=== instr_encoder ===
==> src/rtl/instr_encoder.sv <==
// RV32I instruction encoder.
// Turns a DCODED_* operation plus register indices and an immediate into a
// packed 32-bit instruction word. The word is held in a registered
// valid/ready output slot. The `li` pseudo-op expands into LUI and/or ADDI.
// err_o flags an immediate that does not fit the instruction format; the
// word is still emitted, with its fields truncated.

package dcode_pkg;

    localparam int DCODE_WIDTH = 6;

    localparam logic [DCODE_WIDTH-1:0] DCODED_ILLEGAL = 6'd0;
    localparam logic [DCODE_WIDTH-1:0] DCODED_LUI     = 6'd1;
    localparam logic [DCODE_WIDTH-1:0] DCODED_AUIPC   = 6'd2;
    localparam logic [DCODE_WIDTH-1:0] DCODED_JAL     = 6'd3;
    localparam logic [DCODE_WIDTH-1:0] DCODED_JALR    = 6'd4;
    localparam logic [DCODE_WIDTH-1:0] DCODED_BEQ     = 6'd5;
    localparam logic [DCODE_WIDTH-1:0] DCODED_BNE     = 6'd6;
    localparam logic [DCODE_WIDTH-1:0] DCODED_BLT     = 6'd7;
    localparam logic [DCODE_WIDTH-1:0] DCODED_BGE     = 6'd8;
    localparam logic [DCODE_WIDTH-1:0] DCODED_BLTU    = 6'd9;
    localparam logic [DCODE_WIDTH-1:0] DCODED_BGEU    = 6'd10;
    localparam logic [DCODE_WIDTH-1:0] DCODED_LB      = 6'd11;
    localparam logic [DCODE_WIDTH-1:0] DCODED_LH      = 6'd12;
    localparam logic [DCODE_WIDTH-1:0] DCODED_LW      = 6'd13;
    localparam logic [DCODE_WIDTH-1:0] DCODED_LBU     = 6'd14;
    localparam logic [DCODE_WIDTH-1:0] DCODED_LHU     = 6'd15;
    localparam logic [DCODE_WIDTH-1:0] DCODED_SB      = 6'd16;
    localparam logic [DCODE_WIDTH-1:0] DCODED_SH      = 6'd17;
    localparam logic [DCODE_WIDTH-1:0] DCODED_SW      = 6'd18;
    localparam logic [DCODE_WIDTH-1:0] DCODED_ADDI    = 6'd19;
    localparam logic [DCODE_WIDTH-1:0] DCODED_SLTI    = 6'd20;
    localparam logic [DCODE_WIDTH-1:0] DCODED_SLTIU   = 6'd21;
    localparam logic [DCODE_WIDTH-1:0] DCODED_XORI    = 6'd22;
    localparam logic [DCODE_WIDTH-1:0] DCODED_ORI     = 6'd23;
    localparam logic [DCODE_WIDTH-1:0] DCODED_ANDI    = 6'd24;
    localparam logic [DCODE_WIDTH-1:0] DCODED_SLLI    = 6'd25;
    localparam logic [DCODE_WIDTH-1:0] DCODED_SRLI    = 6'd26;
    localparam logic [DCODE_WIDTH-1:0] DCODED_SRAI    = 6'd27;
    localparam logic [DCODE_WIDTH-1:0] DCODED_ADD     = 6'd28;
    localparam logic [DCODE_WIDTH-1:0] DCODED_SUB     = 6'd29;
    localparam logic [DCODE_WIDTH-1:0] DCODED_SLL     = 6'd30;
    localparam logic [DCODE_WIDTH-1:0] DCODED_SLT     = 6'd31;
    localparam logic [DCODE_WIDTH-1:0] DCODED_SLTU    = 6'd32;
    localparam logic [DCODE_WIDTH-1:0] DCODED_XOR     = 6'd33;
    localparam logic [DCODE_WIDTH-1:0] DCODED_SRL     = 6'd34;
    localparam logic [DCODE_WIDTH-1:0] DCODED_SRA     = 6'd35;
    localparam logic [DCODE_WIDTH-1:0] DCODED_OR      = 6'd36;
    localparam logic [DCODE_WIDTH-1:0] DCODED_AND     = 6'd37;

endpackage

module instr_encoder
    import dcode_pkg::*;
(
    input  logic                   clk_i,
    input  logic                   rst_i,
    input  logic                   in_valid_i,
    output logic                   in_ready_o,
    input  logic [DCODE_WIDTH-1:0] op_i,
    input  logic                   li_i,
    input  logic [4:0]             rd_i,
    input  logic [4:0]             rs1_i,
    input  logic [4:0]             rs2_i,
    input  logic [31:0]            imm_i,
    output logic                   out_valid_o,
    input  logic                   out_ready_i,
    output logic [31:0]            instr_o,
    output logic                   err_o
);

    // Major opcodes
    localparam logic [6:0] OPC_COMP    = 7'h33;
    localparam logic [6:0] OPC_COMPIMM = 7'h13;
    localparam logic [6:0] OPC_LOAD    = 7'h03;
    localparam logic [6:0] OPC_STORE   = 7'h23;
    localparam logic [6:0] OPC_BRANCH  = 7'h63;
    localparam logic [6:0] OPC_JALR    = 7'h67;
    localparam logic [6:0] OPC_JAL     = 7'h6F;
    localparam logic [6:0] OPC_AUIPC   = 7'h17;
    localparam logic [6:0] OPC_LUI     = 7'h37;

    // funct7 for SUB/SRA/SRAI
    localparam logic [6:0]  F7_ALT   = 7'h20;
    localparam logic [6:0]  F7_BASE  = 7'h00;
    // ADDI x0,x0,0: emitted after reset and for unknown operations
    localparam logic [31:0] NOP_WORD = 32'h0000_0013;

    typedef enum logic [2:0] {
        FMT_R,
        FMT_I,
        FMT_SH,
        FMT_S,
        FMT_B,
        FMT_J,
        FMT_U,
        FMT_BAD
    } fmt_t;

    typedef enum logic {
        ST_IDLE,
        ST_LI_LO
    } state_t;

    // Decoded op properties
    fmt_t        fmt;
    logic [6:0]  opcode;
    logic [2:0]  funct3;
    logic [6:0]  funct7;

    // Immediate range checks
    logic        fits_i;
    logic        fits_sh;
    logic        fits_b;
    logic        fits_j;
    logic        fits_u;

    // Encoded word for a non-li request
    logic [31:0] enc_instr;
    logic        enc_err;

    // li expansion
    logic [19:0] li_hi;
    logic [11:0] li_lo;
    logic [31:0] li_first;
    logic        li_two_words;
    logic [31:0] li_second;

    // Registered state
    state_t      state_reg;
    logic        out_valid_reg;
    logic [31:0] instr_reg;
    logic        err_reg;
    logic [4:0]  li_rd_reg;
    logic [11:0] li_lo_reg;

    // Handshake
    logic        slot_free;
    logic        accept;

    // A value fits a signed field when every bit above the field's sign bit
    // matches it, i.e. the upper slice is all zeros or all ones.
    assign fits_i  = (&imm_i[31:11]) | ~(|imm_i[31:11]);
    assign fits_sh = ~(|imm_i[31:5]);
    assign fits_b  = ((&imm_i[31:12]) | ~(|imm_i[31:12])) & ~imm_i[0];
    assign fits_j  = ((&imm_i[31:20]) | ~(|imm_i[31:20])) & ~imm_i[0];
    assign fits_u  = ~(|imm_i[11:0]);

    // Map the operation code to its format, opcode and function fields
    always_comb begin
        fmt    = FMT_BAD;
        opcode = OPC_COMPIMM;
        funct3 = 3'b000;
        funct7 = F7_BASE;
        case (op_i)
            DCODED_LUI:   begin fmt = FMT_U; opcode = OPC_LUI;   end
            DCODED_AUIPC: begin fmt = FMT_U; opcode = OPC_AUIPC; end
            DCODED_JAL:   begin fmt = FMT_J; opcode = OPC_JAL;   end
            DCODED_JALR:  begin fmt = FMT_I; opcode = OPC_JALR;  funct3 = 3'b000; end

            DCODED_BEQ:   begin fmt = FMT_B; opcode = OPC_BRANCH; funct3 = 3'b000; end
            DCODED_BNE:   begin fmt = FMT_B; opcode = OPC_BRANCH; funct3 = 3'b001; end
            DCODED_BLT:   begin fmt = FMT_B; opcode = OPC_BRANCH; funct3 = 3'b100; end
            DCODED_BGE:   begin fmt = FMT_B; opcode = OPC_BRANCH; funct3 = 3'b101; end
            DCODED_BLTU:  begin fmt = FMT_B; opcode = OPC_BRANCH; funct3 = 3'b110; end
            DCODED_BGEU:  begin fmt = FMT_B; opcode = OPC_BRANCH; funct3 = 3'b111; end

            DCODED_LB:    begin fmt = FMT_I; opcode = OPC_LOAD; funct3 = 3'b000; end
            DCODED_LH:    begin fmt = FMT_I; opcode = OPC_LOAD; funct3 = 3'b001; end
            DCODED_LW:    begin fmt = FMT_I; opcode = OPC_LOAD; funct3 = 3'b010; end
            DCODED_LBU:   begin fmt = FMT_I; opcode = OPC_LOAD; funct3 = 3'b100; end
            DCODED_LHU:   begin fmt = FMT_I; opcode = OPC_LOAD; funct3 = 3'b101; end

            DCODED_SB:    begin fmt = FMT_S; opcode = OPC_STORE; funct3 = 3'b000; end
            DCODED_SH:    begin fmt = FMT_S; opcode = OPC_STORE; funct3 = 3'b001; end
            DCODED_SW:    begin fmt = FMT_S; opcode = OPC_STORE; funct3 = 3'b010; end

            DCODED_ADDI:  begin fmt = FMT_I; opcode = OPC_COMPIMM; funct3 = 3'b000; end
            DCODED_SLTI:  begin fmt = FMT_I; opcode = OPC_COMPIMM; funct3 = 3'b010; end
            DCODED_SLTIU: begin fmt = FMT_I; opcode = OPC_COMPIMM; funct3 = 3'b011; end
            DCODED_XORI:  begin fmt = FMT_I; opcode = OPC_COMPIMM; funct3 = 3'b100; end
            DCODED_ORI:   begin fmt = FMT_I; opcode = OPC_COMPIMM; funct3 = 3'b110; end
            DCODED_ANDI:  begin fmt = FMT_I; opcode = OPC_COMPIMM; funct3 = 3'b111; end

            DCODED_SLLI:  begin fmt = FMT_SH; opcode = OPC_COMPIMM; funct3 = 3'b001; end
            DCODED_SRLI:  begin fmt = FMT_SH; opcode = OPC_COMPIMM; funct3 = 3'b101; end
            DCODED_SRAI:  begin fmt = FMT_SH; opcode = OPC_COMPIMM; funct3 = 3'b101; funct7 = F7_ALT; end

            DCODED_ADD:   begin fmt = FMT_R; opcode = OPC_COMP; funct3 = 3'b000; end
            DCODED_SUB:   begin fmt = FMT_R; opcode = OPC_COMP; funct3 = 3'b000; funct7 = F7_ALT; end
            DCODED_SLL:   begin fmt = FMT_R; opcode = OPC_COMP; funct3 = 3'b001; end
            DCODED_SLT:   begin fmt = FMT_R; opcode = OPC_COMP; funct3 = 3'b010; end
            DCODED_SLTU:  begin fmt = FMT_R; opcode = OPC_COMP; funct3 = 3'b011; end
            DCODED_XOR:   begin fmt = FMT_R; opcode = OPC_COMP; funct3 = 3'b100; end
            DCODED_SRL:   begin fmt = FMT_R; opcode = OPC_COMP; funct3 = 3'b101; end
            DCODED_SRA:   begin fmt = FMT_R; opcode = OPC_COMP; funct3 = 3'b101; funct7 = F7_ALT; end
            DCODED_OR:    begin fmt = FMT_R; opcode = OPC_COMP; funct3 = 3'b110; end
            DCODED_AND:   begin fmt = FMT_R; opcode = OPC_COMP; funct3 = 3'b111; end
            default:      ;
        endcase
    end

    // Pack fields by format; registers a format does not use stay zero
    always_comb begin
        enc_instr = NOP_WORD;
        enc_err   = 1'b1;
        case (fmt)
            FMT_R: begin
                enc_instr = {funct7, rs2_i, rs1_i, funct3, rd_i, opcode};
                enc_err   = 1'b0;
            end
            FMT_I: begin
                enc_instr = {imm_i[11:0], rs1_i, funct3, rd_i, opcode};
                enc_err   = ~fits_i;
            end
            FMT_SH: begin
                enc_instr = {funct7, imm_i[4:0], rs1_i, funct3, rd_i, opcode};
                enc_err   = ~fits_sh;
            end
            FMT_S: begin
                enc_instr = {imm_i[11:5], rs2_i, rs1_i, funct3, imm_i[4:0], opcode};
                enc_err   = ~fits_i;
            end
            FMT_B: begin
                enc_instr = {imm_i[12], imm_i[10:5], rs2_i, rs1_i, funct3,
                             imm_i[4:1], imm_i[11], opcode};
                enc_err   = ~fits_b;
            end
            FMT_J: begin
                enc_instr = {imm_i[20], imm_i[10:1], imm_i[11], imm_i[19:12],
                             rd_i, opcode};
                enc_err   = ~fits_j;
            end
            FMT_U: begin
                enc_instr = {imm_i[31:12], rd_i, opcode};
                enc_err   = ~fits_u;
            end
            default: ;
        endcase
    end

    // li: the upper part is rounded up when lo is negative so that the
    // sign-extended ADDI restores the exact value.
    assign li_hi        = imm_i[31:12] + {19'd0, imm_i[11]};
    assign li_lo        = imm_i[11:0];
    assign li_two_words = (li_hi != 20'd0) && (li_lo != 12'd0);
    assign li_first     = (li_hi == 20'd0)
                        ? {li_lo, 5'd0, 3'b000, rd_i, OPC_COMPIMM}
                        : {li_hi, rd_i, OPC_LUI};
    assign li_second    = {li_lo_reg, li_rd_reg, 3'b000, li_rd_reg, OPC_COMPIMM};

    assign slot_free  = ~out_valid_reg | out_ready_i;
    assign in_ready_o = (state_reg == ST_IDLE) & slot_free;
    assign accept     = in_valid_i & in_ready_o;

    // Output slot and li sequencing
    always_ff @(posedge clk_i) begin
        if (rst_i) begin
            state_reg     <= ST_IDLE;
            out_valid_reg <= 1'b0;
            instr_reg     <= NOP_WORD;
            err_reg       <= 1'b0;
            li_rd_reg     <= 5'd0;
            li_lo_reg     <= 12'd0;
        end else begin
            case (state_reg)
                ST_IDLE: begin
                    if (accept) begin
                        out_valid_reg <= 1'b1;
                        if (li_i) begin
                            instr_reg <= li_first;
                            err_reg   <= 1'b0;
                            if (li_two_words) begin
                                li_rd_reg <= rd_i;
                                li_lo_reg <= li_lo;
                                state_reg <= ST_LI_LO;
                            end
                        end else begin
                            instr_reg <= enc_instr;
                            err_reg   <= enc_err;
                        end
                    end else if (out_valid_reg && out_ready_i) begin
                        out_valid_reg <= 1'b0;
                    end
                end
                ST_LI_LO: begin
                    // The LUI word is always valid here, so the slot frees
                    // exactly when it is taken; the ADDI follows with no gap.
                    if (slot_free) begin
                        out_valid_reg <= 1'b1;
                        instr_reg     <= li_second;
                        err_reg       <= 1'b0;
                        state_reg     <= ST_IDLE;
                    end
                end
                default: state_reg <= ST_IDLE;
            endcase
        end
    end

    assign out_valid_o = out_valid_reg;
    assign instr_o     = instr_reg;
    assign err_o       = err_reg;

endmodule

==> config.mk <==
export PLATFORM = sky130hd
export DESIGN_NAME = instr_encoder
export DESIGN_NICKNAME = d
export VERILOG_FILES = /design/src/rtl/instr_encoder.sv
export SDC_FILE = /design/constraint.sdc
export NUM_CORES = 1
export LEC_CHECK = 0
export CAP_MARGIN = 30
export CELL_PAD_IN_SITES_DETAIL_PLACEMENT = 0
export CELL_PAD_IN_SITES_GLOBAL_PLACEMENT = 2
export CORE_MARGIN = 3
export CORE_UTILIZATION = 30
export CTS_BUF_LIST = sky130_fd_sc_hd__clkbuf_2 sky130_fd_sc_hd__clkbuf_4 sky130_fd_sc_hd__clkbuf_8
export DETAILED_ROUTE_END_ITERATION = 7
export HOLD_SLACK_MARGIN = 0.15
export PLACE_DENSITY_LB_ADDON = 0.15
export SLEW_MARGIN = 30
export SYNTH_ARGS = -nofsm -noshare
export SYNTH_HDL_FRONTEND = slang
export SYNTH_SLANG_ARGS = --single-unit
export TNS_END_PERCENT = 30
==> constraint.sdc <==
create_clock -name clk_i -period 4.42 [get_ports clk_i]
set_clock_uncertainty 0.2 [all_clocks]
set_input_delay 0.884 -clock clk_i [delete_from_list [all_inputs] [get_ports clk_i]]
set_output_delay 0.884 -clock clk_i [all_outputs]
set_load 0.05 [all_outputs]
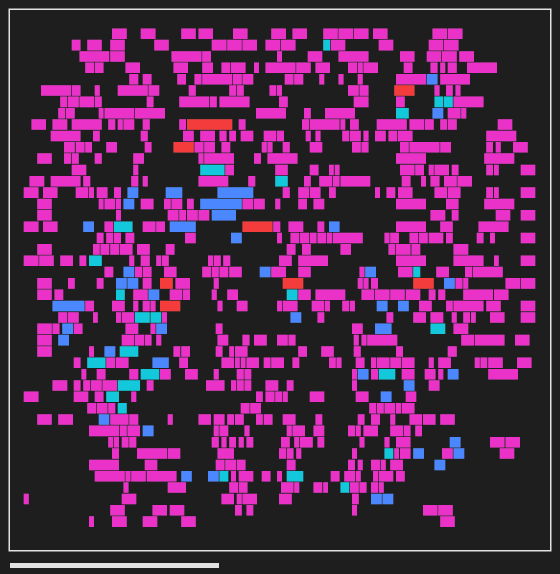
(instr_encoder/drive_strength.png)
The bar under the picture is 50 microns long.
Key: drive 6 and up = red [cells 8, share 1.1%, most used clkbuf_8]; drive 1 or less = magenta [cells 622, share 89%, most used clkdlybuf4s50_1]; drive 2 = cyan [cells 25, share 3.6%, most used or2_2]; drive 3 to 4 = blue [cells 43, share 6.2%, most used buf_4]
Layout area overhead: 27.47%
final worst slack: 584.4 ps
Signal buffers: 126
Final Instance Area: 5829 sq um

[layout by cell type, fill, tap and decap left out, types with 10 or more instances in the layout]
master           count
a21oi_1             53
a22o_1              10
nand2b_1            44
mux2i_1             20
nand2_1             49
inv_1               11
buf_4               35
nand3_1             15
nor2_1              49
o21ai_0             28
clkdlybuf4s50_1     89
nand4_1             11
dfxtp_1             50
xnor2_1             14
nor3_1              31
[area by class of cell]
type / instances / area (sq um) / area share
Timing Repair Buffer: 126 / 1179 / 0.2022
Tap cell: 184 / 230.2 / 0.03949
Multi-Input combinational cell: 501 / 3258 / 0.5589
Sequential cell: 50 / 1001 / 0.1717
Clock inverter: 3 / 43.79 / 0.007512
Inverter: 13 / 48.80 / 0.008371
Clock buffer: 5 / 68.82 / 0.01181
[power groups by stage]
stage / clock [mW] / combinational [mW] / sequential [mW]
after floorplan: 0 / 0.263 / 0.582
after global placement: 0 / 0.540 / 0.509
after detailed placement: 0 / 0.540 / 0.510
after CTS: 0.372 / 0.542 / 0.500
after global routing: 0.388 / 0.584 / 0.504
final: 0.358 / 0.543 / 0.499
[tightest hold or removal path, delay by kind of cell, from the launching register on]
kind | cells | cell delay [ps]
and+or+nand+nor | 2 | 90
DFF | 1 | 330
==> results.toml <==
# generated from flow reports
[run_status]
status = "completed"

[placement]
place_congestion = 0.9318
placed_area_sq_um = 5717
post-place-ws_ps = 185.6

[worst_setup_path]
cp.depth = 10
cp_num_buf_inv = 2

[timing]
fin_crit_ps = 3836
setup_viol = 0
tightest_slew_ps = 814.0
rsz0062_at_grt = "false"

[route]
drt_wl_total_mm = 18.23
dr.pass1.iters = 5

[synth]
yosys_cells = 622
yosys_most_used_dff = "dfxtp_1"

[floorplan]
die_y_microns = 129.5
floorplan.core_util = 0.3111

[final_layout]
instances_no_fill = 882
num-nets-final = 758

[min_path]
min_to = "instr_o[12]$_SDFFE_PP0P_"

[global_route]
grt_pass1_vias = 4865

[power]
power.total_mw = 1.400

[flow_run]
drv_cap = 0

=== mem_access_unit ===
==> mem_access_unit/final_clocks.png <==
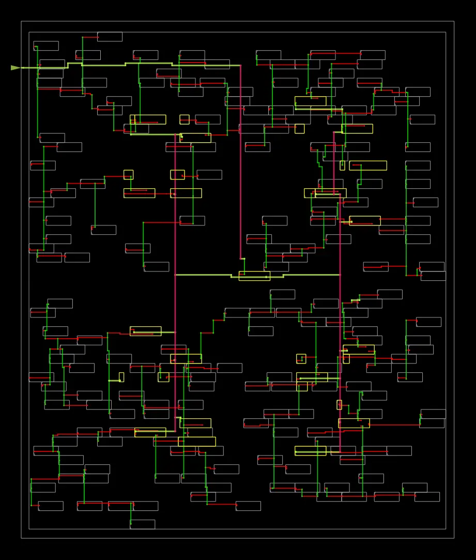
==> mem_access_unit/metal_stack.png <==
Only two layers are drawn.
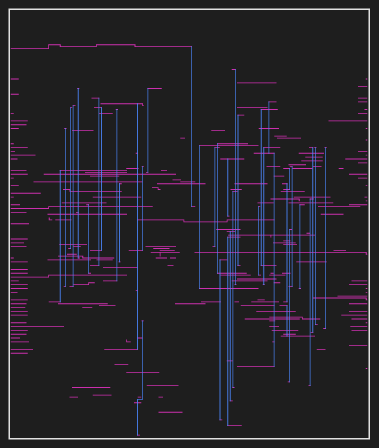
## src/rtl/mem_types_pkg.sv

```systemverilog
// Shared memory-access types for the pipeline MEM stage and mem_access_unit.
// The misalignment helpers back the optional MISALIGN_TRAP_EN build.
package mem_types_pkg;

   typedef enum logic {
      MEM_READ  = 1'b0,
      MEM_WRITE = 1'b1
   } mem_rw_t;

   typedef enum logic [2:0] {
      BYTE   = 3'd0,
      HALF   = 3'd1,
      WORD   = 3'd2,
      BYTE_U = 3'd3,
      HALF_U = 3'd4
   } rw_type_t;

   typedef enum logic [1:0] {
      IDLE  = 2'd0,
      BEAT0 = 2'd1,
      BEAT1 = 2'd2,
      RESP  = 2'd3
   } mau_state_t;

   // Access size in bytes; 0 marks an illegal type code.
   function automatic logic [2:0] size_of(input rw_type_t t);
      logic [2:0] sz;
      case (t)
         BYTE, BYTE_U: sz = 3'd1;
         HALF, HALF_U: sz = 3'd2;
         WORD:         sz = 3'd4;
         default:      sz = 3'd0;
      endcase
      return sz;
   endfunction

   function automatic logic needs_split(input logic [2:0] t, input logic [1:0] off);
      return ({2'b00, off} + {1'b0, size_of(rw_type_t'(t))}) > 4'd4;
   endfunction

   function automatic logic misaligned(input logic [2:0] t, input logic [1:0] off);
      logic [2:0] sz;
      sz = size_of(rw_type_t'(t));
      return ((sz == 3'd2) && off[0]) || ((sz == 3'd4) && (off != 2'b00));
   endfunction

endpackage

```

## src/rtl/lane_align.sv

```systemverilog
// Combinational byte-lane steering for stores and load extraction/extension.
// Store data and mask span two words so the upper half feeds a second beat.
module lane_align
   import mem_types_pkg::*;
(
   input  logic [2:0]  rw_type,
   input  logic [1:0]  offset,
   input  logic [63:0] rdata64,
   input  logic [31:0] wdata,
   output logic [63:0] st_data,
   output logic [7:0]  st_mask,
   output logic [31:0] ld_data
);

   logic [7:0]  base_mask;
   logic [31:0] shifted;

   // Steer store lanes and extract/extend the addressed load bytes.
   always_comb begin
      case (size_of(rw_type_t'(rw_type)))
         3'd1:    base_mask = 8'h01;
         3'd2:    base_mask = 8'h03;
         3'd4:    base_mask = 8'h0F;
         default: base_mask = 8'h00;
      endcase
      st_data = {32'd0, wdata} << {offset, 3'b000};
      st_mask = base_mask << offset;
      shifted = 32'(rdata64 >> {offset, 3'b000});
      case (rw_type)
         BYTE:    ld_data = {{24{shifted[7]}}, shifted[7:0]};
         BYTE_U:  ld_data = {24'd0, shifted[7:0]};
         HALF:    ld_data = {{16{shifted[15]}}, shifted[15:0]};
         HALF_U:  ld_data = {16'd0, shifted[15:0]};
         WORD:    ld_data = shifted;
         default: ld_data = 32'd0;
      endcase
   end

endmodule

```

## src/rtl/mem_access_unit.sv

```systemverilog
// Sequential load/store unit: one request per handshake, 1-2 word beats on a req/ack port.
// Define MISALIGN_TRAP_EN to reject misaligned accesses instead of splitting them.
module mem_access_unit
   import mem_types_pkg::*;
#(
   parameter int ADDR_WIDTH = 12,
   parameter int DATA_WIDTH = 32
) (
   input  logic                  clk,
   input  logic                  rst,
   input  logic                  req_valid,
   output logic                  req_ready,
   input  logic                  req_rw,
   input  logic [2:0]            req_type,
   input  logic [ADDR_WIDTH-1:0] req_addr,
   input  logic [31:0]           req_wdata,
   output logic                  rsp_valid,
   output logic [31:0]           rsp_rdata,
   output logic                  rsp_err,
   output logic                  mem_req,
   output logic [ADDR_WIDTH-3:0] mem_addr,
   output logic [3:0]            mem_we,
   output logic [31:0]           mem_wdata,
   input  logic [31:0]           mem_rdata,
   input  logic                  mem_ack
);

   localparam logic [ADDR_WIDTH-3:0] WORD_INC = {{(ADDR_WIDTH-3){1'b0}}, 1'b1};

   if (DATA_WIDTH != 32) begin : g_dw_check
      $error("mem_access_unit: DATA_WIDTH must be 32");
   end

   mau_state_t            state_q, state_d;
   logic                  rw_q, rw_d;
   logic [2:0]            type_q, type_d;
   logic [1:0]            off_q, off_d;
   logic [ADDR_WIDTH-3:0] word_q, word_d;
   logic [31:0]           wdata_q, wdata_d;
   logic                  err_q, err_d;
   logic                  split_q, split_d;
   logic [31:0]           lo_q, lo_d, hi_q, hi_d;
   logic                  req_ready_q, req_ready_d;
   logic                  rsp_valid_q, rsp_valid_d;
   logic                  rsp_err_q, rsp_err_d;
   logic [31:0]           rsp_rdata_q, rsp_rdata_d;
   logic                  mem_req_q, mem_req_d;
   logic [ADDR_WIDTH-3:0] mem_addr_q, mem_addr_d;
   logic [3:0]            mem_we_q, mem_we_d;
   logic [31:0]           mem_wdata_q, mem_wdata_d;

   logic        req_illegal_s, req_split_s;
   logic [2:0]  st_type_s;
   logic [1:0]  st_off_s;
   logic [31:0] st_wdata_s, ld_data_s, st_unused_ld, ld_unused_wdata;
   logic [63:0] st_data_s, ld_unused_data;
   logic [7:0]  st_mask_s, ld_unused_mask;

   // While idle the store path steers the incoming request so beat0 can launch on accept.
   assign st_type_s       = (state_q == IDLE) ? req_type  : type_q;
   assign st_off_s        = (state_q == IDLE) ? req_addr[1:0] : off_q;
   assign st_wdata_s      = (state_q == IDLE) ? req_wdata : wdata_q;
   assign ld_unused_wdata = 32'd0;

   lane_align u_store_align (
      .rw_type (st_type_s),
      .offset  (st_off_s),
      .rdata64 (64'd0),
      .wdata   (st_wdata_s),
      .st_data (st_data_s),
      .st_mask (st_mask_s),
      .ld_data (st_unused_ld)
   );

   lane_align u_load_align (
      .rw_type (type_q),
      .offset  (off_q),
      .rdata64 ({hi_q, lo_q}),
      .wdata   (ld_unused_wdata),
      .st_data (ld_unused_data),
      .st_mask (ld_unused_mask),
      .ld_data (ld_data_s)
   );

   // Classify the incoming request: illegal codes, unsigned stores, optional misalign trap.
   always_comb begin
`ifdef MISALIGN_TRAP_EN
      req_illegal_s = (req_type > 3'd4)
                   || ((req_rw == MEM_WRITE) && ((req_type == BYTE_U) || (req_type == HALF_U)))
                   || misaligned(req_type, req_addr[1:0]);
      req_split_s   = 1'b0;
`else
      req_illegal_s = (req_type > 3'd4)
                   || ((req_rw == MEM_WRITE) && ((req_type == BYTE_U) || (req_type == HALF_U)));
      req_split_s   = needs_split(req_type, req_addr[1:0]);
`endif
   end

   // Next-state and next-output logic for the access FSM.
   always_comb begin
      state_d     = state_q;
      rw_d        = rw_q;
      type_d      = type_q;
      off_d       = off_q;
      word_d      = word_q;
      wdata_d     = wdata_q;
      err_d       = err_q;
      split_d     = split_q;
      lo_d        = lo_q;
      hi_d        = hi_q;
      req_ready_d = req_ready_q;
      rsp_valid_d = 1'b0;
      rsp_err_d   = 1'b0;
      rsp_rdata_d = rsp_rdata_q;
      mem_req_d   = mem_req_q;
      mem_addr_d  = mem_addr_q;
      mem_we_d    = mem_we_q;
      mem_wdata_d = mem_wdata_q;
      case (state_q)
         IDLE: begin
            if (req_valid) begin
               rw_d        = req_rw;
               type_d      = req_type;
               off_d       = req_addr[1:0];
               word_d      = req_addr[ADDR_WIDTH-1:2];
               wdata_d     = req_wdata;
               err_d       = req_illegal_s;
               split_d     = req_split_s;
               lo_d        = 32'd0;
               hi_d        = 32'd0;
               req_ready_d = 1'b0;
               if (req_illegal_s) begin
                  state_d = RESP;
               end else begin
                  state_d     = BEAT0;
                  mem_req_d   = 1'b1;
                  mem_addr_d  = req_addr[ADDR_WIDTH-1:2];
                  mem_we_d    = (req_rw == MEM_WRITE) ? st_mask_s[3:0] : 4'b0000;
                  mem_wdata_d = (req_rw == MEM_WRITE) ? st_data_s[31:0] : 32'd0;
               end
            end else begin
               req_ready_d = 1'b1;
            end
         end
         BEAT0: begin
            if (mem_ack) begin
               lo_d      = mem_rdata;
               mem_req_d = 1'b0;
               if (split_q) begin
                  // Beat1 signals are set up during the mandatory idle gap cycle.
                  state_d     = BEAT1;
                  mem_addr_d  = word_q + WORD_INC;
                  mem_we_d    = (rw_q == MEM_WRITE) ? st_mask_s[7:4] : 4'b0000;
                  mem_wdata_d = (rw_q == MEM_WRITE) ? st_data_s[63:32] : 32'd0;
               end else begin
                  state_d  = RESP;
                  mem_we_d = 4'b0000;
               end
            end else begin
               state_d = BEAT0;
            end
         end
`ifndef MISALIGN_TRAP_EN
         BEAT1: begin
            if (!mem_req_q) begin
               mem_req_d = 1'b1;
            end else if (mem_ack) begin
               hi_d      = mem_rdata;
               mem_req_d = 1'b0;
               mem_we_d  = 4'b0000;
               state_d   = RESP;
            end else begin
               state_d = BEAT1;
            end
         end
`endif
         RESP: begin
            state_d     = IDLE;
            req_ready_d = 1'b1;
            rsp_valid_d = 1'b1;
            rsp_err_d   = err_q;
            rsp_rdata_d = (err_q || (rw_q == MEM_WRITE)) ? 32'd0 : ld_data_s;
         end
         default: begin
            state_d     = IDLE;
            req_ready_d = 1'b1;
            mem_req_d   = 1'b0;
            mem_we_d    = 4'b0000;
         end
      endcase
   end

   // Access FSM state, request context, beat buffers and registered outputs.
   always_ff @(posedge clk) begin
      if (rst) begin
         state_q     <= IDLE;
         rw_q        <= 1'b0;
         type_q      <= 3'd0;
         off_q       <= 2'd0;
         word_q      <= '0;
         wdata_q     <= 32'd0;
         err_q       <= 1'b0;
         split_q     <= 1'b0;
         lo_q        <= 32'd0;
         hi_q        <= 32'd0;
         req_ready_q <= 1'b1;
         rsp_valid_q <= 1'b0;
         rsp_err_q   <= 1'b0;
         rsp_rdata_q <= 32'd0;
         mem_req_q   <= 1'b0;
         mem_addr_q  <= '0;
         mem_we_q    <= 4'b0000;
         mem_wdata_q <= 32'd0;
      end else begin
         state_q     <= state_d;
         rw_q        <= rw_d;
         type_q      <= type_d;
         off_q       <= off_d;
         word_q      <= word_d;
         wdata_q     <= wdata_d;
         err_q       <= err_d;
         split_q     <= split_d;
         lo_q        <= lo_d;
         hi_q        <= hi_d;
         req_ready_q <= req_ready_d;
         rsp_valid_q <= rsp_valid_d;
         rsp_err_q   <= rsp_err_d;
         rsp_rdata_q <= rsp_rdata_d;
         mem_req_q   <= mem_req_d;
         mem_addr_q  <= mem_addr_d;
         mem_we_q    <= mem_we_d;
         mem_wdata_q <= mem_wdata_d;
      end
   end

   assign req_ready = req_ready_q;
   assign rsp_valid = rsp_valid_q;
   assign rsp_err   = rsp_err_q;
   assign rsp_rdata = rsp_rdata_q;
   assign mem_req   = mem_req_q;
   assign mem_addr  = mem_addr_q;
   assign mem_we    = mem_we_q;
   assign mem_wdata = mem_wdata_q;

endmodule

```

## config.mk

```make
export PLATFORM = sky130hd
export DESIGN_NAME = mem_access_unit
export DESIGN_NICKNAME = d
export VERILOG_FILES = /design/src/rtl/mem_types_pkg.sv /design/src/rtl/lane_align.sv /design/src/rtl/mem_access_unit.sv
export SDC_FILE = /design/constraint.sdc
export NUM_CORES = 1
export LEC_CHECK = 0
export ABC_AREA = 1
export CAP_MARGIN = 20
export CORE_ASPECT_RATIO = 1.2
export CORE_MARGIN = 2
export CORE_UTILIZATION = 54
export CTS_BUF_LIST = sky130_fd_sc_hd__clkbuf_16
export CTS_CLUSTER_SIZE = 28
export DETAILED_ROUTE_END_ITERATION = 7
export PLACE_DENSITY = 0.82
export SLEW_MARGIN = 20
export SYNTH_ARGS = -nofsm -noshare
export SYNTH_HDL_FRONTEND = slang
export SYNTH_SLANG_ARGS = --single-unit
```

## constraint.sdc

```tcl
create_clock -name clk -period 2.3 [get_ports clk]
set_input_delay 0.23 -clock clk [delete_from_list [all_inputs] [get_ports clk]]
set_output_delay 0.23 -clock clk [all_outputs]
set_load 0.01 [all_outputs]
```

==> results.toml <==
# generated from flow reports
[synth]
yosysTopAreaCellShare = 0.3816
synth_cells = 1560
yosysChipArea_sq_um = 9967
synth_flops = 190

[run_status]
status = "completed"

[floorplan]
coreArea_sq_um = 18110

[final_layout]
instances_no_fill = 1928

[route]
postRouteAntennaNets = 0
drt_iter0_markers = 1185

[worst_setup_path]
reg2reg_setup_slack_ps = 210
regToRegStartpoint = "state_q[0]$_SDFFE_PP0P_"

[flow_run]
openroad.warnings = 32

[placement]
place_congestion = 0.9683

[timing]
slew_headroom = 0.5942

[clock_network]
clk_pin_slew_ps = 70
About mem_access_unit/final_clocks.png:
TritonCTS sink count: 190
Setup Skew: 9.702 ps

About mem_access_unit/metal_stack.png:
Key: met4 = blue [wire length 1960 microns]; met3 = magenta [wire length 1770 microns]
Vias: 10670
Total Routing Usage GR: 0.3199
final wirelength: 31.47 mm
drt wl/cell: 16.32 microns

[cell families (layout without fill, tap and decap cells)]
| group | after synthesis | after routing | synth area share |
|---|---|---|---|
| AOI/OAI and AO/OA | 326 | 326 | 0.1712 |
| DFF | 190 | 190 | 0.3816 |
| adders and majority gates | 9 | 9 | 0.01205 |
| buffers and inverters | 213 | 357 | 0.09151 |
| and+or+nand+nor | 819 | 819 | 0.3409 |
| xor gates and xnor gates | 3 | 3 | 0.002637 |
[area by class of cell]
cell class | count | share of cell area
Timing Repair Buffer | 214 | 0.1731
Tap cell | 224 | 0.02239
Clock buffer | 17 | 0.03399
Clock inverter | 15 | 0.01180
Inverter | 111 | 0.03369
Sequential cell | 190 | 0.3039
Multi-Input combinational cell | 1157 | 0.4211
[final timing paths]
kind / to / cells after the start
setup / recovery: mem_addr[7]$_SDFFE_PP0P_ / 12
hold / removal: rsp_valid$_SDFF_PP0_ / 3
setup reg to reg: mem_addr[7]$_SDFFE_PP0P_ / 12
hold reg to reg: wdata_q[21]$_SDFFE_PP0P_ / 2
[report_power, final]
| group | switching (mW) | internal (mW) |
|---|---|---|
| sequential | 0.427 | 4.05 |
| clock | 1.32 | 1.60 |
| combinational | 5.68 | 3.36 |

=== bus_stream_writer ===
File: src/rtl/bus_stream_writer.sv
// bus_stream_writer: a bus-written sample FIFO that drains to a ready/valid
// stream, paced by a programmable tick divider.
//
// Ports:
//   clk, reset          single clock, asynchronous active-low reset
//   chipselect, address, write, write_data, read, read_data
//                       register bus; read_data is registered
//   sink_valid, sink_data, sink_ready
//                       output sample stream
//   irq                 registered low-watermark level interrupt
//
// Register map:
//   0  W  push sample (write_data[DATA_SIZE-1:0]); reads as 0
//   1  RW CTRL   write: bit0 enable, bit1 irq_en, bit2 clear flags, bit3 flush
//                read : level at [16+], bit4 underrun, bit3 overflow,
//                       bit2 full, bit1 empty, bit0 enable
//   2  RW DIVIDER (16 bit)
//   3  RW WATERMARK (ADDR_WIDTH+1 bit)
//
// Output FSM:
//   state     | meaning
//   IDLE      | output disabled
//   WAIT_TICK | waiting for a pacing tick to present the FIFO head
//   PRESENT   | sample held on sink until the consumer accepts it
module bus_stream_writer #(
  parameter int DATA_SIZE  = 28,
  parameter int DEPTH      = 64,
  parameter int ADDR_WIDTH = $clog2(DEPTH)
) (
  input  logic                 clk,
  input  logic                 reset,
  input  logic                 chipselect,
  input  logic [1:0]           address,
  input  logic                 write,
  input  logic [31:0]          write_data,
  input  logic                 read,
  output logic [31:0]          read_data,
  output logic                 sink_valid,
  output logic [DATA_SIZE-1:0] sink_data,
  input  logic                 sink_ready,
  output logic                 irq
);

  typedef enum logic [1:0] {S_IDLE, S_WAIT_TICK, S_PRESENT} state_t;

  localparam logic [ADDR_WIDTH:0] FULL_LEVEL = (ADDR_WIDTH + 1)'(DEPTH);

  state_t                state, state_next;
  logic                  enable, irq_en;
  logic [15:0]           divider, tick_cnt;
  logic [ADDR_WIDTH:0]   watermark, level;
  logic [ADDR_WIDTH-1:0] wr_ptr, rd_ptr;
  logic [DATA_SIZE-1:0]  mem [DEPTH];
  logic [DATA_SIZE-1:0]  data_q;
  logic                  overflow, underrun;
  logic                  bus_wr, push_req, ctrl_wr, flush, clear_flags;
  logic                  push_ok, pop, full, empty, tick;
  logic                  overflow_set, underrun_set;
  logic [31:0]           rd_mux;

  // Upper write_data bits are not used by any register.
  logic unused_bits;
  assign unused_bits = &{1'b0, write_data};

  assign bus_wr       = chipselect && write;
  assign push_req     = bus_wr && (address == 2'd0);
  assign ctrl_wr      = bus_wr && (address == 2'd1);
  assign flush        = ctrl_wr && write_data[3];
  assign clear_flags  = ctrl_wr && write_data[2];
  assign full         = (level == FULL_LEVEL);
  assign empty        = (level == '0);
  assign push_ok      = push_req && !flush && !full;
  assign pop          = sink_valid && sink_ready && !flush;
  // >= keeps pacing sane if DIVIDER is lowered below the running count.
  assign tick         = enable && (tick_cnt >= divider);
  assign overflow_set = push_req && !flush && full;
  assign underrun_set = (state == S_WAIT_TICK) && tick && empty;

  always_ff @(posedge clk or negedge reset) begin
    if (!reset) begin
      enable    <= 1'b0;
      irq_en    <= 1'b0;
      divider   <= '0;
      watermark <= '0;
    end else if (bus_wr) begin
      case (address)
        2'd1: begin
          enable <= write_data[0];
          irq_en <= write_data[1];
        end
        2'd2:    divider   <= write_data[15:0];
        2'd3:    watermark <= write_data[ADDR_WIDTH:0];
        default: ;
      endcase
    end
  end

  always_ff @(posedge clk or negedge reset) begin
    if (!reset)       tick_cnt <= '0;
    else if (!enable) tick_cnt <= '0;
    else if (tick)    tick_cnt <= '0;
    else              tick_cnt <= tick_cnt + 16'd1;
  end

  always_ff @(posedge clk or negedge reset) begin
    if (!reset) begin
      wr_ptr <= '0;
      rd_ptr <= '0;
      level  <= '0;
    end else if (flush) begin
      wr_ptr <= '0;
      rd_ptr <= '0;
      level  <= '0;
    end else begin
      if (push_ok) wr_ptr <= wr_ptr + ADDR_WIDTH'(1);
      if (pop)     rd_ptr <= rd_ptr + ADDR_WIDTH'(1);
      case ({push_ok, pop})
        2'b10:   level <= level + (ADDR_WIDTH + 1)'(1);
        2'b01:   level <= level - (ADDR_WIDTH + 1)'(1);
        default: ;
      endcase
    end
  end

  // Storage needs no reset: the pointers define what is valid.
  always_ff @(posedge clk) begin
    if (push_ok) mem[wr_ptr] <= write_data[DATA_SIZE-1:0];
  end

  always_ff @(posedge clk or negedge reset) begin
    if (!reset) begin
      overflow <= 1'b0;
      underrun <= 1'b0;
    end else if (clear_flags) begin
      overflow <= 1'b0;
      underrun <= 1'b0;
    end else begin
      if (overflow_set) overflow <= 1'b1;
      if (underrun_set) underrun <= 1'b1;
    end
  end

  always_ff @(posedge clk or negedge reset) begin
    if (!reset) state <= S_IDLE;
    else        state <= state_next;
  end

  always_comb begin
    state_next = state;
    if (!enable) begin
      state_next = S_IDLE;
    end else if (flush) begin
      state_next = S_WAIT_TICK;
    end else begin
      case (state)
        S_IDLE:      state_next = S_WAIT_TICK;
        S_WAIT_TICK: if (tick && !empty) state_next = S_PRESENT;
        S_PRESENT:   if (sink_ready) state_next = S_WAIT_TICK;
        default:     state_next = S_IDLE;
      endcase
    end
  end

  // Capture the head as the sample is presented so it stays stable.
  always_ff @(posedge clk or negedge reset) begin
    if (!reset) data_q <= '0;
    else if ((state == S_WAIT_TICK) && (state_next == S_PRESENT)) data_q <= mem[rd_ptr];
  end

  always_comb begin
    sink_valid = (state == S_PRESENT);
    sink_data  = sink_valid ? data_q : '0;
  end

  always_ff @(posedge clk or negedge reset) begin
    if (!reset) irq <= 1'b0;
    else        irq <= irq_en && enable && (level <= watermark);
  end

  always_comb begin
    rd_mux = '0;
    case (address)
      2'd1: begin
        rd_mux[16 +: ADDR_WIDTH + 1] = level;
        rd_mux[4] = underrun;
        rd_mux[3] = overflow;
        rd_mux[2] = full;
        rd_mux[1] = empty;
        rd_mux[0] = enable;
      end
      2'd2:    rd_mux = 32'(divider);
      2'd3:    rd_mux = 32'(watermark);
      default: rd_mux = '0;
    endcase
  end

  always_ff @(posedge clk or negedge reset) begin
    if (!reset)                  read_data <= '0;
    else if (chipselect && read) read_data <= rd_mux;
  end

endmodule

File: config.mk
export PLATFORM = sky130hd
export DESIGN_NAME = bus_stream_writer
export DESIGN_NICKNAME = d
export VERILOG_FILES = /design/src/rtl/bus_stream_writer.sv
export SDC_FILE = /design/constraint.sdc
export NUM_CORES = 2
export LEC_CHECK = 0
export CORE_ASPECT_RATIO = 0.75
export CORE_UTILIZATION = 35
export DETAILED_ROUTE_END_ITERATION = 10
export HOLD_SLACK_MARGIN = 0.05
export RECOVER_POWER = 25
export SYNTH_ARGS = -nofsm -noshare
export SYNTH_HDL_FRONTEND = slang
export SYNTH_SLANG_ARGS = --single-unit
File: constraint.sdc
create_clock -name clk -period 4.8 [get_ports clk]
set_clock_uncertainty 0.15 [all_clocks]
set_input_delay 0.96 -clock clk [delete_from_list [all_inputs] [get_ports clk]]
set_output_delay 0.96 -clock clk [all_outputs]
set_load 0.05 [all_outputs]
==> results.toml <==
# generated from flow reports
[synth]
ys_sh_xor = 0.003305
yosys_cells = 3642
ys_seq_frac = 0.7644
largest_area_cell = "edfxtp_1"
common_cells = "edfxtp_1 (1792), mux4_2 (340), mux2i_1 (224)"
most_common_cell = "edfxtp_1"

[worst_setup_path]
crit_arrival_ps = 2880
cp.required_ps = 3690

[route]
vias = 37170
wl_per_cell_microns = 27.84
remaining_drc_errors = 0

[floorplan]
ioPinCount = 102

[run_status]
status = "complete, but fails checks"
violations = "max-capacitance violations, max-slew violations"

[flow_run]
drv_cap = 18

[final_layout]
num-nets-final = 3975

[timing]
finalSetupTns_ps = 0
slew_viol_final = 955
fin_crit_ps = 3994

[clock_network]
cts_tree = "yes"

[power]
pg_seq_mw = 18.5

[global_route]
grt_pass1_vias = 36910

[min_path]
holdCritStartpoint = "read_data[1]$_DFFE_PN0P_"
==> flip-flops by register name (all words and copies together) (netlist names) <==
signal     count
mem         1792
data_q        28
read_data     23
divider       16
tick_cnt      16
level          7
watermark      7
rd_ptr         6
wr_ptr         6
state          2
enable         1
irq            1
irq_en         1
overflow       1
underrun       1
==> kinds of logic after synthesis <==
family / after synthesis
compound gates: 470
fa+ha+maj: 32
flops: 1908
xor+xnor: 28
simple gates: 289
other cells: 1
buf+inv: 264
mux: 650
==> critical path, stage by stage (launching register included) <==
cell and delay (ps):
dfrtp_1 400, nand2b_1 170, buf_4 210, nor2_1 370, clkdlybuf4s50_1 900
==> area by class of cell <==
| cell class | instances | area [sq um] | share of cell area |
|---|---|---|---|
| Clock buffer | 216 | 4576 | 0.05358 |
| Tap cell | 2793 | 3495 | 0.04092 |
| Clock inverter | 103 | 928.4 | 0.01087 |
| Sequential cell | 1908 | 56730 | 0.6644 |
| Multi-Input combinational cell | 1478 | 16690 | 0.1954 |
| Inverter | 42 | 157.7 | 0.001846 |
| Antenna cell | 2 | 5.005 | 0.00005861 |
| Timing Repair Buffer | 300 | 2810 | 0.03291 |
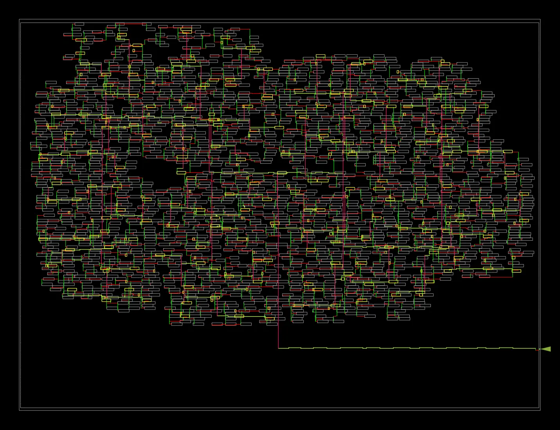
(bus_stream_writer/final_clocks.png)
clock buf count: 216
TritonCTS sink count: 1908
clock latency on the worst-skew pair: 810 ps
CTS buffer count: 173
Seq cells: 1908


=== ahb_apb_bridge_ctrl ===
[src/rtl/ahb_apb_bridge_ctrl.sv]
// AHB-Lite slave to APB3 master sequencer: one AHB transfer at a time, decoded
// onto NUM_SLV APB selects, with registered AHB response and APB outputs.
module ahb_apb_bridge_ctrl #(
  parameter int AW      = 32,
  parameter int DW      = 32,
  parameter int NUM_SLV = 6,
  parameter int IDX_W   = 3,
  parameter int SLV_LSB = 12
) (
  input  logic               HCLK,
  input  logic               HRESETn,
  input  logic               HSEL,
  input  logic [AW-1:0]      HADDR,
  input  logic [1:0]         HTRANS,
  input  logic               HWRITE,
  input  logic [2:0]         HSIZE,
  input  logic [DW-1:0]      HWDATA,
  output logic [DW-1:0]      HRDATA,
  output logic               HREADY,
  output logic [1:0]         HRESP,
  output logic [AW-1:0]      PADDR,
  output logic [NUM_SLV-1:0] PSEL,
  output logic               PENABLE,
  output logic               PWRITE,
  output logic [DW-1:0]      PWDATA,
  input  logic [DW-1:0]      PRDATA,
  input  logic               PREADY,
  input  logic               PSLVERR
);

  localparam logic [1:0] RESP_OKAY = 2'b00;
  localparam logic [1:0] RESP_ERR  = 2'b01;

  typedef enum logic [2:0] {
    S_IDLE, S_WDATA, S_SETUP, S_ACCESS, S_ERR1, S_ERR2
  } state_e;

  state_e             state_q;
  logic [AW-1:0]      addr_q;
  logic               wr_q;
  logic [IDX_W-1:0]   idx_q;
  logic [DW-1:0]      hrdata_q;
  logic               hready_q;
  logic [1:0]         hresp_q;
  logic [AW-1:0]      paddr_q;
  logic [NUM_SLV-1:0] psel_q;
  logic               penable_q;
  logic               pwrite_q;
  logic [DW-1:0]      pwdata_q;

  logic [IDX_W-1:0]   idx;
  logic               xfer_vld;
  logic               dec_err;

  function automatic logic [NUM_SLV-1:0] onehot(input logic [IDX_W-1:0] i);
    return {{(NUM_SLV-1){1'b0}}, 1'b1} << i;
  endfunction

  // New address phases are only taken while the bus shows HREADY high,
  // i.e. in IDLE or in the second error cycle.
  assign idx      = HADDR[SLV_LSB +: IDX_W];
  assign xfer_vld = HSEL & HTRANS[1] & hready_q &
                    ((state_q == S_IDLE) | (state_q == S_ERR2));
  assign dec_err  = (int'(idx) >= NUM_SLV) | (HSIZE > 3'd2);

  always_ff @(posedge HCLK or negedge HRESETn) begin
    if (!HRESETn) begin
      state_q   <= S_IDLE;
      addr_q    <= '0;
      wr_q      <= 1'b0;
      idx_q     <= '0;
      hrdata_q  <= '0;
      hready_q  <= 1'b1;
      hresp_q   <= RESP_OKAY;
      paddr_q   <= '0;
      psel_q    <= '0;
      penable_q <= 1'b0;
      pwrite_q  <= 1'b0;
      pwdata_q  <= '0;
    end else begin
      case (state_q)
        S_IDLE, S_ERR2: begin
          state_q  <= S_IDLE;
          hready_q <= 1'b1;
          hresp_q  <= RESP_OKAY;
          if (xfer_vld) begin
            addr_q   <= HADDR;
            wr_q     <= HWRITE;
            idx_q    <= idx;
            hready_q <= 1'b0;
            if (dec_err) begin
              state_q <= S_ERR1;
              hresp_q <= RESP_ERR;
            end else if (HWRITE) begin
              state_q <= S_WDATA;
            end else begin
              // Reads skip the data-capture cycle and go straight to SETUP.
              state_q  <= S_SETUP;
              psel_q   <= onehot(idx);
              paddr_q  <= HADDR;
              pwrite_q <= 1'b0;
            end
          end
        end
        S_WDATA: begin
          state_q  <= S_SETUP;
          pwdata_q <= HWDATA;
          psel_q   <= onehot(idx_q);
          paddr_q  <= addr_q;
          pwrite_q <= 1'b1;
        end
        S_SETUP: begin
          state_q   <= S_ACCESS;
          penable_q <= 1'b1;
        end
        S_ACCESS: begin
          if (PREADY) begin
            psel_q    <= '0;
            penable_q <= 1'b0;
            if (PSLVERR) begin
              state_q <= S_ERR1;
              hresp_q <= RESP_ERR;
            end else begin
              state_q  <= S_IDLE;
              hready_q <= 1'b1;
              if (!wr_q) hrdata_q <= PRDATA;
            end
          end
        end
        S_ERR1: begin
          state_q  <= S_ERR2;
          hready_q <= 1'b1;
          hresp_q  <= RESP_ERR;
        end
        default: begin
          state_q  <= S_IDLE;
          hready_q <= 1'b1;
          hresp_q  <= RESP_OKAY;
        end
      endcase
    end
  end

  assign HRDATA  = hrdata_q;
  assign HREADY  = hready_q;
  assign HRESP   = hresp_q;
  assign PADDR   = paddr_q;
  assign PSEL    = psel_q;
  assign PENABLE = penable_q;
  assign PWRITE  = pwrite_q;
  assign PWDATA  = pwdata_q;

endmodule
[config.mk]
export PLATFORM = sky130hd
export DESIGN_NAME = ahb_apb_bridge_ctrl
export DESIGN_NICKNAME = d
export VERILOG_FILES = /design/src/rtl/ahb_apb_bridge_ctrl.sv
export SDC_FILE = /design/constraint.sdc
export NUM_CORES = 1
export LEC_CHECK = 0
export CAP_MARGIN = 0
export CORE_UTILIZATION = 28
export CTS_CLUSTER_SIZE = 14
export DETAILED_ROUTE_END_ITERATION = 6
export GPL_ROUTABILITY_DRIVEN = 0
export PLACE_DENSITY = 0.61
export SLEW_MARGIN = 10
export SYNTH_ARGS = -nofsm -noshare
export SYNTH_HDL_FRONTEND = slang
export SYNTH_SLANG_ARGS = --single-unit
export TNS_END_PERCENT = 20
[constraint.sdc]
create_clock -name HCLK -period 1.6 [get_ports HCLK]
set_input_delay 0.32 -clock HCLK [delete_from_list [all_inputs] [get_ports HCLK]]
set_output_delay 0.32 -clock HCLK [all_outputs]
set_load 0.01 [all_outputs]
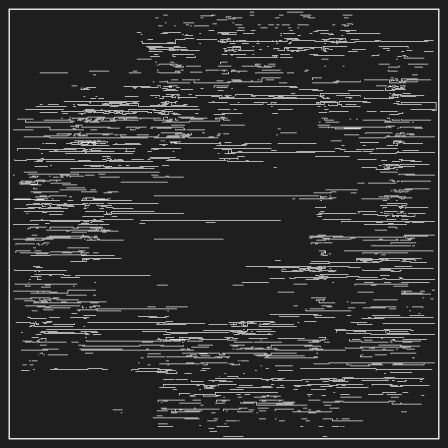
(ahb_apb_bridge_ctrl/met1.png)
The longest straight run is 57.0 microns. The layer carries 7480 microns of wire. 708 nets have wire on it.
GR Util met1: 0.2047
Vias: 4659
final wirelength: 16.71 mm

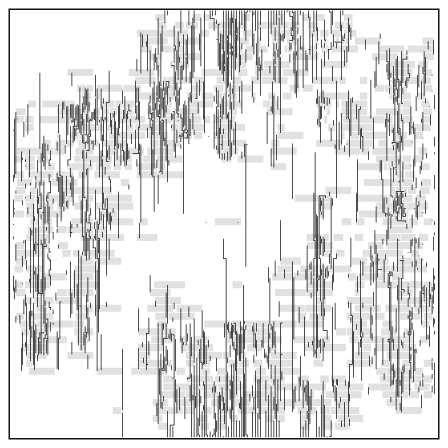
(ahb_apb_bridge_ctrl/met2.png)
Cells faint in the background.
The layer carries 8040 microns of wire. The longest straight run is 52.4 microns. The layer holds 48% of the routed length. 727 nets have wire on it. The wires run mostly vertical.
met2 Use GR: 0.2589

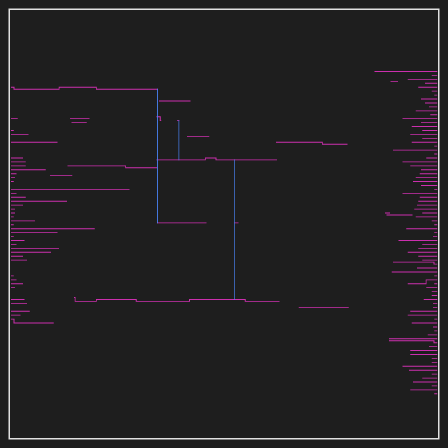
(ahb_apb_bridge_ctrl/metal_stack.png)
Only two layers are drawn.
Key: met4 = blue [wire length 108 microns]; met3 = magenta [wire length 1080 microns]
drt wl/cell: 16.69 microns
Total Routing Usage GR: 0.1582

==> results.toml <==
# generated from flow reports
[timing]
fin_ws_ps = -193.1
setup_viol = 102
fin_crit_ps = 1793
timing.hold.ws_ps = 358.4
slew_viol_final = 0

[synth]
yosys_cells = 471
largest_area_cell = "dfrtp_1"
ys_types = 47

[global_route]
antenna_found_initial = 0
grt_pass1_wl_mm = 26.74

[final_layout]
num-nets-final = 820
instances_no_fill = 1001

[power]
switching_share = 0.3334

[clock_network]
clock-sinks = 142
post_cts_buffers = 1

[route]
drt_iter0_markers = 150

[run_status]
violations = "negative setup slack"
status = "complete, but fails checks"

[worst_setup_path]
r2r_end = "HRDATA[15]$_DFFE_PN0P_"
critPathLaunchType = "flop"
worstSetupEndpoint = "HRDATA[15]$_DFFE_PN0P_"
-- layout make-up --
| type | instances | area [sq um] | share of cell area |
|---|---|---|---|
| Sequential cell | 142 | 3555 | 0.3802 |
| Timing Repair Buffer | 255 | 2501 | 0.2675 |
| Multi-Input combinational cell | 291 | 2316 | 0.2477 |
| Clock buffer | 18 | 429.2 | 0.04590 |
| Tap cell | 275 | 344.1 | 0.03680 |
| Clock inverter | 14 | 181.4 | 0.01941 |
| Inverter | 6 | 22.52 | 0.002409 |
-- per-layer routing --
layer / up-vias / routed length (microns) / track usage
met5: - / 0 / 0
met3: 7 / 1083 / 0.04693
met1: 2350 / 7478 / 0.2047
met2: 157 / 8041 / 0.2589
met4: 0 / 108 / 0.03866
li1: 2145 / - / -
-- power groups by stage --
stage | Clock, mW | Sequential [mW] | Combinational [mW]
2_1_floorplan | 0 | 6.78 | 3.69
3_3_place_gp | 0 | 6.29 | 7.96
3_5_place_dp | 0 | 6.35 | 8.13
4_1_cts | 4.25 | 6.28 | 7.46
5_1_grt | 4.40 | 6.49 | 8.11
6_report | 4.13 | 6.27 | 7.44

=== bus_op_engine ===
==> bus_op_engine/met2.png <==
Cells faint in the background.
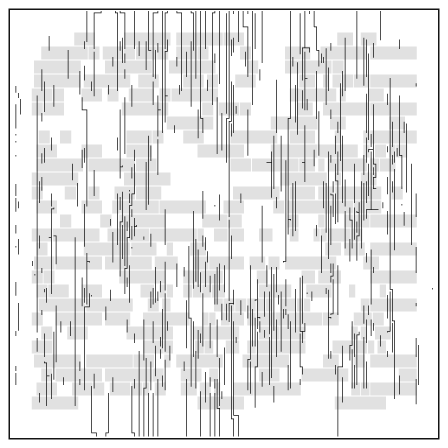
## src/rtl/bus_op_engine.sv

```systemverilog
// Bus operation engine: address phase, snoop window, data beats, then a response to the LLC controller.
// Optional BUS_TRACE_EN macro prints each snoop-result capture (simulation only).
module bus_op_engine #(
  parameter int SNOOP_LAT = 2,
  parameter int BEATS     = 8,
  parameter int CNT_W     = 16
) (
  input  logic             clk,
  input  logic             rst_n,
  input  logic             req_valid,
  output logic             req_ready,
  input  logic [2:0]       req_op,
  input  logic [31:0]      req_addr,
  output logic             bus_valid,
  output logic [2:0]       bus_op,
  output logic [31:0]      bus_addr,
  output logic             bus_beat_valid,
  output logic [3:0]       bus_beat_idx,
  output logic             resp_valid,
  input  logic             resp_ready,
  output logic [1:0]       resp_snoop,
  output logic             resp_err,
  output logic [CNT_W-1:0] txn_count
);

  localparam logic [2:0] OP_READ  = 3'b001;
  localparam logic [2:0] OP_WRITE = 3'b010;
  localparam logic [2:0] OP_INV   = 3'b011;
  localparam logic [2:0] OP_RWIM  = 3'b100;

  localparam logic [1:0] SNP_NOHIT = 2'b00;
  localparam logic [1:0] SNP_HIT   = 2'b01;
  localparam logic [1:0] SNP_HITM  = 2'b10;

  localparam logic [3:0] SNP_LOAD  = 4'(SNOOP_LAT - 1);
  localparam logic [3:0] BEAT_LAST = 4'(BEATS - 1);

  typedef enum logic [2:0] {
    S_IDLE,
    S_ADDR,
    S_SNOOP,
    S_XFER,
    S_RESP
  } state_t;

  state_t           state_q, state_d;
  logic [2:0]       op_q, op_d;
  logic [31:0]      addr_q, addr_d;
  logic             err_q, err_d;
  logic [1:0]       snoop_q, snoop_d;
  logic [3:0]       cnt_q, cnt_d;
  logic [3:0]       beat_q, beat_d;
  logic [CNT_W-1:0] txn_q, txn_d;

  logic req_legal;
  logic [1:0] snoop_res;

  assign req_legal = (req_op == OP_READ) || (req_op == OP_WRITE) ||
                     (req_op == OP_INV)  || (req_op == OP_RWIM);

  // Snoop outcome is a pure function of the low address bits of the latched request.
  always_comb begin
    snoop_res = SNP_NOHIT;
    case (addr_q[1:0])
      2'b00:   snoop_res = SNP_HIT;
      2'b01:   snoop_res = SNP_HITM;
      default: snoop_res = SNP_NOHIT;
    endcase
  end

  always_ff @(posedge clk or negedge rst_n) begin
    if (!rst_n) begin
      state_q <= S_IDLE;
      op_q    <= '0;
      addr_q  <= '0;
      err_q   <= 1'b0;
      snoop_q <= SNP_NOHIT;
      cnt_q   <= '0;
      beat_q  <= '0;
      txn_q   <= '0;
    end else begin
      state_q <= state_d;
      op_q    <= op_d;
      addr_q  <= addr_d;
      err_q   <= err_d;
      snoop_q <= snoop_d;
      cnt_q   <= cnt_d;
      beat_q  <= beat_d;
      txn_q   <= txn_d;
    end
  end

  always_comb begin
    state_d = state_q;
    op_d    = op_q;
    addr_d  = addr_q;
    err_d   = err_q;
    snoop_d = snoop_q;
    cnt_d   = cnt_q;
    beat_d  = beat_q;
    txn_d   = txn_q;
    case (state_q)
      S_IDLE: begin
        if (req_valid) begin
          op_d    = req_op;
          addr_d  = req_addr;
          snoop_d = SNP_NOHIT;
          err_d   = !req_legal;
          state_d = req_legal ? S_ADDR : S_RESP;
        end
      end
      S_ADDR: begin
        cnt_d   = SNP_LOAD;
        state_d = S_SNOOP;
      end
      S_SNOOP: begin
        if (cnt_q == 4'd0) begin
          snoop_d = snoop_res;
          beat_d  = '0;
          state_d = (op_q == OP_INV) ? S_RESP : S_XFER;
        end else begin
          cnt_d = cnt_q - 4'd1;
        end
      end
      S_XFER: begin
        if (beat_q == BEAT_LAST) begin
          beat_d  = '0;
          state_d = S_RESP;
        end else begin
          beat_d = beat_q + 4'd1;
        end
      end
      S_RESP: begin
        if (resp_ready) begin
          txn_d   = txn_q + 1'b1;
          state_d = S_IDLE;
        end
      end
      default: state_d = S_IDLE;
    endcase
  end

  // Bus fields read as zero outside the address phase so idle bus lines stay quiet.
  assign req_ready      = (state_q == S_IDLE);
  assign bus_valid      = (state_q == S_ADDR);
  assign bus_op         = (state_q == S_ADDR) ? op_q : 3'b000;
  assign bus_addr       = (state_q == S_ADDR) ? addr_q : 32'h0;
  assign bus_beat_valid = (state_q == S_XFER);
  assign bus_beat_idx   = beat_q;
  assign resp_valid     = (state_q == S_RESP);
  assign resp_snoop     = snoop_q;
  assign resp_err       = err_q;
  assign txn_count      = txn_q;

`ifdef BUS_TRACE_EN
  always_ff @(posedge clk) begin
    if (rst_n && state_q == S_SNOOP && cnt_q == 4'd0)
      $display("Busop: %0d, Address: %0h, Snoop Result: %0d", op_q, addr_q, snoop_res);
    if (rst_n && state_q == S_IDLE && req_valid && !req_legal)
      $display("Busop: %0d ILLEGAL", req_op);
  end
`else
`endif

endmodule

```

## config.mk

```make
export PLATFORM = sky130hd
export DESIGN_NAME = bus_op_engine
export DESIGN_NICKNAME = d
export VERILOG_FILES = /design/src/rtl/bus_op_engine.sv
export SDC_FILE = /design/constraint.sdc
export NUM_CORES = 1
export LEC_CHECK = 0
export CORE_MARGIN = 4
export CORE_UTILIZATION = 55
export CTS_BUF_LIST = sky130_fd_sc_hd__clkbuf_8
export DETAILED_ROUTE_END_ITERATION = 8
export DONT_BUFFER_PORTS = 1
export MAX_ROUTING_LAYER = met4
export PLACE_DENSITY = 0.66
export REMOVE_ABC_BUFFERS = 1
export SLEW_MARGIN = 20
export SYNTH_ARGS = -nofsm -noshare
export SYNTH_HDL_FRONTEND = slang
export SYNTH_SLANG_ARGS = --single-unit
```

## constraint.sdc

```tcl
create_clock -name clk -period 2.4 [get_ports clk]
set_input_delay 0.36 -clock clk [delete_from_list [all_inputs] [get_ports clk]]
set_output_delay 0.36 -clock clk [all_outputs]
set_load 0.03 [all_outputs]
```

==> results.toml <==
# generated from flow reports
[run_status]
status = "completed"

[power]
p_clk_frac = 0.192
max-vdd-ir-drop_v = 0.0007383

[final_layout]
clkCellAreaFrac = 0.05004
combGateArea_sq_um = 1389
area_growth_pct = 8.659
dominant_cells = "registers"

[synth]
area_leaders = "dfrtp_1 (52%), mux2_2 (13%), and2_1 (7.2%)"
synth_warnings = 0
async_reset_ff_frac = 1.000
synth_area_sq_um = 3107
synth_cells = 260
ys_types = 41

[placement]
placed_area_sq_um = 3166
place_hpwl_mm = 4.071

[worst_setup_path]
r2r_end = "txn_count[14]$_DFFE_PN0P_"

[clock_network]
post_cts_resized = 0
htree_num_levels = 3

[flow_run]
drv_cap = 0

[route]
dr.pass1.iters = 4
viasPerCell = 5.487
About bus_op_engine/met2.png:
The layer carries 2680 microns of wire. The layer holds 46% of the routed length.
Vias: 1882
final wirelength: 5.816 mm
met2 Use GR: 0.2595

[cells by family (layout without fill, tap and decap cells)]
| family | Yosys count | after routing | share of synthesized area |
|---|---|---|---|
| AOI/OAI and AO/OA | 18 | 18 | 0.03827 |
| xor gates and xnor gates | 18 | 18 | 0.05074 |
| adders and majority gates | 3 | 3 | 0.01208 |
| buffers and inverters | 16 | 26 | 0.03141 |
| DFF | 65 | 65 | 0.5236 |
| muxes | 38 | 38 | 0.1373 |
| other | 0 | 1 | 0 |
| and+or+nand+nor | 102 | 102 | 0.2066 |
[worst max path at each step]
stage,from,to,depth (start not counted)
final,state_q[1]$_DFFE_PN0P_,bus_addr[7],3
after global routing,state_q[1]$_DFFE_PN0P_,bus_addr[30],3
after floorplan,state_q[0]$_DFFE_PN0P_,addr_q[0]$_DFFE_PN0P_,3
after detailed placement,state_q[0]$_DFFE_PN0P_,bus_addr[7],3
after CTS,state_q[0]$_DFFE_PN0P_,bus_addr[7],3
after global placement,state_q[0]$_DFFE_PN0P_,bus_addr[7],3
[sequential cells by signal, summed over array words and instances (netlist names)]
register,count
txn_count,16
op_q,3
resp_err,1
resp_snoop,2
addr_q,32
cnt_q,4
bus_beat_idx,4
state_q,3

=== rr_grant_encoder8 ===
==> rr_grant_encoder8/drive_strength.png <==
The bar under the picture is 10 microns long.
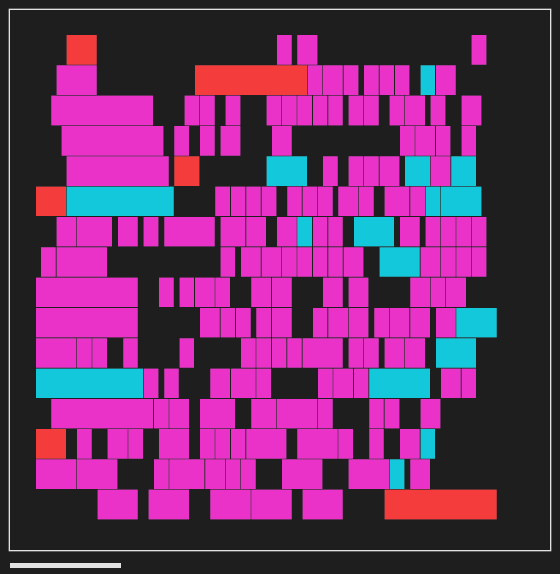
==> rr_grant_encoder8/metal_stack.png <==
Only two layers are drawn.
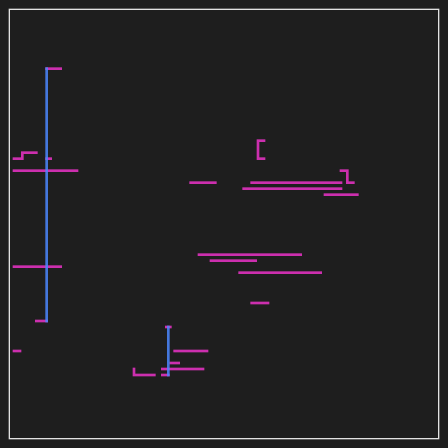
==> rr_grant_encoder8/met1.png <==
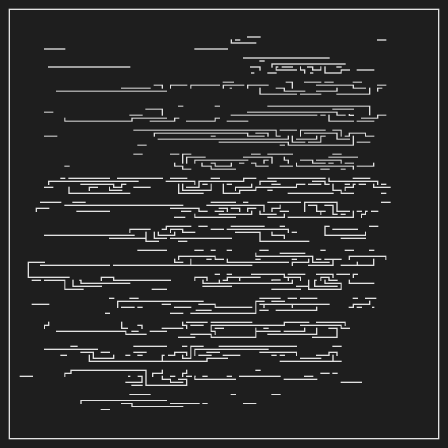
File: src/rtl/rr_grant_encoder8.sv
// rtl/rr_grant_encoder8.sv - 8-way round-robin arbiter with registered 3-bit grant index
// Optional hold-time revocation is compiled in with `define RR_TIMEOUT_EN.
module rr_grant_encoder8 #(
    parameter int N_REQ = 8,
    parameter int IDX_W = 3
`ifdef RR_TIMEOUT_EN
    ,
    parameter int MAX_HOLD = 16
`endif
) (
    input  logic             clk,
    input  logic             rst,
    input  logic [N_REQ-1:0] Req_in,
    input  logic             Release_in,
    output logic [IDX_W-1:0] Grant_idx,
    output logic             Grant_valid,
    output logic             Timeout_flag
);

    typedef enum logic {
        IDLE  = 1'b0,
        GRANT = 1'b1
    } state_t;

    state_t           state;
    logic [IDX_W-1:0] ptr;
    logic [IDX_W-1:0] winner;
    logic             owner_done;
    logic             timeout_hit;
    logic             exit_grant;

    // Scan from the highest offset down so the lowest offset from ptr wins.
    always_comb begin
        winner = ptr;
        for (int i = N_REQ - 1; i >= 0; i--) begin
            if (Req_in[ptr + IDX_W'(i)]) begin
                winner = ptr + IDX_W'(i);
            end
        end
    end

    assign owner_done = Release_in | ~Req_in[Grant_idx];

`ifdef RR_TIMEOUT_EN
    logic [7:0] hold_cnt;

    assign timeout_hit = (hold_cnt == 8'(MAX_HOLD - 1));
`else
    assign timeout_hit  = 1'b0;
    assign Timeout_flag = 1'b0;
`endif

    assign exit_grant = owner_done | timeout_hit;

    always_ff @(posedge clk or posedge rst) begin
        if (rst) begin
            state       <= IDLE;
            ptr         <= '0;
            Grant_idx   <= '0;
            Grant_valid <= 1'b0;
`ifdef RR_TIMEOUT_EN
            hold_cnt     <= 8'd0;
            Timeout_flag <= 1'b0;
`endif
        end else begin
`ifdef RR_TIMEOUT_EN
            Timeout_flag <= 1'b0;
`endif
            case (state)
                IDLE: begin
                    if (|Req_in) begin
                        Grant_idx   <= winner;
                        Grant_valid <= 1'b1;
                        state       <= GRANT;
`ifdef RR_TIMEOUT_EN
                        hold_cnt <= 8'd0;
`endif
                    end
                end
                GRANT: begin
                    if (exit_grant) begin
                        Grant_valid <= 1'b0;
                        ptr         <= Grant_idx + IDX_W'(1);
                        state       <= IDLE;
`ifdef RR_TIMEOUT_EN
                        // A genuine release or drop in the timeout cycle is not a revocation.
                        Timeout_flag <= ~owner_done;
`endif
                    end else begin
`ifdef RR_TIMEOUT_EN
                        hold_cnt <= hold_cnt + 8'd1;
`endif
                    end
                end
                default: begin
                    state       <= IDLE;
                    Grant_valid <= 1'b0;
                end
            endcase
        end
    end

endmodule

File: config.mk
export PLATFORM = sky130hd
export DESIGN_NAME = rr_grant_encoder8
export DESIGN_NICKNAME = d
export VERILOG_FILES = /design/src/rtl/rr_grant_encoder8.sv
export SDC_FILE = /design/constraint.sdc
export NUM_CORES = 1
export LEC_CHECK = 0
export ABC_AREA = 1
export CORE_MARGIN = 2
export CORE_UTILIZATION = 54
export CTS_CLUSTER_SIZE = 24
export DETAILED_ROUTE_END_ITERATION = 6
export GPL_TIMING_DRIVEN = 0
export PLACE_DENSITY = 0.81
export REMOVE_ABC_BUFFERS = 1
export SLEW_MARGIN = 30
export SYNTH_ARGS = -nofsm -noshare
export SYNTH_HDL_FRONTEND = slang
export SYNTH_SLANG_ARGS = --single-unit
File: constraint.sdc
create_clock -name clk -period 2.4 [get_ports clk]
set_input_delay 0.24 -clock clk [delete_from_list [all_inputs] [get_ports clk]]
set_output_delay 0.24 -clock clk [all_outputs]
set_load 0.03 [all_outputs]
==> results.toml <==
# generated from flow reports
[run_status]
status = "completed"

[min_path]
min_path_type = "in2async"

[floorplan]
floorplan.core_util = 0.5612
die_area_sq_um = 2348

[synth]
synth_flops = 8
yosys_cells = 176
yosysTopAreaCellShare = 0.2286

[timing]
rsz0062_at_grt = "false"
timing.hold.ws_ps = 221.6
fin_crit_sh = 0.8882

[flow_run]
openroad.warnings = 26

[route]
top_layer = "met4"
wl_met1_mm = 1.090

[final_layout]
lay_top_count = "nand2_1"
n_antenna_cell = 0

[worst_setup_path]
crit_path_end_kind = "flop"
rr_worst_depth = 15
crit_arrival_ps = 2270
critPathTopFamily = "simple AND/OR/NAND/NOR gates"
worstPathMaxFanout = 12
regToRegStartpoint = "ptr[0]$_DFFE_PP0P_"
critPathLaunchType = "flop"

[placement]
post-place-ws_ps = 64.58
Notes on rr_grant_encoder8/drive_strength.png above:
Key: drive 2 = cyan [cells 16, share 8.5%, most used nand3_2]; drive 3 to 4 = red [cells 6, share 3.2%, most used clkbuf_4]; drive 1 or less = magenta [cells 167, share 88%, most used nand2_1]
final worst slack: 268.4 ps
Final Instance Area: 1227 sq um
Layout area overhead: 15.01%
Signal buffers: 14

Notes on rr_grant_encoder8/metal_stack.png above:
Key: met4 = blue [wire length 34.0 microns]; met3 = magenta [wire length 93.8 microns]
Total Routing Usage GR: 0.2318
final wirelength: 2.508 mm
Vias: 1164
drt wl/cell: 11.61 microns

Notes on rr_grant_encoder8/met1.png above:
186 nets have wire on it. The wires run mostly horizontal. The longest straight run is 16.1 microns.
GR Util met1: 0.2708

## synth_stat cells, drive strengths merged
library cell	number
xor2	2
a21oi	7
inv	22
nor4	1
nor2	9
buf	4
xnor2	1
nand3	38
dfrtp	8
o32ai	1
and3	1
ha	3
a31oi	2
conb	1
o221ai	1
mux2i	1
o21ai	6
nand2	67
o211ai	1
## logic make-up after synthesis
kind of cell | Yosys count | synth area share
other | 1 | 0.003514
adders and majority gates | 3 | 0.03517
DFF | 8 | 0.1876
AOI/OAI and AO/OA | 18 | 0.09613
xor gates and xnor gates | 3 | 0.05979
muxes | 1 | 0.009379
buffers and inverters | 26 | 0.1184
and+or+nand+nor | 116 | 0.4900
## area by class of cell
cell class	instances	area, sq um
inverter	22	85.08
clock buffer	3	22.52
sequential	8	202.7
multi-input combinational	142	743.2
timing repair buffer	14	140.1
tap	27	33.78
fill	171	674.4
## registers in the layout (all words and copies together) (netlist names)
name,cells
Grant_valid,1
state,1
ptr,3
Grant_idx,3

=== counter_mux_sched ===
==> counter_mux_sched/final_clocks.png <==
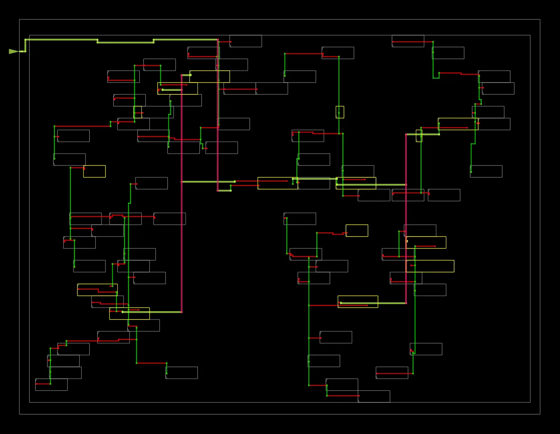
### src/rtl/counter_pkg.sv
// rtl/counter_pkg.sv - scheduler state encoding, default widths and a small constant helper
package counter_pkg;

  typedef enum logic [2:0] {
    ST_IDLE    = 3'd0,
    ST_SETTLE  = 3'd1,
    ST_MEASURE = 3'd2,
    ST_REPORT  = 3'd3,
    ST_NEXT    = 3'd4
  } sched_state_t;

  localparam int DEF_COUNTER_NUM = 4;
  localparam int DEF_SETTLE_CYC  = 4;
  localparam int DEF_CNT_W       = 16;
  localparam int DEF_WIN_W       = 16;

  function automatic int max_int(input int a, input int b);
    return (a > b) ? a : b;
  endfunction

endpackage

### src/rtl/counter_mux_sched_edge.sv
// rtl/counter_mux_sched_edge.sv - rising-edge detector feeding a saturating counter with overflow flag
module counter_mux_sched_edge
  import counter_pkg::*;
#(
  parameter int CNT_W = DEF_CNT_W
) (
  input  logic             clk,
  input  logic             rst,
  input  logic             clr,
  input  logic             en,
  input  logic             din,
  output logic [CNT_W-1:0] cnt,
  output logic             ovf
);

  localparam logic [CNT_W-1:0] CNT_MAX = '1;

  logic prev;
  logic rise;

  assign rise = din & ~prev;

  // prev tracks the input every cycle so the first counted cycle sees a real history
  always_ff @(posedge clk) begin
    if (rst) begin
      prev <= 1'b0;
      cnt  <= '0;
      ovf  <= 1'b0;
    end else begin
      prev <= din;
      if (clr) begin
        cnt <= '0;
        ovf <= 1'b0;
      end else if (en && rise) begin
        if (cnt == CNT_MAX) begin
          ovf <= 1'b1;
        end else begin
          cnt <= cnt + CNT_W'(1);
        end
      end
    end
  end

endmodule

### src/rtl/counter_mux_sched.sv
// rtl/counter_mux_sched.sv - per-channel source a/b scheduler with settle blanking and windowed edge counts
// Defining COUNTER_MUX_SCHED_CONT_EN makes the schedule wrap around until stopped.
module counter_mux_sched
  import counter_pkg::*;
#(
  parameter int COUNTER_NUM = DEF_COUNTER_NUM,
  parameter int SETTLE_CYC  = DEF_SETTLE_CYC,
  parameter int CNT_W       = DEF_CNT_W,
  parameter int WIN_W       = DEF_WIN_W
) (
  input  logic                           i_clk,
  input  logic                           i_rst,
  input  logic                           i_start,
  input  logic                           i_stop,
  input  logic [COUNTER_NUM-1:0]         i_chan_en,
  input  logic [WIN_W-1:0]               i_win_len,
  input  logic [COUNTER_NUM-1:0]         i_syn_din,
  output logic [COUNTER_NUM-1:0]         o_mux_sel,
  output logic                           o_busy,
  output logic                           o_res_valid,
  input  logic                           i_res_ready,
  output logic [$clog2(COUNTER_NUM)-1:0] o_res_chan,
  output logic                           o_res_src,
  output logic [CNT_W-1:0]               o_res_cnt,
  output logic                           o_res_ovf
);

  localparam int CH_W  = $clog2(COUNTER_NUM);
  localparam int TMR_W = max_int(WIN_W, $clog2(SETTLE_CYC + 1));
  localparam logic [TMR_W-1:0] SETTLE_LAST = TMR_W'((SETTLE_CYC > 0) ? SETTLE_CYC - 1 : 0);

  sched_state_t           state, state_n;
  logic [CH_W-1:0]        ch, ch_n;
  logic                   src, src_n;
  logic [COUNTER_NUM-1:0] en_q, en_n;
  logic [WIN_W-1:0]       win_q, win_n;
  logic [TMR_W-1:0]       timer, timer_n;
  logic [TMR_W-1:0]       win_last;
  logic [COUNTER_NUM-1:0] mux_n;
  logic [CH_W-1:0]        start_ch;
  logic [CH_W-1:0]        up_ch;
  logic                   up_found;
`ifdef COUNTER_MUX_SCHED_CONT_EN
  logic [CH_W-1:0]        wrap_ch;
`endif

  // A zero-length window still measures for one cycle
  assign win_last = (win_q == '0) ? '0 : TMR_W'(win_q) - TMR_W'(1);

  always_comb begin
    start_ch = '0;
    for (int i = COUNTER_NUM - 1; i >= 0; i--) begin
      if (i_chan_en[i]) start_ch = CH_W'(i);
    end
  end

  always_comb begin
    up_ch    = '0;
    up_found = 1'b0;
`ifdef COUNTER_MUX_SCHED_CONT_EN
    wrap_ch  = '0;
`endif
    for (int i = COUNTER_NUM - 1; i >= 0; i--) begin
`ifdef COUNTER_MUX_SCHED_CONT_EN
      if (en_q[i]) wrap_ch = CH_W'(i);
`endif
      if (en_q[i] && (i > int'(ch))) begin
        up_found = 1'b1;
        up_ch    = CH_W'(i);
      end
    end
  end

  always_comb begin
    state_n = state;
    ch_n    = ch;
    src_n   = src;
    en_n    = en_q;
    win_n   = win_q;
    timer_n = timer;
    mux_n   = o_mux_sel;
    case (state)
      ST_IDLE: begin
        if (i_start && (i_chan_en != '0)) begin
          state_n = ST_SETTLE;
          en_n    = i_chan_en;
          win_n   = i_win_len;
          ch_n    = start_ch;
          src_n   = 1'b0;
          timer_n = '0;
        end
      end
      ST_SETTLE: begin
        if (timer >= SETTLE_LAST) begin
          state_n = ST_MEASURE;
          timer_n = '0;
        end else begin
          timer_n = timer + TMR_W'(1);
        end
      end
      ST_MEASURE: begin
        if (timer >= win_last) begin
          state_n = ST_REPORT;
          timer_n = '0;
        end else begin
          timer_n = timer + TMR_W'(1);
        end
      end
      ST_REPORT: begin
        if (i_res_ready) begin
          if (!src) begin
            state_n   = ST_SETTLE;
            src_n     = 1'b1;
            mux_n[ch] = 1'b1;
            timer_n   = '0;
          end else begin
            // dropped on the way in so the select is already low during NEXT
            state_n   = ST_NEXT;
            mux_n[ch] = 1'b0;
          end
        end
      end
      ST_NEXT: begin
        timer_n = '0;
        src_n   = 1'b0;
        if (up_found) begin
          state_n = ST_SETTLE;
          ch_n    = up_ch;
        end else begin
`ifdef COUNTER_MUX_SCHED_CONT_EN
          state_n = ST_SETTLE;
          ch_n    = wrap_ch;
`else
          state_n = ST_IDLE;
`endif
        end
      end
      default: state_n = ST_IDLE;
    endcase
    if (i_stop && (state != ST_IDLE)) begin
      state_n = ST_IDLE;
      mux_n   = '0;
      src_n   = 1'b0;
      timer_n = '0;
    end
  end

  always_ff @(posedge i_clk) begin
    if (i_rst) begin
      state       <= ST_IDLE;
      ch          <= '0;
      src         <= 1'b0;
      en_q        <= '0;
      win_q       <= '0;
      timer       <= '0;
      o_mux_sel   <= '0;
      o_busy      <= 1'b0;
      o_res_valid <= 1'b0;
    end else begin
      state       <= state_n;
      ch          <= ch_n;
      src         <= src_n;
      en_q        <= en_n;
      win_q       <= win_n;
      timer       <= timer_n;
      o_mux_sel   <= mux_n;
      o_busy      <= (state_n != ST_IDLE);
      o_res_valid <= (state_n == ST_REPORT);
    end
  end

  assign o_res_chan = ch;
  assign o_res_src  = src;

  // One counter shared by all channels; SETTLE clears it, REPORT holds the result
  counter_mux_sched_edge #(
    .CNT_W(CNT_W)
  ) u_edge (
    .clk (i_clk),
    .rst (i_rst),
    .clr (state == ST_SETTLE),
    .en  (state == ST_MEASURE),
    .din (i_syn_din[ch]),
    .cnt (o_res_cnt),
    .ovf (o_res_ovf)
  );

endmodule
### config.mk
export PLATFORM = sky130hd
export DESIGN_NAME = counter_mux_sched
export DESIGN_NICKNAME = d
export VERILOG_FILES = /design/src/rtl/counter_pkg.sv /design/src/rtl/counter_mux_sched_edge.sv /design/src/rtl/counter_mux_sched.sv
export SDC_FILE = /design/constraint.sdc
export NUM_CORES = 1
export LEC_CHECK = 0
export ABC_AREA = 1
export CAP_MARGIN = 25
export CORE_ASPECT_RATIO = 0.75
export CORE_MARGIN = 2
export CORE_UTILIZATION = 40
export DETAILED_ROUTE_END_ITERATION = 10
export GPL_TIMING_DRIVEN = 0
export PLACE_DENSITY = 0.64
export SETUP_SLACK_MARGIN = 0.5
export SYNTH_ARGS = -nofsm -noshare
export SYNTH_HDL_FRONTEND = slang
export SYNTH_SLANG_ARGS = --single-unit
### constraint.sdc
create_clock -name i_clk -period 5.72 [get_ports i_clk]
set_clock_uncertainty 0.05 [all_clocks]
set_input_delay 1.144 -clock i_clk [delete_from_list [all_inputs] [get_ports i_clk]]
set_output_delay 1.144 -clock i_clk [all_outputs]
set_load 0.02 [all_outputs]
==> results.toml <==
# generated from flow reports
[route]
remaining_drc_errors = 0

[floorplan]
die_y_microns = 90.67
die_area_sq_um = 10840

[power]
max-vdd-ir-drop_v = 0.0001584
power_leakage_nw = 2.126

[synth]
largest_area_cell = "dfxtp_1"
synth_flops = 65

[final_layout]
area_growth_pct = 25.02
fill_cells = 946

[placement]
place_congestion = 0.8608
place_hpwl_mm = 7.681
post-place-ws_ps = 2620

[global_route]
grtUsageMet3 = 0.04987
grt_overflow = 0

[timing]
slew_headroom = 0.6646
fin_crit_ps = 3060
timing.hold.ws_ps = 458.5

[min_path]
holdCritStartpoint = "u_edge.cnt[8]$_SDFFE_PP0P_"

[run_status]
status = "completed"

[flow_run]
drv_cap = 0

[worst_setup_path]
cp.required_ps = 5890
path_cells = "inv_1, nand3_1, nor4_1, nand3_1, inv_1, nand2_1, nand2_1, nand3_1, ha_1, nand4_1, nor2_1, nand2_1, nand3_1, nand2_1, nand2_1, buf_2, nor2_1"

[clock_network]
post_cts_buffers = 0
About counter_mux_sched/final_clocks.png:
CTS buffer count: 9
TritonCTS sink count: 65
clock buf count: 12
clock latency on the worst-skew pair: 330 ps

[power by group]
| part | total [mW] | leakage [nW] | internal (mW) | switching (mW) |
|---|---|---|---|---|
| logic | 0.219 | 1.45 | 0.0840 | 0.135 |
| registers | 0.488 | 0.529 | 0.471 | 0.0164 |
| clock network | 0.551 | 0.148 | 0.357 | 0.194 |
| total | 1.26 | 2.13 | 0.912 | 0.346 |
[cells by family (layout without fill, tap and decap cells)]
logic type,Yosys count,in the layout,share of synthesized area
adder cells (fa/ha/maj),20,20,0.06246
flip-flops,65,65,0.3248
multiplexers,1,1,0.002499
AND/OR/NAND/NOR,317,317,0.3367
buffers and inverters,81,150,0.08620
XOR/XNOR,30,30,0.06558
AND-OR/OR-AND,83,83,0.1218
[stage by stage]
step / utilization / power [mW]
floorplan: - / 0.6446
global placement: 0.4859 / 0.7054
CTS: 0.5165 / 1.270
finish: 0.5165 / 1.258
detailed placement: 0.4859 / 0.7146
global route: 0.5165 / 1.331
[layout make-up]
class,count,share of cell area
Clock buffer,12,0.05121
Sequential cell,65,0.2598
Tap cell,132,0.03298
Buffer,12,0.01674
Multi-Input combinational cell,451,0.4711
Inverter,69,0.05221
Timing Repair Buffer,54,0.1079
Clock inverter,3,0.007994

=== traceback_lifo_reorder ===
==> traceback_lifo_reorder/final_clocks.png <==
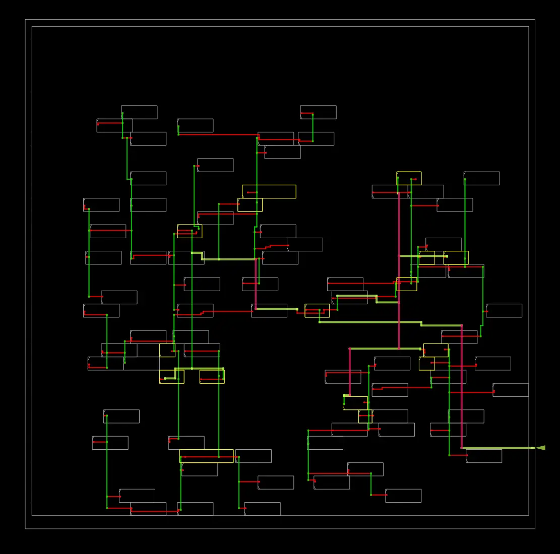
==> traceback_lifo_reorder/drive_strength.png <==
The bar under the picture is 20 microns long.
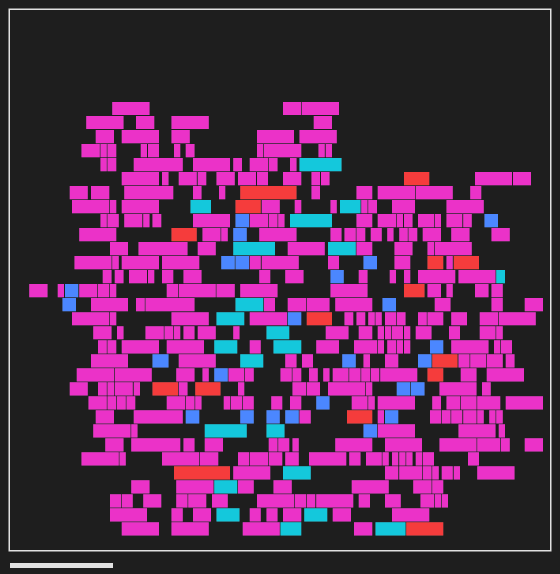
## config.mk

```make
export PLATFORM = sky130hd
export DESIGN_NAME = traceback_lifo_reorder
export DESIGN_NICKNAME = d
export VERILOG_FILES = /design/src/rtl/traceback_lifo_reorder.sv
export SDC_FILE = /design/constraint.sdc
export NUM_CORES = 1
export LEC_CHECK = 0
export CORE_UTILIZATION = 35
export CTS_CLUSTER_SIZE = 14
export DETAILED_ROUTE_END_ITERATION = 10
export SYNTH_ARGS = -nofsm -noshare
export SYNTH_HDL_FRONTEND = slang
export SYNTH_SLANG_ARGS = --single-unit
export TNS_END_PERCENT = 50
```

## constraint.sdc

```tcl
create_clock -name clk -period 2.4 [get_ports clk]
set_input_delay 0.48 -clock clk [delete_from_list [all_inputs] [get_ports clk]]
set_output_delay 0.48 -clock clk [all_outputs]
set_load 0.01 [all_outputs]
```

## src/rtl/traceback_lifo_reorder.sv

```systemverilog
// Ping-pong LIFO that turns time-reversed Viterbi traceback bits back into forward order.
// Optional LSB-first byte packer on the output stream, enabled by DECODED_BYTE_PACK_EN.
module traceback_lifo_reorder #(
    parameter int unsigned BLOCK_LEN   = 21,
    parameter int unsigned SKIP_BLOCKS = 2
) (
    input  logic       clk,
    input  logic       reset_n,
    input  logic       reverse_decoded_bit,
    input  logic       stack_toggle,
    output logic       decoded_bit_out,
    output logic       decoded_valid_out,
    output logic       frame_start_out,
    output logic       drop_out,
    output logic       overflow_out
`ifdef DECODED_BYTE_PACK_EN
    ,
    output logic [7:0] byte_out,
    output logic       byte_valid_out
`endif
);
    localparam int unsigned CNT_W  = $clog2(BLOCK_LEN + 1);
    localparam int unsigned PTR_W  = $clog2(BLOCK_LEN);
    localparam int unsigned SKIP_W = 4;

    logic                      toggle_q,   toggle_d;
    logic                      wr_bank_q,  wr_bank_d;
    logic [CNT_W-1:0]          wr_cnt_q,   wr_cnt_d;
    logic [1:0][BLOCK_LEN-1:0] bank_q,     bank_d;
    logic [PTR_W-1:0]          rd_ptr_q,   rd_ptr_d;
    logic [CNT_W-1:0]          rd_rem_q,   rd_rem_d;
    logic                      first_q,    first_d;
    logic [SKIP_W-1:0]         skip_cnt_q, skip_cnt_d;
    logic                      dbit_q,     dbit_d;
    logic                      valid_q,    valid_d;
    logic                      frame_q,    frame_d;
    logic                      drop_q,     drop_d;
    logic                      ovf_q,      ovf_d;
    logic                      boundary;
    logic                      rd_bank;

    // Read the bank not being written; a boundary swaps roles, so the old read happens first.
    always_comb begin
        toggle_d   = stack_toggle;
        wr_bank_d  = wr_bank_q;
        wr_cnt_d   = wr_cnt_q;
        bank_d     = bank_q;
        rd_ptr_d   = rd_ptr_q;
        rd_rem_d   = rd_rem_q;
        first_d    = first_q;
        skip_cnt_d = skip_cnt_q;
        dbit_d     = dbit_q;
        valid_d    = 1'b0;
        frame_d    = 1'b0;
        drop_d     = 1'b0;
        ovf_d      = ovf_q;
        boundary   = (stack_toggle != toggle_q);
        rd_bank    = ~wr_bank_q;

        if (rd_rem_q != '0) begin
            dbit_d   = bank_q[rd_bank][rd_ptr_q];
            valid_d  = 1'b1;
            frame_d  = first_q;
            first_d  = 1'b0;
            rd_ptr_d = rd_ptr_q - PTR_W'(1);
            rd_rem_d = rd_rem_q - CNT_W'(1);
        end

        if (boundary) begin
            wr_bank_d           = rd_bank;
            bank_d[rd_bank][0]  = reverse_decoded_bit;
            wr_cnt_d            = CNT_W'(1);
            drop_d              = (rd_rem_q > CNT_W'(1));
            if (skip_cnt_q == '0) begin
                rd_ptr_d = PTR_W'(wr_cnt_q - CNT_W'(1));
                rd_rem_d = wr_cnt_q;
                first_d  = 1'b1;
            end else begin
                skip_cnt_d = skip_cnt_q - SKIP_W'(1);
                rd_rem_d   = '0;
            end
        end else if (wr_cnt_q < CNT_W'(BLOCK_LEN)) begin
            bank_d[wr_bank_q][PTR_W'(wr_cnt_q)] = reverse_decoded_bit;
            wr_cnt_d = wr_cnt_q + CNT_W'(1);
        end else begin
            ovf_d = 1'b1;
        end
    end

    always_ff @(posedge clk) begin
        if (!reset_n) begin
            toggle_q   <= 1'b0;
            wr_bank_q  <= 1'b0;
            wr_cnt_q   <= '0;
            bank_q     <= '0;
            rd_ptr_q   <= '0;
            rd_rem_q   <= '0;
            first_q    <= 1'b0;
            skip_cnt_q <= SKIP_W'(SKIP_BLOCKS);
            dbit_q     <= 1'b0;
            valid_q    <= 1'b0;
            frame_q    <= 1'b0;
            drop_q     <= 1'b0;
            ovf_q      <= 1'b0;
        end else begin
            toggle_q   <= toggle_d;
            wr_bank_q  <= wr_bank_d;
            wr_cnt_q   <= wr_cnt_d;
            bank_q     <= bank_d;
            rd_ptr_q   <= rd_ptr_d;
            rd_rem_q   <= rd_rem_d;
            first_q    <= first_d;
            skip_cnt_q <= skip_cnt_d;
            dbit_q     <= dbit_d;
            valid_q    <= valid_d;
            frame_q    <= frame_d;
            drop_q     <= drop_d;
            ovf_q      <= ovf_d;
        end
    end

    assign decoded_bit_out   = dbit_q;
    assign decoded_valid_out = valid_q;
    assign frame_start_out   = frame_q;
    assign drop_out          = drop_q;
    assign overflow_out      = ovf_q;

`ifdef DECODED_BYTE_PACK_EN
    logic [6:0] pk_q,       pk_d;
    logic [2:0] pk_cnt_q,   pk_cnt_d;
    logic [7:0] byte_q,     byte_d;
    logic       byte_vld_q, byte_vld_d;

    // Packs the registered output stream, so a byte lands one cycle after its 8th bit.
    always_comb begin
        pk_d       = pk_q;
        pk_cnt_d   = pk_cnt_q;
        byte_d     = byte_q;
        byte_vld_d = 1'b0;
        if (valid_q) begin
            if (pk_cnt_q == 3'd7) begin
                byte_d     = {dbit_q, pk_q};
                byte_vld_d = 1'b1;
            end else begin
                pk_d[pk_cnt_q] = dbit_q;
            end
            pk_cnt_d = pk_cnt_q + 3'd1;
        end
    end

    always_ff @(posedge clk) begin
        if (!reset_n) begin
            pk_q       <= '0;
            pk_cnt_q   <= '0;
            byte_q     <= '0;
            byte_vld_q <= 1'b0;
        end else begin
            pk_q       <= pk_d;
            pk_cnt_q   <= pk_cnt_d;
            byte_q     <= byte_d;
            byte_vld_q <= byte_vld_d;
        end
    end

    assign byte_out       = byte_q;
    assign byte_valid_out = byte_vld_q;
`endif

endmodule

```

==> results.toml <==
# generated from flow reports
[timing]
fin_crit_ps = 2174
tightest_slew_ps = 636.4

[worst_setup_path]
startpoint = "rd_ptr_q[0]$_SDFF_PN0_"
cp.depth = 5

[run_status]
status = "completed"

[final_layout]
clkCellAreaFrac = 0.05434

[global_route]
grtUsageMet3 = 0.03057
grt_max_degree = 29

[floorplan]
num_rows = 37

[synth]
ys_sh_simple = 0.2432
common_cells = "dfxtp_1 (69), nand2_1 (46), mux2i_1 (45)"
ys_sh_xor = 0.03518
async_reset_ff_frac = 0
ys_seq_frac = 0.3735

[route]
wl_per_cell_microns = 15.34

[power]
largestPowerGroup = "registers"
power.share.sequential = 0.391
power_leakage_nw = 1.685
Notes on traceback_lifo_reorder/final_clocks.png above:
Seq cells: 69
clock buf count: 9
CTS buffer count: 9
TritonCTS sink count: 69
clock-net power: 1.11 mW

Notes on traceback_lifo_reorder/drive_strength.png above:
Key: drive 3 to 4 = blue [cells 25, share 6.2%, most used buf_4]; drive 1 or less = magenta [cells 344, share 85%, most used dfxtp_1]; drive 6 and up = red [cells 15, share 3.7%, most used clkbuf_8]; drive 2 = cyan [cells 21, share 5.2%, most used nor4_2]
Layout area overhead: 13.94%
Signal buffers: 32
final worst slack: 225.7 ps

## state kept, by name, indices dropped and copies added, names as in the netlist
| name | flops |
|---|---|
| bank_q | 42 |
| rd_ptr_q | 5 |
| rd_rem_q | 5 |
| wr_cnt_q | 5 |
| skip_cnt_q | 4 |
| decoded_bit_out | 1 |
| decoded_valid_out | 1 |
| drop_out | 1 |
| first_q | 1 |
| frame_start_out | 1 |
| overflow_out | 1 |
| toggle_q | 1 |
| wr_bank_q | 1 |
## how the worst min path moves through the flow
stage,start,endpoint,slack (ps)
after floorplan,bank_q[11]$_SDFFE_PN0P_,bank_q[11]$_SDFFE_PN0P_,430
after global placement,bank_q[6]$_SDFFE_PN0P_,bank_q[6]$_SDFFE_PN0P_,440
after detailed placement,bank_q[6]$_SDFFE_PN0P_,bank_q[6]$_SDFFE_PN0P_,450
after CTS,bank_q[6]$_SDFFE_PN0P_,bank_q[6]$_SDFFE_PN0P_,460
after global routing,bank_q[9]$_SDFFE_PN0P_,bank_q[9]$_SDFFE_PN0P_,480
final,bank_q[6]$_SDFFE_PN0P_,bank_q[6]$_SDFFE_PN0P_,460

=== alu_seq_ctrl ===
<file path="config.mk">
export PLATFORM = sky130hd
export DESIGN_NAME = alu_seq_ctrl
export DESIGN_NICKNAME = d
export VERILOG_FILES = /design/src/rtl/alu_seq_ctrl.sv
export SDC_FILE = /design/constraint.sdc
export NUM_CORES = 1
export LEC_CHECK = 0
export CAP_MARGIN = 20
export CORE_MARGIN = 2
export CORE_UTILIZATION = 48
export DETAILED_ROUTE_END_ITERATION = 12
export PLACE_DENSITY = 0.86
export SETUP_SLACK_MARGIN = 0.05
export SKIP_LAST_GASP = 1
export SYNTH_ARGS = -nofsm -noshare
export SYNTH_HDL_FRONTEND = slang
export SYNTH_SLANG_ARGS = --single-unit
</file>
<file path="constraint.sdc">
create_clock -name Clk -period 5.1 [get_ports Clk]
set_input_delay 1.53 -clock Clk [delete_from_list [all_inputs] [get_ports Clk]]
set_output_delay 1.53 -clock Clk [all_outputs]
set_load 0.02 [all_outputs]
</file>
<file path="src/rtl/alu_seq_ctrl.sv">
// alu_seq_ctrl: multi-cycle sequencer driving a 1-cycle ALU; repeats 1-bit shifts ShAmt times.
// Latency: single op Done at cycle 2, shift N>0 at N+1, ShAmt=0/illegal at 1; Start ignored while Busy.
// Optional busy-cycle counter port BusyCycles enabled by defining ALU_SEQ_PERF_EN.
module alu_seq_ctrl #(
  parameter int DATA_W  = 32,
  parameter int SHAMT_W = 5
) (
  input  logic               Clk,
  input  logic               Reset,
  input  logic               Start,
  input  logic [3:0]         Op,
  input  logic [DATA_W-1:0]  A,
  input  logic [DATA_W-1:0]  B,
  input  logic [SHAMT_W-1:0] ShAmt,
  output logic               Busy,
  output logic               Done,
  output logic [DATA_W-1:0]  Result,
  output logic               ResultZero,
  output logic               Err,
  output logic [DATA_W-1:0]  AluA,
  output logic [DATA_W-1:0]  AluB,
  output logic [3:0]         AluOp,
  input  logic [DATA_W-1:0]  AluOut,
  input  logic               AluZero
`ifdef ALU_SEQ_PERF_EN
  ,
  output logic [31:0]        BusyCycles
`endif
);

  typedef enum logic [1:0] {
    S_IDLE  = 2'd0,
    S_EXEC  = 2'd1,
    S_SHIFT = 2'd2,
    S_DONE  = 2'd3
  } state_t;

  state_t             state;
  logic [3:0]         op_r;
  logic [DATA_W-1:0]  acc;
  logic [DATA_W-1:0]  b_r;
  logic [SHAMT_W-1:0] cnt;

  function automatic logic is_single(input logic [3:0] op);
    return op <= 4'b0100;
  endfunction

  function automatic logic is_shift(input logic [3:0] op);
    return (op == 4'b1000) || (op == 4'b1001) || (op == 4'b1010) ||
           (op == 4'b1100) || (op == 4'b1101);
  endfunction

  // acc holds A during EXEC and the running shift value during SHIFT
  assign AluA  = (state == S_EXEC || state == S_SHIFT) ? acc  : '0;
  assign AluB  = (state == S_EXEC)                     ? b_r  : '0;
  assign AluOp = (state == S_EXEC || state == S_SHIFT) ? op_r : 4'b0000;

  always_ff @(posedge Clk) begin
    if (Reset) begin
      state      <= S_IDLE;
      op_r       <= '0;
      acc        <= '0;
      b_r        <= '0;
      cnt        <= '0;
      Busy       <= 1'b0;
      Done       <= 1'b0;
      Result     <= '0;
      ResultZero <= 1'b0;
      Err        <= 1'b0;
    end else begin
      Done <= 1'b0;
      case (state)
        S_IDLE: begin
          if (Start) begin
            op_r <= Op;
            acc  <= A;
            b_r  <= B;
            cnt  <= ShAmt;
            Busy <= 1'b1;
            if (is_single(Op)) begin
              state <= S_EXEC;
            end else if (is_shift(Op) && ShAmt != '0) begin
              state <= S_SHIFT;
            end else if (is_shift(Op)) begin
              state      <= S_DONE;
              Done       <= 1'b1;
              Result     <= A;
              ResultZero <= (A == '0);
              Err        <= 1'b0;
            end else begin
              state      <= S_DONE;
              Done       <= 1'b1;
              Result     <= '0;
              ResultZero <= 1'b1;
              Err        <= 1'b1;
            end
          end
        end
        S_EXEC: begin
          state      <= S_DONE;
          Done       <= 1'b1;
          Result     <= AluOut;
          ResultZero <= AluZero;
          Err        <= 1'b0;
        end
        S_SHIFT: begin
          acc <= AluOut;
          cnt <= cnt - SHAMT_W'(1);
          if (cnt == SHAMT_W'(1)) begin
            state      <= S_DONE;
            Done       <= 1'b1;
            Result     <= AluOut;
            ResultZero <= AluZero;
            Err        <= 1'b0;
          end
        end
        S_DONE: begin
          state <= S_IDLE;
          Busy  <= 1'b0;
        end
        default: begin
          state <= S_IDLE;
          Busy  <= 1'b0;
        end
      endcase
    end
  end

`ifdef ALU_SEQ_PERF_EN
  always_ff @(posedge Clk) begin
    if (Reset) begin
      BusyCycles <= '0;
    end else if (Busy) begin
      BusyCycles <= BusyCycles + 32'd1;
    end
  end
`endif

endmodule

</file>
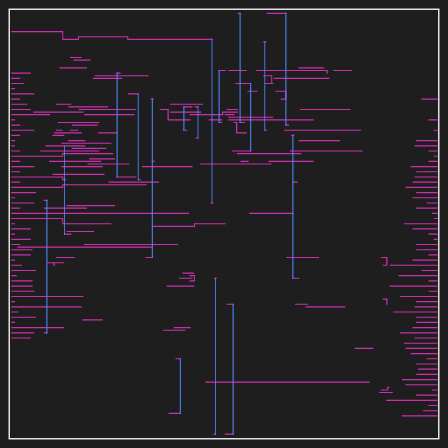
(alu_seq_ctrl/metal_stack.png)
Only two layers are drawn.
Key: met4 = blue [wire length 445 microns]; met3 = magenta [wire length 1520 microns]
Vias: 5822
Total Routing Usage GR: 0.2720

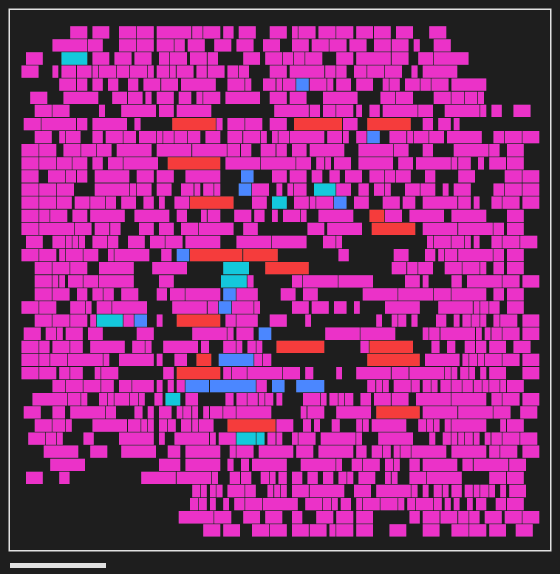
(alu_seq_ctrl/drive_strength.png)
The bar under the picture is 20 microns long.
Key: drive 6 and up = red [cells 18, share 2.1%, most used clkbuf_16]; drive 2 = cyan [cells 9, share 1.1%]; drive 1 or less = magenta [cells 799, share 95%, most used clkdlybuf4s50_1]; drive 3 to 4 = blue [cells 15, share 1.8%, most used buf_4]
Signal buffers: 225
Layout area overhead: 44.60%
Final Instance Area: 8105 sq um
final worst slack: 1151 ps

[power by group through the flow]
stage	Combinational (mW)	Clock [mW]	Sequential [mW]
6_report	2.50	0.807	1.31
5_1_grt	2.69	0.851	1.34
4_1_cts	2.45	0.813	1.31
3_5_place_dp	2.43	0	1.32
3_3_place_gp	2.34	0	1.31
2_1_floorplan	1.55	0	1.42
[metrics by stage]
stage / setup WS (ps) / util
detailed placement: 1150 / 0.6731
finish: 1151 / 0.7098
global placement: 1266 / 0.6707
global route: 979.7 / 0.7098
floorplan: 2044 / -
CTS: 755.8 / 0.7033
[layer usage]
layer,share of wire,global-route usage
met5,0,0
met2,0.49,0.4610
met3,0.085,0.04374
met4,0.025,0.09593
met1,0.40,0.3540
[critical path: cells and delay by family (launching register included)]
kind | cells | cell delay (ps)
buffers and inverters | 2 | 750
adder cells (fa/ha/maj) | 1 | 750
flip-flops | 1 | 340
AND/OR/NAND/NOR | 1 | 240
[sequential cells by signal, summed over array words and instances, names as in the netlist]
register / cells
op_r: 4
Err: 1
cnt: 5
ResultZero: 1
acc: 32
state: 2
b_r: 32
Busy: 1
Done: 1
Result: 32
==> results.toml <==
# generated from flow reports
[placement]
io_buffers = 212
placed_area_sq_um = 7686

[floorplan]
tap_cells = 143
die_y_microns = 112.1

[timing]
finalSetupTns_ps = 0
slew_headroom = 0.4019

[final_layout]
flop_area_sq_um = 2222
combGateArea_sq_um = 3038
buf_share = 0.2819
nClkBuffers = 10
nNonClkInverters = 10
clkCellAreaFrac = 0.04245

[synth]
synth_cells = 667
yosysChipArea_sq_um = 5605
common_cells = "dfxtp_1 (111), nand2_1 (109), and2_1 (69)"

[power]
max-vdd-ir-drop_v = 0.0003683
power.share.sequential = 0.283

[global_route]
grt_overflow = 0

[run_status]
status = "completed"

[worst_setup_path]
reg2reg_setup_slack_ps = 2080
cp.required_ps = 3570
path_cells = "inv_1, ha_1, and2_1, clkdlybuf4s50_1"

[route]
wl_per_cell_microns = 18.16

[clock_network]
htree_num_levels = 3
cts_max_path_buffers = 2

=== matmul_apb_arbiter ===
## config.mk

```make
export PLATFORM = sky130hd
export DESIGN_NAME = matmul_apb_arbiter
export DESIGN_NICKNAME = d
export VERILOG_FILES = /design/src/rtl/matmul_apb_arbiter.sv
export SDC_FILE = /design/constraint.sdc
export NUM_CORES = 1
export LEC_CHECK = 0
export CORE_MARGIN = 2
export CORE_UTILIZATION = 36
export CTS_CLUSTER_SIZE = 40
export DETAILED_ROUTE_END_ITERATION = 12
export GPL_ROUTABILITY_DRIVEN = 0
export PLACE_DENSITY = 0.79
export SLEW_MARGIN = 20
export SYNTH_ARGS = -nofsm -noshare
export SYNTH_HDL_FRONTEND = slang
export SYNTH_SLANG_ARGS = --single-unit
```

## constraint.sdc

```tcl
create_clock -name clk_i -period 2.15 [get_ports clk_i]
set_input_delay 0.645 -clock clk_i [delete_from_list [all_inputs] [get_ports clk_i]]
set_output_delay 0.645 -clock clk_i [all_outputs]
set_load 0.02 [all_outputs]
```

## src/rtl/matmul_apb_arbiter.sv

```systemverilog
// Two-requester APB master for the matmul slave: round-robin grant, SETUP/ACCESS
// sequencing, and a watchdog that aborts accesses whose pready never arrives.
module matmul_apb_arbiter #(
    parameter int BUS_WIDTH  = 32,
    parameter int ADDR_WIDTH = 16,
    parameter int MAX_DIM    = 4,
    parameter int TIMEOUT    = 16
) (
    input  logic                    clk_i,
    input  logic                    rst_i,
    input  logic [1:0]              req_i,
    input  logic [1:0]              write_i,
    input  logic [2*ADDR_WIDTH-1:0] addr_i,
    input  logic [2*BUS_WIDTH-1:0]  wdata_i,
    input  logic [2*MAX_DIM-1:0]    strb_i,
    output logic [1:0]              done_o,
    output logic                    err_o,
    output logic [BUS_WIDTH-1:0]    rdata_o,
    output logic [ADDR_WIDTH-1:0]   paddr_o,
    output logic                    psel_o,
    output logic                    penable_o,
    output logic                    pwrite_o,
    output logic [BUS_WIDTH-1:0]    pwdata_o,
    output logic [MAX_DIM-1:0]      pstrb_o,
    input  logic [BUS_WIDTH-1:0]    prdata_i,
    input  logic                    pready_i,
    input  logic                    pslverr_i
);
    localparam int              CNT_W    = $clog2(TIMEOUT);
    localparam logic [CNT_W-1:0] CNT_LAST = CNT_W'(TIMEOUT - 1);

    generate
        if (TIMEOUT < 2) begin : g_bad_timeout
            $error("matmul_apb_arbiter: TIMEOUT must be >= 2");
        end
    endgenerate

    typedef enum logic [1:0] {
        S_IDLE   = 2'd0,
        S_SETUP  = 2'd1,
        S_ACCESS = 2'd2
    } state_t;

    state_t                r_state;
    logic                  r_prio;
    logic                  r_win;
    logic [CNT_W-1:0]      r_cnt;
    logic                  r_psel;
    logic                  r_penable;
    logic [ADDR_WIDTH-1:0] r_paddr;
    logic                  r_pwrite;
    logic [BUS_WIDTH-1:0]  r_pwdata;
    logic [MAX_DIM-1:0]    r_pstrb;
    logic [1:0]            r_done;
    logic                  r_err;
    logic [BUS_WIDTH-1:0]  r_rdata;

    state_t                w_state_nxt;
    logic                  w_prio_nxt;
    logic                  w_win_nxt;
    logic [CNT_W-1:0]      w_cnt_nxt;
    logic                  w_psel_nxt;
    logic                  w_penable_nxt;
    logic [ADDR_WIDTH-1:0] w_paddr_nxt;
    logic                  w_pwrite_nxt;
    logic [BUS_WIDTH-1:0]  w_pwdata_nxt;
    logic [MAX_DIM-1:0]    w_pstrb_nxt;
    logic [1:0]            w_done_nxt;
    logic                  w_err_nxt;
    logic [BUS_WIDTH-1:0]  w_rdata_nxt;

    logic [1:0]            w_req_eff;
    logic                  w_gnt;
    logic                  w_gnt_write;
    logic [ADDR_WIDTH-1:0] w_gnt_addr;
    logic [BUS_WIDTH-1:0]  w_gnt_wdata;
    logic [MAX_DIM-1:0]    w_gnt_strb;

    // The requester being told it is done still shows its stale req_i this cycle.
    assign w_req_eff   = req_i & ~r_done;
    assign w_gnt       = (w_req_eff == 2'b11) ? r_prio : w_req_eff[1];
    assign w_gnt_write = write_i[w_gnt];
    assign w_gnt_addr  = w_gnt ? addr_i[ADDR_WIDTH +: ADDR_WIDTH] : addr_i[0 +: ADDR_WIDTH];
    assign w_gnt_wdata = w_gnt ? wdata_i[BUS_WIDTH +: BUS_WIDTH] : wdata_i[0 +: BUS_WIDTH];
    assign w_gnt_strb  = w_gnt ? strb_i[MAX_DIM +: MAX_DIM] : strb_i[0 +: MAX_DIM];

    always_comb begin
        // NOTE: every target gets a default first so no path leaves a latch behind.
        w_state_nxt   = r_state;
        w_prio_nxt    = r_prio;
        w_win_nxt     = r_win;
        w_cnt_nxt     = r_cnt;
        w_psel_nxt    = r_psel;
        w_penable_nxt = r_penable;
        w_paddr_nxt   = r_paddr;
        w_pwrite_nxt  = r_pwrite;
        w_pwdata_nxt  = r_pwdata;
        w_pstrb_nxt   = r_pstrb;
        w_done_nxt    = '0;
        w_err_nxt     = 1'b0;
        w_rdata_nxt   = '0;

        unique case (r_state)
            S_IDLE: begin
                if (|w_req_eff) begin
                    w_state_nxt   = S_SETUP;
                    w_win_nxt     = w_gnt;
                    w_psel_nxt    = 1'b1;
                    w_penable_nxt = 1'b0;
                    w_paddr_nxt   = w_gnt_addr;
                    w_pwrite_nxt  = w_gnt_write;
                    w_pwdata_nxt  = w_gnt_wdata;
                    w_pstrb_nxt   = w_gnt_write ? w_gnt_strb : '0;
                end
            end
            S_SETUP: begin
                w_state_nxt   = S_ACCESS;
                w_penable_nxt = 1'b1;
                w_cnt_nxt     = '0;
            end
            S_ACCESS: begin
                if (pready_i || (r_cnt == CNT_LAST)) begin
                    w_state_nxt   = S_IDLE;
                    w_prio_nxt    = ~r_win;
                    w_cnt_nxt     = '0;
                    w_psel_nxt    = 1'b0;
                    w_penable_nxt = 1'b0;
                    w_paddr_nxt   = '0;
                    w_pwrite_nxt  = 1'b0;
                    w_pwdata_nxt  = '0;
                    w_pstrb_nxt   = '0;
                    w_done_nxt    = {r_win, ~r_win};
                    // A watchdog abort reports an error and never forwards prdata.
                    w_err_nxt     = pready_i ? pslverr_i : 1'b1;
                    w_rdata_nxt   = (pready_i && !r_pwrite) ? prdata_i : '0;
                end else begin
                    w_cnt_nxt = r_cnt + CNT_W'(1);
                end
            end
            default: begin
                w_state_nxt = S_IDLE;
            end
        endcase
    end

    always_ff @(posedge clk_i) begin
        // NOTE: state is updated with non-blocking assignments so every register
        // sees the pre-edge values of its neighbours.
        if (rst_i) begin
            r_state   <= S_IDLE;
            r_prio    <= 1'b0;
            r_win     <= 1'b0;
            r_cnt     <= '0;
            r_psel    <= 1'b0;
            r_penable <= 1'b0;
            r_paddr   <= '0;
            r_pwrite  <= 1'b0;
            r_pwdata  <= '0;
            r_pstrb   <= '0;
            r_done    <= '0;
            r_err     <= 1'b0;
            r_rdata   <= '0;
        end else begin
            r_state   <= w_state_nxt;
            r_prio    <= w_prio_nxt;
            r_win     <= w_win_nxt;
            r_cnt     <= w_cnt_nxt;
            r_psel    <= w_psel_nxt;
            r_penable <= w_penable_nxt;
            r_paddr   <= w_paddr_nxt;
            r_pwrite  <= w_pwrite_nxt;
            r_pwdata  <= w_pwdata_nxt;
            r_pstrb   <= w_pstrb_nxt;
            r_done    <= w_done_nxt;
            r_err     <= w_err_nxt;
            r_rdata   <= w_rdata_nxt;
        end
    end

    assign done_o    = r_done;
    assign err_o     = r_err;
    assign rdata_o   = r_rdata;
    assign paddr_o   = r_paddr;
    assign psel_o    = r_psel;
    assign penable_o = r_penable;
    assign pwrite_o  = r_pwrite;
    assign pwdata_o  = r_pwdata;
    assign pstrb_o   = r_pstrb;

endmodule

```

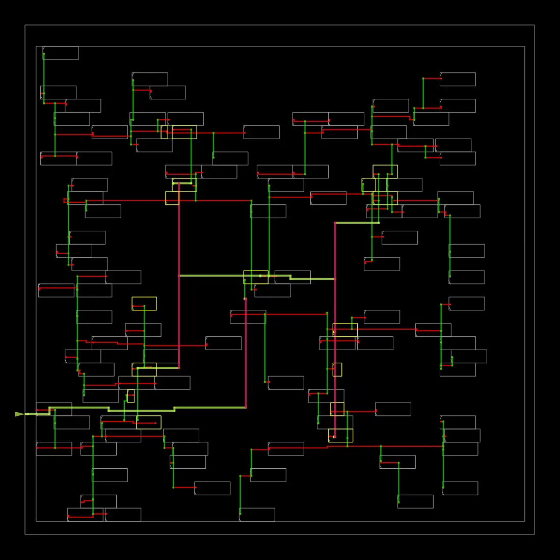
(matmul_apb_arbiter/final_clocks.png)
CTS buffer count: 9
clock latency on the worst-skew pair: 350 ps

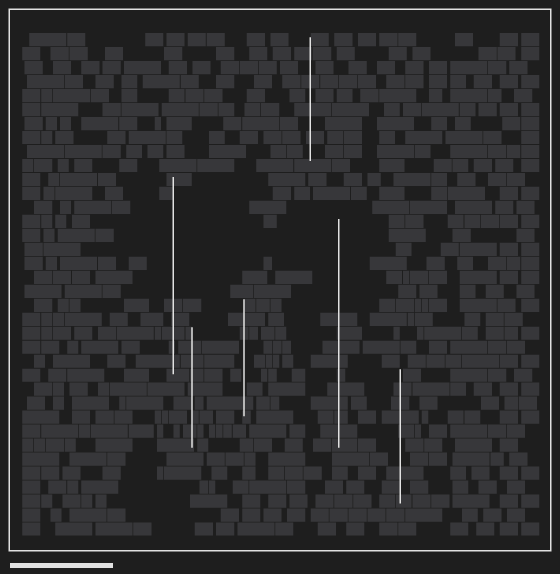
(matmul_apb_arbiter/met4.png)
The bar under the picture is 20 microns long. Cells faint in the background.
The layer holds 1.7% of the routed length. The wires run mostly vertical.
final wirelength: 10.76 mm
Vias: 3336

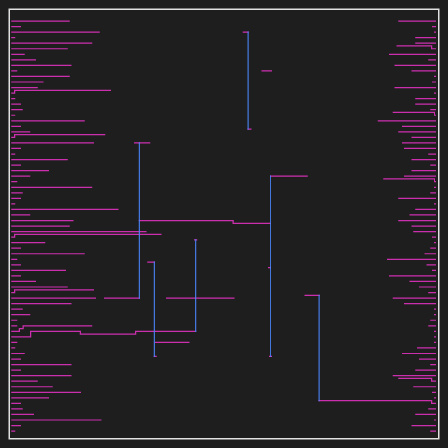
(matmul_apb_arbiter/metal_stack.png)
Only two layers are drawn.
Key: met3 = magenta [wire length 1190 microns]; met4 = blue [wire length 178 microns]
Total Routing Usage GR: 0.1933
drt wl/cell: 15.22 microns

flip-flops by register name (all words and copies together) (netlist names):
| name | cells |
|---|---|
| done_o | 2 |
| err_o | 1 |
| paddr_o | 16 |
| penable_o | 1 |
| psel_o | 1 |
| pstrb_o | 4 |
| pwdata_o | 32 |
| pwrite_o | 1 |
| r_cnt | 4 |
| r_prio | 1 |
| r_state | 2 |
| r_win | 1 |
| rdata_o | 32 |
area by class of cell:
cell class                 count  area, sq um
sequential                    98         1962
multi-input combinational    197         1614
clock inverter                 4        27.53
clock buffer                  12        145.1
fill                         769         3306
inverter                       7        26.28
timing repair buffer         256         2618
tap                          133        166.4
per-layer routing:
layer | vias up | wire length [microns] | track usage
met1 | 1505 | 4184 | 0.2054
met2 | 167 | 5211 | 0.3353
met5 | - | 0 | 0
met4 | 0 | 177 | 0.07143
met3 | 15 | 1187 | 0.08796
li1 | 1649 | - | -
worst register-to-register path, delay by kind of cell, from the launching register on:
| kind | cells | cell delay (ps) |
|---|---|---|
| AOI/OAI and AO/OA | 3 | 800 |
| adders and majority gates | 1 | 250 |
| buffers and inverters | 3 | 350 |
| DFF | 1 | 350 |
==> results.toml <==
# generated from flow reports
[global_route]
grt_pass1_wl_mm = 17.06
grt_max_degree = 50

[timing]
fin_ws_ps = 74.50
fin_crit_ps = 2075
tightest_slew_ps = 295.1
report.final.hold_viol_count = 0

[synth]
ys_types = 35
synth_warnings = 0
adder_share = 0.02042
yosysChipArea_sq_um = 3676
most_common_cell = "dfxtp_1"
largest_area_cell = "dfxtp_1"
common_cells = "dfxtp_1 (98), mux2i_1 (56), o2bb2ai_1 (49)"

[worst_setup_path]
r2r_end = "paddr_o[8]$_SDFFE_PP0P_"
cp_num_buf_inv = 1

[floorplan]
die_area_sq_um = 11040
die_w_microns = 105.1
floorplan.core_util = 0.3727

[clock_network]
htree_num_levels = 3

[placement]
post-place-ws_ps = -327.4

[final_layout]
instances_no_fill = 707

[run_status]
status = "completed"

[power]
combPwrFrac = 0.309

[route]
dr.pass1.iters = 4

=== flag_unit ===
==> flag_unit/met1.png <==
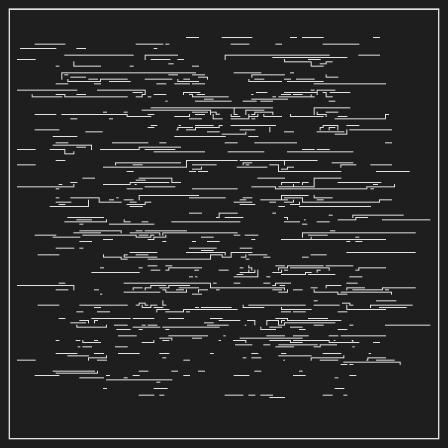
==> flag_unit/met2.png <==
Cells faint in the background.
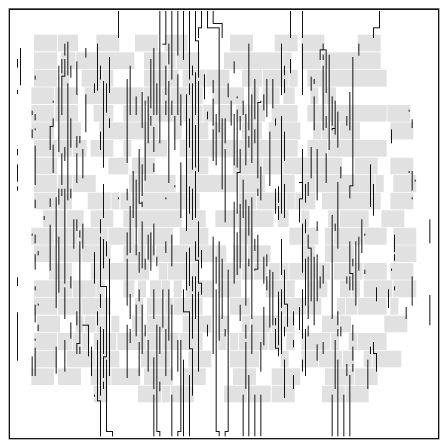
## config.mk

```make
export PLATFORM = sky130hd
export DESIGN_NAME = flag_unit
export DESIGN_NICKNAME = d
export VERILOG_FILES = /design/src/rtl/flag_pkg.sv /design/src/rtl/flag_calc.sv /design/src/rtl/flag_unit.sv
export SDC_FILE = /design/constraint.sdc
export NUM_CORES = 1
export LEC_CHECK = 0
export ABC_AREA = 0
export CAP_MARGIN = 20
export CORE_MARGIN = 3
export CORE_UTILIZATION = 45
export CTS_BUF_LIST = sky130_fd_sc_hd__clkbuf_8
export DETAILED_ROUTE_END_ITERATION = 10
export MAX_ROUTING_LAYER = met4
export PLACE_DENSITY_LB_ADDON = 0.1
export SETUP_SLACK_MARGIN = 0.3
export SLEW_MARGIN = 20
export SYNTH_ARGS = -nofsm -noshare
export SYNTH_HDL_FRONTEND = slang
export SYNTH_SLANG_ARGS = --single-unit
```

## constraint.sdc

```tcl
create_clock -name clk -period 4.4 [get_ports clk]
set_input_delay 0.88 -clock clk [delete_from_list [all_inputs] [get_ports clk]]
set_output_delay 0.88 -clock clk [all_outputs]
set_load 0.05 [all_outputs]
```

## src/rtl/flag_pkg.sv

```systemverilog
// Shared opcode, flag-index and condition-code definitions for the flag unit,
// plus the per-opcode write mask and per-condition read set lookups.
package flag_pkg;

   localparam int FLAG_Z = 2;
   localparam int FLAG_V = 1;
   localparam int FLAG_N = 0;

   localparam logic [3:0] OP_ADD    = 4'b0000;
   localparam logic [3:0] OP_SUB    = 4'b0001;
   localparam logic [3:0] OP_XOR    = 4'b0010;
   localparam logic [3:0] OP_RED    = 4'b0011;
   localparam logic [3:0] OP_SLL    = 4'b0100;
   localparam logic [3:0] OP_SRA    = 4'b0101;
   localparam logic [3:0] OP_ROR    = 4'b0110;
   localparam logic [3:0] OP_PADDSB = 4'b0111;

   localparam logic [2:0] CC_NE  = 3'b000;
   localparam logic [2:0] CC_EQ  = 3'b001;
   localparam logic [2:0] CC_GT  = 3'b010;
   localparam logic [2:0] CC_LT  = 3'b011;
   localparam logic [2:0] CC_GE  = 3'b100;
   localparam logic [2:0] CC_LE  = 3'b101;
   localparam logic [2:0] CC_OVF = 3'b110;
   localparam logic [2:0] CC_UNC = 3'b111;

   function automatic logic [2:0] write_mask(input logic [3:0] op);
      logic [2:0] m;
      m = 3'b000;
      case (op)
         OP_ADD, OP_SUB: begin
            m[FLAG_Z] = 1'b1;
            m[FLAG_V] = 1'b1;
            m[FLAG_N] = 1'b1;
         end
         OP_XOR, OP_SLL, OP_SRA, OP_ROR: m[FLAG_Z] = 1'b1;
         OP_RED, OP_PADDSB:              m = 3'b000;
         default:                        m = 3'b000;
      endcase
      return m;
   endfunction

   function automatic logic [2:0] read_set(input logic [2:0] cond);
      logic [2:0] r;
      r = 3'b000;
      case (cond)
         CC_NE, CC_EQ:        r[FLAG_Z] = 1'b1;
         CC_GT, CC_GE, CC_LE: begin
            r[FLAG_Z] = 1'b1;
            r[FLAG_N] = 1'b1;
         end
         CC_LT:               r[FLAG_N] = 1'b1;
         CC_OVF:              r[FLAG_V] = 1'b1;
         CC_UNC:              r = 3'b000;
         default:             r = 3'b000;
      endcase
      return r;
   endfunction

endpackage

```

## src/rtl/flag_calc.sv

```systemverilog
// Combinational candidate-flag generator for the EX-stage ALU op.
// Z/N come from the (possibly saturated) result; V from the raw, unsaturated sum.
module flag_calc
   import flag_pkg::*;
#(
   parameter int DW = 16
) (
   input  logic [3:0]    opcode,
   input  logic [DW-1:0] a,
   input  logic [DW-1:0] b,
   input  logic [DW-1:0] result,
   output logic [2:0]    cand,
   output logic [2:0]    wr_mask
);

   logic [DW-1:0] raw_add;
   logic [DW-1:0] raw_sub;
   logic          v_add;
   logic          v_sub;

   always_comb begin
      raw_add = a + b;
      raw_sub = a - b;
      v_add   = (a[DW-1] == b[DW-1]) && (raw_add[DW-1] != a[DW-1]);
      v_sub   = (a[DW-1] != b[DW-1]) && (raw_sub[DW-1] != a[DW-1]);

      cand         = 3'b000;
      cand[FLAG_Z] = (result == '0);
      cand[FLAG_N] = result[DW-1];
      cand[FLAG_V] = (opcode == OP_SUB) ? v_sub : v_add;

      wr_mask = write_mask(opcode);
   end

endmodule

```

## src/rtl/flag_unit.sv

```systemverilog
// Architectural Z/V/N flag register with EX-retirement commit, combinational
// branch flag-hazard detection, and a saturating hazard-cycle counter.
module flag_unit
   import flag_pkg::*;
#(
   parameter int DW    = 16,
   parameter int CNT_W = 16
) (
   input  logic             clk,
   input  logic             rst,
   input  logic             ex_valid,
   input  logic [3:0]       ex_opcode,
   input  logic [DW-1:0]    ex_a,
   input  logic [DW-1:0]    ex_b,
   input  logic [DW-1:0]    ex_result,
   input  logic             ex_stall,
   input  logic             ex_flush,
   input  logic             id_is_branch,
   input  logic [2:0]       id_cond,
   output logic [2:0]       flags,
   output logic             flag_hazard,
   output logic [CNT_W-1:0] hazard_cnt
);

   typedef enum logic {HZ_CLEAR = 1'b0, HZ_WAIT = 1'b1} hz_state_e;

   logic [2:0]       cand;
   logic [2:0]       wr_mask;
   logic             commit;
   logic             count_en;
   logic [2:0]       flags_d,  flags_q;
   logic [CNT_W-1:0] cnt_d,    cnt_q;
   hz_state_e        state_d,  state_q;

   flag_calc #(.DW(DW)) u_calc (
      .opcode  (ex_opcode),
      .a       (ex_a),
      .b       (ex_b),
      .result  (ex_result),
      .cand    (cand),
      .wr_mask (wr_mask)
   );

   always_comb begin
      commit      = ex_valid & ~ex_stall & ~ex_flush;
      // Stall does not mask the hazard: a held writer still owes its flags.
      flag_hazard = id_is_branch & ex_valid & ~ex_flush & (|(read_set(id_cond) & wr_mask));
      flags_d     = commit ? ((flags_q & ~wr_mask) | (cand & wr_mask)) : flags_q;
   end

   always_comb begin
      state_d  = state_q;
      count_en = 1'b0;
      case (state_q)
         HZ_CLEAR: begin
            if (flag_hazard) begin
               state_d  = HZ_WAIT;
               count_en = 1'b1;
            end
         end
         HZ_WAIT: begin
            count_en = flag_hazard;
            if (commit || ex_flush) state_d = HZ_CLEAR;
         end
         default: state_d = HZ_CLEAR;
      endcase
      cnt_d = (count_en && (cnt_q != '1)) ? cnt_q + 1'b1 : cnt_q;
   end

   always_ff @(posedge clk or posedge rst) begin
      if (rst) begin
         flags_q <= 3'b000;
         cnt_q   <= '0;
         state_q <= HZ_CLEAR;
      end else begin
         flags_q <= flags_d;
         cnt_q   <= cnt_d;
         state_q <= state_d;
      end
   end

   assign flags      = flags_q;
   assign hazard_cnt = cnt_q;

endmodule
```

==> results.toml <==
# generated from flow reports
[final_layout]
n_antenna_cell = 0
flop_area_sq_um = 475.5
nClkBuffers = 3

[synth]
synth_cells = 183
yosysChipArea_sq_um = 1638
edf_count = 0
ys_sh_xor = 0.08021
yosysTopAreaCellShare = 0.2903
largest_area_cell = "dfrtp_1"

[timing]
tightest_slew_ps = 709.0
report.final.hold_viol_count = 0

[global_route]
antenna_found_initial = 0
grt_pass1_wl_mm = 6.603
met1_usage = 0.2188
grt.busiest_layer = "met2"

[run_status]
status = "completed"

[route]
viasPerCell = 5.131
dr.pass1.iters = 4
postRouteAntennaNets = 0

[placement]
post-place-ws_ps = 619.3
io_buffers = 80

[flow_run]
openroad.warnings = 40

[floorplan]
floorplan.core_util = 0.4795
Notes on flag_unit/met1.png above:
The layer carries 1670 microns of wire. The wires run mostly horizontal. The longest straight run is 20.7 microns.
Vias: 1606
final wirelength: 3.962 mm

Notes on flag_unit/met2.png above:
The layer carries 1960 microns of wire. The longest straight run is 25.0 microns. The layer holds 49% of the routed length.
met2 Use GR: 0.3544

## worst max-delay path: stages
cell and delay [ps]:
clkdlybuf4s50_1 430, nor3_2 300, o211a_1 210, o2111ai_2 190, inv_1 100, clkdlybuf4s50_1 800
## power groups by stage
stage          logic [mW]  registers [mW]  clock network [mW]
2_1_floorplan      0.0706           0.275                   0
3_3_place_gp        0.240           0.216                   0
3_5_place_dp        0.245           0.217                   0
4_1_cts             0.246           0.213               0.120
5_1_grt             0.265           0.217               0.128
6_report            0.244           0.214               0.118
## layout by cell type (no fill, tap or decap), types with 2 or more instances in the layout
master	synthesis	final
nor2_1	8	8
clkbuf_8	0	3
clkdlybuf4s50_1	0	80
nand2b_1	3	3
and3_1	2	2
nor2b_1	3	3
o21ai_0	5	5
nand3_1	4	4
dfrtp_1	19	19
xnor2_1	11	11
nand2_1	16	16
nand4_1	8	8
mux2_2	2	2
o21bai_1	2	2
xor2_1	4	4
ha_1	29	29
a21oi_1	16	16
nor4_1	6	6
inv_1	25	26
a211oi_1	2	2

=== alu_share_ctrl ===
<file path="src/rtl/alu_pkg.sv">
// alu_pkg: shared ALU function codes, flag indices and controller state codes
package alu_pkg;
  localparam logic [1:0] ALU_ADD    = 2'b00;
  localparam logic [1:0] ALU_SUB    = 2'b01;
  localparam logic [1:0] ALU_TRANSX = 2'b10;
  localparam logic [1:0] ALU_COMP   = 2'b11;
  localparam int FLG_Z = 0;
  localparam int FLG_C = 1;
  localparam int FLG_V = 2;
  localparam int FLG_S = 3;
  typedef enum logic [1:0] {ST_IDLE, ST_EXEC, ST_CAPT} state_t;
endpackage

</file>
<file path="src/rtl/alu_share_ctrl_rr_arb2.sv">
// rr_arb2: two-way round-robin pick; on a tie the requester not served last wins
module rr_arb2 (
  input  logic [1:0] eff,
  input  logic       last,
  output logic       win_valid,
  output logic       win_id
);
  // a lone request wins outright; a tie goes to the one served less recently
  always_comb begin
    win_valid = |eff;
    win_id    = &eff ? ~last : eff[1];
  end
endmodule

</file>
<file path="src/rtl/alu_share_ctrl.sv">
// alu_share_ctrl: round-robin sharing of one registered ALU between two requesters
module alu_share_ctrl
  import alu_pkg::*;
#(
  parameter int WIDTH  = 16,
  parameter int FLAG_W = 4
) (
  input  logic              clk,
  input  logic              rst_n,
  input  logic [1:0]        req,
  input  logic [1:0]        op0,
  input  logic [1:0]        op1,
  input  logic [WIDTH-1:0]  a0,
  input  logic [WIDTH-1:0]  a1,
  input  logic [WIDTH-1:0]  b0,
  input  logic [WIDTH-1:0]  b1,
  output logic [1:0]        done,
  output logic [WIDTH-1:0]  resp_data,
  output logic [FLAG_W-1:0] resp_flags,
  output logic              busy,
  output logic              gnt_id,
  output logic [WIDTH-1:0]  alu_x,
  output logic [WIDTH-1:0]  alu_y,
  output logic [1:0]        alu_fun,
  input  logic [WIDTH-1:0]  alu_z,
  input  logic [FLAG_W-1:0] alu_flags
);
  state_t     state;
  logic       last;
  logic [1:0] eff;
  logic       win_valid;
  logic       win_id;

  // done is one-hot of gnt_id only in the cycle after CAPT, so it doubles as the stale-request mask
  always_comb eff = req & ~done;

  rr_arb2 u_arb (
    .eff       (eff),
    .last      (last),
    .win_valid (win_valid),
    .win_id    (win_id)
  );

  // grant in IDLE, let the ALU register during EXEC, capture its result in CAPT
  always_ff @(posedge clk or negedge rst_n) begin
    if (!rst_n) begin
      state      <= ST_IDLE;
      done       <= '0;
      busy       <= 1'b0;
      resp_data  <= '0;
      resp_flags <= '0;
      alu_x      <= '0;
      alu_y      <= '0;
      alu_fun    <= ALU_ADD;
      gnt_id     <= 1'b0;
      last       <= 1'b1;
    end else begin
      done <= '0;
      case (state)
        ST_IDLE: if (win_valid) begin
          alu_fun <= win_id ? op1 : op0;
          alu_x   <= win_id ? a1 : a0;
          alu_y   <= win_id ? b1 : b0;
          gnt_id  <= win_id;
          last    <= win_id;
          busy    <= 1'b1;
          state   <= ST_EXEC;
        end
        ST_EXEC: state <= ST_CAPT;
        ST_CAPT: begin
          resp_data  <= alu_z;
          resp_flags <= alu_flags;
          done       <= gnt_id ? 2'b10 : 2'b01;
          busy       <= 1'b0;
          state      <= ST_IDLE;
        end
        default: state <= ST_IDLE;
      endcase
    end
  end
endmodule
</file>
<file path="config.mk">
export PLATFORM = sky130hd
export DESIGN_NAME = alu_share_ctrl
export DESIGN_NICKNAME = d
export VERILOG_FILES = /design/src/rtl/alu_pkg.sv /design/src/rtl/alu_share_ctrl_rr_arb2.sv /design/src/rtl/alu_share_ctrl.sv
export SDC_FILE = /design/constraint.sdc
export NUM_CORES = 1
export LEC_CHECK = 0
export CORE_AREA = 2 2 84 86
export DETAILED_ROUTE_END_ITERATION = 8
export DIE_AREA = 0 0 86 88
export GPL_TIMING_DRIVEN = 0
export PLACE_DENSITY_LB_ADDON = 0.25
export SLEW_MARGIN = 20
export SYNTH_ARGS = -nofsm -noshare
export SYNTH_HDL_FRONTEND = slang
export SYNTH_SLANG_ARGS = --single-unit
</file>
<file path="constraint.sdc">
create_clock -name clk -period 3.7 [get_ports clk]
set_clock_uncertainty 0.05 [all_clocks]
set_input_delay 0.925 -clock clk [delete_from_list [all_inputs] [get_ports clk]]
set_output_delay 0.925 -clock clk [all_outputs]
set_load 0.02 [all_outputs]
</file>
==> results.toml <==
# generated from flow reports
[global_route]
grt.met2_usage = 0.3164
grtUsageMet3 = 0.06221

[clock_network]
cts_tree = "yes"
clk_latency_ps = 330

[final_layout]
comb_area_frac = 0.2102
clkCellAreaFrac = 0.04538
comb_cells = 170

[run_status]
status = "completed"

[power]
power.total_mw = 3.864
switching_share = 0.3822
power_leakage_nw = 1.862

[floorplan]
die_y_microns = 88
floorplan.core_util = 0.3917

[synth]
synth_cells = 250
yosys_cells = 250

[timing]
report.final.hold_viol_count = 0
setup_viol = 0

[worst_setup_path]
worstPathMaxFanout = 4
==> worst paths after layout <==
path / startpoint / end / slack, ps / cells after the start
worst min-delay path: state[1]$_DFFE_PN0P_ / state[1]$_DFFE_PN0P_ / 410 / 1
worst min register to register: state[1]$_DFFE_PN0P_ / state[1]$_DFFE_PN0P_ / 410 / 1
min in group asynchronous: rst_n / alu_y[9]$_DFFE_PN0P_ / 470 / 1
worst max-delay path: gnt_id$_DFFE_PN0P_ / gnt_id / 1370 / 1
max in group asynchronous: rst_n / last$_DFFE_PN1P_ / 2550 / 2
worst max register to register: last$_DFFE_PN1P_ / alu_x[15]$_DFFE_PN0P_ / 2250 / 5
==> Yosys cell counts <==
library cell	count
and2_1	2
buf_6	7
buf_4	4
nor2b_4	1
nor2b_1	4
o21a_1	1
buf_2	7
nand2_1	68
a31oi_1	34
nand2_2	1
inv_1	1
dfstp_2	1
mux2_2	22
dfrtp_1	60
nand3b_1	1
nor2_1	35
o21bai_1	1
==> kinds of logic after synthesis <==
family	count (synthesis)	share of synthesized area
buf+inv	19	0.05673
flops	61	0.5870
simple gates	112	0.1736
mux	22	0.09519
compound gates	36	0.08750
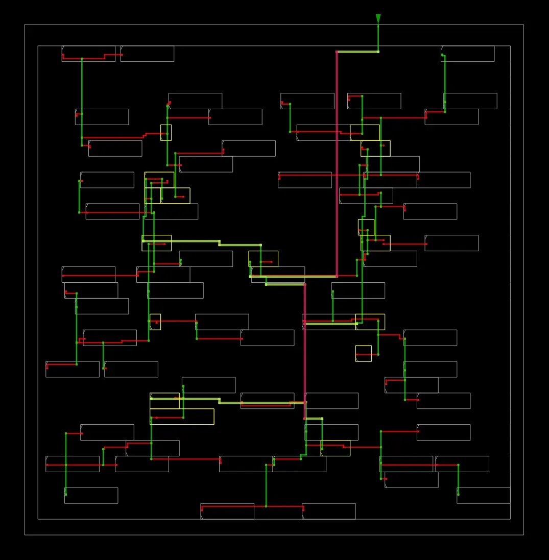
(alu_share_ctrl/final_clocks.png)
clock-net power: 0.597 mW
CTS buffer count: 9

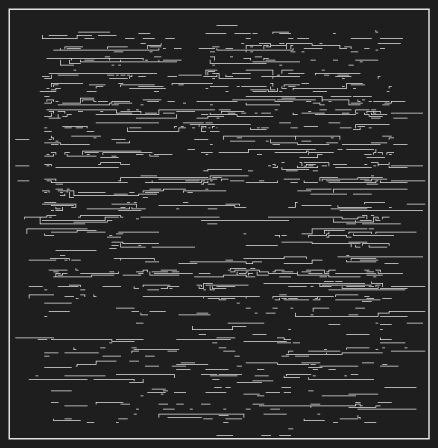
(alu_share_ctrl/met1.png)
The layer holds 41% of the routed length. 423 nets have wire on it. The wires run mostly horizontal. The layer carries 3000 microns of wire. The longest straight run is 23.9 microns.
GR Util met1: 0.2395
final wirelength: 7.257 mm
Vias: 2375


=== coram_memory_dma ===
==> coram_memory_dma/met4.png <==
The bar under the picture is 50 microns long. Cells faint in the background.
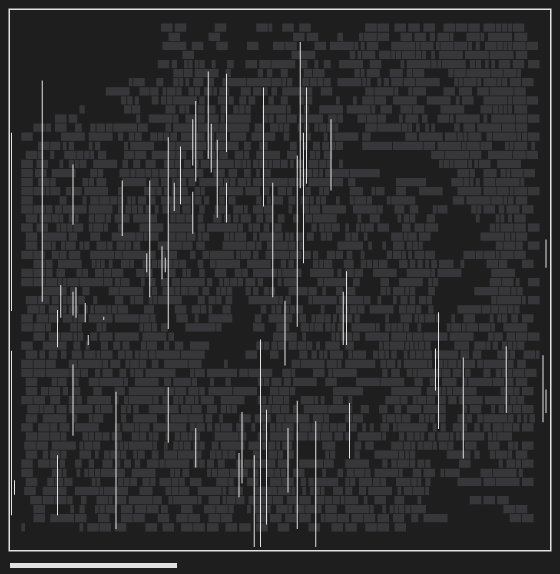
==> coram_memory_dma/met2.png <==
Cells faint in the background.
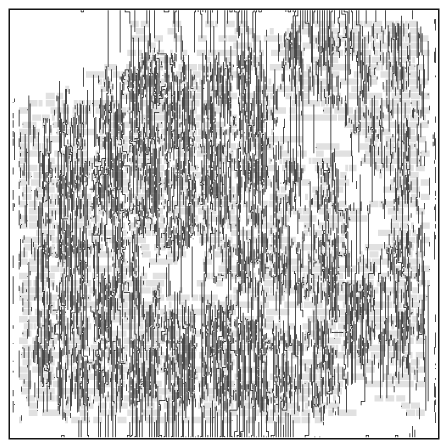
===== src/rtl/coram_memory_dma.sv =====
// DMA engine for one CoRAM memory object: moves word_size words between external
// memory and the core BRAM, split into sequential bursts of at most MAX_BURST beats.
module coram_memory_dma #(
    parameter int W_D       = 32,
    parameter int W_EXT_A   = 64,
    parameter int W_CORE_A  = 10,
    parameter int MAX_BURST = 16
) (
    input  logic                CLK,
    input  logic                RST,
    input  logic [63:0]         ext_addr,
    input  logic [63:0]         core_addr,
    input  logic                read_enable,
    input  logic                write_enable,
    input  logic [64:0]         word_size,
    output logic                ready,
    output logic                busy,
    output logic                ext_req_valid,
    input  logic                ext_req_ready,
    output logic                ext_req_write,
    output logic [W_EXT_A-1:0]  ext_req_addr,
    output logic [8:0]          ext_req_len,
    input  logic                ext_rdata_valid,
    output logic                ext_rdata_ready,
    input  logic [W_D-1:0]      ext_rdata,
    output logic                ext_wdata_valid,
    input  logic                ext_wdata_ready,
    output logic [W_D-1:0]      ext_wdata,
    output logic [W_CORE_A-1:0] core_addr_o,
    output logic [W_D-1:0]      core_d,
    output logic                core_we,
    input  logic [W_D-1:0]      core_q
);
    typedef enum logic [2:0] {S_IDLE, S_REQ, S_RD_DATA, S_FETCH, S_WDATA, S_DONE} state_t;

    state_t              state_q, state_d;
    logic [W_EXT_A-1:0]  ext_q, ext_d;
    logic [W_CORE_A-1:0] ptr_q, ptr_d;
    logic [64:0]         rem_q, rem_d;
    logic [8:0]          beats_q, beats_d;
    logic                to_core_q, to_core_d;
    logic [W_D-1:0]      wdata_q, wdata_d;
    logic                wfirst_q, wfirst_d;
    logic [8:0]          burst_len;

    logic unused_core_hi;
    assign unused_core_hi = ^core_addr[63:W_CORE_A];
    generate
        if (W_EXT_A < 64) begin : g_ext_hi
            logic unused_ext_hi;
            assign unused_ext_hi = ^ext_addr[63:W_EXT_A];
        end
    endgenerate

    assign burst_len     = (rem_q < 65'(MAX_BURST)) ? rem_q[8:0] : 9'(MAX_BURST);
    assign ext_req_write = ~to_core_q;
    assign ext_req_addr  = ext_q;
    assign ext_req_len   = burst_len;
    assign core_addr_o   = ptr_q;
    assign core_d        = ext_rdata;
    // First WDATA cycle forwards the BRAM output; later cycles replay the captured copy.
    assign ext_wdata     = wfirst_q ? core_q : wdata_q;

    always_ff @(posedge CLK) begin
        if (!RST) begin
            state_q   <= S_IDLE;
            ext_q     <= '0;
            ptr_q     <= '0;
            rem_q     <= '0;
            beats_q   <= '0;
            to_core_q <= 1'b0;
            wdata_q   <= '0;
            wfirst_q  <= 1'b0;
        end else begin
            state_q   <= state_d;
            ext_q     <= ext_d;
            ptr_q     <= ptr_d;
            rem_q     <= rem_d;
            beats_q   <= beats_d;
            to_core_q <= to_core_d;
            wdata_q   <= wdata_d;
            wfirst_q  <= wfirst_d;
        end
    end

    always_comb begin
        state_d         = state_q;
        ext_d           = ext_q;
        ptr_d           = ptr_q;
        rem_d           = rem_q;
        beats_d         = beats_q;
        to_core_d       = to_core_q;
        wdata_d         = wdata_q;
        wfirst_d        = wfirst_q;
        ready           = 1'b0;
        busy            = 1'b0;
        ext_req_valid   = 1'b0;
        ext_rdata_ready = 1'b0;
        ext_wdata_valid = 1'b0;
        core_we         = 1'b0;
        case (state_q)
            S_IDLE, S_DONE: begin
                ready   = 1'b1;
                state_d = S_IDLE;
                if (read_enable || write_enable) begin
                    state_d   = S_REQ;
                    ext_d     = ext_addr[W_EXT_A-1:0];
                    ptr_d     = core_addr[W_CORE_A-1:0];
                    rem_d     = word_size;
                    to_core_d = write_enable;
                end
            end
            S_REQ: begin
                busy = 1'b1;
                // A zero-length command spends exactly this one busy cycle here.
                if (rem_q == 65'd0) begin
                    state_d = S_DONE;
                end else begin
                    ext_req_valid = 1'b1;
                    if (ext_req_ready) begin
                        ext_d   = ext_q + W_EXT_A'(burst_len);
                        rem_d   = rem_q - 65'(burst_len);
                        beats_d = burst_len;
                        state_d = to_core_q ? S_RD_DATA : S_FETCH;
                    end
                end
            end
            S_RD_DATA: begin
                busy            = 1'b1;
                ext_rdata_ready = 1'b1;
                if (ext_rdata_valid) begin
                    core_we = 1'b1;
                    ptr_d   = ptr_q + W_CORE_A'(1);
                    beats_d = beats_q - 9'd1;
                    if (beats_q == 9'd1)
                        state_d = (rem_q == 65'd0) ? S_DONE : S_REQ;
                end
            end
            S_FETCH: begin
                busy     = 1'b1;
                wfirst_d = 1'b1;
                state_d  = S_WDATA;
            end
            S_WDATA: begin
                busy            = 1'b1;
                ext_wdata_valid = 1'b1;
                wfirst_d        = 1'b0;
                if (wfirst_q)
                    wdata_d = core_q;
                if (ext_wdata_ready) begin
                    ptr_d   = ptr_q + W_CORE_A'(1);
                    beats_d = beats_q - 9'd1;
                    if (beats_q == 9'd1)
                        state_d = (rem_q == 65'd0) ? S_DONE : S_REQ;
                    else
                        state_d = S_FETCH;
                end
            end
            default: state_d = S_IDLE;
        endcase
    end
endmodule


===== config.mk =====
export PLATFORM = sky130hd
export DESIGN_NAME = coram_memory_dma
export DESIGN_NICKNAME = d
export VERILOG_FILES = /design/src/rtl/coram_memory_dma.sv
export SDC_FILE = /design/constraint.sdc
export NUM_CORES = 1
export LEC_CHECK = 0
export ABC_AREA = 0
export CAP_MARGIN = 10
export CORE_MARGIN = 3
export CORE_UTILIZATION = 50
export CTS_BUF_LIST = sky130_fd_sc_hd__clkbuf_4 sky130_fd_sc_hd__clkbuf_8 sky130_fd_sc_hd__clkbuf_16
export DETAILED_ROUTE_END_ITERATION = 7
export PLACE_DENSITY = 0.86
export SYNTH_ARGS = -nofsm -noshare
export SYNTH_HDL_FRONTEND = slang
export SYNTH_SLANG_ARGS = --single-unit

===== constraint.sdc =====
create_clock -name CLK -period 11.2 [get_ports CLK]
set_input_delay 2.24 -clock CLK [delete_from_list [all_inputs] [get_ports CLK]]
set_output_delay 2.24 -clock CLK [all_outputs]
set_load 0.01 [all_outputs]

==> results.toml <==
# generated from flow reports
[global_route]
grt_max_degree = 97
grt_pass1_vias = 13150
grt_pass1_wl_mm = 68.99
grt_use_total = 0.3194

[worst_setup_path]
rr_worst_depth = 13
regToRegStartpoint = "rem_q[34]$_SDFFE_PN0P_"

[min_path]
holdCritStartpoint = "wdata_q[10]$_SDFFE_PN0P_"
min_path_type = "reg2reg"

[timing]
setup_viol = 0
fin_ws_ps = 5062
skew_ps = 9.860

[power]
pg_seq_mw = 1.18

[floorplan]
coreArea_sq_um = 23680

[placement]
post-place-ws_ps = 5509
place_hpwl_mm = 29.71

[run_status]
status = "completed"

[clock_network]
clk_latency_ps = 430
clock-sinks = 185

[route]
wl_met1_mm = 17.45
dr.pass1.iters = 6
drt_iter0_markers = 1801
postRouteAntennaNets = 0

[final_layout]
layout-drive-gt1-share = 0.07065
## Picture notes: coram_memory_dma/met4.png
51 nets have wire on it. The layer carries 1350 microns of wire. The wires run mostly vertical. The longest straight run is 66.0 microns. The layer holds 3.1% of the routed length.
final wirelength: 43.96 mm
Vias: 14070

## Picture notes: coram_memory_dma/met2.png
1748 nets have wire on it. The layer holds 47% of the routed length.
met2 Use GR: 0.5263

-- area by class of cell --
cell class / count / area (sq um) / share of cell area
clock buffers: 17 / 425.4 / 0.02749
repair buffers: 315 / 3107 / 0.2008
flip-flops and latches: 185 / 3704 / 0.2393
clock inverters: 15 / 162.7 / 0.01051
diodes: 1 / 2.502 / 0.0001617
inverters: 20 / 77.57 / 0.005013
multi-input cells: 1274 / 7596 / 0.4909
well taps: 319 / 399.1 / 0.02579
-- worst min-delay path: cells and delay by family (launching register included) --
family / cells / cell delay, ps
simple gates: 1 / 50
flops: 1 / 310
compound gates: 1 / 50
-- cells in the final DEF (no fill, tap or decap), types with 11 or more instances in the layout --
cell,Yosys,layout
dfxtp_1,185,185
nor4_1,27,27
a21o_1,13,13
o211ai_1,18,18
nand4_1,43,43
inv_1,19,18
a311oi_1,19,19
or4_1,22,22
nand3_1,50,50
and3_1,43,43
clkdlybuf4s50_1,0,294
o31ai_1,11,11
o21ai_0,99,99
a21oi_1,157,157
nand2_1,195,194
or3_1,20,20
mux2_2,34,34
a31oi_1,38,38
ha_1,13,13
nor2_1,153,151
buf_4,38,18
nor3_1,59,59
clkbuf_16,0,17
and2_1,15,15
a211oi_1,33,33

=== final_debounce ===
<file path="src/rtl/final_debounce.sv">
// Push-button debouncer: 2-flop sync, 4-state qualify FSM, registered outputs.
// Define FINAL_DEBOUNCE_REPEAT_EN to add auto-repeat dips while held.
module final_debounce #(
  parameter int STABLE_CYCLES = 20000,
  parameter int CNT_W         = 16,
  parameter int HOLD_CYCLES   = 500000,
  parameter int REPEAT_CYCLES = 100000
) (
  input  logic clk,
  input  logic rst,
  input  logic button_raw,
  output logic button_clean,
  output logic busy
);

  typedef enum logic [1:0] {
    IDLE,
    CHK_PRESS,
    PRESSED,
    CHK_RELEASE
  } state_e;

  localparam logic [CNT_W-1:0] LAST = CNT_W'(STABLE_CYCLES - 1);
  localparam logic [CNT_W-1:0] ONE  = CNT_W'(1);

  state_e           state_q, state_d;
  logic [CNT_W-1:0] cnt_q, cnt_d;
  logic [1:0]       sync_q;
  logic             clean_q, clean_d;
  logic             busy_q, busy_d;
  logic             dip;
  logic             sync;

`ifdef FINAL_DEBOUNCE_REPEAT_EN
  localparam logic [CNT_W-1:0] HOLD_LAST = CNT_W'(HOLD_CYCLES - 1);
  localparam logic [CNT_W-1:0] REP_LAST  = CNT_W'(REPEAT_CYCLES - 1);

  logic             rep_q, rep_d;
  logic [CNT_W-1:0] lim;

  assign lim = rep_q ? REP_LAST : HOLD_LAST;

  always_ff @(posedge clk) begin
    if (rst) rep_q <= 1'b0;
    else     rep_q <= rep_d;
  end
`endif

  assign sync = sync_q[1];

  always_comb begin
    state_d = state_q;
    cnt_d   = cnt_q;
    dip     = 1'b0;
`ifdef FINAL_DEBOUNCE_REPEAT_EN
    rep_d   = rep_q;
`endif
    unique case (state_q)
      IDLE: begin
        if (sync) begin
          state_d = CHK_PRESS;
          cnt_d   = ONE;
        end
      end
      CHK_PRESS: begin
        if (!sync) begin
          state_d = IDLE;
          cnt_d   = '0;
        end else if (cnt_q == LAST) begin
          state_d = PRESSED;
          cnt_d   = '0;
        end else begin
          cnt_d = cnt_q + ONE;
        end
      end
      PRESSED: begin
        if (!sync) begin
          state_d = CHK_RELEASE;
          cnt_d   = ONE;
`ifdef FINAL_DEBOUNCE_REPEAT_EN
          rep_d   = 1'b0;
        end else if (cnt_q == lim) begin
          // first dip after the hold time, then every repeat period
          dip   = 1'b1;
          cnt_d = '0;
          rep_d = 1'b1;
        end else begin
          cnt_d = cnt_q + ONE;
`endif
        end
      end
      CHK_RELEASE: begin
        if (sync) begin
          state_d = PRESSED;
          cnt_d   = '0;
        end else if (cnt_q == LAST) begin
          state_d = IDLE;
          cnt_d   = '0;
        end else begin
          cnt_d = cnt_q + ONE;
        end
      end
      default: begin
        state_d = IDLE;
        cnt_d   = '0;
      end
    endcase
    clean_d = ((state_d == PRESSED) || (state_d == CHK_RELEASE)) && !dip;
    busy_d  = (state_d == CHK_PRESS) || (state_d == CHK_RELEASE);
  end

  always_ff @(posedge clk) begin
    if (rst) begin
      sync_q  <= 2'b00;
      state_q <= IDLE;
      cnt_q   <= '0;
      clean_q <= 1'b0;
      busy_q  <= 1'b0;
    end else begin
      sync_q  <= {sync_q[0], button_raw};
      state_q <= state_d;
      cnt_q   <= cnt_d;
      clean_q <= clean_d;
      busy_q  <= busy_d;
    end
  end

  assign button_clean = clean_q;
  assign busy         = busy_q;

endmodule

</file>
<file path="config.mk">
export PLATFORM = sky130hd
export DESIGN_NAME = final_debounce
export DESIGN_NICKNAME = d
export VERILOG_FILES = /design/src/rtl/final_debounce.sv
export SDC_FILE = /design/constraint.sdc
export NUM_CORES = 1
export LEC_CHECK = 0
export CAP_MARGIN = 40
export CORE_AREA = 2 2 56 58
export DETAILED_ROUTE_END_ITERATION = 8
export DIE_AREA = 0 0 58 60
export GPL_TIMING_DRIVEN = 0
export PLACE_DENSITY = 0.56
export SLEW_MARGIN = 20
export SYNTH_ARGS = -nofsm -noshare
export SYNTH_HDL_FRONTEND = slang
export SYNTH_SLANG_ARGS = --single-unit
</file>
<file path="constraint.sdc">
create_clock -name clk -period 2.6 [get_ports clk]
set_input_delay 0.39 -clock clk [delete_from_list [all_inputs] [get_ports clk]]
set_output_delay 0.39 -clock clk [all_outputs]
set_load 0.01 [all_outputs]
</file>
==> results.toml <==
# generated from flow reports
[global_route]
grt_overflow = 0
met1_usage = 0.2457
grt_pass1_wl_mm = 4.498
grtUsageMet3 = 0.01948
grt_use_total = 0.1692

[clock_network]
cts_made_buffers = 3
clk_pin_slew_ps = 130

[synth]
syn_nets = 137
edf_count = 0
common_cells = "dfxtp_1 (21), a31oi_1 (18), nand2_1 (11), nand3_1 (11), nor2_1 (8)"
yosys_most_used_dff = "dfxtp_1"
synth_cells = 133

[floorplan]
num_rows = 20

[timing]
rsz0062_at_grt = "false"
fin_crit_sh = 0.7114

[run_status]
status = "completed"

[worst_setup_path]
critPathLaunchType = "flop"
crit_arrival_ps = 2050
crit_type = "reg2reg"
r2r_end = "cnt_q[14]$_SDFFE_PP0P_"

[min_path]
min_path_type = "reg2reg"

[power]
p_sw_mw = 0.1243
switching_share = 0.2408
combPwrFrac = 0.047
p_clk_frac = 0.319

[flow_run]
drv_cap = 0

[route]
met3_length_microns = 74

[placement]
io_buffers = 3

[final_layout]
fill_cells = 306
flop_area_sq_um = 420.4
[logic make-up after synthesis]
group,Yosys count,share of synthesized area
and+or+nand+nor,63,0.3296
AOI/OAI and AO/OA,32,0.1871
DFF,21,0.3742
buffers and inverters,13,0.06680
xor gates and xnor gates,2,0.02228
muxes,1,0.008909
adders and majority gates,1,0.01113
[power by group through the flow]
stage,clock network [mW],logic (mW),registers (mW)
detailed placement,0,0.0233,0.334
global route,0.180,0.0270,0.328
finish,0.165,0.0244,0.327
CTS,0.173,0.0234,0.327
floorplan,0,0.0160,0.334
global placement,0,0.0230,0.334
[registers in the layout, summed over array words and instances (netlist names)]
| name | flops |
|---|---|
| button_clean | 1 |
| sync_q | 2 |
| state_q | 1 |
| cnt_q | 16 |
| busy | 1 |
[critical path: stages (launching register included)]
cell and delay, ps:
dfxtp_1 410, ha_1 240, nand4_1 200, or4_1 600, o2111ai_1 200, nand3_1 90
[metrics by stage]
stage                     cells  worst slack [ps]  hold WS, ps    util
after floorplan             133             955.7        413.8       -
after global placement      169             774.7        422.3  0.4116
after detailed placement    169             764.9        435.1  0.4116
after CTS                   173             740.9        460.4  0.4211
after global routing        174             527.6        464.1  0.4228
final                       174             750.3        455.8  0.4228
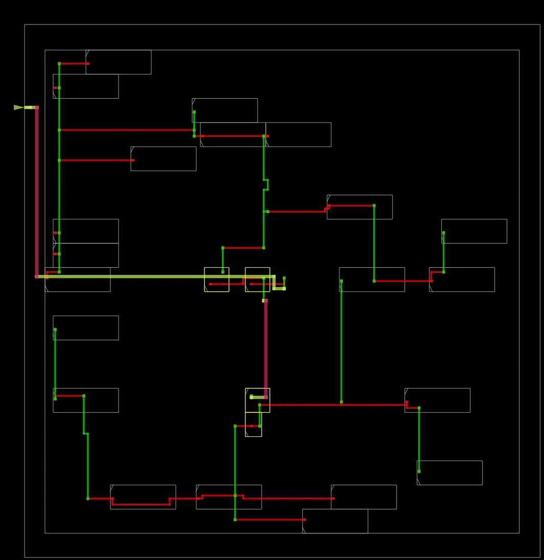
(final_debounce/final_clocks.png)
clock buf count: 3
clock-net power: 0.165 mW
TritonCTS sink count: 21

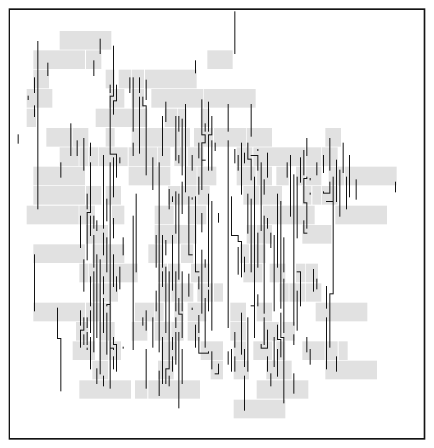
(final_debounce/met2.png)
Cells faint in the background.
The layer carries 1130 microns of wire. The wires run mostly vertical.
met2 Use GR: 0.2581
Vias: 1039
final wirelength: 2.647 mm


=== mu0x_datapath ===
==> mu0x_datapath/final_clocks.png <==
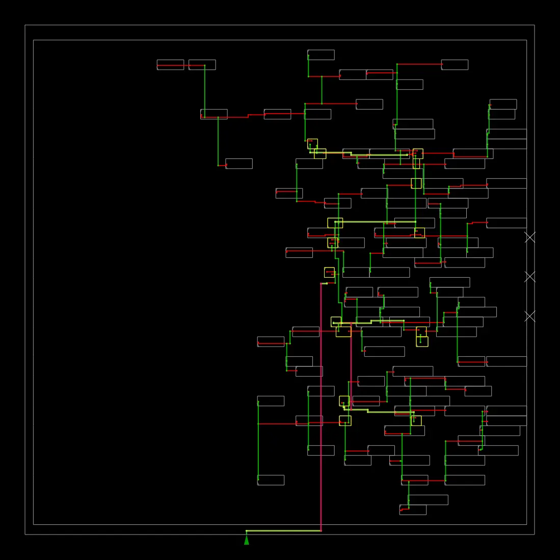
==> mu0x_datapath/met4.png <==
The bar under the picture is 50 microns long. Cells faint in the background.
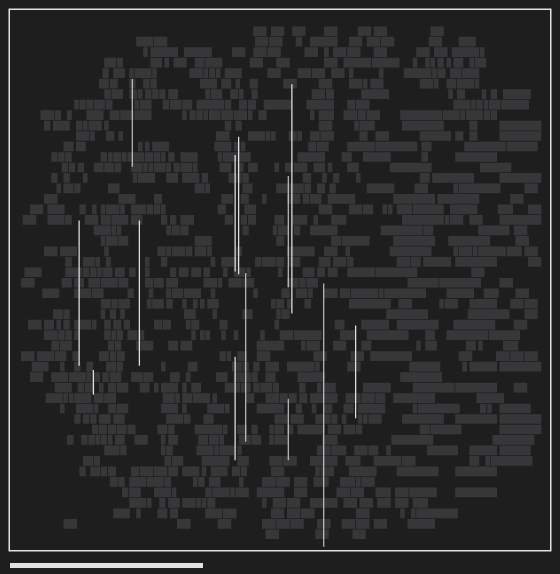
==> config.mk <==
export PLATFORM = sky130hd
export DESIGN_NAME = mu0x_datapath
export DESIGN_NICKNAME = d
export VERILOG_FILES = /design/src/rtl/mu0x_datapath.sv
export SDC_FILE = /design/constraint.sdc
export NUM_CORES = 1
export LEC_CHECK = 0
export CAP_MARGIN = 0
export CORE_MARGIN = 2
export CORE_UTILIZATION = 40
export CTS_BUF_LIST = sky130_fd_sc_hd__clkbuf_4
export DETAILED_ROUTE_END_ITERATION = 10
export PLACE_DENSITY_LB_ADDON = 0.08
export RECOVER_POWER = 100
export SYNTH_ARGS = -nofsm -noshare
export SYNTH_HDL_FRONTEND = slang
export SYNTH_SLANG_ARGS = --single-unit
==> constraint.sdc <==
create_clock -name Clk -period 11.45 [get_ports Clk]
set_clock_uncertainty 0.1 [all_clocks]
set_input_delay 1.7175 -clock Clk [delete_from_list [all_inputs] [get_ports Clk]]
set_output_delay 1.7175 -clock Clk [all_outputs]
set_load 0.02 [all_outputs]
==> src/rtl/mu0x_datapath.sv <==
// mu0x_datapath -- parametrised MU0 datapath with a 3-bit ALU mode set,
// a registered carry flag and a hardware return-address stack.
//
// Ports
//   Clk, Reset           rising-edge clock, synchronous active-high reset
//   Din                  memory read data
//   X_sel, Y_sel         ALU operand selects (X: Acc/PC, Y: Din/IR operand)
//   Addr_sel             memory address select (PC / IR operand)
//   PC_En, IR_En,
//   Acc_En, Flag_En      register load enables
//   M                    ALU mode
//   Push, Pop            return-stack control
//   F                    instruction opcode field
//   Address, Dout        memory address and write data (Dout = X)
//   N, Z, C              negative, zero (combinational) and carry (registered)
//   PC, Acc              program counter and accumulator
//   Stk_Empty, Stk_Full  stack occupancy
//   Stk_Err              sticky stack-misuse flag
//
// DATA_W must be at least ADDR_W+4 so the opcode field and the operand
// field of IR do not overlap.

module mu0x_datapath #(
  parameter int unsigned       DATA_W      = 16,
  parameter int unsigned       ADDR_W      = 12,
  parameter int unsigned       STACK_DEPTH = 4,
  parameter logic [ADDR_W-1:0] PC_RESET    = '0
) (
  input  logic              Clk,
  input  logic              Reset,
  input  logic [DATA_W-1:0] Din,
  input  logic              X_sel,
  input  logic              Y_sel,
  input  logic              Addr_sel,
  input  logic              PC_En,
  input  logic              IR_En,
  input  logic              Acc_En,
  input  logic              Flag_En,
  input  logic [2:0]        M,
  input  logic              Push,
  input  logic              Pop,
  output logic [3:0]        F,
  output logic [ADDR_W-1:0] Address,
  output logic [DATA_W-1:0] Dout,
  output logic              N,
  output logic              Z,
  output logic              C,
  output logic [ADDR_W-1:0] PC,
  output logic [DATA_W-1:0] Acc,
  output logic              Stk_Empty,
  output logic              Stk_Full,
  output logic              Stk_Err
);

  // SP counts 0..STACK_DEPTH inclusive, so it needs one more code than
  // the entry index does.
  localparam int unsigned SP_W  = $clog2(STACK_DEPTH + 1);
  localparam int unsigned IDX_W = $clog2(STACK_DEPTH);
  localparam int unsigned EXT_W = DATA_W - ADDR_W;

  localparam logic [2:0] M_PASS = 3'b000;
  localparam logic [2:0] M_ADD  = 3'b001;
  localparam logic [2:0] M_INC  = 3'b010;
  localparam logic [2:0] M_SUB  = 3'b011;
  localparam logic [2:0] M_AND  = 3'b100;
  localparam logic [2:0] M_OR   = 3'b101;
  localparam logic [2:0] M_XOR  = 3'b110;

  logic [ADDR_W-1:0] pc_q, pc_d;
  logic [DATA_W-1:0] acc_q, acc_d;
  logic [DATA_W-1:0] ir_q, ir_d;
  logic              c_q, c_d;
  logic [SP_W-1:0]   sp_q, sp_d;
  logic              err_q, err_d;
  logic [ADDR_W-1:0] stk_q [STACK_DEPTH];

  logic [DATA_W-1:0] x, y;
  logic [DATA_W-1:0] alu_res;
  logic              alu_c;
  logic [DATA_W:0]   wide;

  logic              stk_full, stk_empty;
  logic              push_ok, pop_ok, stk_misuse;
  logic [IDX_W-1:0]  push_idx, pop_idx;

  // Operand and address muxes
  assign x = X_sel ? {{EXT_W{1'b0}}, pc_q} : acc_q;
  assign y = Y_sel ? {{EXT_W{1'b0}}, ir_q[ADDR_W-1:0]} : Din;

  // ALU; carry comes from a DATA_W+1 bit result. For subtraction the top
  // bit of the extended difference is exactly the unsigned borrow.
  always_comb begin
    wide    = '0;
    alu_res = '0;
    alu_c   = 1'b0;
    case (M)
      M_PASS: alu_res = y;
      M_ADD: begin
        wide    = {1'b0, x} + {1'b0, y};
        alu_res = wide[DATA_W-1:0];
        alu_c   = wide[DATA_W];
      end
      M_INC: begin
        wide    = {1'b0, x} + {{DATA_W{1'b0}}, 1'b1};
        alu_res = wide[DATA_W-1:0];
        alu_c   = wide[DATA_W];
      end
      M_SUB: begin
        wide    = {1'b0, x} - {1'b0, y};
        alu_res = wide[DATA_W-1:0];
        alu_c   = wide[DATA_W];
      end
      M_AND: alu_res = x & y;
      M_OR:  alu_res = x | y;
      M_XOR: alu_res = x ^ y;
      default: begin
        alu_res = {1'b0, x[DATA_W-1:1]};
        alu_c   = x[0];
      end
    endcase
  end

  // Return stack control. Any push/pop that cannot complete (including
  // both at once) leaves the stack untouched and raises the sticky error.
  assign stk_empty  = (sp_q == '0);
  assign stk_full   = (sp_q == SP_W'(STACK_DEPTH));
  assign push_ok    = Push & ~Pop & ~stk_full;
  assign pop_ok     = Pop & ~Push & ~stk_empty;
  assign stk_misuse = (Push & Pop) | (Push & stk_full) | (Pop & stk_empty);
  assign push_idx   = sp_q[IDX_W-1:0];
  assign pop_idx    = IDX_W'(sp_q - SP_W'(1));

  always_comb begin
    ir_d  = IR_En   ? Din     : ir_q;
    acc_d = Acc_En  ? alu_res : acc_q;
    c_d   = Flag_En ? alu_c   : c_q;
    sp_d  = sp_q;
    err_d = err_q | stk_misuse;
    pc_d  = PC_En ? alu_res[ADDR_W-1:0] : pc_q;
    if (push_ok) begin
      sp_d = sp_q + SP_W'(1);
    end
    if (pop_ok) begin
      sp_d = sp_q - SP_W'(1);
      pc_d = stk_q[pop_idx];   // return beats PC_En
    end
  end

  always_ff @(posedge Clk) begin
    if (Reset) begin
      pc_q  <= PC_RESET;
      acc_q <= '0;
      ir_q  <= '0;
      c_q   <= 1'b0;
      sp_q  <= '0;
      err_q <= 1'b0;
    end else begin
      pc_q  <= pc_d;
      acc_q <= acc_d;
      ir_q  <= ir_d;
      c_q   <= c_d;
      sp_q  <= sp_d;
      err_q <= err_d;
    end
  end

  // Stack storage carries no reset; SP alone defines which entries are live.
  always_ff @(posedge Clk) begin
    if (!Reset && push_ok) begin
      stk_q[push_idx] <= pc_q;
    end
  end

  assign F         = ir_q[DATA_W-1 -: 4];
  assign Address   = Addr_sel ? ir_q[ADDR_W-1:0] : pc_q;
  assign Dout      = x;
  assign N         = acc_q[DATA_W-1];
  assign Z         = (acc_q == '0);
  assign C         = c_q;
  assign PC        = pc_q;
  assign Acc       = acc_q;
  assign Stk_Empty = stk_empty;
  assign Stk_Full  = stk_full;
  assign Stk_Err   = err_q;

endmodule

==> results.toml <==
# generated from flow reports
[run_status]
violations = "design-rule violations"
status = "complete, but fails checks"

[clock_network]
htree_num_levels = 3
clock-sinks = 97

[route]
viasPerCell = 6.058
remaining_drc_errors = 3
drt_iter0_markers = 635
postRouteAntennaNets = 0

[timing]
slew_viol_final = 0
report.final.hold_viol_count = 0

[power]
pg_seq_mw = 0.419
switching_share = 0.3966
p_int_mw = 0.5857
pwr_density_cell_nw_per_um2 = 113.3

[synth]
largest_area_cell = "edfxtp_1"
yosysTopAreaCellShare = 0.1944
yosysChipArea_sq_um = 7415

[floorplan]
ioPinCount = 96
num_rows = 49

[final_layout]
largest_reg_flops = 48
area_growth_pct = 15.54

[min_path]
min_path_type = "reg2reg"

[worst_setup_path]
crit_type = "in2out"
cp.required_ps = 9630

[global_route]
grt_overflow = 0

[placement]
place_congestion = 0.9229
Notes on mu0x_datapath/final_clocks.png above:
CTS buffer count: 9
clock latency on the worst-skew pair: 450 ps
clock-net power: 0.176 mW

Notes on mu0x_datapath/met4.png above:
The longest straight run is 68.0 microns. 12 nets have wire on it.
Vias: 6706
final wirelength: 24.59 mm

-- routing by layer --
layer  GRT usage  part of all wire  vias up
li1            -                 -     3134
met4     0.06486             0.018        0
met1      0.3578              0.45     3262
met3     0.02872             0.066       27
met2      0.3981              0.47      283
met5           0                 0        -
-- worst paths after layout --
path	end	slack, ps	startpoint	depth (start not counted)
max	Dout[1]	5050	X_sel	4
max reg2reg	C$_SDFFE_PP0P_	7220	PC[0]$_SDFFE_PP0P_	11
min	Stk_Err$_SDFF_PP0_	390	Stk_Err$_SDFF_PP0_	2
min reg2reg	Stk_Err$_SDFF_PP0_	390	Stk_Err$_SDFF_PP0_	2
-- worst min-delay path, delay by kind of cell, from the launching register on --
family	cells	cell delay, ps
flops	1	360
simple gates	2	120
-- layout make-up --
cell class                      instances  area (sq um)  share of cell area
Sequential cell                        97          2422              0.2828
Clock buffer                            9         67.56            0.007887
Multi-Input combinational cell        606          4526              0.5283
Timing Repair Buffer                  101         987.2              0.1152
Inverter                               57         214.0             0.02497
Tap cell                              229         286.5             0.03345
Antenna cell                            1         2.502           0.0002921
Clock inverter                          7         61.31            0.007156

=== gnss_code_epoch_gen ===
<file path="src/rtl/gnss_code_epoch_gen.sv">
// gnss_code_epoch_gen: per-channel C/A code-phase NCO driving one epoch bit,
// with millisecond counting, wrap-aligned rate updates and snapshot capture.
module gnss_code_epoch_gen #(
  parameter int NCO_W      = 32,
  parameter int CODE_LEN   = 1023,
  parameter int EPOCH_HIGH = 512,
  parameter int MS_PER_BIT = 20
) (
  input  logic             clk_i,
  input  logic             nrst_i,
  input  logic             enable_i,
  input  logic [NCO_W-1:0] code_rate_in_i,
  input  logic             code_rate_ld_i,
  input  logic             phase_ld_i,
  input  logic [9:0]       chip_init_i,
  input  logic             snapshot_i,
  output logic [9:0]       chip_index_o,
  output logic             chip_tick_o,
  output logic             epoch_o,
  output logic [4:0]       ms_count_o,
  output logic [9:0]       snap_chip_o,
  output logic [NCO_W-1:0] snap_phase_o,
  output logic [4:0]       snap_ms_o,
  output logic             snap_valid_o
);
  logic [NCO_W-1:0] phase_q, phase_d, rate_q, rate_d, pend_rate_q, pend_rate_d, snap_phase_q;
  logic [9:0]       chip_q, chip_d, snap_chip_q;
  logic [4:0]       ms_q, ms_d, snap_ms_q;
  logic             pend_q, pend_d, tick_q, tick_d, epoch_q, epoch_d, snap_valid_q;
  logic [NCO_W:0]   sum;
  logic             adv, wrap, swap;
  // A stopped NCO (zero rate) never wraps, so a pending rate is adopted straight away.
  always_comb begin
    sum         = {1'b0, phase_q} + {1'b0, rate_q};
    adv         = enable_i && sum[NCO_W];
    wrap        = adv && !phase_ld_i && chip_q == 10'(CODE_LEN - 1);
    swap        = (wrap && (code_rate_ld_i || pend_q)) || (rate_q == '0 && pend_q);
    phase_d     = phase_ld_i ? '0 : enable_i ? sum[NCO_W-1:0] : phase_q;
    chip_d      = phase_ld_i ? (chip_init_i < 10'(CODE_LEN) ? chip_init_i : '0) :
                  !adv ? chip_q : wrap ? '0 : chip_q + 10'd1;
    ms_d        = phase_ld_i ? '0 : !wrap ? ms_q :
                  ms_q == 5'(MS_PER_BIT - 1) ? '0 : ms_q + 5'd1;
    tick_d      = adv && !phase_ld_i;
    epoch_d     = enable_i && chip_d < 10'(EPOCH_HIGH);
    rate_d      = !swap ? rate_q : (wrap && code_rate_ld_i) ? code_rate_in_i : pend_rate_q;
    pend_rate_d = code_rate_ld_i ? code_rate_in_i : pend_rate_q;
    pend_d      = code_rate_ld_i ? !wrap : swap ? 1'b0 : pend_q;
  end
  always_ff @(posedge clk_i) begin
    if (!nrst_i) begin
      phase_q      <= '0;
      rate_q       <= '0;
      pend_rate_q  <= '0;
      pend_q       <= 1'b0;
      chip_q       <= '0;
      ms_q         <= '0;
      tick_q       <= 1'b0;
      epoch_q      <= 1'b0;
      snap_chip_q  <= '0;
      snap_phase_q <= '0;
      snap_ms_q    <= '0;
      snap_valid_q <= 1'b0;
    end else begin
      phase_q      <= phase_d;
      rate_q       <= rate_d;
      pend_rate_q  <= pend_rate_d;
      pend_q       <= pend_d;
      chip_q       <= chip_d;
      ms_q         <= ms_d;
      tick_q       <= tick_d;
      epoch_q      <= epoch_d;
      snap_valid_q <= snapshot_i;
      if (snapshot_i) begin
        snap_chip_q  <= chip_q;
        snap_phase_q <= phase_q;
        snap_ms_q    <= ms_q;
      end
    end
  end
  assign chip_index_o = chip_q;
  assign chip_tick_o  = tick_q;
  assign epoch_o      = epoch_q;
  assign ms_count_o   = ms_q;
  assign snap_chip_o  = snap_chip_q;
  assign snap_phase_o = snap_phase_q;
  assign snap_ms_o    = snap_ms_q;
  assign snap_valid_o = snap_valid_q;
endmodule

</file>
<file path="config.mk">
export PLATFORM = sky130hd
export DESIGN_NAME = gnss_code_epoch_gen
export DESIGN_NICKNAME = d
export VERILOG_FILES = /design/src/rtl/gnss_code_epoch_gen.sv
export SDC_FILE = /design/constraint.sdc
export NUM_CORES = 1
export LEC_CHECK = 0
export CAP_MARGIN = 10
export CORE_MARGIN = 4
export CORE_UTILIZATION = 50
export DETAILED_ROUTE_END_ITERATION = 7
export PLACE_DENSITY_LB_ADDON = 0.25
export SYNTH_ARGS = -nofsm -noshare
export SYNTH_HDL_FRONTEND = slang
export SYNTH_SLANG_ARGS = --single-unit
</file>
<file path="constraint.sdc">
create_clock -name clk_i -period 3.99 [get_ports clk_i]
set_clock_uncertainty 0.15 [all_clocks]
set_input_delay 0.9975 -clock clk_i [delete_from_list [all_inputs] [get_ports clk_i]]
set_output_delay 0.9975 -clock clk_i [all_outputs]
set_load 0.005 [all_outputs]
</file>
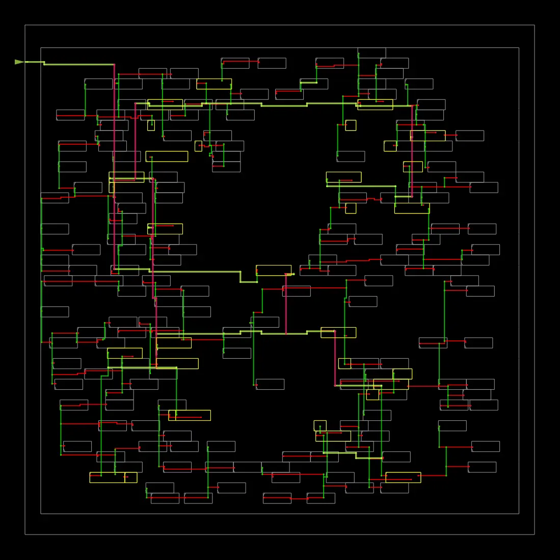
(gnss_code_epoch_gen/final_clocks.png)
clock buf count: 20
CTS buffer count: 17
Seq cells: 162
TritonCTS sink count: 162

==> results.toml <==
# generated from flow reports
[global_route]
grt_pass1_vias = 6544

[clock_network]
clk_latency_ps = 440
cts_max_path_buffers = 2

[synth]
synth_cells = 880
edf_count = 0
ys_seq_frac = 0.4098
largest_area_cell = "dfxtp_1"

[final_layout]
combGateArea_sq_um = 4395

[worst_setup_path]
r2r_end = "rate_q[7]$_SDFFE_PN0P_"
regToRegStartpoint = "phase_q[19]$_SDFFE_PP0P_"

[floorplan]
floorplan.core_util = 0.5149

[run_status]
status = "completed"

[placement]
place_inst = 1175

[timing]
report.final.hold_viol_count = 0

[min_path]
min_to = "rate_q[17]$_SDFFE_PN0P_"
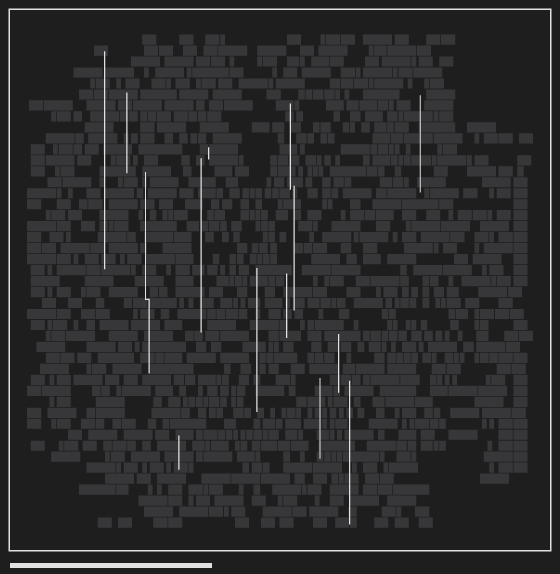
(gnss_code_epoch_gen/met4.png)
The bar under the picture is 50 microns long. Cells faint in the background.
10 nets have wire on it. The layer holds 1.9% of the routed length. The wires run mostly vertical. The layer carries 374 microns of wire.
final wirelength: 19.77 mm
Vias: 6827

## routing by layer
metal  wire (microns)  global-route usage  part of all wire  up-vias
li1                 -                   -                 -     3377
met1             9603              0.3172              0.49     3210
met2             8456              0.3397              0.43      208
met3             1339             0.04989             0.068       32
met4              373             0.08000             0.019        0
met5                0                   0                 0        -
## cell type report
class / instances / share of cell area
well taps: 211 / 0.02668
clock buffers: 20 / 0.04616
repair buffers: 134 / 0.1340
flip-flops and latches: 162 / 0.3278
inverters: 20 / 0.007587
clock inverters: 12 / 0.01353
multi-input cells: 648 / 0.4442
## report_power, final
group	total [mW]	switching, mW	internal [mW]
logic	1.64	0.883	0.753
clock network	1.62	0.668	0.954
registers	1.98	0.188	1.79
## registers in the layout (all words and copies together), names as in the netlist
register and cells:
chip_index_o 10, chip_tick_o 1, epoch_o 1, ms_count_o 5, pend_q 1, pend_rate_q 32, phase_q 32, rate_q 32
snap_chip_o 10, snap_ms_o 5, snap_phase_o 32, snap_valid_o 1
## kinds of logic after synthesis
logic type                 synth area share
and+or+nand+nor                      0.1820
AOI/OAI and AO/OA                    0.1532
DFF                                  0.4098
muxes                                0.1353
buffers and inverters               0.03636
adders and majority gates           0.05787
xor gates and xnor gates            0.02546

=== neuron_mac_accumulator_flat ===
==> neuron_mac_accumulator_flat/drive_strength.png <==
The bar under the picture is 20 microns long.
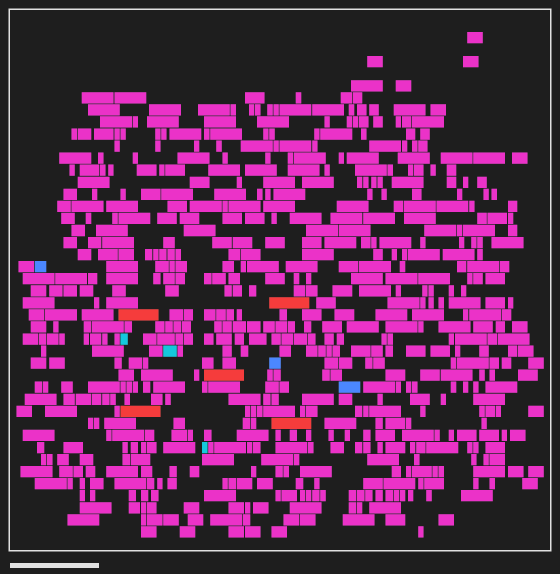
==> neuron_mac_accumulator_flat/met2.png <==
Cells faint in the background.
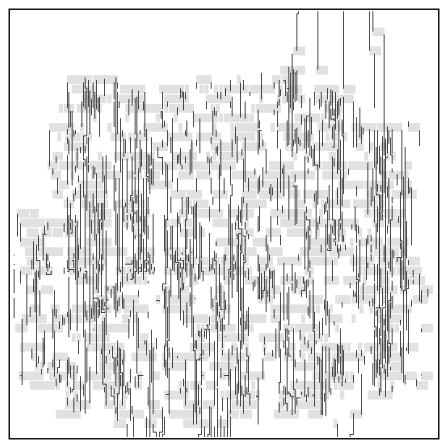
==> neuron_mac_accumulator_flat/met1.png <==
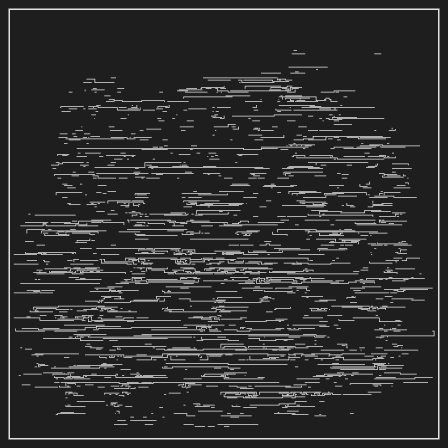
File: config.mk
export PLATFORM = sky130hd
export DESIGN_NAME = neuron_mac_accumulator_flat
export DESIGN_NICKNAME = d
export VERILOG_FILES = /design/src/rtl/neuron_mac_accumulator_if.sv /design/src/rtl/neuron_mac_accumulator.sv /design/src/flat_wrapper.sv
export SDC_FILE = /design/constraint.sdc
export NUM_CORES = 1
export LEC_CHECK = 0
export CAP_MARGIN = 40
export CELL_PAD_IN_SITES_DETAIL_PLACEMENT = 0
export CELL_PAD_IN_SITES_GLOBAL_PLACEMENT = 1
export CORE_UTILIZATION = 37
export DETAILED_ROUTE_END_ITERATION = 8
export PLACE_DENSITY = 0.72
export SLEW_MARGIN = 10
export SYNTH_ARGS = -nofsm -noshare
export SYNTH_HDL_FRONTEND = slang
export SYNTH_SLANG_ARGS = --single-unit
File: constraint.sdc
create_clock -name clk -period 8.8 [get_ports clk]
set_clock_uncertainty 0.05 [all_clocks]
set_input_delay 1.76 -clock clk [delete_from_list [all_inputs] [get_ports clk]]
set_output_delay 1.76 -clock clk [all_outputs]
set_load 0.005 [all_outputs]
File: src/rtl/neuron_mac_accumulator_if.sv
// Operand stream and result bus between a neuron MAC engine and its producer/consumer.
// Latency: none, wires only.
// Backpressure: the slave raises in_ready; a pair moves only when in_valid && in_ready.
interface neuron_mac_accumulator_if #(
    parameter int DATA_W = 8,
    parameter int ACC_W  = 20
);
    logic                     start;
    logic                     in_valid;
    logic signed [DATA_W-1:0] x;
    logic signed [DATA_W-1:0] w;
    logic                     in_ready;
    logic                     busy;
    logic                     done;
    logic signed [ACC_W-1:0]  sum;
    logic                     ovf;

    modport master (
        output start, in_valid, x, w,
        input  in_ready, busy, done, sum, ovf
    );

    modport slave (
        input  start, in_valid, x, w,
        output in_ready, busy, done, sum, ovf
    );
endinterface

File: src/rtl/neuron_mac_accumulator.sv
// Neuron MAC: accumulates N_INPUTS signed x*w products; MAC_SAT_EN selects saturating math + sticky ovf.
// Latency: done pulses and sum updates the cycle after the last accepted pair.
// Backpressure: in_ready is high only in ACC; pairs offered in IDLE/DONE are left unconsumed.
module neuron_mac_accumulator #(
    parameter int N_INPUTS = 16,
    parameter int DATA_W   = 8,
    parameter int ACC_W    = 20
) (
    input logic                     clk,
    input logic                     rst,
    neuron_mac_accumulator_if.slave bus
);

    localparam int CNT_W = $clog2(N_INPUTS + 1);
    localparam int PRD_W = 2 * DATA_W;

    typedef enum logic [1:0] {
        S_IDLE = 2'd0,
        S_ACC  = 2'd1,
        S_DONE = 2'd2
    } state_t;

    state_t                   state_q, state_d;
    logic signed [ACC_W-1:0]  acc_q, acc_d;
    logic signed [ACC_W-1:0]  sum_q, sum_d;
    logic [CNT_W-1:0]         count_q, count_d;

    logic                     accept;
    logic                     last_term;
    logic signed [PRD_W-1:0]  prod;
    logic signed [ACC_W-1:0]  prod_ext;
    logic signed [ACC_W-1:0]  acc_nxt;
    logic                     sat_hit;

    assign accept    = bus.in_valid && (state_q == S_ACC);
    assign last_term = (count_q == CNT_W'(N_INPUTS - 1));

`ifdef MAC_SAT_EN
    localparam logic [ACC_W-1:0] ACC_MAX = {1'b0, {(ACC_W-1){1'b1}}};
    localparam logic [ACC_W-1:0] ACC_MIN = {1'b1, {(ACC_W-1){1'b0}}};

    logic signed [ACC_W:0] acc_wide;
    logic                  ovf_q, ovf_d;

    // Product and one-bit-wider sum; the top two bits disagreeing means the ACC_W result overflowed.
    always_comb begin
        prod     = PRD_W'(bus.x) * PRD_W'(bus.w);
        prod_ext = ACC_W'(prod);
        acc_wide = (ACC_W+1)'(acc_q) + (ACC_W+1)'(prod_ext);
        sat_hit  = acc_wide[ACC_W] != acc_wide[ACC_W-1];
        acc_nxt  = acc_wide[ACC_W-1:0];
        if (sat_hit) begin
            acc_nxt = acc_wide[ACC_W] ? ACC_MIN : ACC_MAX;
        end
    end

    // Overflow flag: cleared by a new evaluation, set by any clamp, otherwise sticky.
    always_comb begin
        ovf_d = ovf_q;
        if (state_q == S_IDLE && bus.start) begin
            ovf_d = 1'b0;
        end else if (accept && sat_hit) begin
            ovf_d = 1'b1;
        end
    end

    // Overflow flag register.
    always_ff @(posedge clk) begin
        if (rst) begin
            ovf_q <= 1'b0;
        end else begin
            ovf_q <= ovf_d;
        end
    end

    assign bus.ovf = ovf_q;
`else
    // Product and plain two's-complement wrap-around sum.
    always_comb begin
        prod     = PRD_W'(bus.x) * PRD_W'(bus.w);
        prod_ext = ACC_W'(prod);
        acc_nxt  = acc_q + prod_ext;
        sat_hit  = 1'b0;
    end

    assign bus.ovf = 1'b0;
`endif

    // Next-state logic: IDLE waits for start, ACC folds in accepted pairs, DONE lasts one cycle.
    always_comb begin
        state_d = state_q;
        acc_d   = acc_q;
        count_d = count_q;
        sum_d   = sum_q;
        case (state_q)
            S_IDLE: begin
                if (bus.start) begin
                    acc_d   = '0;
                    count_d = '0;
                    state_d = S_ACC;
                end
            end
            S_ACC: begin
                if (accept) begin
                    acc_d   = acc_nxt;
                    count_d = count_q + CNT_W'(1);
                    if (last_term) begin
                        // sum is loaded only here so it is stable from DONE until the next DONE.
                        sum_d   = acc_nxt;
                        state_d = S_DONE;
                    end
                end
            end
            S_DONE: begin
                state_d = S_IDLE;
            end
            default: begin
                state_d = S_IDLE;
            end
        endcase
    end

    // State, accumulator, term counter and result registers.
    always_ff @(posedge clk) begin
        if (rst) begin
            state_q <= S_IDLE;
            acc_q   <= '0;
            count_q <= '0;
            sum_q   <= '0;
        end else begin
            state_q <= state_d;
            acc_q   <= acc_d;
            count_q <= count_d;
            sum_q   <= sum_d;
        end
    end

    assign bus.in_ready = (state_q == S_ACC);
    assign bus.busy     = (state_q != S_IDLE);
    assign bus.done     = (state_q == S_DONE);
    assign bus.sum      = sum_q;

    // Width-only use of sat_hit in the wrap build keeps both builds structurally alike.
    logic unused_ok;
    assign unused_ok = sat_hit;

endmodule

File: src/flat_wrapper.sv
// flat-port wrapper written by rule: the top's interface ports become plain ports
module neuron_mac_accumulator_flat 
#(
    parameter int N_INPUTS = 16,
    parameter int DATA_W   = 8,
    parameter int ACC_W    = 20
)
  (clk, rst, bus_start, bus_in_valid, bus_x, bus_w, bus_in_ready, bus_busy, bus_done, bus_sum, bus_ovf);
  neuron_mac_accumulator_if #(.DATA_W(DATA_W), .ACC_W(ACC_W)) bus_i ();
  input logic clk;
  input logic rst;
  input wire logic [$bits(bus_i.start)-1:0] bus_start;
  input wire logic [$bits(bus_i.in_valid)-1:0] bus_in_valid;
  input wire logic [$bits(bus_i.x)-1:0] bus_x;
  input wire logic [$bits(bus_i.w)-1:0] bus_w;
  output wire logic [$bits(bus_i.in_ready)-1:0] bus_in_ready;
  output wire logic [$bits(bus_i.busy)-1:0] bus_busy;
  output wire logic [$bits(bus_i.done)-1:0] bus_done;
  output wire logic [$bits(bus_i.sum)-1:0] bus_sum;
  output wire logic [$bits(bus_i.ovf)-1:0] bus_ovf;
  assign bus_i.start = bus_start;
  assign bus_i.in_valid = bus_in_valid;
  assign bus_i.x = bus_x;
  assign bus_i.w = bus_w;
  assign bus_in_ready = bus_i.in_ready;
  assign bus_busy = bus_i.busy;
  assign bus_done = bus_i.done;
  assign bus_sum = bus_i.sum;
  assign bus_ovf = bus_i.ovf;
  neuron_mac_accumulator #(.N_INPUTS(N_INPUTS), .DATA_W(DATA_W), .ACC_W(ACC_W)) u_core (.clk(clk), .rst(rst), .bus(bus_i));
endmodule
==> results.toml <==
# generated from flow reports
[final_layout]
instances_no_fill = 793
n_antenna_cell = 0

[power]
p_int_mw = 1.118
p_sw_mw = 1.153
pg_clk_mw = 0.185

[synth]
async_reset_ff_frac = 0
ys_sh_xor = 0.03462
synthAoiAreaFrac = 0.1121
syn_nets = 731
synth_cells = 575
ys_sh_simple = 0.1521

[timing]
max_freq_ghz = 0.1344

[placement]
io_buffers = 42
place_congestion = 0.8577
post-place-ws_ps = 1055

[floorplan]
die_area_sq_um = 14840

[worst_setup_path]
reg2reg_setup_slack_ps = 4000

[run_status]
status = "completed"

[route]
wl_met1_mm = 5.485
Notes on neuron_mac_accumulator_flat/drive_strength.png above:
Key: drive 3 to 4 = blue [cells 3, share 0.49%]; drive 2 = cyan [cells 3, share 0.49%]; drive 6 and up = red [cells 5, share 0.82%, most used clkbuf_16]; drive 1 or less = magenta [cells 602, share 98%, most used inv_1]
Signal buffers: 43
final worst slack: 1361 ps
Final Instance Area: 6050 sq um
Layout area overhead: 13.87%

Notes on neuron_mac_accumulator_flat/met2.png above:
The wires run mostly vertical. The layer carries 5880 microns of wire.
Vias: 3916
met2 Use GR: 0.3012
final wirelength: 11.72 mm

Notes on neuron_mac_accumulator_flat/met1.png above:
The layer carries 5490 microns of wire. The longest straight run is 47.4 microns. The layer holds 47% of the routed length. 700 nets have wire on it. The wires run mostly horizontal.
GR Util met1: 0.2331

[synthesized netlist by cell type (all sizes together) (4+ instances only)]
cell    number  area share
a21o         8       0.011
a21oi       31       0.030
a22oi        6      0.0085
and2        35       0.041
and3         4      0.0047
buf          7      0.0066
clkbuf       6      0.0042
dfxtp       47        0.18
fa          88        0.33
ha          48        0.11
inv         95       0.067
nand2       63       0.045
nand2b       5      0.0059
nand3       11       0.010
nor2        35       0.025
nor2b        4      0.0061
nor3         5      0.0047
o21ai       15       0.014
xnor2       15       0.025
xor2         6      0.0099
[worst max-delay path, stage by stage]
cell and delay, ps:
clkdlybuf4s50_1 670, and2_1 720, inv_1 130, fa_1 510
inv_1 50, fa_1 530, fa_1 440, fa_1 530
fa_1 490, ha_1 350, o21a_1 200, o31a_1 140
o221a_1 290, o41a_1 390, xnor2_1 210, a211oi_1 100
[area by class of cell]
type / instances / area [sq um]
inverters: 96 / 360.3
clock buffers: 6 / 128.9
repair buffers: 43 / 427.9
multi-input cells: 419 / 3954
fillers: 1374 / 7885
flip-flops and latches: 47 / 940.9
clock inverters: 2 / 12.51
well taps: 180 / 225.2

=== spi_master_flat ===
==> spi_master_flat/metal_stack.png <==
Only two layers are drawn.
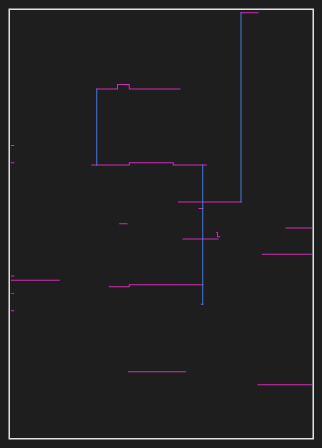
==> spi_master_flat/final_clocks.png <==
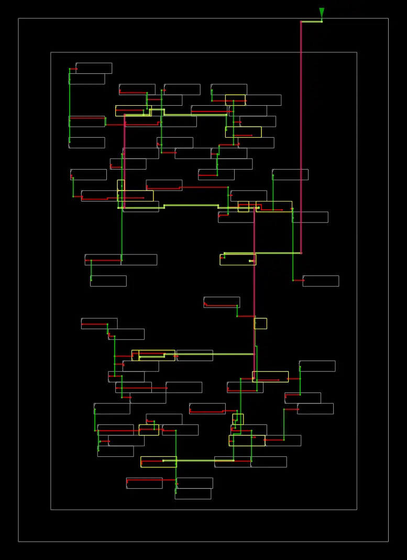
[src/rtl/spi_pkg.sv]
// Shared constants, state encoding and command payload for the SPI register master.
package spi_pkg;

  localparam int unsigned ADDR_W          = 7;
  localparam int unsigned DATA_W          = 8;
  localparam int unsigned BIT_CNT_W       = 5;
  localparam int unsigned SHIFT_W         = 1 + ADDR_W + DATA_W;
  localparam int unsigned FRAME_BITS      = 17;
  localparam int unsigned TAIL_PULSES     = 3;
  localparam int unsigned DATA_START_EDGE = 10;

  localparam logic [2:0] ST_IDLE  = 3'd0;
  localparam logic [2:0] ST_SETUP = 3'd1;
  localparam logic [2:0] ST_SHIFT = 3'd2;
  localparam logic [2:0] ST_HOLD  = 3'd3;
  localparam logic [2:0] ST_TAIL  = 3'd4;
  localparam logic [2:0] ST_FIN   = 3'd5;

  localparam logic [ADDR_W-1:0] REG_ADDR_0 = 7'd0;
  localparam logic [ADDR_W-1:0] REG_ADDR_1 = 7'd1;
  localparam logic [ADDR_W-1:0] REG_ADDR_2 = 7'd2;
  localparam logic [ADDR_W-1:0] REG_ADDR_3 = 7'd3;

  typedef struct packed {
    logic              rw;
    logic [ADDR_W-1:0] addr;
    logic [DATA_W-1:0] wdata;
  } spi_cmd_t;

  // Bits shifted out after the dummy bit; reads carry an all-zero data field.
  function automatic logic [SHIFT_W-1:0] build_frame(spi_cmd_t cmd);
    return {cmd.rw, cmd.addr, (cmd.rw ? DATA_W'(0) : cmd.wdata)};
  endfunction

endpackage

[src/rtl/spi_master_if.sv]
// Host request/response and SPI pin bundle for spi_master.
interface spi_master_if;
  import spi_pkg::*;

  logic              start;
  logic              rw;
  logic [ADDR_W-1:0] addr;
  logic [DATA_W-1:0] wdata;
  logic              busy;
  logic              done;
  logic [DATA_W-1:0] rdata;
  logic              cs_n;
  logic              sclk;
  logic              mosi;
  logic              miso;

  modport master (
    input  start, rw, addr, wdata, miso,
    output busy, done, rdata, cs_n, sclk, mosi
  );

  modport slave (
    output start, rw, addr, wdata, miso,
    input  busy, done, rdata, cs_n, sclk, mosi
  );

endinterface

[src/rtl/spi_clk_div.sv]
// Half-period tick generator: one-cycle tick every CLK_DIV cycles, restarted by clr.
module spi_clk_div #(
  parameter int unsigned CLK_DIV = 25000
) (
  input  logic sys_clk,
  input  logic rst_n,
  input  logic clr,
  output logic tick_c
);

  localparam int unsigned CNT_W = (CLK_DIV > 1) ? $clog2(CLK_DIV) : 1;
  localparam logic [CNT_W-1:0] CNT_MAX = CNT_W'(CLK_DIV - 1);

  logic [CNT_W-1:0] cnt_q;

  assign tick_c = (cnt_q == CNT_MAX);

  always_ff @(posedge sys_clk or negedge rst_n) begin
    if (!rst_n)               cnt_q <= '0;
    else if (clr || tick_c)   cnt_q <= '0;
    else                      cnt_q <= cnt_q + 1'b1;
  end

endmodule

[src/rtl/spi_master.sv]
// SPI register-access master: 17-bit command frame, 3 trailing cs_n-high pulses, done pulse.
module spi_master
  import spi_pkg::*;
#(
  parameter int unsigned CLK_DIV = 25000
) (
  input  logic          sys_clk,
  input  logic          rst_n,
  spi_master_if.master  bus
);

  logic [2:0]           state_q, state_d;
  logic                 rw_q, rw_d;
  logic [SHIFT_W-1:0]   frame_q, frame_d;
  logic [DATA_W-1:0]    rx_q, rx_d;
  logic [DATA_W-1:0]    rdata_q, rdata_d;
  logic [BIT_CNT_W-1:0] bit_cnt_q, bit_cnt_d;
  logic                 sclk_q, sclk_d;
  logic                 mosi_q, mosi_d;
  logic                 cs_n_q, busy_q, done_q;
  logic                 tick_c;
  spi_cmd_t             cmd_c;

  assign cmd_c = {bus.rw, bus.addr, bus.wdata};

  spi_clk_div #(.CLK_DIV(CLK_DIV)) u_clk_div (
    .sys_clk (sys_clk),
    .rst_n   (rst_n),
    .clr     (state_d != state_q),
    .tick_c  (tick_c)
  );

  // Next-state and datapath; bit_cnt runs 0..17 in SHIFT and on to 20 in TAIL.
  always_comb begin
    state_d   = state_q;
    rw_d      = rw_q;
    frame_d   = frame_q;
    rx_d      = rx_q;
    rdata_d   = rdata_q;
    bit_cnt_d = bit_cnt_q;
    sclk_d    = sclk_q;
    mosi_d    = mosi_q;
    case (state_q)
      ST_IDLE: begin
        bit_cnt_d = '0;
        if (bus.start) begin
          rw_d    = cmd_c.rw;
          frame_d = build_frame(cmd_c);
          sclk_d  = 1'b0;
          mosi_d  = 1'b0;
          state_d = ST_SETUP;
        end
      end
      ST_SETUP: begin
        if (tick_c) begin
          sclk_d  = 1'b1;
          state_d = ST_SHIFT;
        end
      end
      ST_SHIFT, ST_TAIL: begin
        if (tick_c) begin
          if (sclk_q) begin
            sclk_d    = 1'b0;
            bit_cnt_d = BIT_CNT_W'(bit_cnt_q + 1'b1);
            if (state_q == ST_SHIFT) begin
              mosi_d  = frame_q[SHIFT_W-1];
              frame_d = {frame_q[SHIFT_W-2:0], 1'b0};
              if (rw_q && (bit_cnt_q >= BIT_CNT_W'(DATA_START_EDGE - 1)))
                rx_d = {rx_q[DATA_W-2:0], bus.miso};
            end
          end else if ((state_q == ST_SHIFT) && (bit_cnt_q == BIT_CNT_W'(FRAME_BITS))) begin
            state_d = ST_HOLD;
          end else if ((state_q == ST_TAIL) &&
                       (bit_cnt_q == BIT_CNT_W'(FRAME_BITS + TAIL_PULSES))) begin
            if (rw_q) rdata_d = rx_q;
            state_d = ST_FIN;
          end else begin
            sclk_d = 1'b1;
          end
        end
      end
      ST_HOLD: begin
        if (tick_c) begin
          sclk_d  = 1'b1;
          state_d = ST_TAIL;
        end
      end
      ST_FIN:  state_d = ST_IDLE;
      default: state_d = ST_IDLE;
    endcase
  end

  always_ff @(posedge sys_clk or negedge rst_n) begin
    if (!rst_n) begin
      state_q   <= ST_IDLE;
      rw_q      <= 1'b0;
      frame_q   <= '0;
      rx_q      <= '0;
      rdata_q   <= '0;
      bit_cnt_q <= '0;
      sclk_q    <= 1'b0;
      mosi_q    <= 1'b0;
      cs_n_q    <= 1'b1;
      busy_q    <= 1'b0;
      done_q    <= 1'b0;
    end else begin
      state_q   <= state_d;
      rw_q      <= rw_d;
      frame_q   <= frame_d;
      rx_q      <= rx_d;
      rdata_q   <= rdata_d;
      bit_cnt_q <= bit_cnt_d;
      sclk_q    <= sclk_d;
      mosi_q    <= mosi_d;
      cs_n_q    <= !((state_d == ST_SETUP) || (state_d == ST_SHIFT));
      busy_q    <= (state_d == ST_SETUP) || (state_d == ST_SHIFT) ||
                   (state_d == ST_HOLD)  || (state_d == ST_TAIL);
      done_q    <= (state_d == ST_FIN);
    end
  end

  assign bus.busy  = busy_q;
  assign bus.done  = done_q;
  assign bus.rdata = rdata_q;
  assign bus.cs_n  = cs_n_q;
  assign bus.sclk  = sclk_q;
  assign bus.mosi  = mosi_q;

endmodule

[src/flat_wrapper.sv]
// flat-port wrapper written by rule: the top's interface ports become plain ports
module spi_master_flat import spi_pkg::*;
#(
  parameter int unsigned CLK_DIV = 25000
)
  (sys_clk, rst_n, bus_start, bus_rw, bus_addr, bus_wdata, bus_miso, bus_busy, bus_done, bus_rdata, bus_cs_n, bus_sclk, bus_mosi);
  spi_master_if bus_i ();
  input  logic sys_clk;
  input  logic rst_n;
  input wire logic [$bits(bus_i.start)-1:0] bus_start;
  input wire logic [$bits(bus_i.rw)-1:0] bus_rw;
  input wire logic [$bits(bus_i.addr)-1:0] bus_addr;
  input wire logic [$bits(bus_i.wdata)-1:0] bus_wdata;
  input wire logic [$bits(bus_i.miso)-1:0] bus_miso;
  output wire logic [$bits(bus_i.busy)-1:0] bus_busy;
  output wire logic [$bits(bus_i.done)-1:0] bus_done;
  output wire logic [$bits(bus_i.rdata)-1:0] bus_rdata;
  output wire logic [$bits(bus_i.cs_n)-1:0] bus_cs_n;
  output wire logic [$bits(bus_i.sclk)-1:0] bus_sclk;
  output wire logic [$bits(bus_i.mosi)-1:0] bus_mosi;
  assign bus_i.start = bus_start;
  assign bus_i.rw = bus_rw;
  assign bus_i.addr = bus_addr;
  assign bus_i.wdata = bus_wdata;
  assign bus_i.miso = bus_miso;
  assign bus_busy = bus_i.busy;
  assign bus_done = bus_i.done;
  assign bus_rdata = bus_i.rdata;
  assign bus_cs_n = bus_i.cs_n;
  assign bus_sclk = bus_i.sclk;
  assign bus_mosi = bus_i.mosi;
  spi_master #(.CLK_DIV(CLK_DIV)) u_core (.sys_clk(sys_clk), .rst_n(rst_n), .bus(bus_i));
endmodule
[config.mk]
export PLATFORM = sky130hd
export DESIGN_NAME = spi_master_flat
export DESIGN_NICKNAME = d
export VERILOG_FILES = /design/src/rtl/spi_pkg.sv /design/src/rtl/spi_master_if.sv /design/src/rtl/spi_clk_div.sv /design/src/rtl/spi_master.sv /design/src/flat_wrapper.sv
export SDC_FILE = /design/constraint.sdc
export NUM_CORES = 1
export LEC_CHECK = 0
export ABC_AREA = 1
export CAP_MARGIN = 20
export CORE_ASPECT_RATIO = 1.5
export CORE_MARGIN = 8
export CORE_UTILIZATION = 35
export DETAILED_ROUTE_END_ITERATION = 8
export GPL_ROUTABILITY_DRIVEN = 0
export PLACE_DENSITY_LB_ADDON = 0.25
export SLEW_MARGIN = 40
export SYNTH_ARGS = -nofsm -noshare
export SYNTH_HDL_FRONTEND = slang
export SYNTH_SLANG_ARGS = --single-unit
[constraint.sdc]
create_clock -name sys_clk -period 2.9 [get_ports sys_clk]
set_clock_uncertainty 0.05 [all_clocks]
set_input_delay 0.58 -clock sys_clk [delete_from_list [all_inputs] [get_ports sys_clk]]
set_output_delay 0.58 -clock sys_clk [all_outputs]
set_load 0.03 [all_outputs]
==> results.toml <==
# generated from flow reports
[power]
pwr_density_cell_nw_per_um2 = 488.0
power.share.sequential = 0.446
largestPowerGroup = "the clock network"
max-vdd-ir-drop_v = 0.0002616

[flow_run]
openroad.warnings = 28

[worst_setup_path]
critPathTopFamily = "buffers and inverters"
slowest_delay_ps = 670

[clock_network]
post_cts_buffers = 0
cts_made_buffers = 9
root_buffer = "clkbuf_16"
cts_tree = "yes"
post_cts_resized = 0

[final_layout]
num-nets-final = 433
flop_area_sq_um = 1528
comb_cells = 258
seq_share = 0.3894

[synth]
ys_seq_frac = 0.4718
synth_area_sq_um = 3238
edf_count = 0
yosys_cells = 372
mux_share = 0.02164
ys_types = 33

[timing]
setup_viol = 0

[floorplan]
tap_cells = 112
ioPinCount = 33

[run_status]
status = "completed"

[route]
postRouteAntennaNets = 0
Notes on spi_master_flat/metal_stack.png above:
Key: met4 = blue [wire length 127 microns]; met3 = magenta [wire length 214 microns]
Total Routing Usage GR: 0.1170
drt wl/cell: 12.98 microns

Notes on spi_master_flat/final_clocks.png above:
clock latency on the worst-skew pair: 330 ps
Seq cells: 61

## layer usage
layer	GRT usage	up-vias
met5	0	-
met4	0.05754	0
met3	0.03579	8
met2	0.1885	26
met1	0.1364	1174
li1	-	1267
## worst max path at each step
stage / startpoint / endpoint / slack (ps)
after floorplan: u_core.u_clk_div.cnt_q[0]$_DFF_PN0_ / u_core.frame_q[5]$_DFFE_PN0P_ / 1190
after global routing: u_core.state_q[1]$_DFF_PN0_ / u_core.frame_q[12]$_DFFE_PN0P_ / 570
after CTS: u_core.bus.cs_n$_DFF_PN1_ / bus_cs_n / 740
after detailed placement: u_core.state_q[1]$_DFF_PN0_ / u_core.frame_q[4]$_DFFE_PN0P_ / 760
after global placement: bus_start / u_core.frame_q[7]$_DFFE_PN0P_ / 800
final: u_core.bus.cs_n$_DFF_PN1_ / bus_cs_n / 760
## stage by stage
step	setup WS (ps)	hold slack [ps]	utilization	total power [mW]	instance area [sq um]
final	761.6	168.2	0.4290	1.915	3924
after global routing	574.7	206.5	0.4290	1.991	3924
after CTS	735.0	186.7	0.4290	1.942	3924
after detailed placement	760.0	408.5	0.3977	0.9279	3637
after global placement	800.1	394.4	0.3974	0.9264	3635
after floorplan	1192	234.4	-	0.8791	3238

=== fp_mul_pipe ===
==> fp_mul_pipe/metal_stack.png <==
Only two layers are drawn.
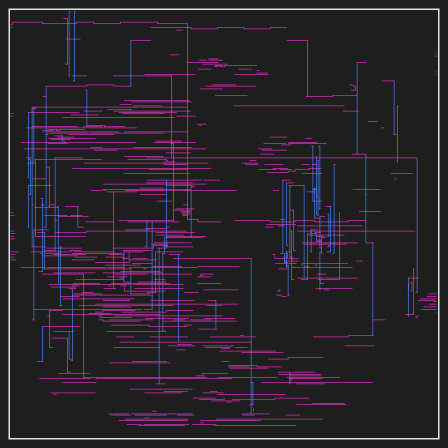
==> fp_mul_pipe/drive_strength.png <==
The bar under the picture is 50 microns long.
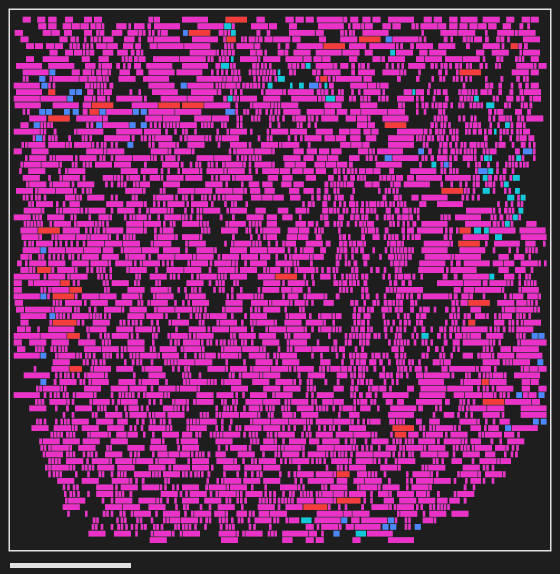
==> fp_mul_pipe/met2.png <==
Cells faint in the background.
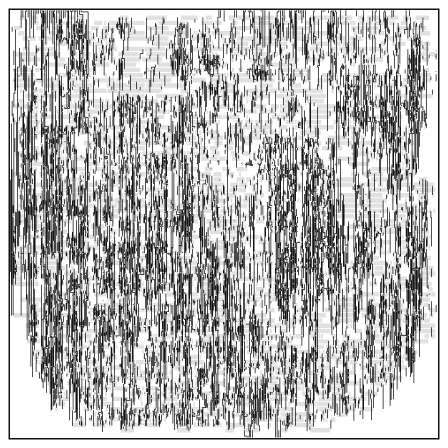
File: src/rtl/fp_mul_pipe.sv
// Three-stage pipelined IEEE-754 multiplier with valid/ready streaming,
// RNE/RTZ rounding, exception flags and a pass-through tag.
module fp_mul_pipe #(
  parameter int BITS          = 32,
  parameter int MANTISSA_BITS = 23,
  parameter int EXPONENT_BITS = 8,
  parameter int TAG_BITS      = 4
) (
  input  logic                clk,
  input  logic                rst,
  input  logic                in_valid,
  output logic                in_ready,
  input  logic [BITS-1:0]     x,
  input  logic [BITS-1:0]     y,
  input  logic                rnd_mode,
  input  logic [TAG_BITS-1:0] in_tag,
  output logic                out_valid,
  input  logic                out_ready,
  output logic [BITS-1:0]     out,
  output logic [3:0]          flags,
  output logic [TAG_BITS-1:0] out_tag
);
  localparam int M  = MANTISSA_BITS;
  localparam int E  = EXPONENT_BITS;
  localparam int EW = E + 2;
  localparam int PW = 2 * M + 2;
  localparam logic signed [EW-1:0] BIAS    = EW'((1 << (E - 1)) - 1);
  localparam logic signed [EW-1:0] EXP_MAX = EW'((1 << E) - 2);
  localparam logic signed [EW-1:0] EXP_MIN = EW'(1);
  localparam logic [M-1:0]         QNAN_FRAC = {1'b1, {(M - 1){1'b0}}};

  // Handshake: a stage transfer happens on every cycle where the output slot
  // is empty or being consumed; in_ready = advance; accept = in_valid & in_ready.
  logic advance;
  assign advance  = out_ready | ~out_valid;
  assign in_ready = advance;

  // ---------------- S1: unpack and classify ----------------
  logic          sx, sy;
  logic [E-1:0]  ex, ey;
  logic [M-1:0]  fx, fy;
  logic          x_zero, y_zero, x_inf, y_inf, x_nan, y_nan, x_snan, y_snan;
  logic          inf_zero, c_nan, c_inf, c_zero, c_invalid;
  logic signed [EW-1:0] exp_sum;

  assign {sx, ex, fx} = x;
  assign {sy, ey, fy} = y;
  // Zero exponent covers denormals too: they are flushed to signed zero.
  assign x_zero   = (ex == '0);
  assign y_zero   = (ey == '0);
  assign x_inf    = (&ex) & (fx == '0);
  assign y_inf    = (&ey) & (fy == '0);
  assign x_nan    = (&ex) & (fx != '0);
  assign y_nan    = (&ey) & (fy != '0);
  assign x_snan   = x_nan & ~fx[M-1];
  assign y_snan   = y_nan & ~fy[M-1];
  assign inf_zero = (x_inf & y_zero) | (y_inf & x_zero);
  assign c_nan     = x_nan | y_nan | inf_zero;
  assign c_invalid = x_snan | y_snan | inf_zero;
  assign c_inf     = ~c_nan & (x_inf | y_inf);
  assign c_zero    = ~c_nan & ~c_inf & (x_zero | y_zero);
  assign exp_sum   = $signed({2'b00, ex}) + $signed({2'b00, ey}) - BIAS;

  logic                 s1_valid, s1_sign, s1_nan, s1_inf, s1_zero, s1_invalid, s1_rtz;
  logic signed [EW-1:0] s1_exp;
  logic [M:0]           s1_ma, s1_mb;
  logic [TAG_BITS-1:0]  s1_tag;

  always_ff @(posedge clk) begin
    if (advance) begin
      s1_sign    <= sx ^ sy;
      s1_exp     <= exp_sum;
      s1_ma      <= {1'b1, fx};
      s1_mb      <= {1'b1, fy};
      s1_nan     <= c_nan;
      s1_inf     <= c_inf;
      s1_zero    <= c_zero;
      s1_invalid <= c_invalid;
      s1_rtz     <= rnd_mode;
      s1_tag     <= in_tag;
    end
  end

  // ---------------- S2: significand product ----------------
  logic                 s2_valid, s2_sign, s2_nan, s2_inf, s2_zero, s2_invalid, s2_rtz;
  logic signed [EW-1:0] s2_exp;
  logic [PW-1:0]        s2_prod;
  logic [TAG_BITS-1:0]  s2_tag;

  always_ff @(posedge clk) begin
    if (advance) begin
      s2_sign    <= s1_sign;
      s2_exp     <= s1_exp;
      s2_prod    <= PW'(s1_ma) * PW'(s1_mb);
      s2_nan     <= s1_nan;
      s2_inf     <= s1_inf;
      s2_zero    <= s1_zero;
      s2_invalid <= s1_invalid;
      s2_rtz     <= s1_rtz;
      s2_tag     <= s1_tag;
    end
  end

  // ---------------- S3: normalise, round, pack ----------------
  logic                 prod_msb, g, r, sticky, inc, inexact;
  logic [PW-2:0]        norm;
  logic [M-1:0]         mant;
  logic [M:0]           mant_r;
  logic signed [EW-1:0] exp_n, exp_r;
  logic [BITS-1:0]      res;
  logic [3:0]           res_flags;

  // Left-justify the product so the hidden bit sits just above norm's MSB.
  assign prod_msb = s2_prod[PW-1];
  assign norm     = prod_msb ? s2_prod[PW-2:0] : {s2_prod[PW-3:0], 1'b0};
  assign mant     = norm[PW-2 -: M];
  assign g        = norm[M];
  assign r        = norm[M-1];
  assign sticky   = |norm[M-2:0];
  assign inexact  = g | r | sticky;
  assign inc      = ~s2_rtz & g & (r | sticky | mant[0]);
  assign mant_r   = {1'b0, mant} + (M + 1)'(inc);
  assign exp_n    = s2_exp + $signed({{(EW - 1){1'b0}}, prod_msb});
  assign exp_r    = exp_n + $signed({{(EW - 1){1'b0}}, mant_r[M]});

  always_comb begin
    res       = '0;
    res_flags = '0;
    if (s2_nan) begin
      res       = {1'b0, {E{1'b1}}, QNAN_FRAC};
      res_flags = {s2_invalid, 3'b000};
    end else if (s2_inf) begin
      res = {s2_sign, {E{1'b1}}, {M{1'b0}}};
    end else if (s2_zero) begin
      res = {s2_sign, {(BITS - 1){1'b0}}};
    end else if (exp_r > EXP_MAX) begin
      res_flags = 4'b0101;
      res = s2_rtz ? {s2_sign, {(E - 1){1'b1}}, 1'b0, {M{1'b1}}}
                   : {s2_sign, {E{1'b1}}, {M{1'b0}}};
    end else if (exp_r < EXP_MIN) begin
      res_flags = 4'b0011;
      res       = {s2_sign, {(BITS - 1){1'b0}}};
    end else begin
      res_flags = {3'b000, inexact};
      res       = {s2_sign, exp_r[E-1:0], mant_r[M-1:0]};
    end
  end

  // Valid bits and visible outputs are the only reset state.
  always_ff @(posedge clk) begin
    if (rst) begin
      s1_valid  <= 1'b0;
      s2_valid  <= 1'b0;
      out_valid <= 1'b0;
      out       <= '0;
      flags     <= '0;
      out_tag   <= '0;
    end else if (advance) begin
      s1_valid  <= in_valid;
      s2_valid  <= s1_valid;
      out_valid <= s2_valid;
      out       <= res;
      flags     <= res_flags;
      out_tag   <= s2_tag;
    end
  end
endmodule

File: config.mk
export PLATFORM = sky130hd
export DESIGN_NAME = fp_mul_pipe
export DESIGN_NICKNAME = d
export VERILOG_FILES = /design/src/rtl/fp_mul_pipe.sv
export SDC_FILE = /design/constraint.sdc
export NUM_CORES = 2
export LEC_CHECK = 0
export ABC_AREA = 1
export CORE_UTILIZATION = 57
export CTS_CLUSTER_SIZE = 8
export DETAILED_ROUTE_END_ITERATION = 12
export GPL_ROUTABILITY_DRIVEN = 0
export HOLD_SLACK_MARGIN = 0.06
export PLACE_DENSITY_LB_ADDON = 0.05
export SLEW_MARGIN = 20
export SYNTH_ARGS = -nofsm -noshare
export SYNTH_HDL_FRONTEND = slang
export SYNTH_SLANG_ARGS = --single-unit
File: constraint.sdc
create_clock -name clk -period 14.1 [get_ports clk]
set_clock_uncertainty 0.05 [all_clocks]
set_input_delay 2.115 -clock clk [delete_from_list [all_inputs] [get_ports clk]]
set_output_delay 2.115 -clock clk [all_outputs]
set_load 0.05 [all_outputs]
==> results.toml <==
# generated from flow reports
[run_status]
status = "completed"

[final_layout]
clkCellAreaFrac = 0.01941
comb_cells = 2149
comb_area_frac = 0.6150
nNonClkInverters = 1020
layout-drive-gt1-share = 0.03531
dominant_cells = "logic gates"

[timing]
fin_crit_sh = 0.5195
slew_viol_final = 0
setup_viol = 0

[worst_setup_path]
cp_num_buf_inv = 5
cp_slowest_cell = "edfxtp_1"

[clock_network]
post_cts_resized = 0
htree_num_levels = 4
clock-sinks = 177

[synth]
ys_sh_xor = 0.01794
largest_area_cell = "fa_1"

[min_path]
min_to = "s2_exp[5]$_DFFE_PP_"

[floorplan]
tap_cells = 615

[placement]
placed_area_sq_um = 29570

[flow_run]
openroad.warnings = 27
drv_cap = 0
## Picture notes: fp_mul_pipe/metal_stack.png
Key: met4 = blue [wire length 2430 microns]; met3 = magenta [wire length 7050 microns]
Total Routing Usage GR: 0.3216
Vias: 22110

## Picture notes: fp_mul_pipe/drive_strength.png
Key: drive 2 = cyan [cells 41, share 1.2%, most used nand2_2]; drive 3 to 4 = blue [cells 48, share 1.4%, most used buf_4]; drive 6 and up = red [cells 36, share 1.0%, most used clkbuf_16]; drive 1 or less = magenta [cells 3415, share 96%, most used inv_1]
Final Instance Area: 30300 sq um
Signal buffers: 162
final worst slack: 6775 ps
Layout area overhead: 8.898%

## Picture notes: fp_mul_pipe/met2.png
The layer holds 47% of the routed length. The layer carries 35.2 mm of wire. The wires run mostly vertical.
met2 Use GR: 0.5263
final wirelength: 75.39 mm

[how the worst max path moves through the flow]
stage / start / end / slack [ps] / depth (start not counted)
final: s1_ma[9]$_DFFE_PP_ / s2_prod[36]$_DFFE_PP_ / 6770 / 25
after global routing: s1_ma[9]$_DFFE_PP_ / s2_prod[36]$_DFFE_PP_ / 6510 / 25
after CTS: s1_ma[9]$_DFFE_PP_ / s2_prod[36]$_DFFE_PP_ / 6910 / 25
after detailed placement: s1_ma[9]$_DFFE_PP_ / s2_prod[36]$_DFFE_PP_ / 6930 / 25
after global placement: s1_ma[9]$_DFFE_PP_ / s2_prod[36]$_DFFE_PP_ / 7030 / 25
after floorplan: out_ready / in_ready / 5270 / 4
[cell usage in the layout (no fill, tap or decap), types with 41 or more instances in the layout]
| cell type | instances |
|---|---|
| clkdlybuf4s50_1 | 114 |
| inv_1 | 1010 |
| nor2_1 | 170 |
| xor2_1 | 41 |
| nand3_1 | 68 |
| fa_1 | 484 |
| ha_1 | 191 |
| nand2_1 | 880 |
| a21oi_1 | 86 |
| o21ai_0 | 58 |
| dfxtp_1 | 43 |
| buf_4 | 41 |
| edfxtp_1 | 134 |

=== fp_compare_pipe ===
==> fp_compare_pipe/drive_strength.png <==
The bar under the picture is 50 microns long.
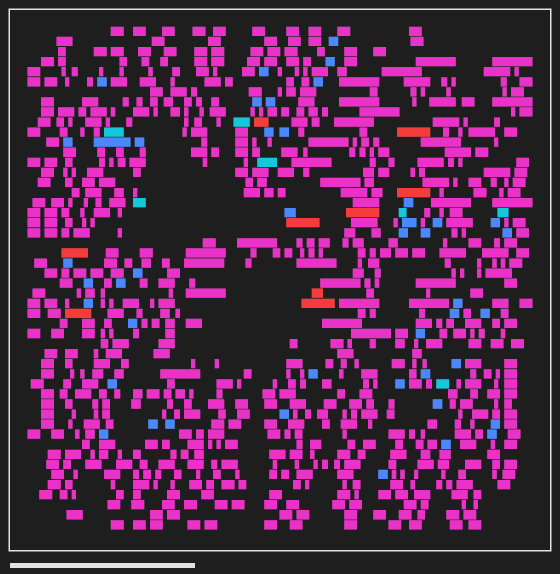
**src/rtl/fp_compare_pipe.sv**
```systemverilog
// fp_compare_pipe: 2-stage multi-lane FloPoCo comparator with ready/valid; FP_CMP_STATS_EN adds stat_unordered_cnt
module fp_compare_pipe #(
  parameter int WE = 11,
  parameter int WF = 15,
  parameter int LANES = 3,
  parameter int TAG_W = 8
) (
  input  logic                          clk,
  input  logic                          rst,
  input  logic                          in_valid,
  output logic                          in_ready,
  input  logic [2:0]                    in_op,
  input  logic [TAG_W-1:0]              in_tag,
  input  logic [LANES*(WE+WF+3)-1:0]    in_a,
  input  logic [LANES*(WE+WF+3)-1:0]    in_b,
  output logic                          out_valid,
  input  logic                          out_ready,
  output logic [LANES-1:0]              out_result,
  output logic [LANES-1:0]              out_unordered,
  output logic [TAG_W-1:0]              out_tag
`ifdef FP_CMP_STATS_EN
  ,
  output logic [15:0]                   stat_unordered_cnt
`endif
);
  localparam int W = WE + WF + 3;
  logic adv, v1;
  logic [W-1:0] a [LANES];
  logic [W-1:0] b [LANES];
  logic [LANES-1:0] lt0, eq0, sa0, sb0, un0;
  logic [LANES-1:0] lt1, eq1, sa1, sb1, un1;
  logic [LANES-1:0] lt2, eq2, res;
  logic [2:0] op1;
  logic [TAG_W-1:0] tag1;
  // exponent/fraction only count for normals, so garbage in zero/inf fields compares equal
  function automatic logic [W-2:0] key(input logic [W-1:0] x);
    return {x[W-1:W-2], x[W-1:W-2] == 2'b01 ? x[W-4:0] : {(W-3){1'b0}}};
  endfunction
  genvar i;
  for (i = 0; i < LANES; i++) begin : g_lane
    assign a[i] = in_a[i*W +: W];
    assign b[i] = in_b[i*W +: W];
  end
  assign adv = !out_valid | out_ready;
  assign in_ready = adv;
  always_comb begin
    lt0 = '0;
    eq0 = '0;
    sa0 = '0;
    sb0 = '0;
    un0 = '0;
    for (int j = 0; j < LANES; j++) begin
      lt0[j] = key(a[j]) < key(b[j]);
      eq0[j] = key(a[j]) == key(b[j]);
      sa0[j] = a[j][W-3] & |a[j][W-1:W-2];
      sb0[j] = b[j][W-3] & |b[j][W-1:W-2];
      un0[j] = &a[j][W-1:W-2] | &b[j][W-1:W-2];
    end
  end
  always_ff @(posedge clk) begin
    if (rst) v1 <= 1'b0;
    else if (adv) begin
      v1 <= in_valid;
      lt1 <= lt0;
      eq1 <= eq0;
      sa1 <= sa0;
      sb1 <= sb0;
      un1 <= un0;
      op1 <= in_op;
      tag1 <= in_tag;
    end
  end
  // both negative flips magnitude order; differing signs make the negative one smaller
  always_comb begin
    lt2 = '0;
    eq2 = '0;
    res = '0;
    for (int j = 0; j < LANES; j++) begin
      lt2[j] = sa1[j] != sb1[j] ? sa1[j] : sa1[j] ? !(lt1[j] | eq1[j]) : lt1[j];
      eq2[j] = sa1[j] == sb1[j] && eq1[j];
      res[j] = un1[j] ? op1 == 3'd1 :
               op1 == 3'd0 ? eq2[j] :
               op1 == 3'd1 ? !eq2[j] :
               op1 == 3'd2 ? lt2[j] :
               op1 == 3'd3 ? lt2[j] | eq2[j] :
               op1 == 3'd4 ? !(lt2[j] | eq2[j]) :
               op1 == 3'd5 ? !lt2[j] : 1'b0;
    end
  end
  always_ff @(posedge clk) begin
    if (rst) begin
      out_valid <= 1'b0;
      out_result <= '0;
      out_unordered <= '0;
      out_tag <= '0;
    end else if (adv) begin
      out_valid <= v1;
      out_result <= res;
      out_unordered <= un1;
      out_tag <= tag1;
    end
  end
`ifdef FP_CMP_STATS_EN
  logic [16:0] sum;
  always_comb begin
    sum = {1'b0, stat_unordered_cnt};
    for (int j = 0; j < LANES; j++) sum = sum + 17'(out_unordered[j]);
  end
  always_ff @(posedge clk) begin
    if (rst) stat_unordered_cnt <= '0;
    else if (out_valid && out_ready) stat_unordered_cnt <= sum[16] ? 16'hFFFF : sum[15:0];
  end
`endif
endmodule

```
**config.mk**
```make
export PLATFORM = sky130hd
export DESIGN_NAME = fp_compare_pipe
export DESIGN_NICKNAME = d
export VERILOG_FILES = /design/src/rtl/fp_compare_pipe.sv
export SDC_FILE = /design/constraint.sdc
export NUM_CORES = 1
export LEC_CHECK = 0
export CELL_PAD_IN_SITES_DETAIL_PLACEMENT = 1
export CELL_PAD_IN_SITES_GLOBAL_PLACEMENT = 2
export CORE_MARGIN = 4
export CORE_UTILIZATION = 23
export CTS_CLUSTER_SIZE = 28
export DETAILED_ROUTE_END_ITERATION = 6
export GPL_ROUTABILITY_DRIVEN = 0
export PLACE_DENSITY_LB_ADDON = 0.15
export SLEW_MARGIN = 10
export SYNTH_ARGS = -nofsm -noshare
export SYNTH_HDL_FRONTEND = slang
export SYNTH_SLANG_ARGS = --single-unit
```
**constraint.sdc**
```tcl
create_clock -name clk -period 3 [get_ports clk]
set_input_delay 0.6 -clock clk [delete_from_list [all_inputs] [get_ports clk]]
set_output_delay 0.6 -clock clk [all_outputs]
set_load 0.02 [all_outputs]
```
==> results.toml <==
# generated from flow reports
[run_status]
status = "completed"

[synth]
synth_flops = 42
most_common_cell = "nand2_1"

[final_layout]
n_antenna_cell = 0

[worst_setup_path]
crit_type = "in2reg"
slowest_delay_ps = 480
startpoint = "in_b[85]"
critPathLaunchType = "input port"

[timing]
fin_crit_ps = 2791
slew_headroom = 0.6306
report.final.hold_viol_count = 0
tightest_slew_ps = 546.4
skew_ps = 4.348

[floorplan]
die_w_microns = 145.9

[global_route]
grt.met2_usage = 0.2580
grt_use_total = 0.1385

[power]
pwr_density_cell_nw_per_um2 = 276.5

[clock_network]
post_cts_buffers = 0
clk_latency_ps = 280

[min_path]
holdCritStartpoint = "out_tag[0]$_SDFFE_PP0N_"

[route]
viasPerCell = 4.638
remaining_drc_errors = 0

[placement]
post-place-ws_ps = -185.6
## Picture notes: fp_compare_pipe/drive_strength.png
Key: drive 3 to 4 = blue [cells 44, share 5.7%, most used buf_4]; drive 6 and up = red [cells 9, share 1.2%, most used clkbuf_16]; drive 1 or less = magenta [cells 715, share 92%, most used clkdlybuf4s50_1]; drive 2 = cyan [cells 7, share 0.90%]
Final Instance Area: 7138 sq um
Layout area overhead: 63.28%
final worst slack: 208.6 ps
Signal buffers: 247

[report_power, final]
part | internal, mW | switching, mW | total [mW]
combinational | 0.452 | 0.296 | 0.748
sequential | 0.657 | 0.0261 | 0.683
clock | 0.313 | 0.230 | 0.543
[flip-flops by register name, summed over array words and instances (netlist names)]
name / cells
lt1: 3
tag1: 8
out_result: 3
out_unordered: 3
sa1: 3
eq1: 3
v1: 1
op1: 3
out_valid: 1
un1: 3
sb1: 3
out_tag: 8
[final cells by class]
type / count / area [sq um] / share of cell area
well taps: 234 / 292.8 / 0.04102
inverters: 12 / 45.04 / 0.006310
multi-input cells: 466 / 3156 / 0.4421
clock inverters: 3 / 25.02 / 0.003506
clock buffers: 5 / 125.1 / 0.01753
repair buffers: 247 / 2394 / 0.3353
flip-flops and latches: 42 / 1101 / 0.1543
[critical path: cells and delay by family]
family,cells,cell delay [ps]
AND-OR/OR-AND,5,920
adder cells (fa/ha/maj),1,280
buffers and inverters,4,910
AND/OR/NAND/NOR,2,240
[timing repair]
item                       4_1_cts  5_1_grt
setup endpoints to repair        0        2
hold buffers                     0        0
gates resized                    0        4

=== hazard_ctrl ===
==> hazard_ctrl/drive_strength.png <==
The bar under the picture is 50 microns long.
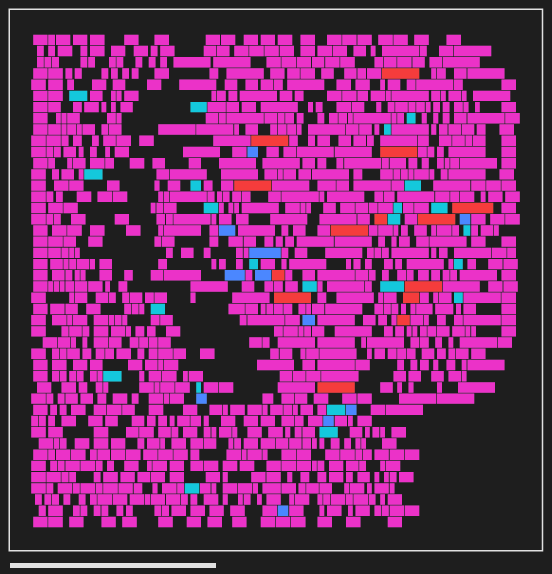
==> hazard_ctrl/met2.png <==
Cells faint in the background.
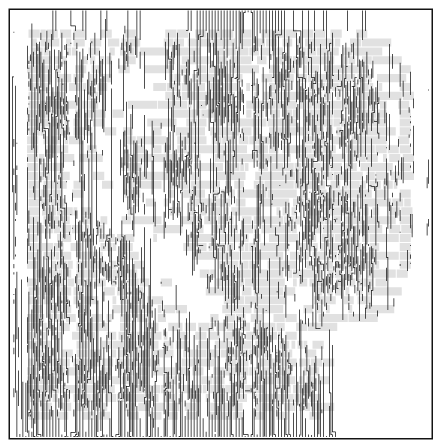
==> hazard_ctrl/final_clocks.png <==
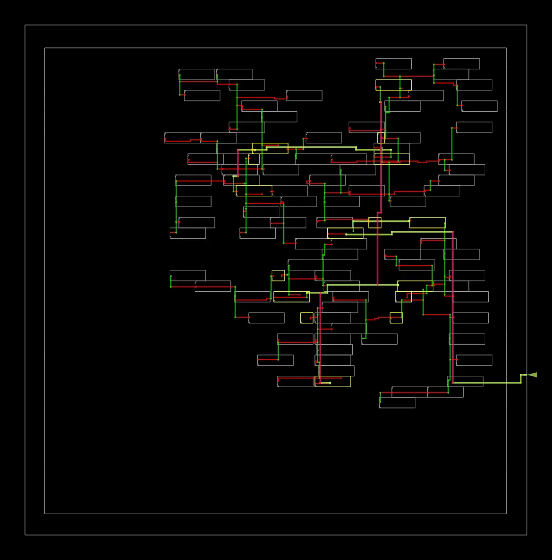
**src/rtl/hazard_ctrl.sv**
```systemverilog
// Pipeline hazard sequencer: stall/flush/redirect control for the 5-stage core,
// data-memory wait watchdog and saturating performance counters.
module hazard_ctrl #(
  parameter int MEM_TIMEOUT = 16,
  parameter int CNT_W       = 32
) (
  input  logic             clk,
  input  logic             rst,
  input  logic [4:0]       id_rs1_addr,
  input  logic [4:0]       id_rs2_addr,
  input  logic             id_uses_rs1,
  input  logic             id_uses_rs2,
  input  logic             ex_mem_rd,
  input  logic [4:0]       ex_rd_addr,
  input  logic             ex_branch,
  input  logic             ex_prediction,
  input  logic             ex_taken,
  input  logic [63:0]      ex_pc,
  input  logic [63:0]      ex_target,
  input  logic             mem_req,
  input  logic             mem_ready,
  output logic             pc_stall,
  output logic             if_id_stall,
  output logic             if_id_flush,
  output logic             id_ex_flush,
  output logic             pipe_hold,
  output logic             redirect_valid,
  output logic [63:0]      redirect_pc,
  output logic             mem_timeout,
  output logic [CNT_W-1:0] stall_cycles,
  output logic [CNT_W-1:0] flush_events,
  output logic [1:0]       dbg_state
);

  typedef enum logic [1:0] {
    S_RUN      = 2'd0,
    S_MEM_WAIT = 2'd1,
    S_ERROR    = 2'd2
  } state_e;

  // 17 bits holds MEM_TIMEOUT-1 for the full legal range up to 2^16.
  localparam int                WCNT_W    = 17;
  localparam logic [WCNT_W-1:0] WAIT_LAST = WCNT_W'(MEM_TIMEOUT - 1);
  localparam logic [CNT_W-1:0]  CNT_MAX   = '1;

  state_e            state_q, state_d;
  logic [WCNT_W-1:0] wait_cnt_q, wait_cnt_d;
  logic              mem_timeout_q, mem_timeout_d;
  logic [CNT_W-1:0]  stall_cycles_q, stall_cycles_d;
  logic [CNT_W-1:0]  flush_events_q, flush_events_d;

  logic load_use;
  logic mispredict;
  logic mem_wait;
  logic rs1_hit;
  logic rs2_hit;

  assign rs1_hit    = id_uses_rs1 && (id_rs1_addr == ex_rd_addr);
  assign rs2_hit    = id_uses_rs2 && (id_rs2_addr == ex_rd_addr);
  assign load_use   = ex_mem_rd && (ex_rd_addr != 5'd0) && (rs1_hit || rs2_hit);
  assign mispredict = ex_branch && (ex_taken != ex_prediction);
  assign mem_wait   = mem_req && !mem_ready;

  // Priority: watchdog error, memory wait, mispredict, load-use.
  always_comb begin
    pc_stall       = 1'b0;
    if_id_stall    = 1'b0;
    if_id_flush    = 1'b0;
    id_ex_flush    = 1'b0;
    pipe_hold      = 1'b0;
    redirect_valid = 1'b0;
    redirect_pc    = 64'd0;
    if (rst) begin
      pc_stall = 1'b0;
    end else if (state_q == S_ERROR || mem_wait) begin
      pc_stall    = 1'b1;
      if_id_stall = 1'b1;
      pipe_hold   = 1'b1;
    end else if (mispredict) begin
      if_id_flush    = 1'b1;
      id_ex_flush    = 1'b1;
      redirect_valid = 1'b1;
      redirect_pc    = ex_taken ? ex_target : (ex_pc + 64'd4);
    end else if (load_use) begin
      pc_stall    = 1'b1;
      if_id_stall = 1'b1;
      id_ex_flush = 1'b1;
    end
  end

  always_comb begin
    state_d       = state_q;
    wait_cnt_d    = wait_cnt_q;
    mem_timeout_d = mem_timeout_q;
    case (state_q)
      S_RUN: begin
        if (mem_wait) begin
          state_d    = S_MEM_WAIT;
          wait_cnt_d = WCNT_W'(1);
        end else begin
          wait_cnt_d = '0;
        end
      end
      S_MEM_WAIT: begin
        // Leaving on mem_ready or on a dropped mem_req are both just !mem_wait.
        if (!mem_wait) begin
          state_d    = S_RUN;
          wait_cnt_d = '0;
        end else if (wait_cnt_q == WAIT_LAST) begin
          state_d       = S_ERROR;
          mem_timeout_d = 1'b1;
        end else begin
          wait_cnt_d = wait_cnt_q + WCNT_W'(1);
        end
      end
      S_ERROR: begin
        state_d       = S_ERROR;
        mem_timeout_d = 1'b1;
      end
      default: begin
        state_d    = S_RUN;
        wait_cnt_d = '0;
      end
    endcase
  end

  always_comb begin
    stall_cycles_d = stall_cycles_q;
    flush_events_d = flush_events_q;
    if (pc_stall && stall_cycles_q != CNT_MAX) begin
      stall_cycles_d = stall_cycles_q + CNT_W'(1);
    end
    if (redirect_valid && flush_events_q != CNT_MAX) begin
      flush_events_d = flush_events_q + CNT_W'(1);
    end
  end

  always_ff @(posedge clk or posedge rst) begin
    if (rst) begin
      state_q        <= S_RUN;
      wait_cnt_q     <= '0;
      mem_timeout_q  <= 1'b0;
      stall_cycles_q <= '0;
      flush_events_q <= '0;
    end else begin
      state_q        <= state_d;
      wait_cnt_q     <= wait_cnt_d;
      mem_timeout_q  <= mem_timeout_d;
      stall_cycles_q <= stall_cycles_d;
      flush_events_q <= flush_events_d;
    end
  end

  assign mem_timeout  = mem_timeout_q;
  assign stall_cycles = stall_cycles_q;
  assign flush_events = flush_events_q;
  assign dbg_state    = state_q;

  a_rpc_zero: assert property (@(posedge clk) disable iff (rst)
    !redirect_valid |-> redirect_pc == 64'd0);
  a_no_stall_and_flush: assert property (@(posedge clk) disable iff (rst)
    !(if_id_stall && if_id_flush));
  a_hold_blocks_redirect: assert property (@(posedge clk) disable iff (rst)
    pipe_hold |-> (pc_stall && !redirect_valid && !id_ex_flush));

endmodule

```
**config.mk**
```make
export PLATFORM = sky130hd
export DESIGN_NAME = hazard_ctrl
export DESIGN_NICKNAME = d
export VERILOG_FILES = /design/src/rtl/hazard_ctrl.sv
export SDC_FILE = /design/constraint.sdc
export NUM_CORES = 1
export LEC_CHECK = 0
export ABC_AREA = 0
export CAP_MARGIN = 20
export CORE_AREA = 5 5 124 126
export DETAILED_ROUTE_END_ITERATION = 10
export DIE_AREA = 0 0 129 131
export PLACE_DENSITY = 0.85
export SKIP_CTS_REPAIR_TIMING = 1
export SYNTH_ARGS = -nofsm -noshare
export SYNTH_HDL_FRONTEND = slang
export SYNTH_SLANG_ARGS = --single-unit
export TNS_END_PERCENT = 20
```
**constraint.sdc**
```tcl
create_clock -name clk -period 9.05 [get_ports clk]
set_input_delay 0.905 -clock clk [delete_from_list [all_inputs] [get_ports clk]]
set_output_delay 0.905 -clock clk [all_outputs]
set_load 0.01 [all_outputs]
```
==> results.toml <==
# generated from flow reports
[flow_run]
openroad.warnings = 26
drv_cap = 0

[worst_setup_path]
crit_type = "in2out"
worstPathMaxFanout = 41

[timing]
timing.hold.ws_ps = 473.7

[route]
wl_per_cell_microns = 18.97
viasPerCell = 5.574

[final_layout]
area_growth_pct = 52.42

[synth]
ys_sh_xor = 0.1918
synthTopLogicFamily = "simple AND/OR/NAND/NOR gates"
syn_area_per_cell_sq_um = 8.202
ys_seq_frac = 0.3311
synth_flops = 84

[run_status]
status = "completed"

[floorplan]
ioPinCount = 290

[global_route]
grt_use_total = 0.2699

[placement]
place_congestion = 0.9470
About hazard_ctrl/drive_strength.png:
Key: drive 6 and up = red [cells 14, share 1.3%, most used clkbuf_16]; drive 1 or less = magenta [cells 1001, share 95%, most used clkdlybuf4s50_1]; drive 2 = cyan [cells 23, share 2.2%, most used or2_2]; drive 3 to 4 = blue [cells 11, share 1.0%, most used buf_4]
Final Instance Area: 9677 sq um
Signal buffers: 295

About hazard_ctrl/met2.png:
1030 nets have wire on it. The longest straight run is 54.6 microns.
final wirelength: 23.39 mm
Vias: 6873
met2 Use GR: 0.4823

About hazard_ctrl/final_clocks.png:
Seq cells: 84
clock-net power: 0.356 mW

## worst paths after layout
path,start,endpoint,slack [ps],depth (start not counted)
setup / recovery,ex_taken,redirect_pc[42],3530,9
hold / removal,mem_timeout$_DFFE_PP0P_,mem_timeout$_DFFE_PP0P_,470,1
setup reg to reg,dbg_state[0]$_DFFE_PP0P_,flush_events[26]$_DFFE_PP0P_,6010,7
hold reg to reg,mem_timeout$_DFFE_PP0P_,mem_timeout$_DFFE_PP0P_,470,1
max in group asynchronous,rst,flush_events[26]$_DFFE_PP0P_,7530,4
min in group asynchronous,rst,wait_cnt_q[3]$_DFFE_PP0P_,930,3
## layout make-up
class | instances | area, sq um | area share
Inverter | 15 | 57.56 | 0.005948
Timing Repair Buffer | 295 | 2958 | 0.3057
Clock inverter | 7 | 58.81 | 0.006077
Multi-Input combinational cell | 639 | 4045 | 0.4180
Clock buffer | 9 | 225.2 | 0.02327
Tap cell | 184 | 230.2 | 0.02379
Sequential cell | 84 | 2102 | 0.2172
## state kept, by name, indices dropped and copies added (netlist names)
name and flops:
dbg_state 2, flush_events 32, mem_timeout 1, stall_cycles 32, wait_cnt_q 17

=== pc_fetch_unit ===
==> pc_fetch_unit/final_clocks.png <==
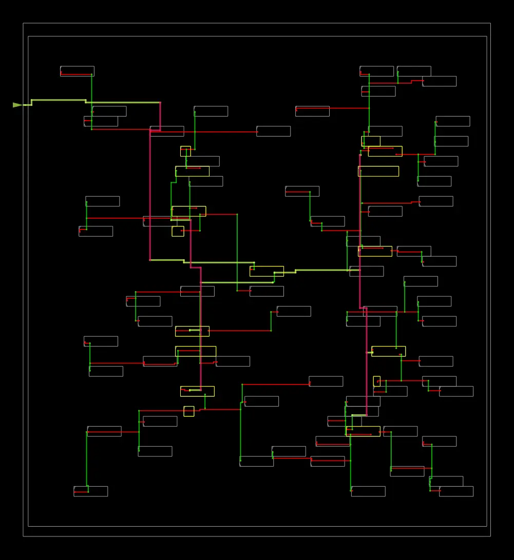
==> pc_fetch_unit/met2.png <==
Cells faint in the background.
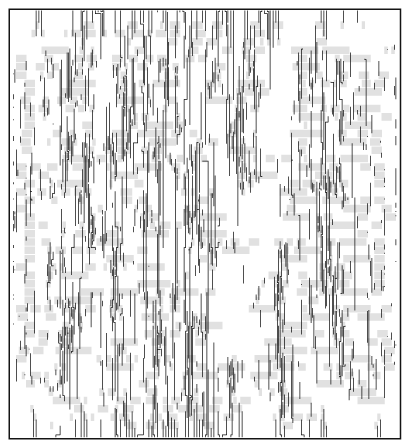
<file path="src/rtl/pc_fetch_unit.sv">
// RV32I program counter and fetch sequencer: IDLE -> FETCH (req/ready) -> EXEC (pc_en) -> FETCH.
// Optional misaligned-target trap enabled by defining PC_MISALIGN_TRAP_EN.
module pc_fetch_unit #(
    parameter int unsigned XLEN         = 32,
    parameter logic [31:0] RESET_VECTOR = 32'h0000_0000
) (
    input  logic            clk,
    input  logic            rst_n,
    input  logic            next_pc_src_i,
    input  logic [XLEN-1:0] alu_res_i,
    input  logic            pc_en_i,
    input  logic            imem_ready_i,
    output logic            imem_req_o,
    output logic [XLEN-1:0] imem_addr_o,
    output logic [XLEN-1:0] pc_o,
    output logic [XLEN-1:0] pc_plus4_o,
    output logic            instr_valid_o,
    output logic [XLEN-1:0] retired_o,
    output logic            trap_o,
    output logic [XLEN-1:0] trap_pc_o
);

    typedef enum logic [1:0] {
        IDLE  = 2'd0,
        FETCH = 2'd1,
        EXEC  = 2'd2,
        TRAP  = 2'd3
    } state_e;

    state_e            state_q, state_d;
    logic [XLEN-1:0]   pc_q, pc_d;
    logic [XLEN-1:0]   retired_q, retired_d;
    logic              imem_req_q, imem_req_d;
    logic              instr_valid_q, instr_valid_d;
    logic [XLEN-1:0]   target_c;
`ifdef PC_MISALIGN_TRAP_EN
    logic              trap_q, trap_d;
    logic [XLEN-1:0]   trap_pc_q, trap_pc_d;
`endif

    assign pc_plus4_o = pc_q + XLEN'(4);

    // JALR-style bit0 clear on the taken target
    assign target_c = next_pc_src_i ? (alu_res_i & ~XLEN'(1)) : pc_plus4_o;

    always_ff @(posedge clk or negedge rst_n) begin
        if (!rst_n) begin
            state_q       <= IDLE;
            pc_q          <= XLEN'(RESET_VECTOR);
            retired_q     <= '0;
            imem_req_q    <= 1'b0;
            instr_valid_q <= 1'b0;
`ifdef PC_MISALIGN_TRAP_EN
            trap_q        <= 1'b0;
            trap_pc_q     <= '0;
`endif
        end else begin
            state_q       <= state_d;
            pc_q          <= pc_d;
            retired_q     <= retired_d;
            imem_req_q    <= imem_req_d;
            instr_valid_q <= instr_valid_d;
`ifdef PC_MISALIGN_TRAP_EN
            trap_q        <= trap_d;
            trap_pc_q     <= trap_pc_d;
`endif
        end
    end

    always_comb begin
        state_d   = state_q;
        pc_d      = pc_q;
        retired_d = retired_q;
`ifdef PC_MISALIGN_TRAP_EN
        trap_d    = trap_q;
        trap_pc_d = trap_pc_q;
`endif
        case (state_q)
            IDLE:  state_d = FETCH;
            FETCH: if (imem_ready_i) state_d = EXEC;
            EXEC: begin
                if (pc_en_i) begin
`ifdef PC_MISALIGN_TRAP_EN
                    if (target_c[1]) begin
                        trap_d    = 1'b1;
                        trap_pc_d = target_c;
                        state_d   = TRAP;
                    end else begin
                        pc_d      = target_c;
                        retired_d = retired_q + XLEN'(1);
                        state_d   = FETCH;
                    end
`else
                    pc_d      = target_c & ~XLEN'(3);
                    retired_d = retired_q + XLEN'(1);
                    state_d   = FETCH;
`endif
                end
            end
            TRAP:    state_d = TRAP;
            default: state_d = IDLE;
        endcase
        // Handshake flags follow the state being entered so they flop alongside it
        imem_req_d    = (state_d == FETCH);
        instr_valid_d = (state_d == EXEC);
    end

    assign imem_req_o    = imem_req_q;
    assign instr_valid_o = instr_valid_q;
    assign pc_o          = pc_q;
    assign imem_addr_o   = pc_q;
    assign retired_o     = retired_q;
`ifdef PC_MISALIGN_TRAP_EN
    assign trap_o        = trap_q;
    assign trap_pc_o     = trap_pc_q;
`else
    assign trap_o        = 1'b0;
    assign trap_pc_o     = '0;
`endif

endmodule

</file>
<file path="config.mk">
export PLATFORM = sky130hd
export DESIGN_NAME = pc_fetch_unit
export DESIGN_NICKNAME = d
export VERILOG_FILES = /design/src/rtl/pc_fetch_unit.sv
export SDC_FILE = /design/constraint.sdc
export NUM_CORES = 1
export LEC_CHECK = 0
export CELL_PAD_IN_SITES_DETAIL_PLACEMENT = 1
export CELL_PAD_IN_SITES_GLOBAL_PLACEMENT = 2
export CORE_ASPECT_RATIO = 1.1
export CORE_MARGIN = 1
export CORE_UTILIZATION = 25
export CTS_CLUSTER_SIZE = 25
export DETAILED_ROUTE_END_ITERATION = 7
export PLACE_DENSITY_LB_ADDON = 0.1
export SLEW_MARGIN = 10
export SYNTH_ARGS = -nofsm -noshare
export SYNTH_HDL_FRONTEND = slang
export SYNTH_SLANG_ARGS = --single-unit
export TNS_END_PERCENT = 10
</file>
<file path="constraint.sdc">
create_clock -name clk -period 4.9 [get_ports clk]
set_clock_uncertainty 0.15 [all_clocks]
set_input_delay 0.49 -clock clk [delete_from_list [all_inputs] [get_ports clk]]
set_output_delay 0.49 -clock clk [all_outputs]
set_load 0.02 [all_outputs]
</file>
==> results.toml <==
# generated from flow reports
[run_status]
status = "completed"

[route]
postRouteAntennaNets = 0
wl_met1_mm = 5.872
wl_per_cell_microns = 16.26
viasPerCell = 4.560

[global_route]
grt_pass1_vias = 3901

[worst_setup_path]
cp.required_ps = 4260
r2r_end = "retired_o[31]$_DFFE_PN0P_"
regToRegStartpoint = "state_q[0]$_DFF_PN0_"
path_cells = "ha_1, nand4_1, nor3_2, nand3_1, xnor2_1, clkdlybuf4s50_1"

[synth]
ys_types = 51
edf_count = 0
yosysTopAreaCellShare = 0.3839
most_common_cell = "buf_4"
ys_seq_frac = 0.3839

[timing]
report.final.hold_viol_count = 0

[clock_network]
cts_max_path_buffers = 2

[power]
comb_cell_power_mw = 1.67
pg_seq_mw = 0.972
combPwrFrac = 0.496

[final_layout]
final_util = 0.3634
Notes on pc_fetch_unit/final_clocks.png above:
clock buf count: 10
clock-net power: 0.722 mW
Seq cells: 66
CTS buffer count: 9

Notes on pc_fetch_unit/met2.png above:
The layer holds 50% of the routed length. The longest straight run is 56.1 microns. The layer carries 6690 microns of wire. The wires run mostly vertical.
Vias: 3771
met2 Use GR: 0.2666
final wirelength: 13.45 mm

critical path, delay by kind of cell (launching register included):
family / cells / cell delay, ps
xor+xnor: 1 / 190
fa+ha+maj: 1 / 330
buf+inv: 1 / 620
flops: 1 / 500
simple gates: 3 / 1140
logic make-up (layout without fill, tap and decap cells):
kind of cell             after synthesis  count (layout)
buffers and inverters                100             185
AND/OR/NAND/NOR                      164             164
XOR/XNOR                              59              59
multiplexers                           3               3
other                                  1              39
AND-OR/OR-AND                         80              80
adder cells (fa/ha/maj)                2               2
flip-flops                            66              66
layout by cell type (no fill, tap or decap), drive strengths merged, types with 9 or more instances in the layout:
cell type,count
clkdlybuf4s50,156
dfrtp,66
nand3,31
nand4,14
xnor2,41
clkbuf,10
a21oi,21
o21ai,20
and3,10
nand2,42
xor2,18
nor2,25
inv,9
nor3,15
conb,39
layout make-up:
| cell class | count | share of cell area |
|---|---|---|
| Clock inverter | 6 | 0.01472 |
| Timing Repair Buffer | 161 | 0.2645 |
| Tap cell | 229 | 0.04746 |
| Clock buffer | 10 | 0.03959 |
| Multi-Input combinational cell | 347 | 0.3552 |
| Inverter | 8 | 0.004974 |
| Sequential cell | 66 | 0.2736 |

=== tweak_prog_loader_flat ===
==> tweak_prog_loader_flat/met1.png <==
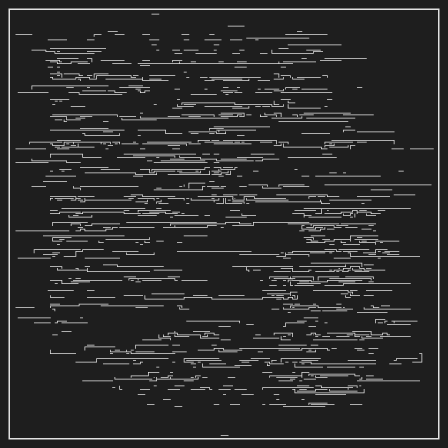
==> src/rtl/tweak_pkg.sv <==
// Shared definitions for the instruction-word loader: field widths, encodings,
// loader states and the field-tuple payload.
package tweak_pkg;

   localparam int unsigned ENC_W  = 2;
   localparam int unsigned OP_W   = 6;
   localparam int unsigned REGS_W = 12;
   localparam int unsigned DATA_W = 24;
   localparam int unsigned WORD_W = 32;
   localparam int unsigned ADDR_W = 4;
   localparam int unsigned CNT_W  = 5;

   localparam logic [ENC_W-1:0] ENC_OP0 = 2'b00;
   localparam logic [ENC_W-1:0] ENC_OP1 = 2'b01;
   localparam logic [ENC_W-1:0] ENC_OP2 = 2'b10;
   localparam logic [ENC_W-1:0] ENC_OP3 = 2'b11;

   typedef enum logic [1:0] {
      ST_IDLE   = 2'd0,
      ST_ACCEPT = 2'd1,
      ST_WRITE  = 2'd2,
      ST_DONE   = 2'd3
   } loader_state_e;

   typedef struct packed {
      logic [ENC_W-1:0]  enc;
      logic [OP_W-1:0]   op;
      logic [REGS_W-1:0] regs;
      logic [DATA_W-1:0] data;
   } fld_t;

endpackage

==> src/rtl/tweak_prog_loader_if.sv <==
// Field-tuple input handshake plus instruction-memory write port of the loader.
interface tweak_prog_loader_if;
   import tweak_pkg::*;

   logic                  fld_valid;
   logic                  fld_ready;
   logic [ENC_W-1:0]      fld_enc;
   logic [OP_W-1:0]       fld_op;
   logic [REGS_W-1:0]     fld_regs;
   logic [DATA_W-1:0]     fld_data;
   logic                  mem_we;
   logic [ADDR_W-1:0]     mem_addr;
   logic [WORD_W-1:0]     mem_wdata;
   logic                  mem_ack;

   // loader side
   modport slave (
      input  fld_valid, fld_enc, fld_op, fld_regs, fld_data, mem_ack,
      output fld_ready, mem_we, mem_addr, mem_wdata
   );

   // field producer / memory side
   modport master (
      output fld_valid, fld_enc, fld_op, fld_regs, fld_data, mem_ack,
      input  fld_ready, mem_we, mem_addr, mem_wdata
   );

endinterface

==> src/rtl/tweak_field_packer.sv <==
// Combinational packer: inverse of the instruction decoder, flagging any nonzero
// field bits the selected encoding has no room for.
module tweak_field_packer
   import tweak_pkg::*;
(
   input  fld_t              fld,
   output logic [WORD_W-1:0] word_c,
   output logic              lossy_c
);

   logic [DATA_W-1:0] low;

   always_comb begin
      low     = '0;
      lossy_c = 1'b0;
      case (fld.enc)
         ENC_OP0: begin
            low     = fld.data;
            lossy_c = |fld.regs;
         end
         ENC_OP1: begin
            low     = {fld.regs[11:8], fld.data[23:4]};
            lossy_c = (|fld.regs[7:0]) | (|fld.data[3:0]);
         end
         ENC_OP2: begin
            low     = {fld.data[23:8], fld.regs[11:4]};
            lossy_c = (|fld.regs[3:0]) | (|fld.data[7:0]);
         end
         default: begin
            low     = {fld.data[23:12], fld.regs[11:0]};
            lossy_c = |fld.data[11:0];
         end
      endcase
      word_c = {fld.enc, fld.op, low};
   end

endmodule

==> src/rtl/tweak_prog_loader.sv <==
// Program loader: accepts field tuples, packs them into instruction words and
// writes them to consecutive (wrapping) memory addresses with an ack handshake.
module tweak_prog_loader
   import tweak_pkg::*;
#(
   parameter int unsigned DEPTH = 16
) (
   input  logic                CLK,
   input  logic                RESET_N,
   input  logic                start,
   input  logic [ADDR_W-1:0]   base_addr,
   input  logic [CNT_W-1:0]    word_count,
   tweak_prog_loader_if.slave  bus,
   output logic                busy,
   output logic                done,
   output logic                err_lossy
);

   localparam logic [1:0] S_IDLE   = ST_IDLE;
   localparam logic [1:0] S_ACCEPT = ST_ACCEPT;
   localparam logic [1:0] S_WRITE  = ST_WRITE;
   localparam logic [1:0] S_DONE   = ST_DONE;

   localparam logic [ADDR_W-1:0] ADDR_MASK = ADDR_W'(DEPTH - 1);
   localparam logic [CNT_W-1:0]  CNT_MAX   = CNT_W'(DEPTH);

   logic [1:0]        state_q, state_d;
   logic [ADDR_W-1:0] addr_q, addr_d;
   logic [CNT_W-1:0]  cnt_q, cnt_d;
   logic [WORD_W-1:0] wdata_q, wdata_d;
   logic              err_q, err_d;
   logic              ready_q, ready_d;
   logic              we_q, we_d;
   logic              busy_q, busy_d;
   logic              done_q, done_d;

   fld_t              fld;
   logic [WORD_W-1:0] packed_word;
   logic              packed_lossy;

   assign fld = {bus.fld_enc, bus.fld_op, bus.fld_regs, bus.fld_data};

   tweak_field_packer u_packer (
      .fld     (fld),
      .word_c  (packed_word),
      .lossy_c (packed_lossy)
   );

   // Next state, datapath updates and next-cycle output values
   always_comb begin
      state_d = state_q;
      addr_d  = addr_q;
      cnt_d   = cnt_q;
      wdata_d = wdata_q;
      err_d   = err_q;
      case (state_q)
         S_IDLE: begin
            if (start) begin
               addr_d  = base_addr & ADDR_MASK;
               cnt_d   = (word_count > CNT_MAX) ? CNT_MAX : word_count;
               err_d   = 1'b0;
               state_d = (word_count == '0) ? S_DONE : S_ACCEPT;
            end
         end
         S_ACCEPT: begin
            if (bus.fld_valid) begin
               wdata_d = packed_word;
               err_d   = err_q | packed_lossy;
               state_d = S_WRITE;
            end
         end
         S_WRITE: begin
            if (bus.mem_ack) begin
               addr_d  = (addr_q + ADDR_W'(1)) & ADDR_MASK;
               cnt_d   = cnt_q - CNT_W'(1);
               state_d = (cnt_q == CNT_W'(1)) ? S_DONE : S_ACCEPT;
            end
         end
         default: state_d = S_IDLE;
      endcase
      ready_d = (state_d == S_ACCEPT);
      we_d    = (state_d == S_WRITE);
      busy_d  = (state_d != S_IDLE);
      done_d  = (state_d == S_DONE);
   end

   always_ff @(posedge CLK or negedge RESET_N) begin
      if (!RESET_N) begin
         state_q <= S_IDLE;
         addr_q  <= '0;
         cnt_q   <= '0;
         wdata_q <= '0;
         err_q   <= 1'b0;
         ready_q <= 1'b0;
         we_q    <= 1'b0;
         busy_q  <= 1'b0;
         done_q  <= 1'b0;
      end else begin
         state_q <= state_d;
         addr_q  <= addr_d;
         cnt_q   <= cnt_d;
         wdata_q <= wdata_d;
         err_q   <= err_d;
         ready_q <= ready_d;
         we_q    <= we_d;
         busy_q  <= busy_d;
         done_q  <= done_d;
      end
   end

   assign bus.fld_ready = ready_q;
   assign bus.mem_we    = we_q;
   assign bus.mem_addr  = addr_q;
   assign bus.mem_wdata = wdata_q;
   assign busy          = busy_q;
   assign done          = done_q;
   assign err_lossy     = err_q;

endmodule

==> src/flat_wrapper.sv <==
// flat-port wrapper written by rule: the top's interface ports become plain ports
module tweak_prog_loader_flat import tweak_pkg::*;
#(
   parameter int unsigned DEPTH = 16
)
  (CLK, RESET_N, start, base_addr, word_count, busy, done, err_lossy, bus_fld_valid, bus_fld_enc, bus_fld_op, bus_fld_regs, bus_fld_data, bus_mem_ack, bus_fld_ready, bus_mem_we, bus_mem_addr, bus_mem_wdata);
  tweak_prog_loader_if bus_i ();
  input  logic CLK;
  input  logic RESET_N;
  input  logic start;
  input  logic [ADDR_W-1:0] base_addr;
  input  logic [CNT_W-1:0] word_count;
  output logic busy;
  output logic done;
  output logic err_lossy;
  input wire logic [$bits(bus_i.fld_valid)-1:0] bus_fld_valid;
  input wire logic [$bits(bus_i.fld_enc)-1:0] bus_fld_enc;
  input wire logic [$bits(bus_i.fld_op)-1:0] bus_fld_op;
  input wire logic [$bits(bus_i.fld_regs)-1:0] bus_fld_regs;
  input wire logic [$bits(bus_i.fld_data)-1:0] bus_fld_data;
  input wire logic [$bits(bus_i.mem_ack)-1:0] bus_mem_ack;
  output wire logic [$bits(bus_i.fld_ready)-1:0] bus_fld_ready;
  output wire logic [$bits(bus_i.mem_we)-1:0] bus_mem_we;
  output wire logic [$bits(bus_i.mem_addr)-1:0] bus_mem_addr;
  output wire logic [$bits(bus_i.mem_wdata)-1:0] bus_mem_wdata;
  assign bus_i.fld_valid = bus_fld_valid;
  assign bus_i.fld_enc = bus_fld_enc;
  assign bus_i.fld_op = bus_fld_op;
  assign bus_i.fld_regs = bus_fld_regs;
  assign bus_i.fld_data = bus_fld_data;
  assign bus_i.mem_ack = bus_mem_ack;
  assign bus_fld_ready = bus_i.fld_ready;
  assign bus_mem_we = bus_i.mem_we;
  assign bus_mem_addr = bus_i.mem_addr;
  assign bus_mem_wdata = bus_i.mem_wdata;
  tweak_prog_loader #(.DEPTH(DEPTH)) u_core (.CLK(CLK), .RESET_N(RESET_N), .start(start), .base_addr(base_addr), .word_count(word_count), .bus(bus_i), .busy(busy), .done(done), .err_lossy(err_lossy));
endmodule
==> config.mk <==
export PLATFORM = sky130hd
export DESIGN_NAME = tweak_prog_loader_flat
export DESIGN_NICKNAME = d
export VERILOG_FILES = /design/src/rtl/tweak_pkg.sv /design/src/rtl/tweak_prog_loader_if.sv /design/src/rtl/tweak_field_packer.sv /design/src/rtl/tweak_prog_loader.sv /design/src/flat_wrapper.sv
export SDC_FILE = /design/constraint.sdc
export NUM_CORES = 1
export LEC_CHECK = 0
export CAP_MARGIN = 5
export CORE_MARGIN = 3
export CORE_UTILIZATION = 40
export CTS_CLUSTER_DIAMETER = 120
export DETAILED_ROUTE_END_ITERATION = 10
export PLACE_DENSITY = 0.73
export SETUP_SLACK_MARGIN = 0.2
export SLEW_MARGIN = 20
export SYNTH_ARGS = -nofsm -noshare
export SYNTH_HDL_FRONTEND = slang
export SYNTH_SLANG_ARGS = --single-unit
==> constraint.sdc <==
create_clock -name CLK -period 2.17 [get_ports CLK]
set_clock_uncertainty 0.2 [all_clocks]
set_input_delay 0.434 -clock CLK [delete_from_list [all_inputs] [get_ports CLK]]
set_output_delay 0.434 -clock CLK [all_outputs]
set_load 0.005 [all_outputs]
==> results.toml <==
# generated from flow reports
[clock_network]
cts_max_path_buffers = 2
htree_num_levels = 2
post_cts_resized = 0
clk_pin_slew_ps = 90

[worst_setup_path]
cp_slowest_cell = "or4_1"

[global_route]
grt.met2_usage = 0.3079

[synth]
adder_share = 0.01491
syn_area_per_cell_sq_um = 9.429
synthTopLogicFamily = "simple AND/OR/NAND/NOR gates"

[final_layout]
comb_area_frac = 0.3270
layout-drive-gt1-share = 0.09164
finalInstanceArea_sq_um = 3731

[run_status]
status = "completed"

[timing]
rsz0062_at_grt = "false"
tightest_slew_ps = 531.7

[placement]
io_buffers = 98

[power]
p_sw_mw = 1.386
comb_cell_power_mw = 1.90
pwr_density_cell_nw_per_um2 = 1075

[floorplan]
tap_cells = 75
coreArea_sq_um = 5991
About tweak_prog_loader_flat/met1.png:
The layer carries 2910 microns of wire. The longest straight run is 30.8 microns. The wires run mostly horizontal. 374 nets have wire on it. The layer holds 43% of the routed length.
Vias: 2312
GR Util met1: 0.2377
final wirelength: 6.717 mm

## how the worst min path moves through the flow
stage / start / end / slack [ps]
after floorplan: RESET_N / u_core.bus.fld_ready$_DFF_PN0_ / -60
after global placement: RESET_N / u_core.bus.mem_addr[3]$_DFFE_PN0P_ / 160
after detailed placement: RESET_N / u_core.bus.mem_addr[3]$_DFFE_PN0P_ / 160
after CTS: u_core.bus.mem_wdata[28]$_DFFE_PN0P_ / u_core.bus.mem_wdata[28]$_DFFE_PN0P_ / 290
after global routing: u_core.bus.mem_wdata[7]$_DFFE_PN0P_ / u_core.bus.mem_wdata[7]$_DFFE_PN0P_ / 310
final: u_core.bus.mem_wdata[29]$_DFFE_PN0P_ / u_core.bus.mem_wdata[29]$_DFFE_PN0P_ / 280
## kinds of logic (layout without fill, tap and decap cells)
kind of cell / Yosys count / count (layout)
AOI/OAI and AO/OA: 54 / 54
adders and majority gates: 3 / 3
buffers and inverters: 22 / 126
DFF: 48 / 48
muxes: 24 / 24
and+or+nand+nor: 116 / 116

=== thunderbird_lamp_monitor ===
==> thunderbird_lamp_monitor/drive_strength.png <==
The bar under the picture is 20 microns long.
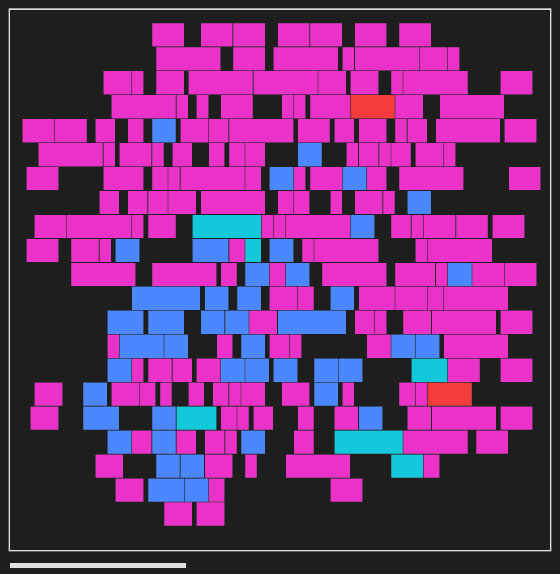
<file path="src/rtl/thunderbird_pkg.sv">
// Shared types and constants for the Thunderbird tail-light monitor.
package thunderbird_pkg;

  typedef enum logic [2:0] {IDLE, L1, L2, L3, R1, R2, R3, ERR} mon_state_t;

  localparam logic [2:0] PAT_OFF = 3'b000;
  localparam logic [2:0] PAT_1   = 3'b100;
  localparam logic [2:0] PAT_2   = 3'b110;
  localparam logic [2:0] PAT_3   = 3'b111;

  localparam logic [1:0] DIR_NONE  = 2'b00;
  localparam logic [1:0] DIR_LEFT  = 2'b01;
  localparam logic [1:0] DIR_RIGHT = 2'b10;

  function automatic logic [1:0] dir_of(input mon_state_t s);
    case (s)
      L1, L2, L3: dir_of = DIR_LEFT;
      R1, R2, R3: dir_of = DIR_RIGHT;
      default:    dir_of = DIR_NONE;
    endcase
  endfunction

endpackage

</file>
<file path="src/rtl/thunderbird_lamp_monitor_sat_counter.sv">
// Event counter that either wraps (SAT=0) or holds at all-ones (SAT=1).
module sat_counter #(
  parameter int W   = 8,
  parameter int SAT = 0
) (
  input  logic         clk,
  input  logic         reset,
  input  logic         inc,
  output logic [W-1:0] count
);

  always_ff @(posedge clk) begin
    if (!reset) begin
      count <= '0;
    end else if (inc) begin
      if (SAT != 0 && (&count)) begin
        count <= count;
      end else begin
        count <= count + W'(1);
      end
    end
  end

endmodule

</file>
<file path="src/rtl/thunderbird_lamp_monitor.sv">
// Observes the six tail-light lines, tracks the running turn sequence and
// reports completed sequences and illegal lamp patterns.
module thunderbird_lamp_monitor
  import thunderbird_pkg::*;
#(
  parameter int CNT_W = 8,
  parameter int ERR_W = 4
) (
  input  logic             clk,
  input  logic             reset,
  input  logic             sample_en,
  input  logic             la,
  input  logic             lb,
  input  logic             lc,
  input  logic             ra,
  input  logic             rb,
  input  logic             rc,
  output logic [1:0]       dir,
  output logic             done_l,
  output logic             done_r,
  output logic [CNT_W-1:0] left_cnt,
  output logic [CNT_W-1:0] right_cnt,
  output logic             err,
  output logic             err_sticky,
  output logic [ERR_W-1:0] err_cnt
);

  mon_state_t state, nxt;
  logic [2:0] lpat, rpat;
  logic       both_off, inc_l, inc_r, inc_e;

  assign lpat     = {la, lb, lc};
  assign rpat     = {ra, rb, rc};
  assign both_off = (lpat == PAT_OFF) && (rpat == PAT_OFF);

  // Anything that is not the single expected next step lands in ERR.
  always_comb begin
    nxt = ERR;
    case (state)
      IDLE: begin
        if (both_off)                                nxt = IDLE;
        else if (lpat == PAT_1 && rpat == PAT_OFF)   nxt = L1;
        else if (rpat == PAT_1 && lpat == PAT_OFF)   nxt = R1;
      end
      L1: if (lpat == PAT_2 && rpat == PAT_OFF) nxt = L2;
      L2: if (lpat == PAT_3 && rpat == PAT_OFF) nxt = L3;
      L3: if (both_off)                         nxt = IDLE;
      R1: if (rpat == PAT_2 && lpat == PAT_OFF) nxt = R2;
      R2: if (rpat == PAT_3 && lpat == PAT_OFF) nxt = R3;
      R3: if (both_off)                         nxt = IDLE;
      ERR: nxt = both_off ? IDLE : ERR;
      default: nxt = ERR;
    endcase
  end

  assign inc_l = sample_en && (state == L3) && (nxt == IDLE);
  assign inc_r = sample_en && (state == R3) && (nxt == IDLE);
  assign inc_e = sample_en && (state != ERR) && (nxt == ERR);

  always_ff @(posedge clk) begin
    if (!reset) begin
      state      <= IDLE;
      dir        <= DIR_NONE;
      done_l     <= 1'b0;
      done_r     <= 1'b0;
      err        <= 1'b0;
      err_sticky <= 1'b0;
    end else begin
      done_l <= inc_l;
      done_r <= inc_r;
      err    <= inc_e;
      if (sample_en) begin
        state <= nxt;
        dir   <= dir_of(nxt);
      end
      if (inc_e) err_sticky <= 1'b1;
    end
  end

  sat_counter #(.W(CNT_W), .SAT(0)) u_left_cnt (
    .clk(clk), .reset(reset), .inc(inc_l), .count(left_cnt)
  );

  sat_counter #(.W(CNT_W), .SAT(0)) u_right_cnt (
    .clk(clk), .reset(reset), .inc(inc_r), .count(right_cnt)
  );

  sat_counter #(.W(ERR_W), .SAT(1)) u_err_cnt (
    .clk(clk), .reset(reset), .inc(inc_e), .count(err_cnt)
  );

endmodule

</file>
<file path="config.mk">
export PLATFORM = sky130hd
export DESIGN_NAME = thunderbird_lamp_monitor
export DESIGN_NICKNAME = d
export VERILOG_FILES = /design/src/rtl/thunderbird_pkg.sv /design/src/rtl/thunderbird_lamp_monitor_sat_counter.sv /design/src/rtl/thunderbird_lamp_monitor.sv
export SDC_FILE = /design/constraint.sdc
export NUM_CORES = 1
export LEC_CHECK = 0
export CAP_MARGIN = 20
export CORE_UTILIZATION = 40
export DETAILED_ROUTE_END_ITERATION = 6
export PLACE_DENSITY = 0.8
export SLEW_MARGIN = 20
export SYNTH_ARGS = -nofsm -noshare
export SYNTH_HDL_FRONTEND = slang
export SYNTH_SLANG_ARGS = --single-unit
</file>
<file path="constraint.sdc">
create_clock -name clk -period 2 [get_ports clk]
set_input_delay 0.3 -clock clk [delete_from_list [all_inputs] [get_ports clk]]
set_output_delay 0.3 -clock clk [all_outputs]
set_load 0.01 [all_outputs]
</file>
==> results.toml <==
# generated from flow reports
[worst_setup_path]
critPathLaunchType = "input port"
reg2reg_setup_slack_ps = 80

[route]
remaining_drc_errors = 0

[min_path]
min_path_type = "reg2reg"

[flow_run]
openroad.warnings = 27

[timing]
report.final.hold_viol_count = 0
rsz0062_at_grt = "false"

[synth]
syn_area_per_cell_sq_um = 8.790
synth_area_sq_um = 1406
most_common_cell = "dfxtp_1"

[floorplan]
die_y_microns = 61.30

[final_layout]
num-nets-final = 236
dominant_cells = "logic gates"
lay_top_cells = "buf_4 (31), clkdlybuf4s50_1 (28), dfxtp_1 (27)"
comb_area_frac = 0.3882
combGateArea_sq_um = 814.5

[run_status]
status = "completed"
## Picture notes: thunderbird_lamp_monitor/drive_strength.png
Key: drive 1 or less = magenta [cells 173, share 77%, most used clkdlybuf4s50_1]; drive 6 and up = red [cells 2, share 0.89%, most used clkbuf_8]; drive 3 to 4 = blue [cells 44, share 20%, most used buf_4]; drive 2 = cyan [cells 6, share 2.7%, most used dfxtp_2]
Final Instance Area: 2098 sq um
final worst slack: 80.58 ps
Layout area overhead: 49.20%

[routing by layer]
metal	wire, microns	up-vias	global-route usage
li1	-	701	-
met1	1536	645	0.2343
met2	1543	42	0.3090
met3	172	8	0.06513
met4	61	0	0.07143
met5	0	-	0
[through the flow]
step	utilization	hold slack, ps	setup slack [ps]	instances
after floorplan	-	485.8	-56.34	160
after global placement	0.5956	455.5	-450.3	262
final	0.6239	474.7	80.58	271
after detailed placement	0.5956	455.8	-463.7	262
after CTS	0.6187	475.4	60.01	270
after global routing	0.6239	500.7	3.025	271
[registers in the layout, indices dropped and copies added, names as in the netlist]
register,flops
err,1
done_l,1
err_sticky,1
u_err_cnt.count,4
u_left_cnt.count,8
u_right_cnt.count,8
dir,2
done_r,1
state,3
[what timing repair did]
item	in CTS	in global routing
gates resized	9	5
buffers inserted	0	1
pin swaps	7	2
endpoints found under the setup margin	14	7
hold buffers	0	0
endpoints found under the hold margin	0	0
[report_power, final]
group          total [mW]  switching (mW)  internal [mW]
clock               0.409           0.206          0.204
combinational       0.152          0.0679         0.0838
sequential          0.606          0.0154          0.590
total                1.17           0.289          0.878


==> layout pictures side by side <==
M2 wires.
Cells faint in the background.
image #1
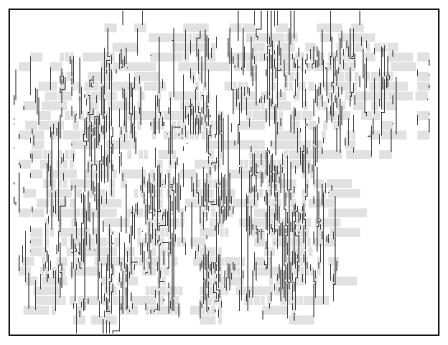
image #2
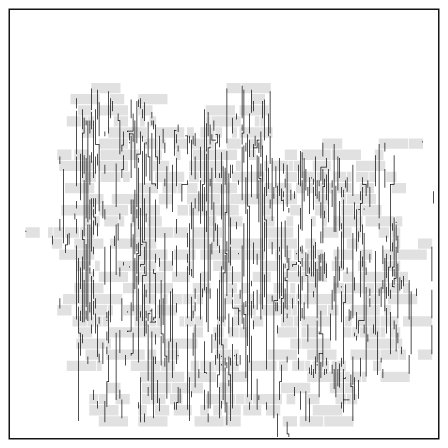
image #3
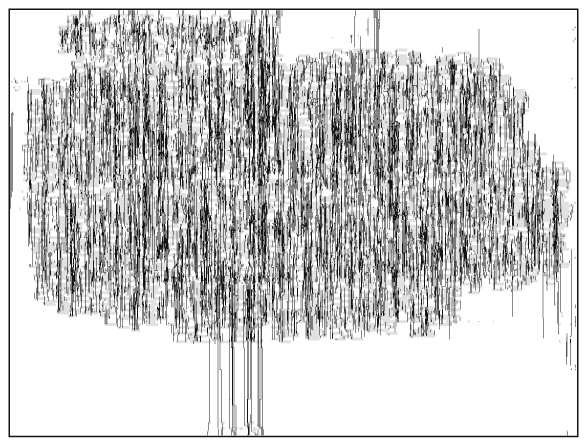
image #4
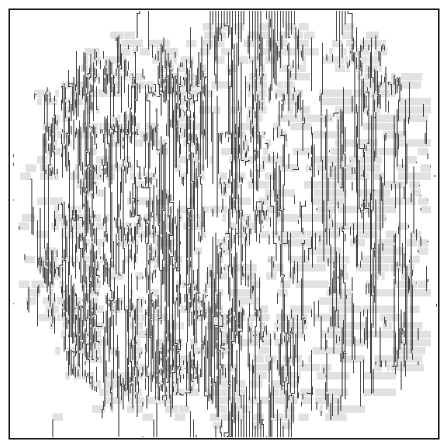
image #5
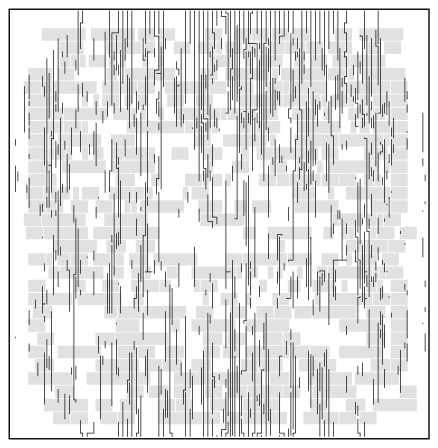
image #6
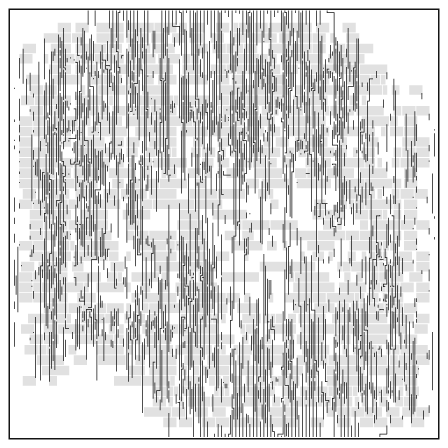
alu_share_ctrl: image #5
counter_mux_sched: image #1
bus_stream_writer: image #3
alu_seq_ctrl: image #6
mu0x_datapath: image #4
traceback_lifo_reorder: image #2

Key to image #5:
The layer carries 3700 microns of wire. 428 nets have wire on it. The layer holds 51% of the routed length. The longest straight run is 36.0 microns. The wires run mostly vertical.


==> screenshots <==
Clock routing.
Plate I
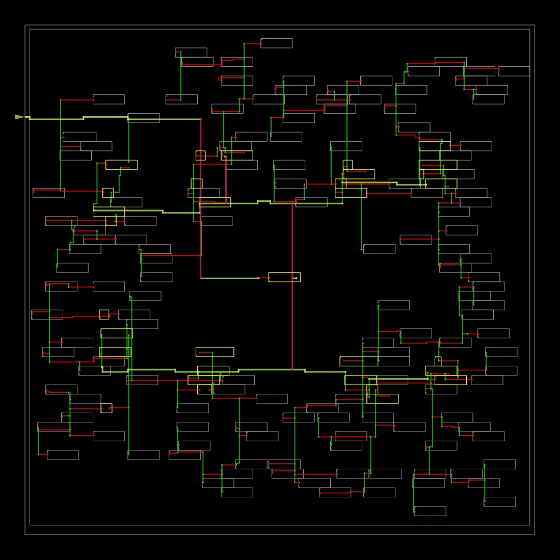
Plate II
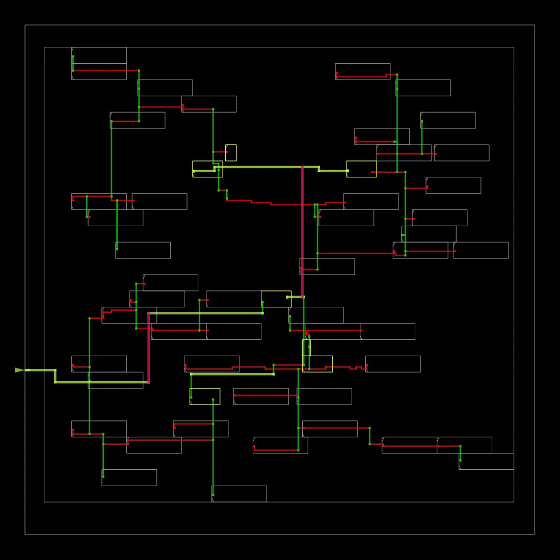
Plate III
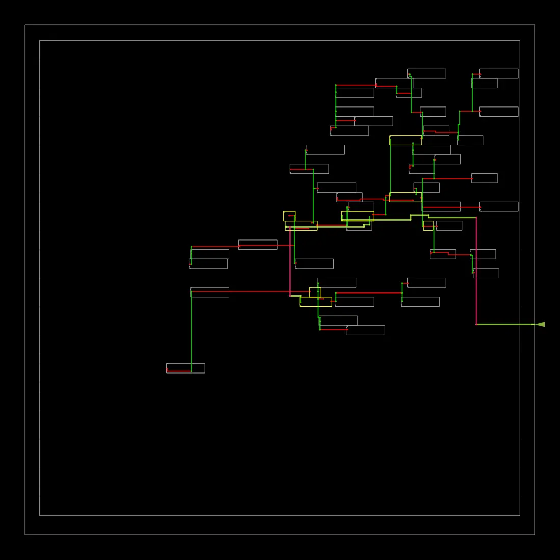
Plate IV
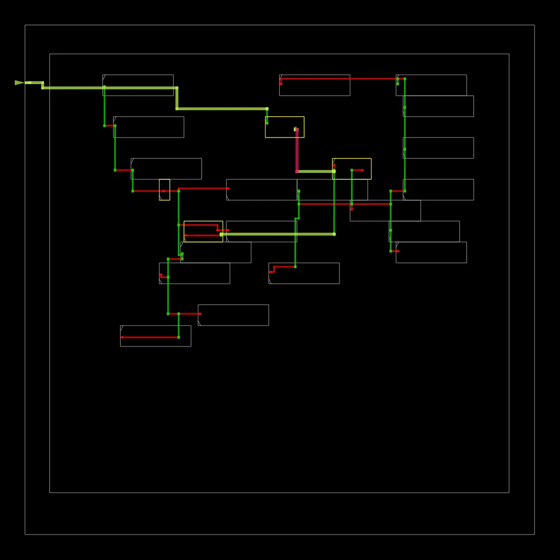
Plate V
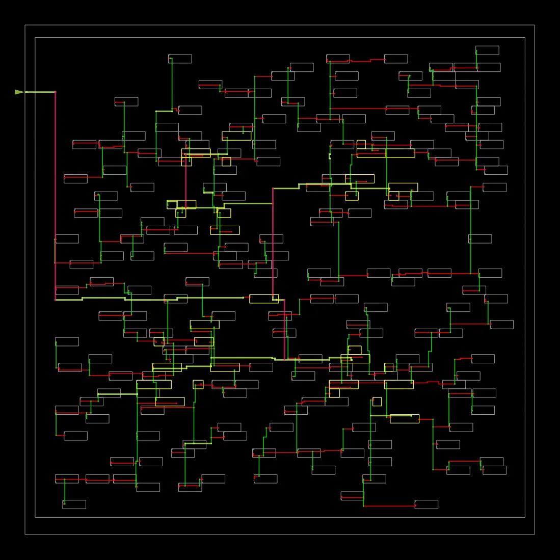
Plate VI
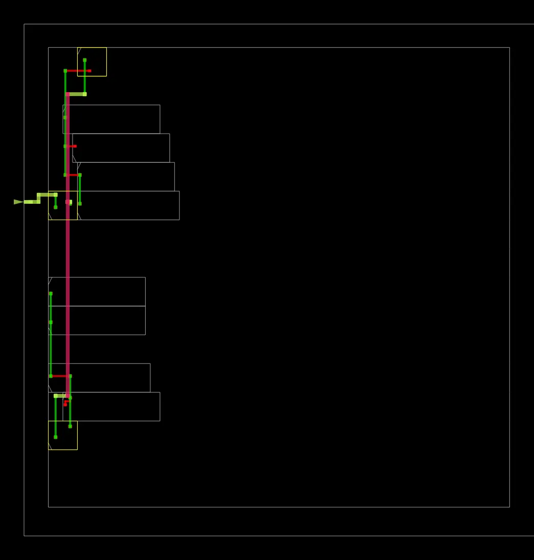
- Plate II = tweak_prog_loader_flat
- Plate III = fp_compare_pipe
- Plate IV = flag_unit
- Plate V = coram_memory_dma
- Plate VI = rr_grant_encoder8
- Plate I = ahb_apb_bridge_ctrl

Power figures rest on the tool's default switching activity, not on a simulated workload.
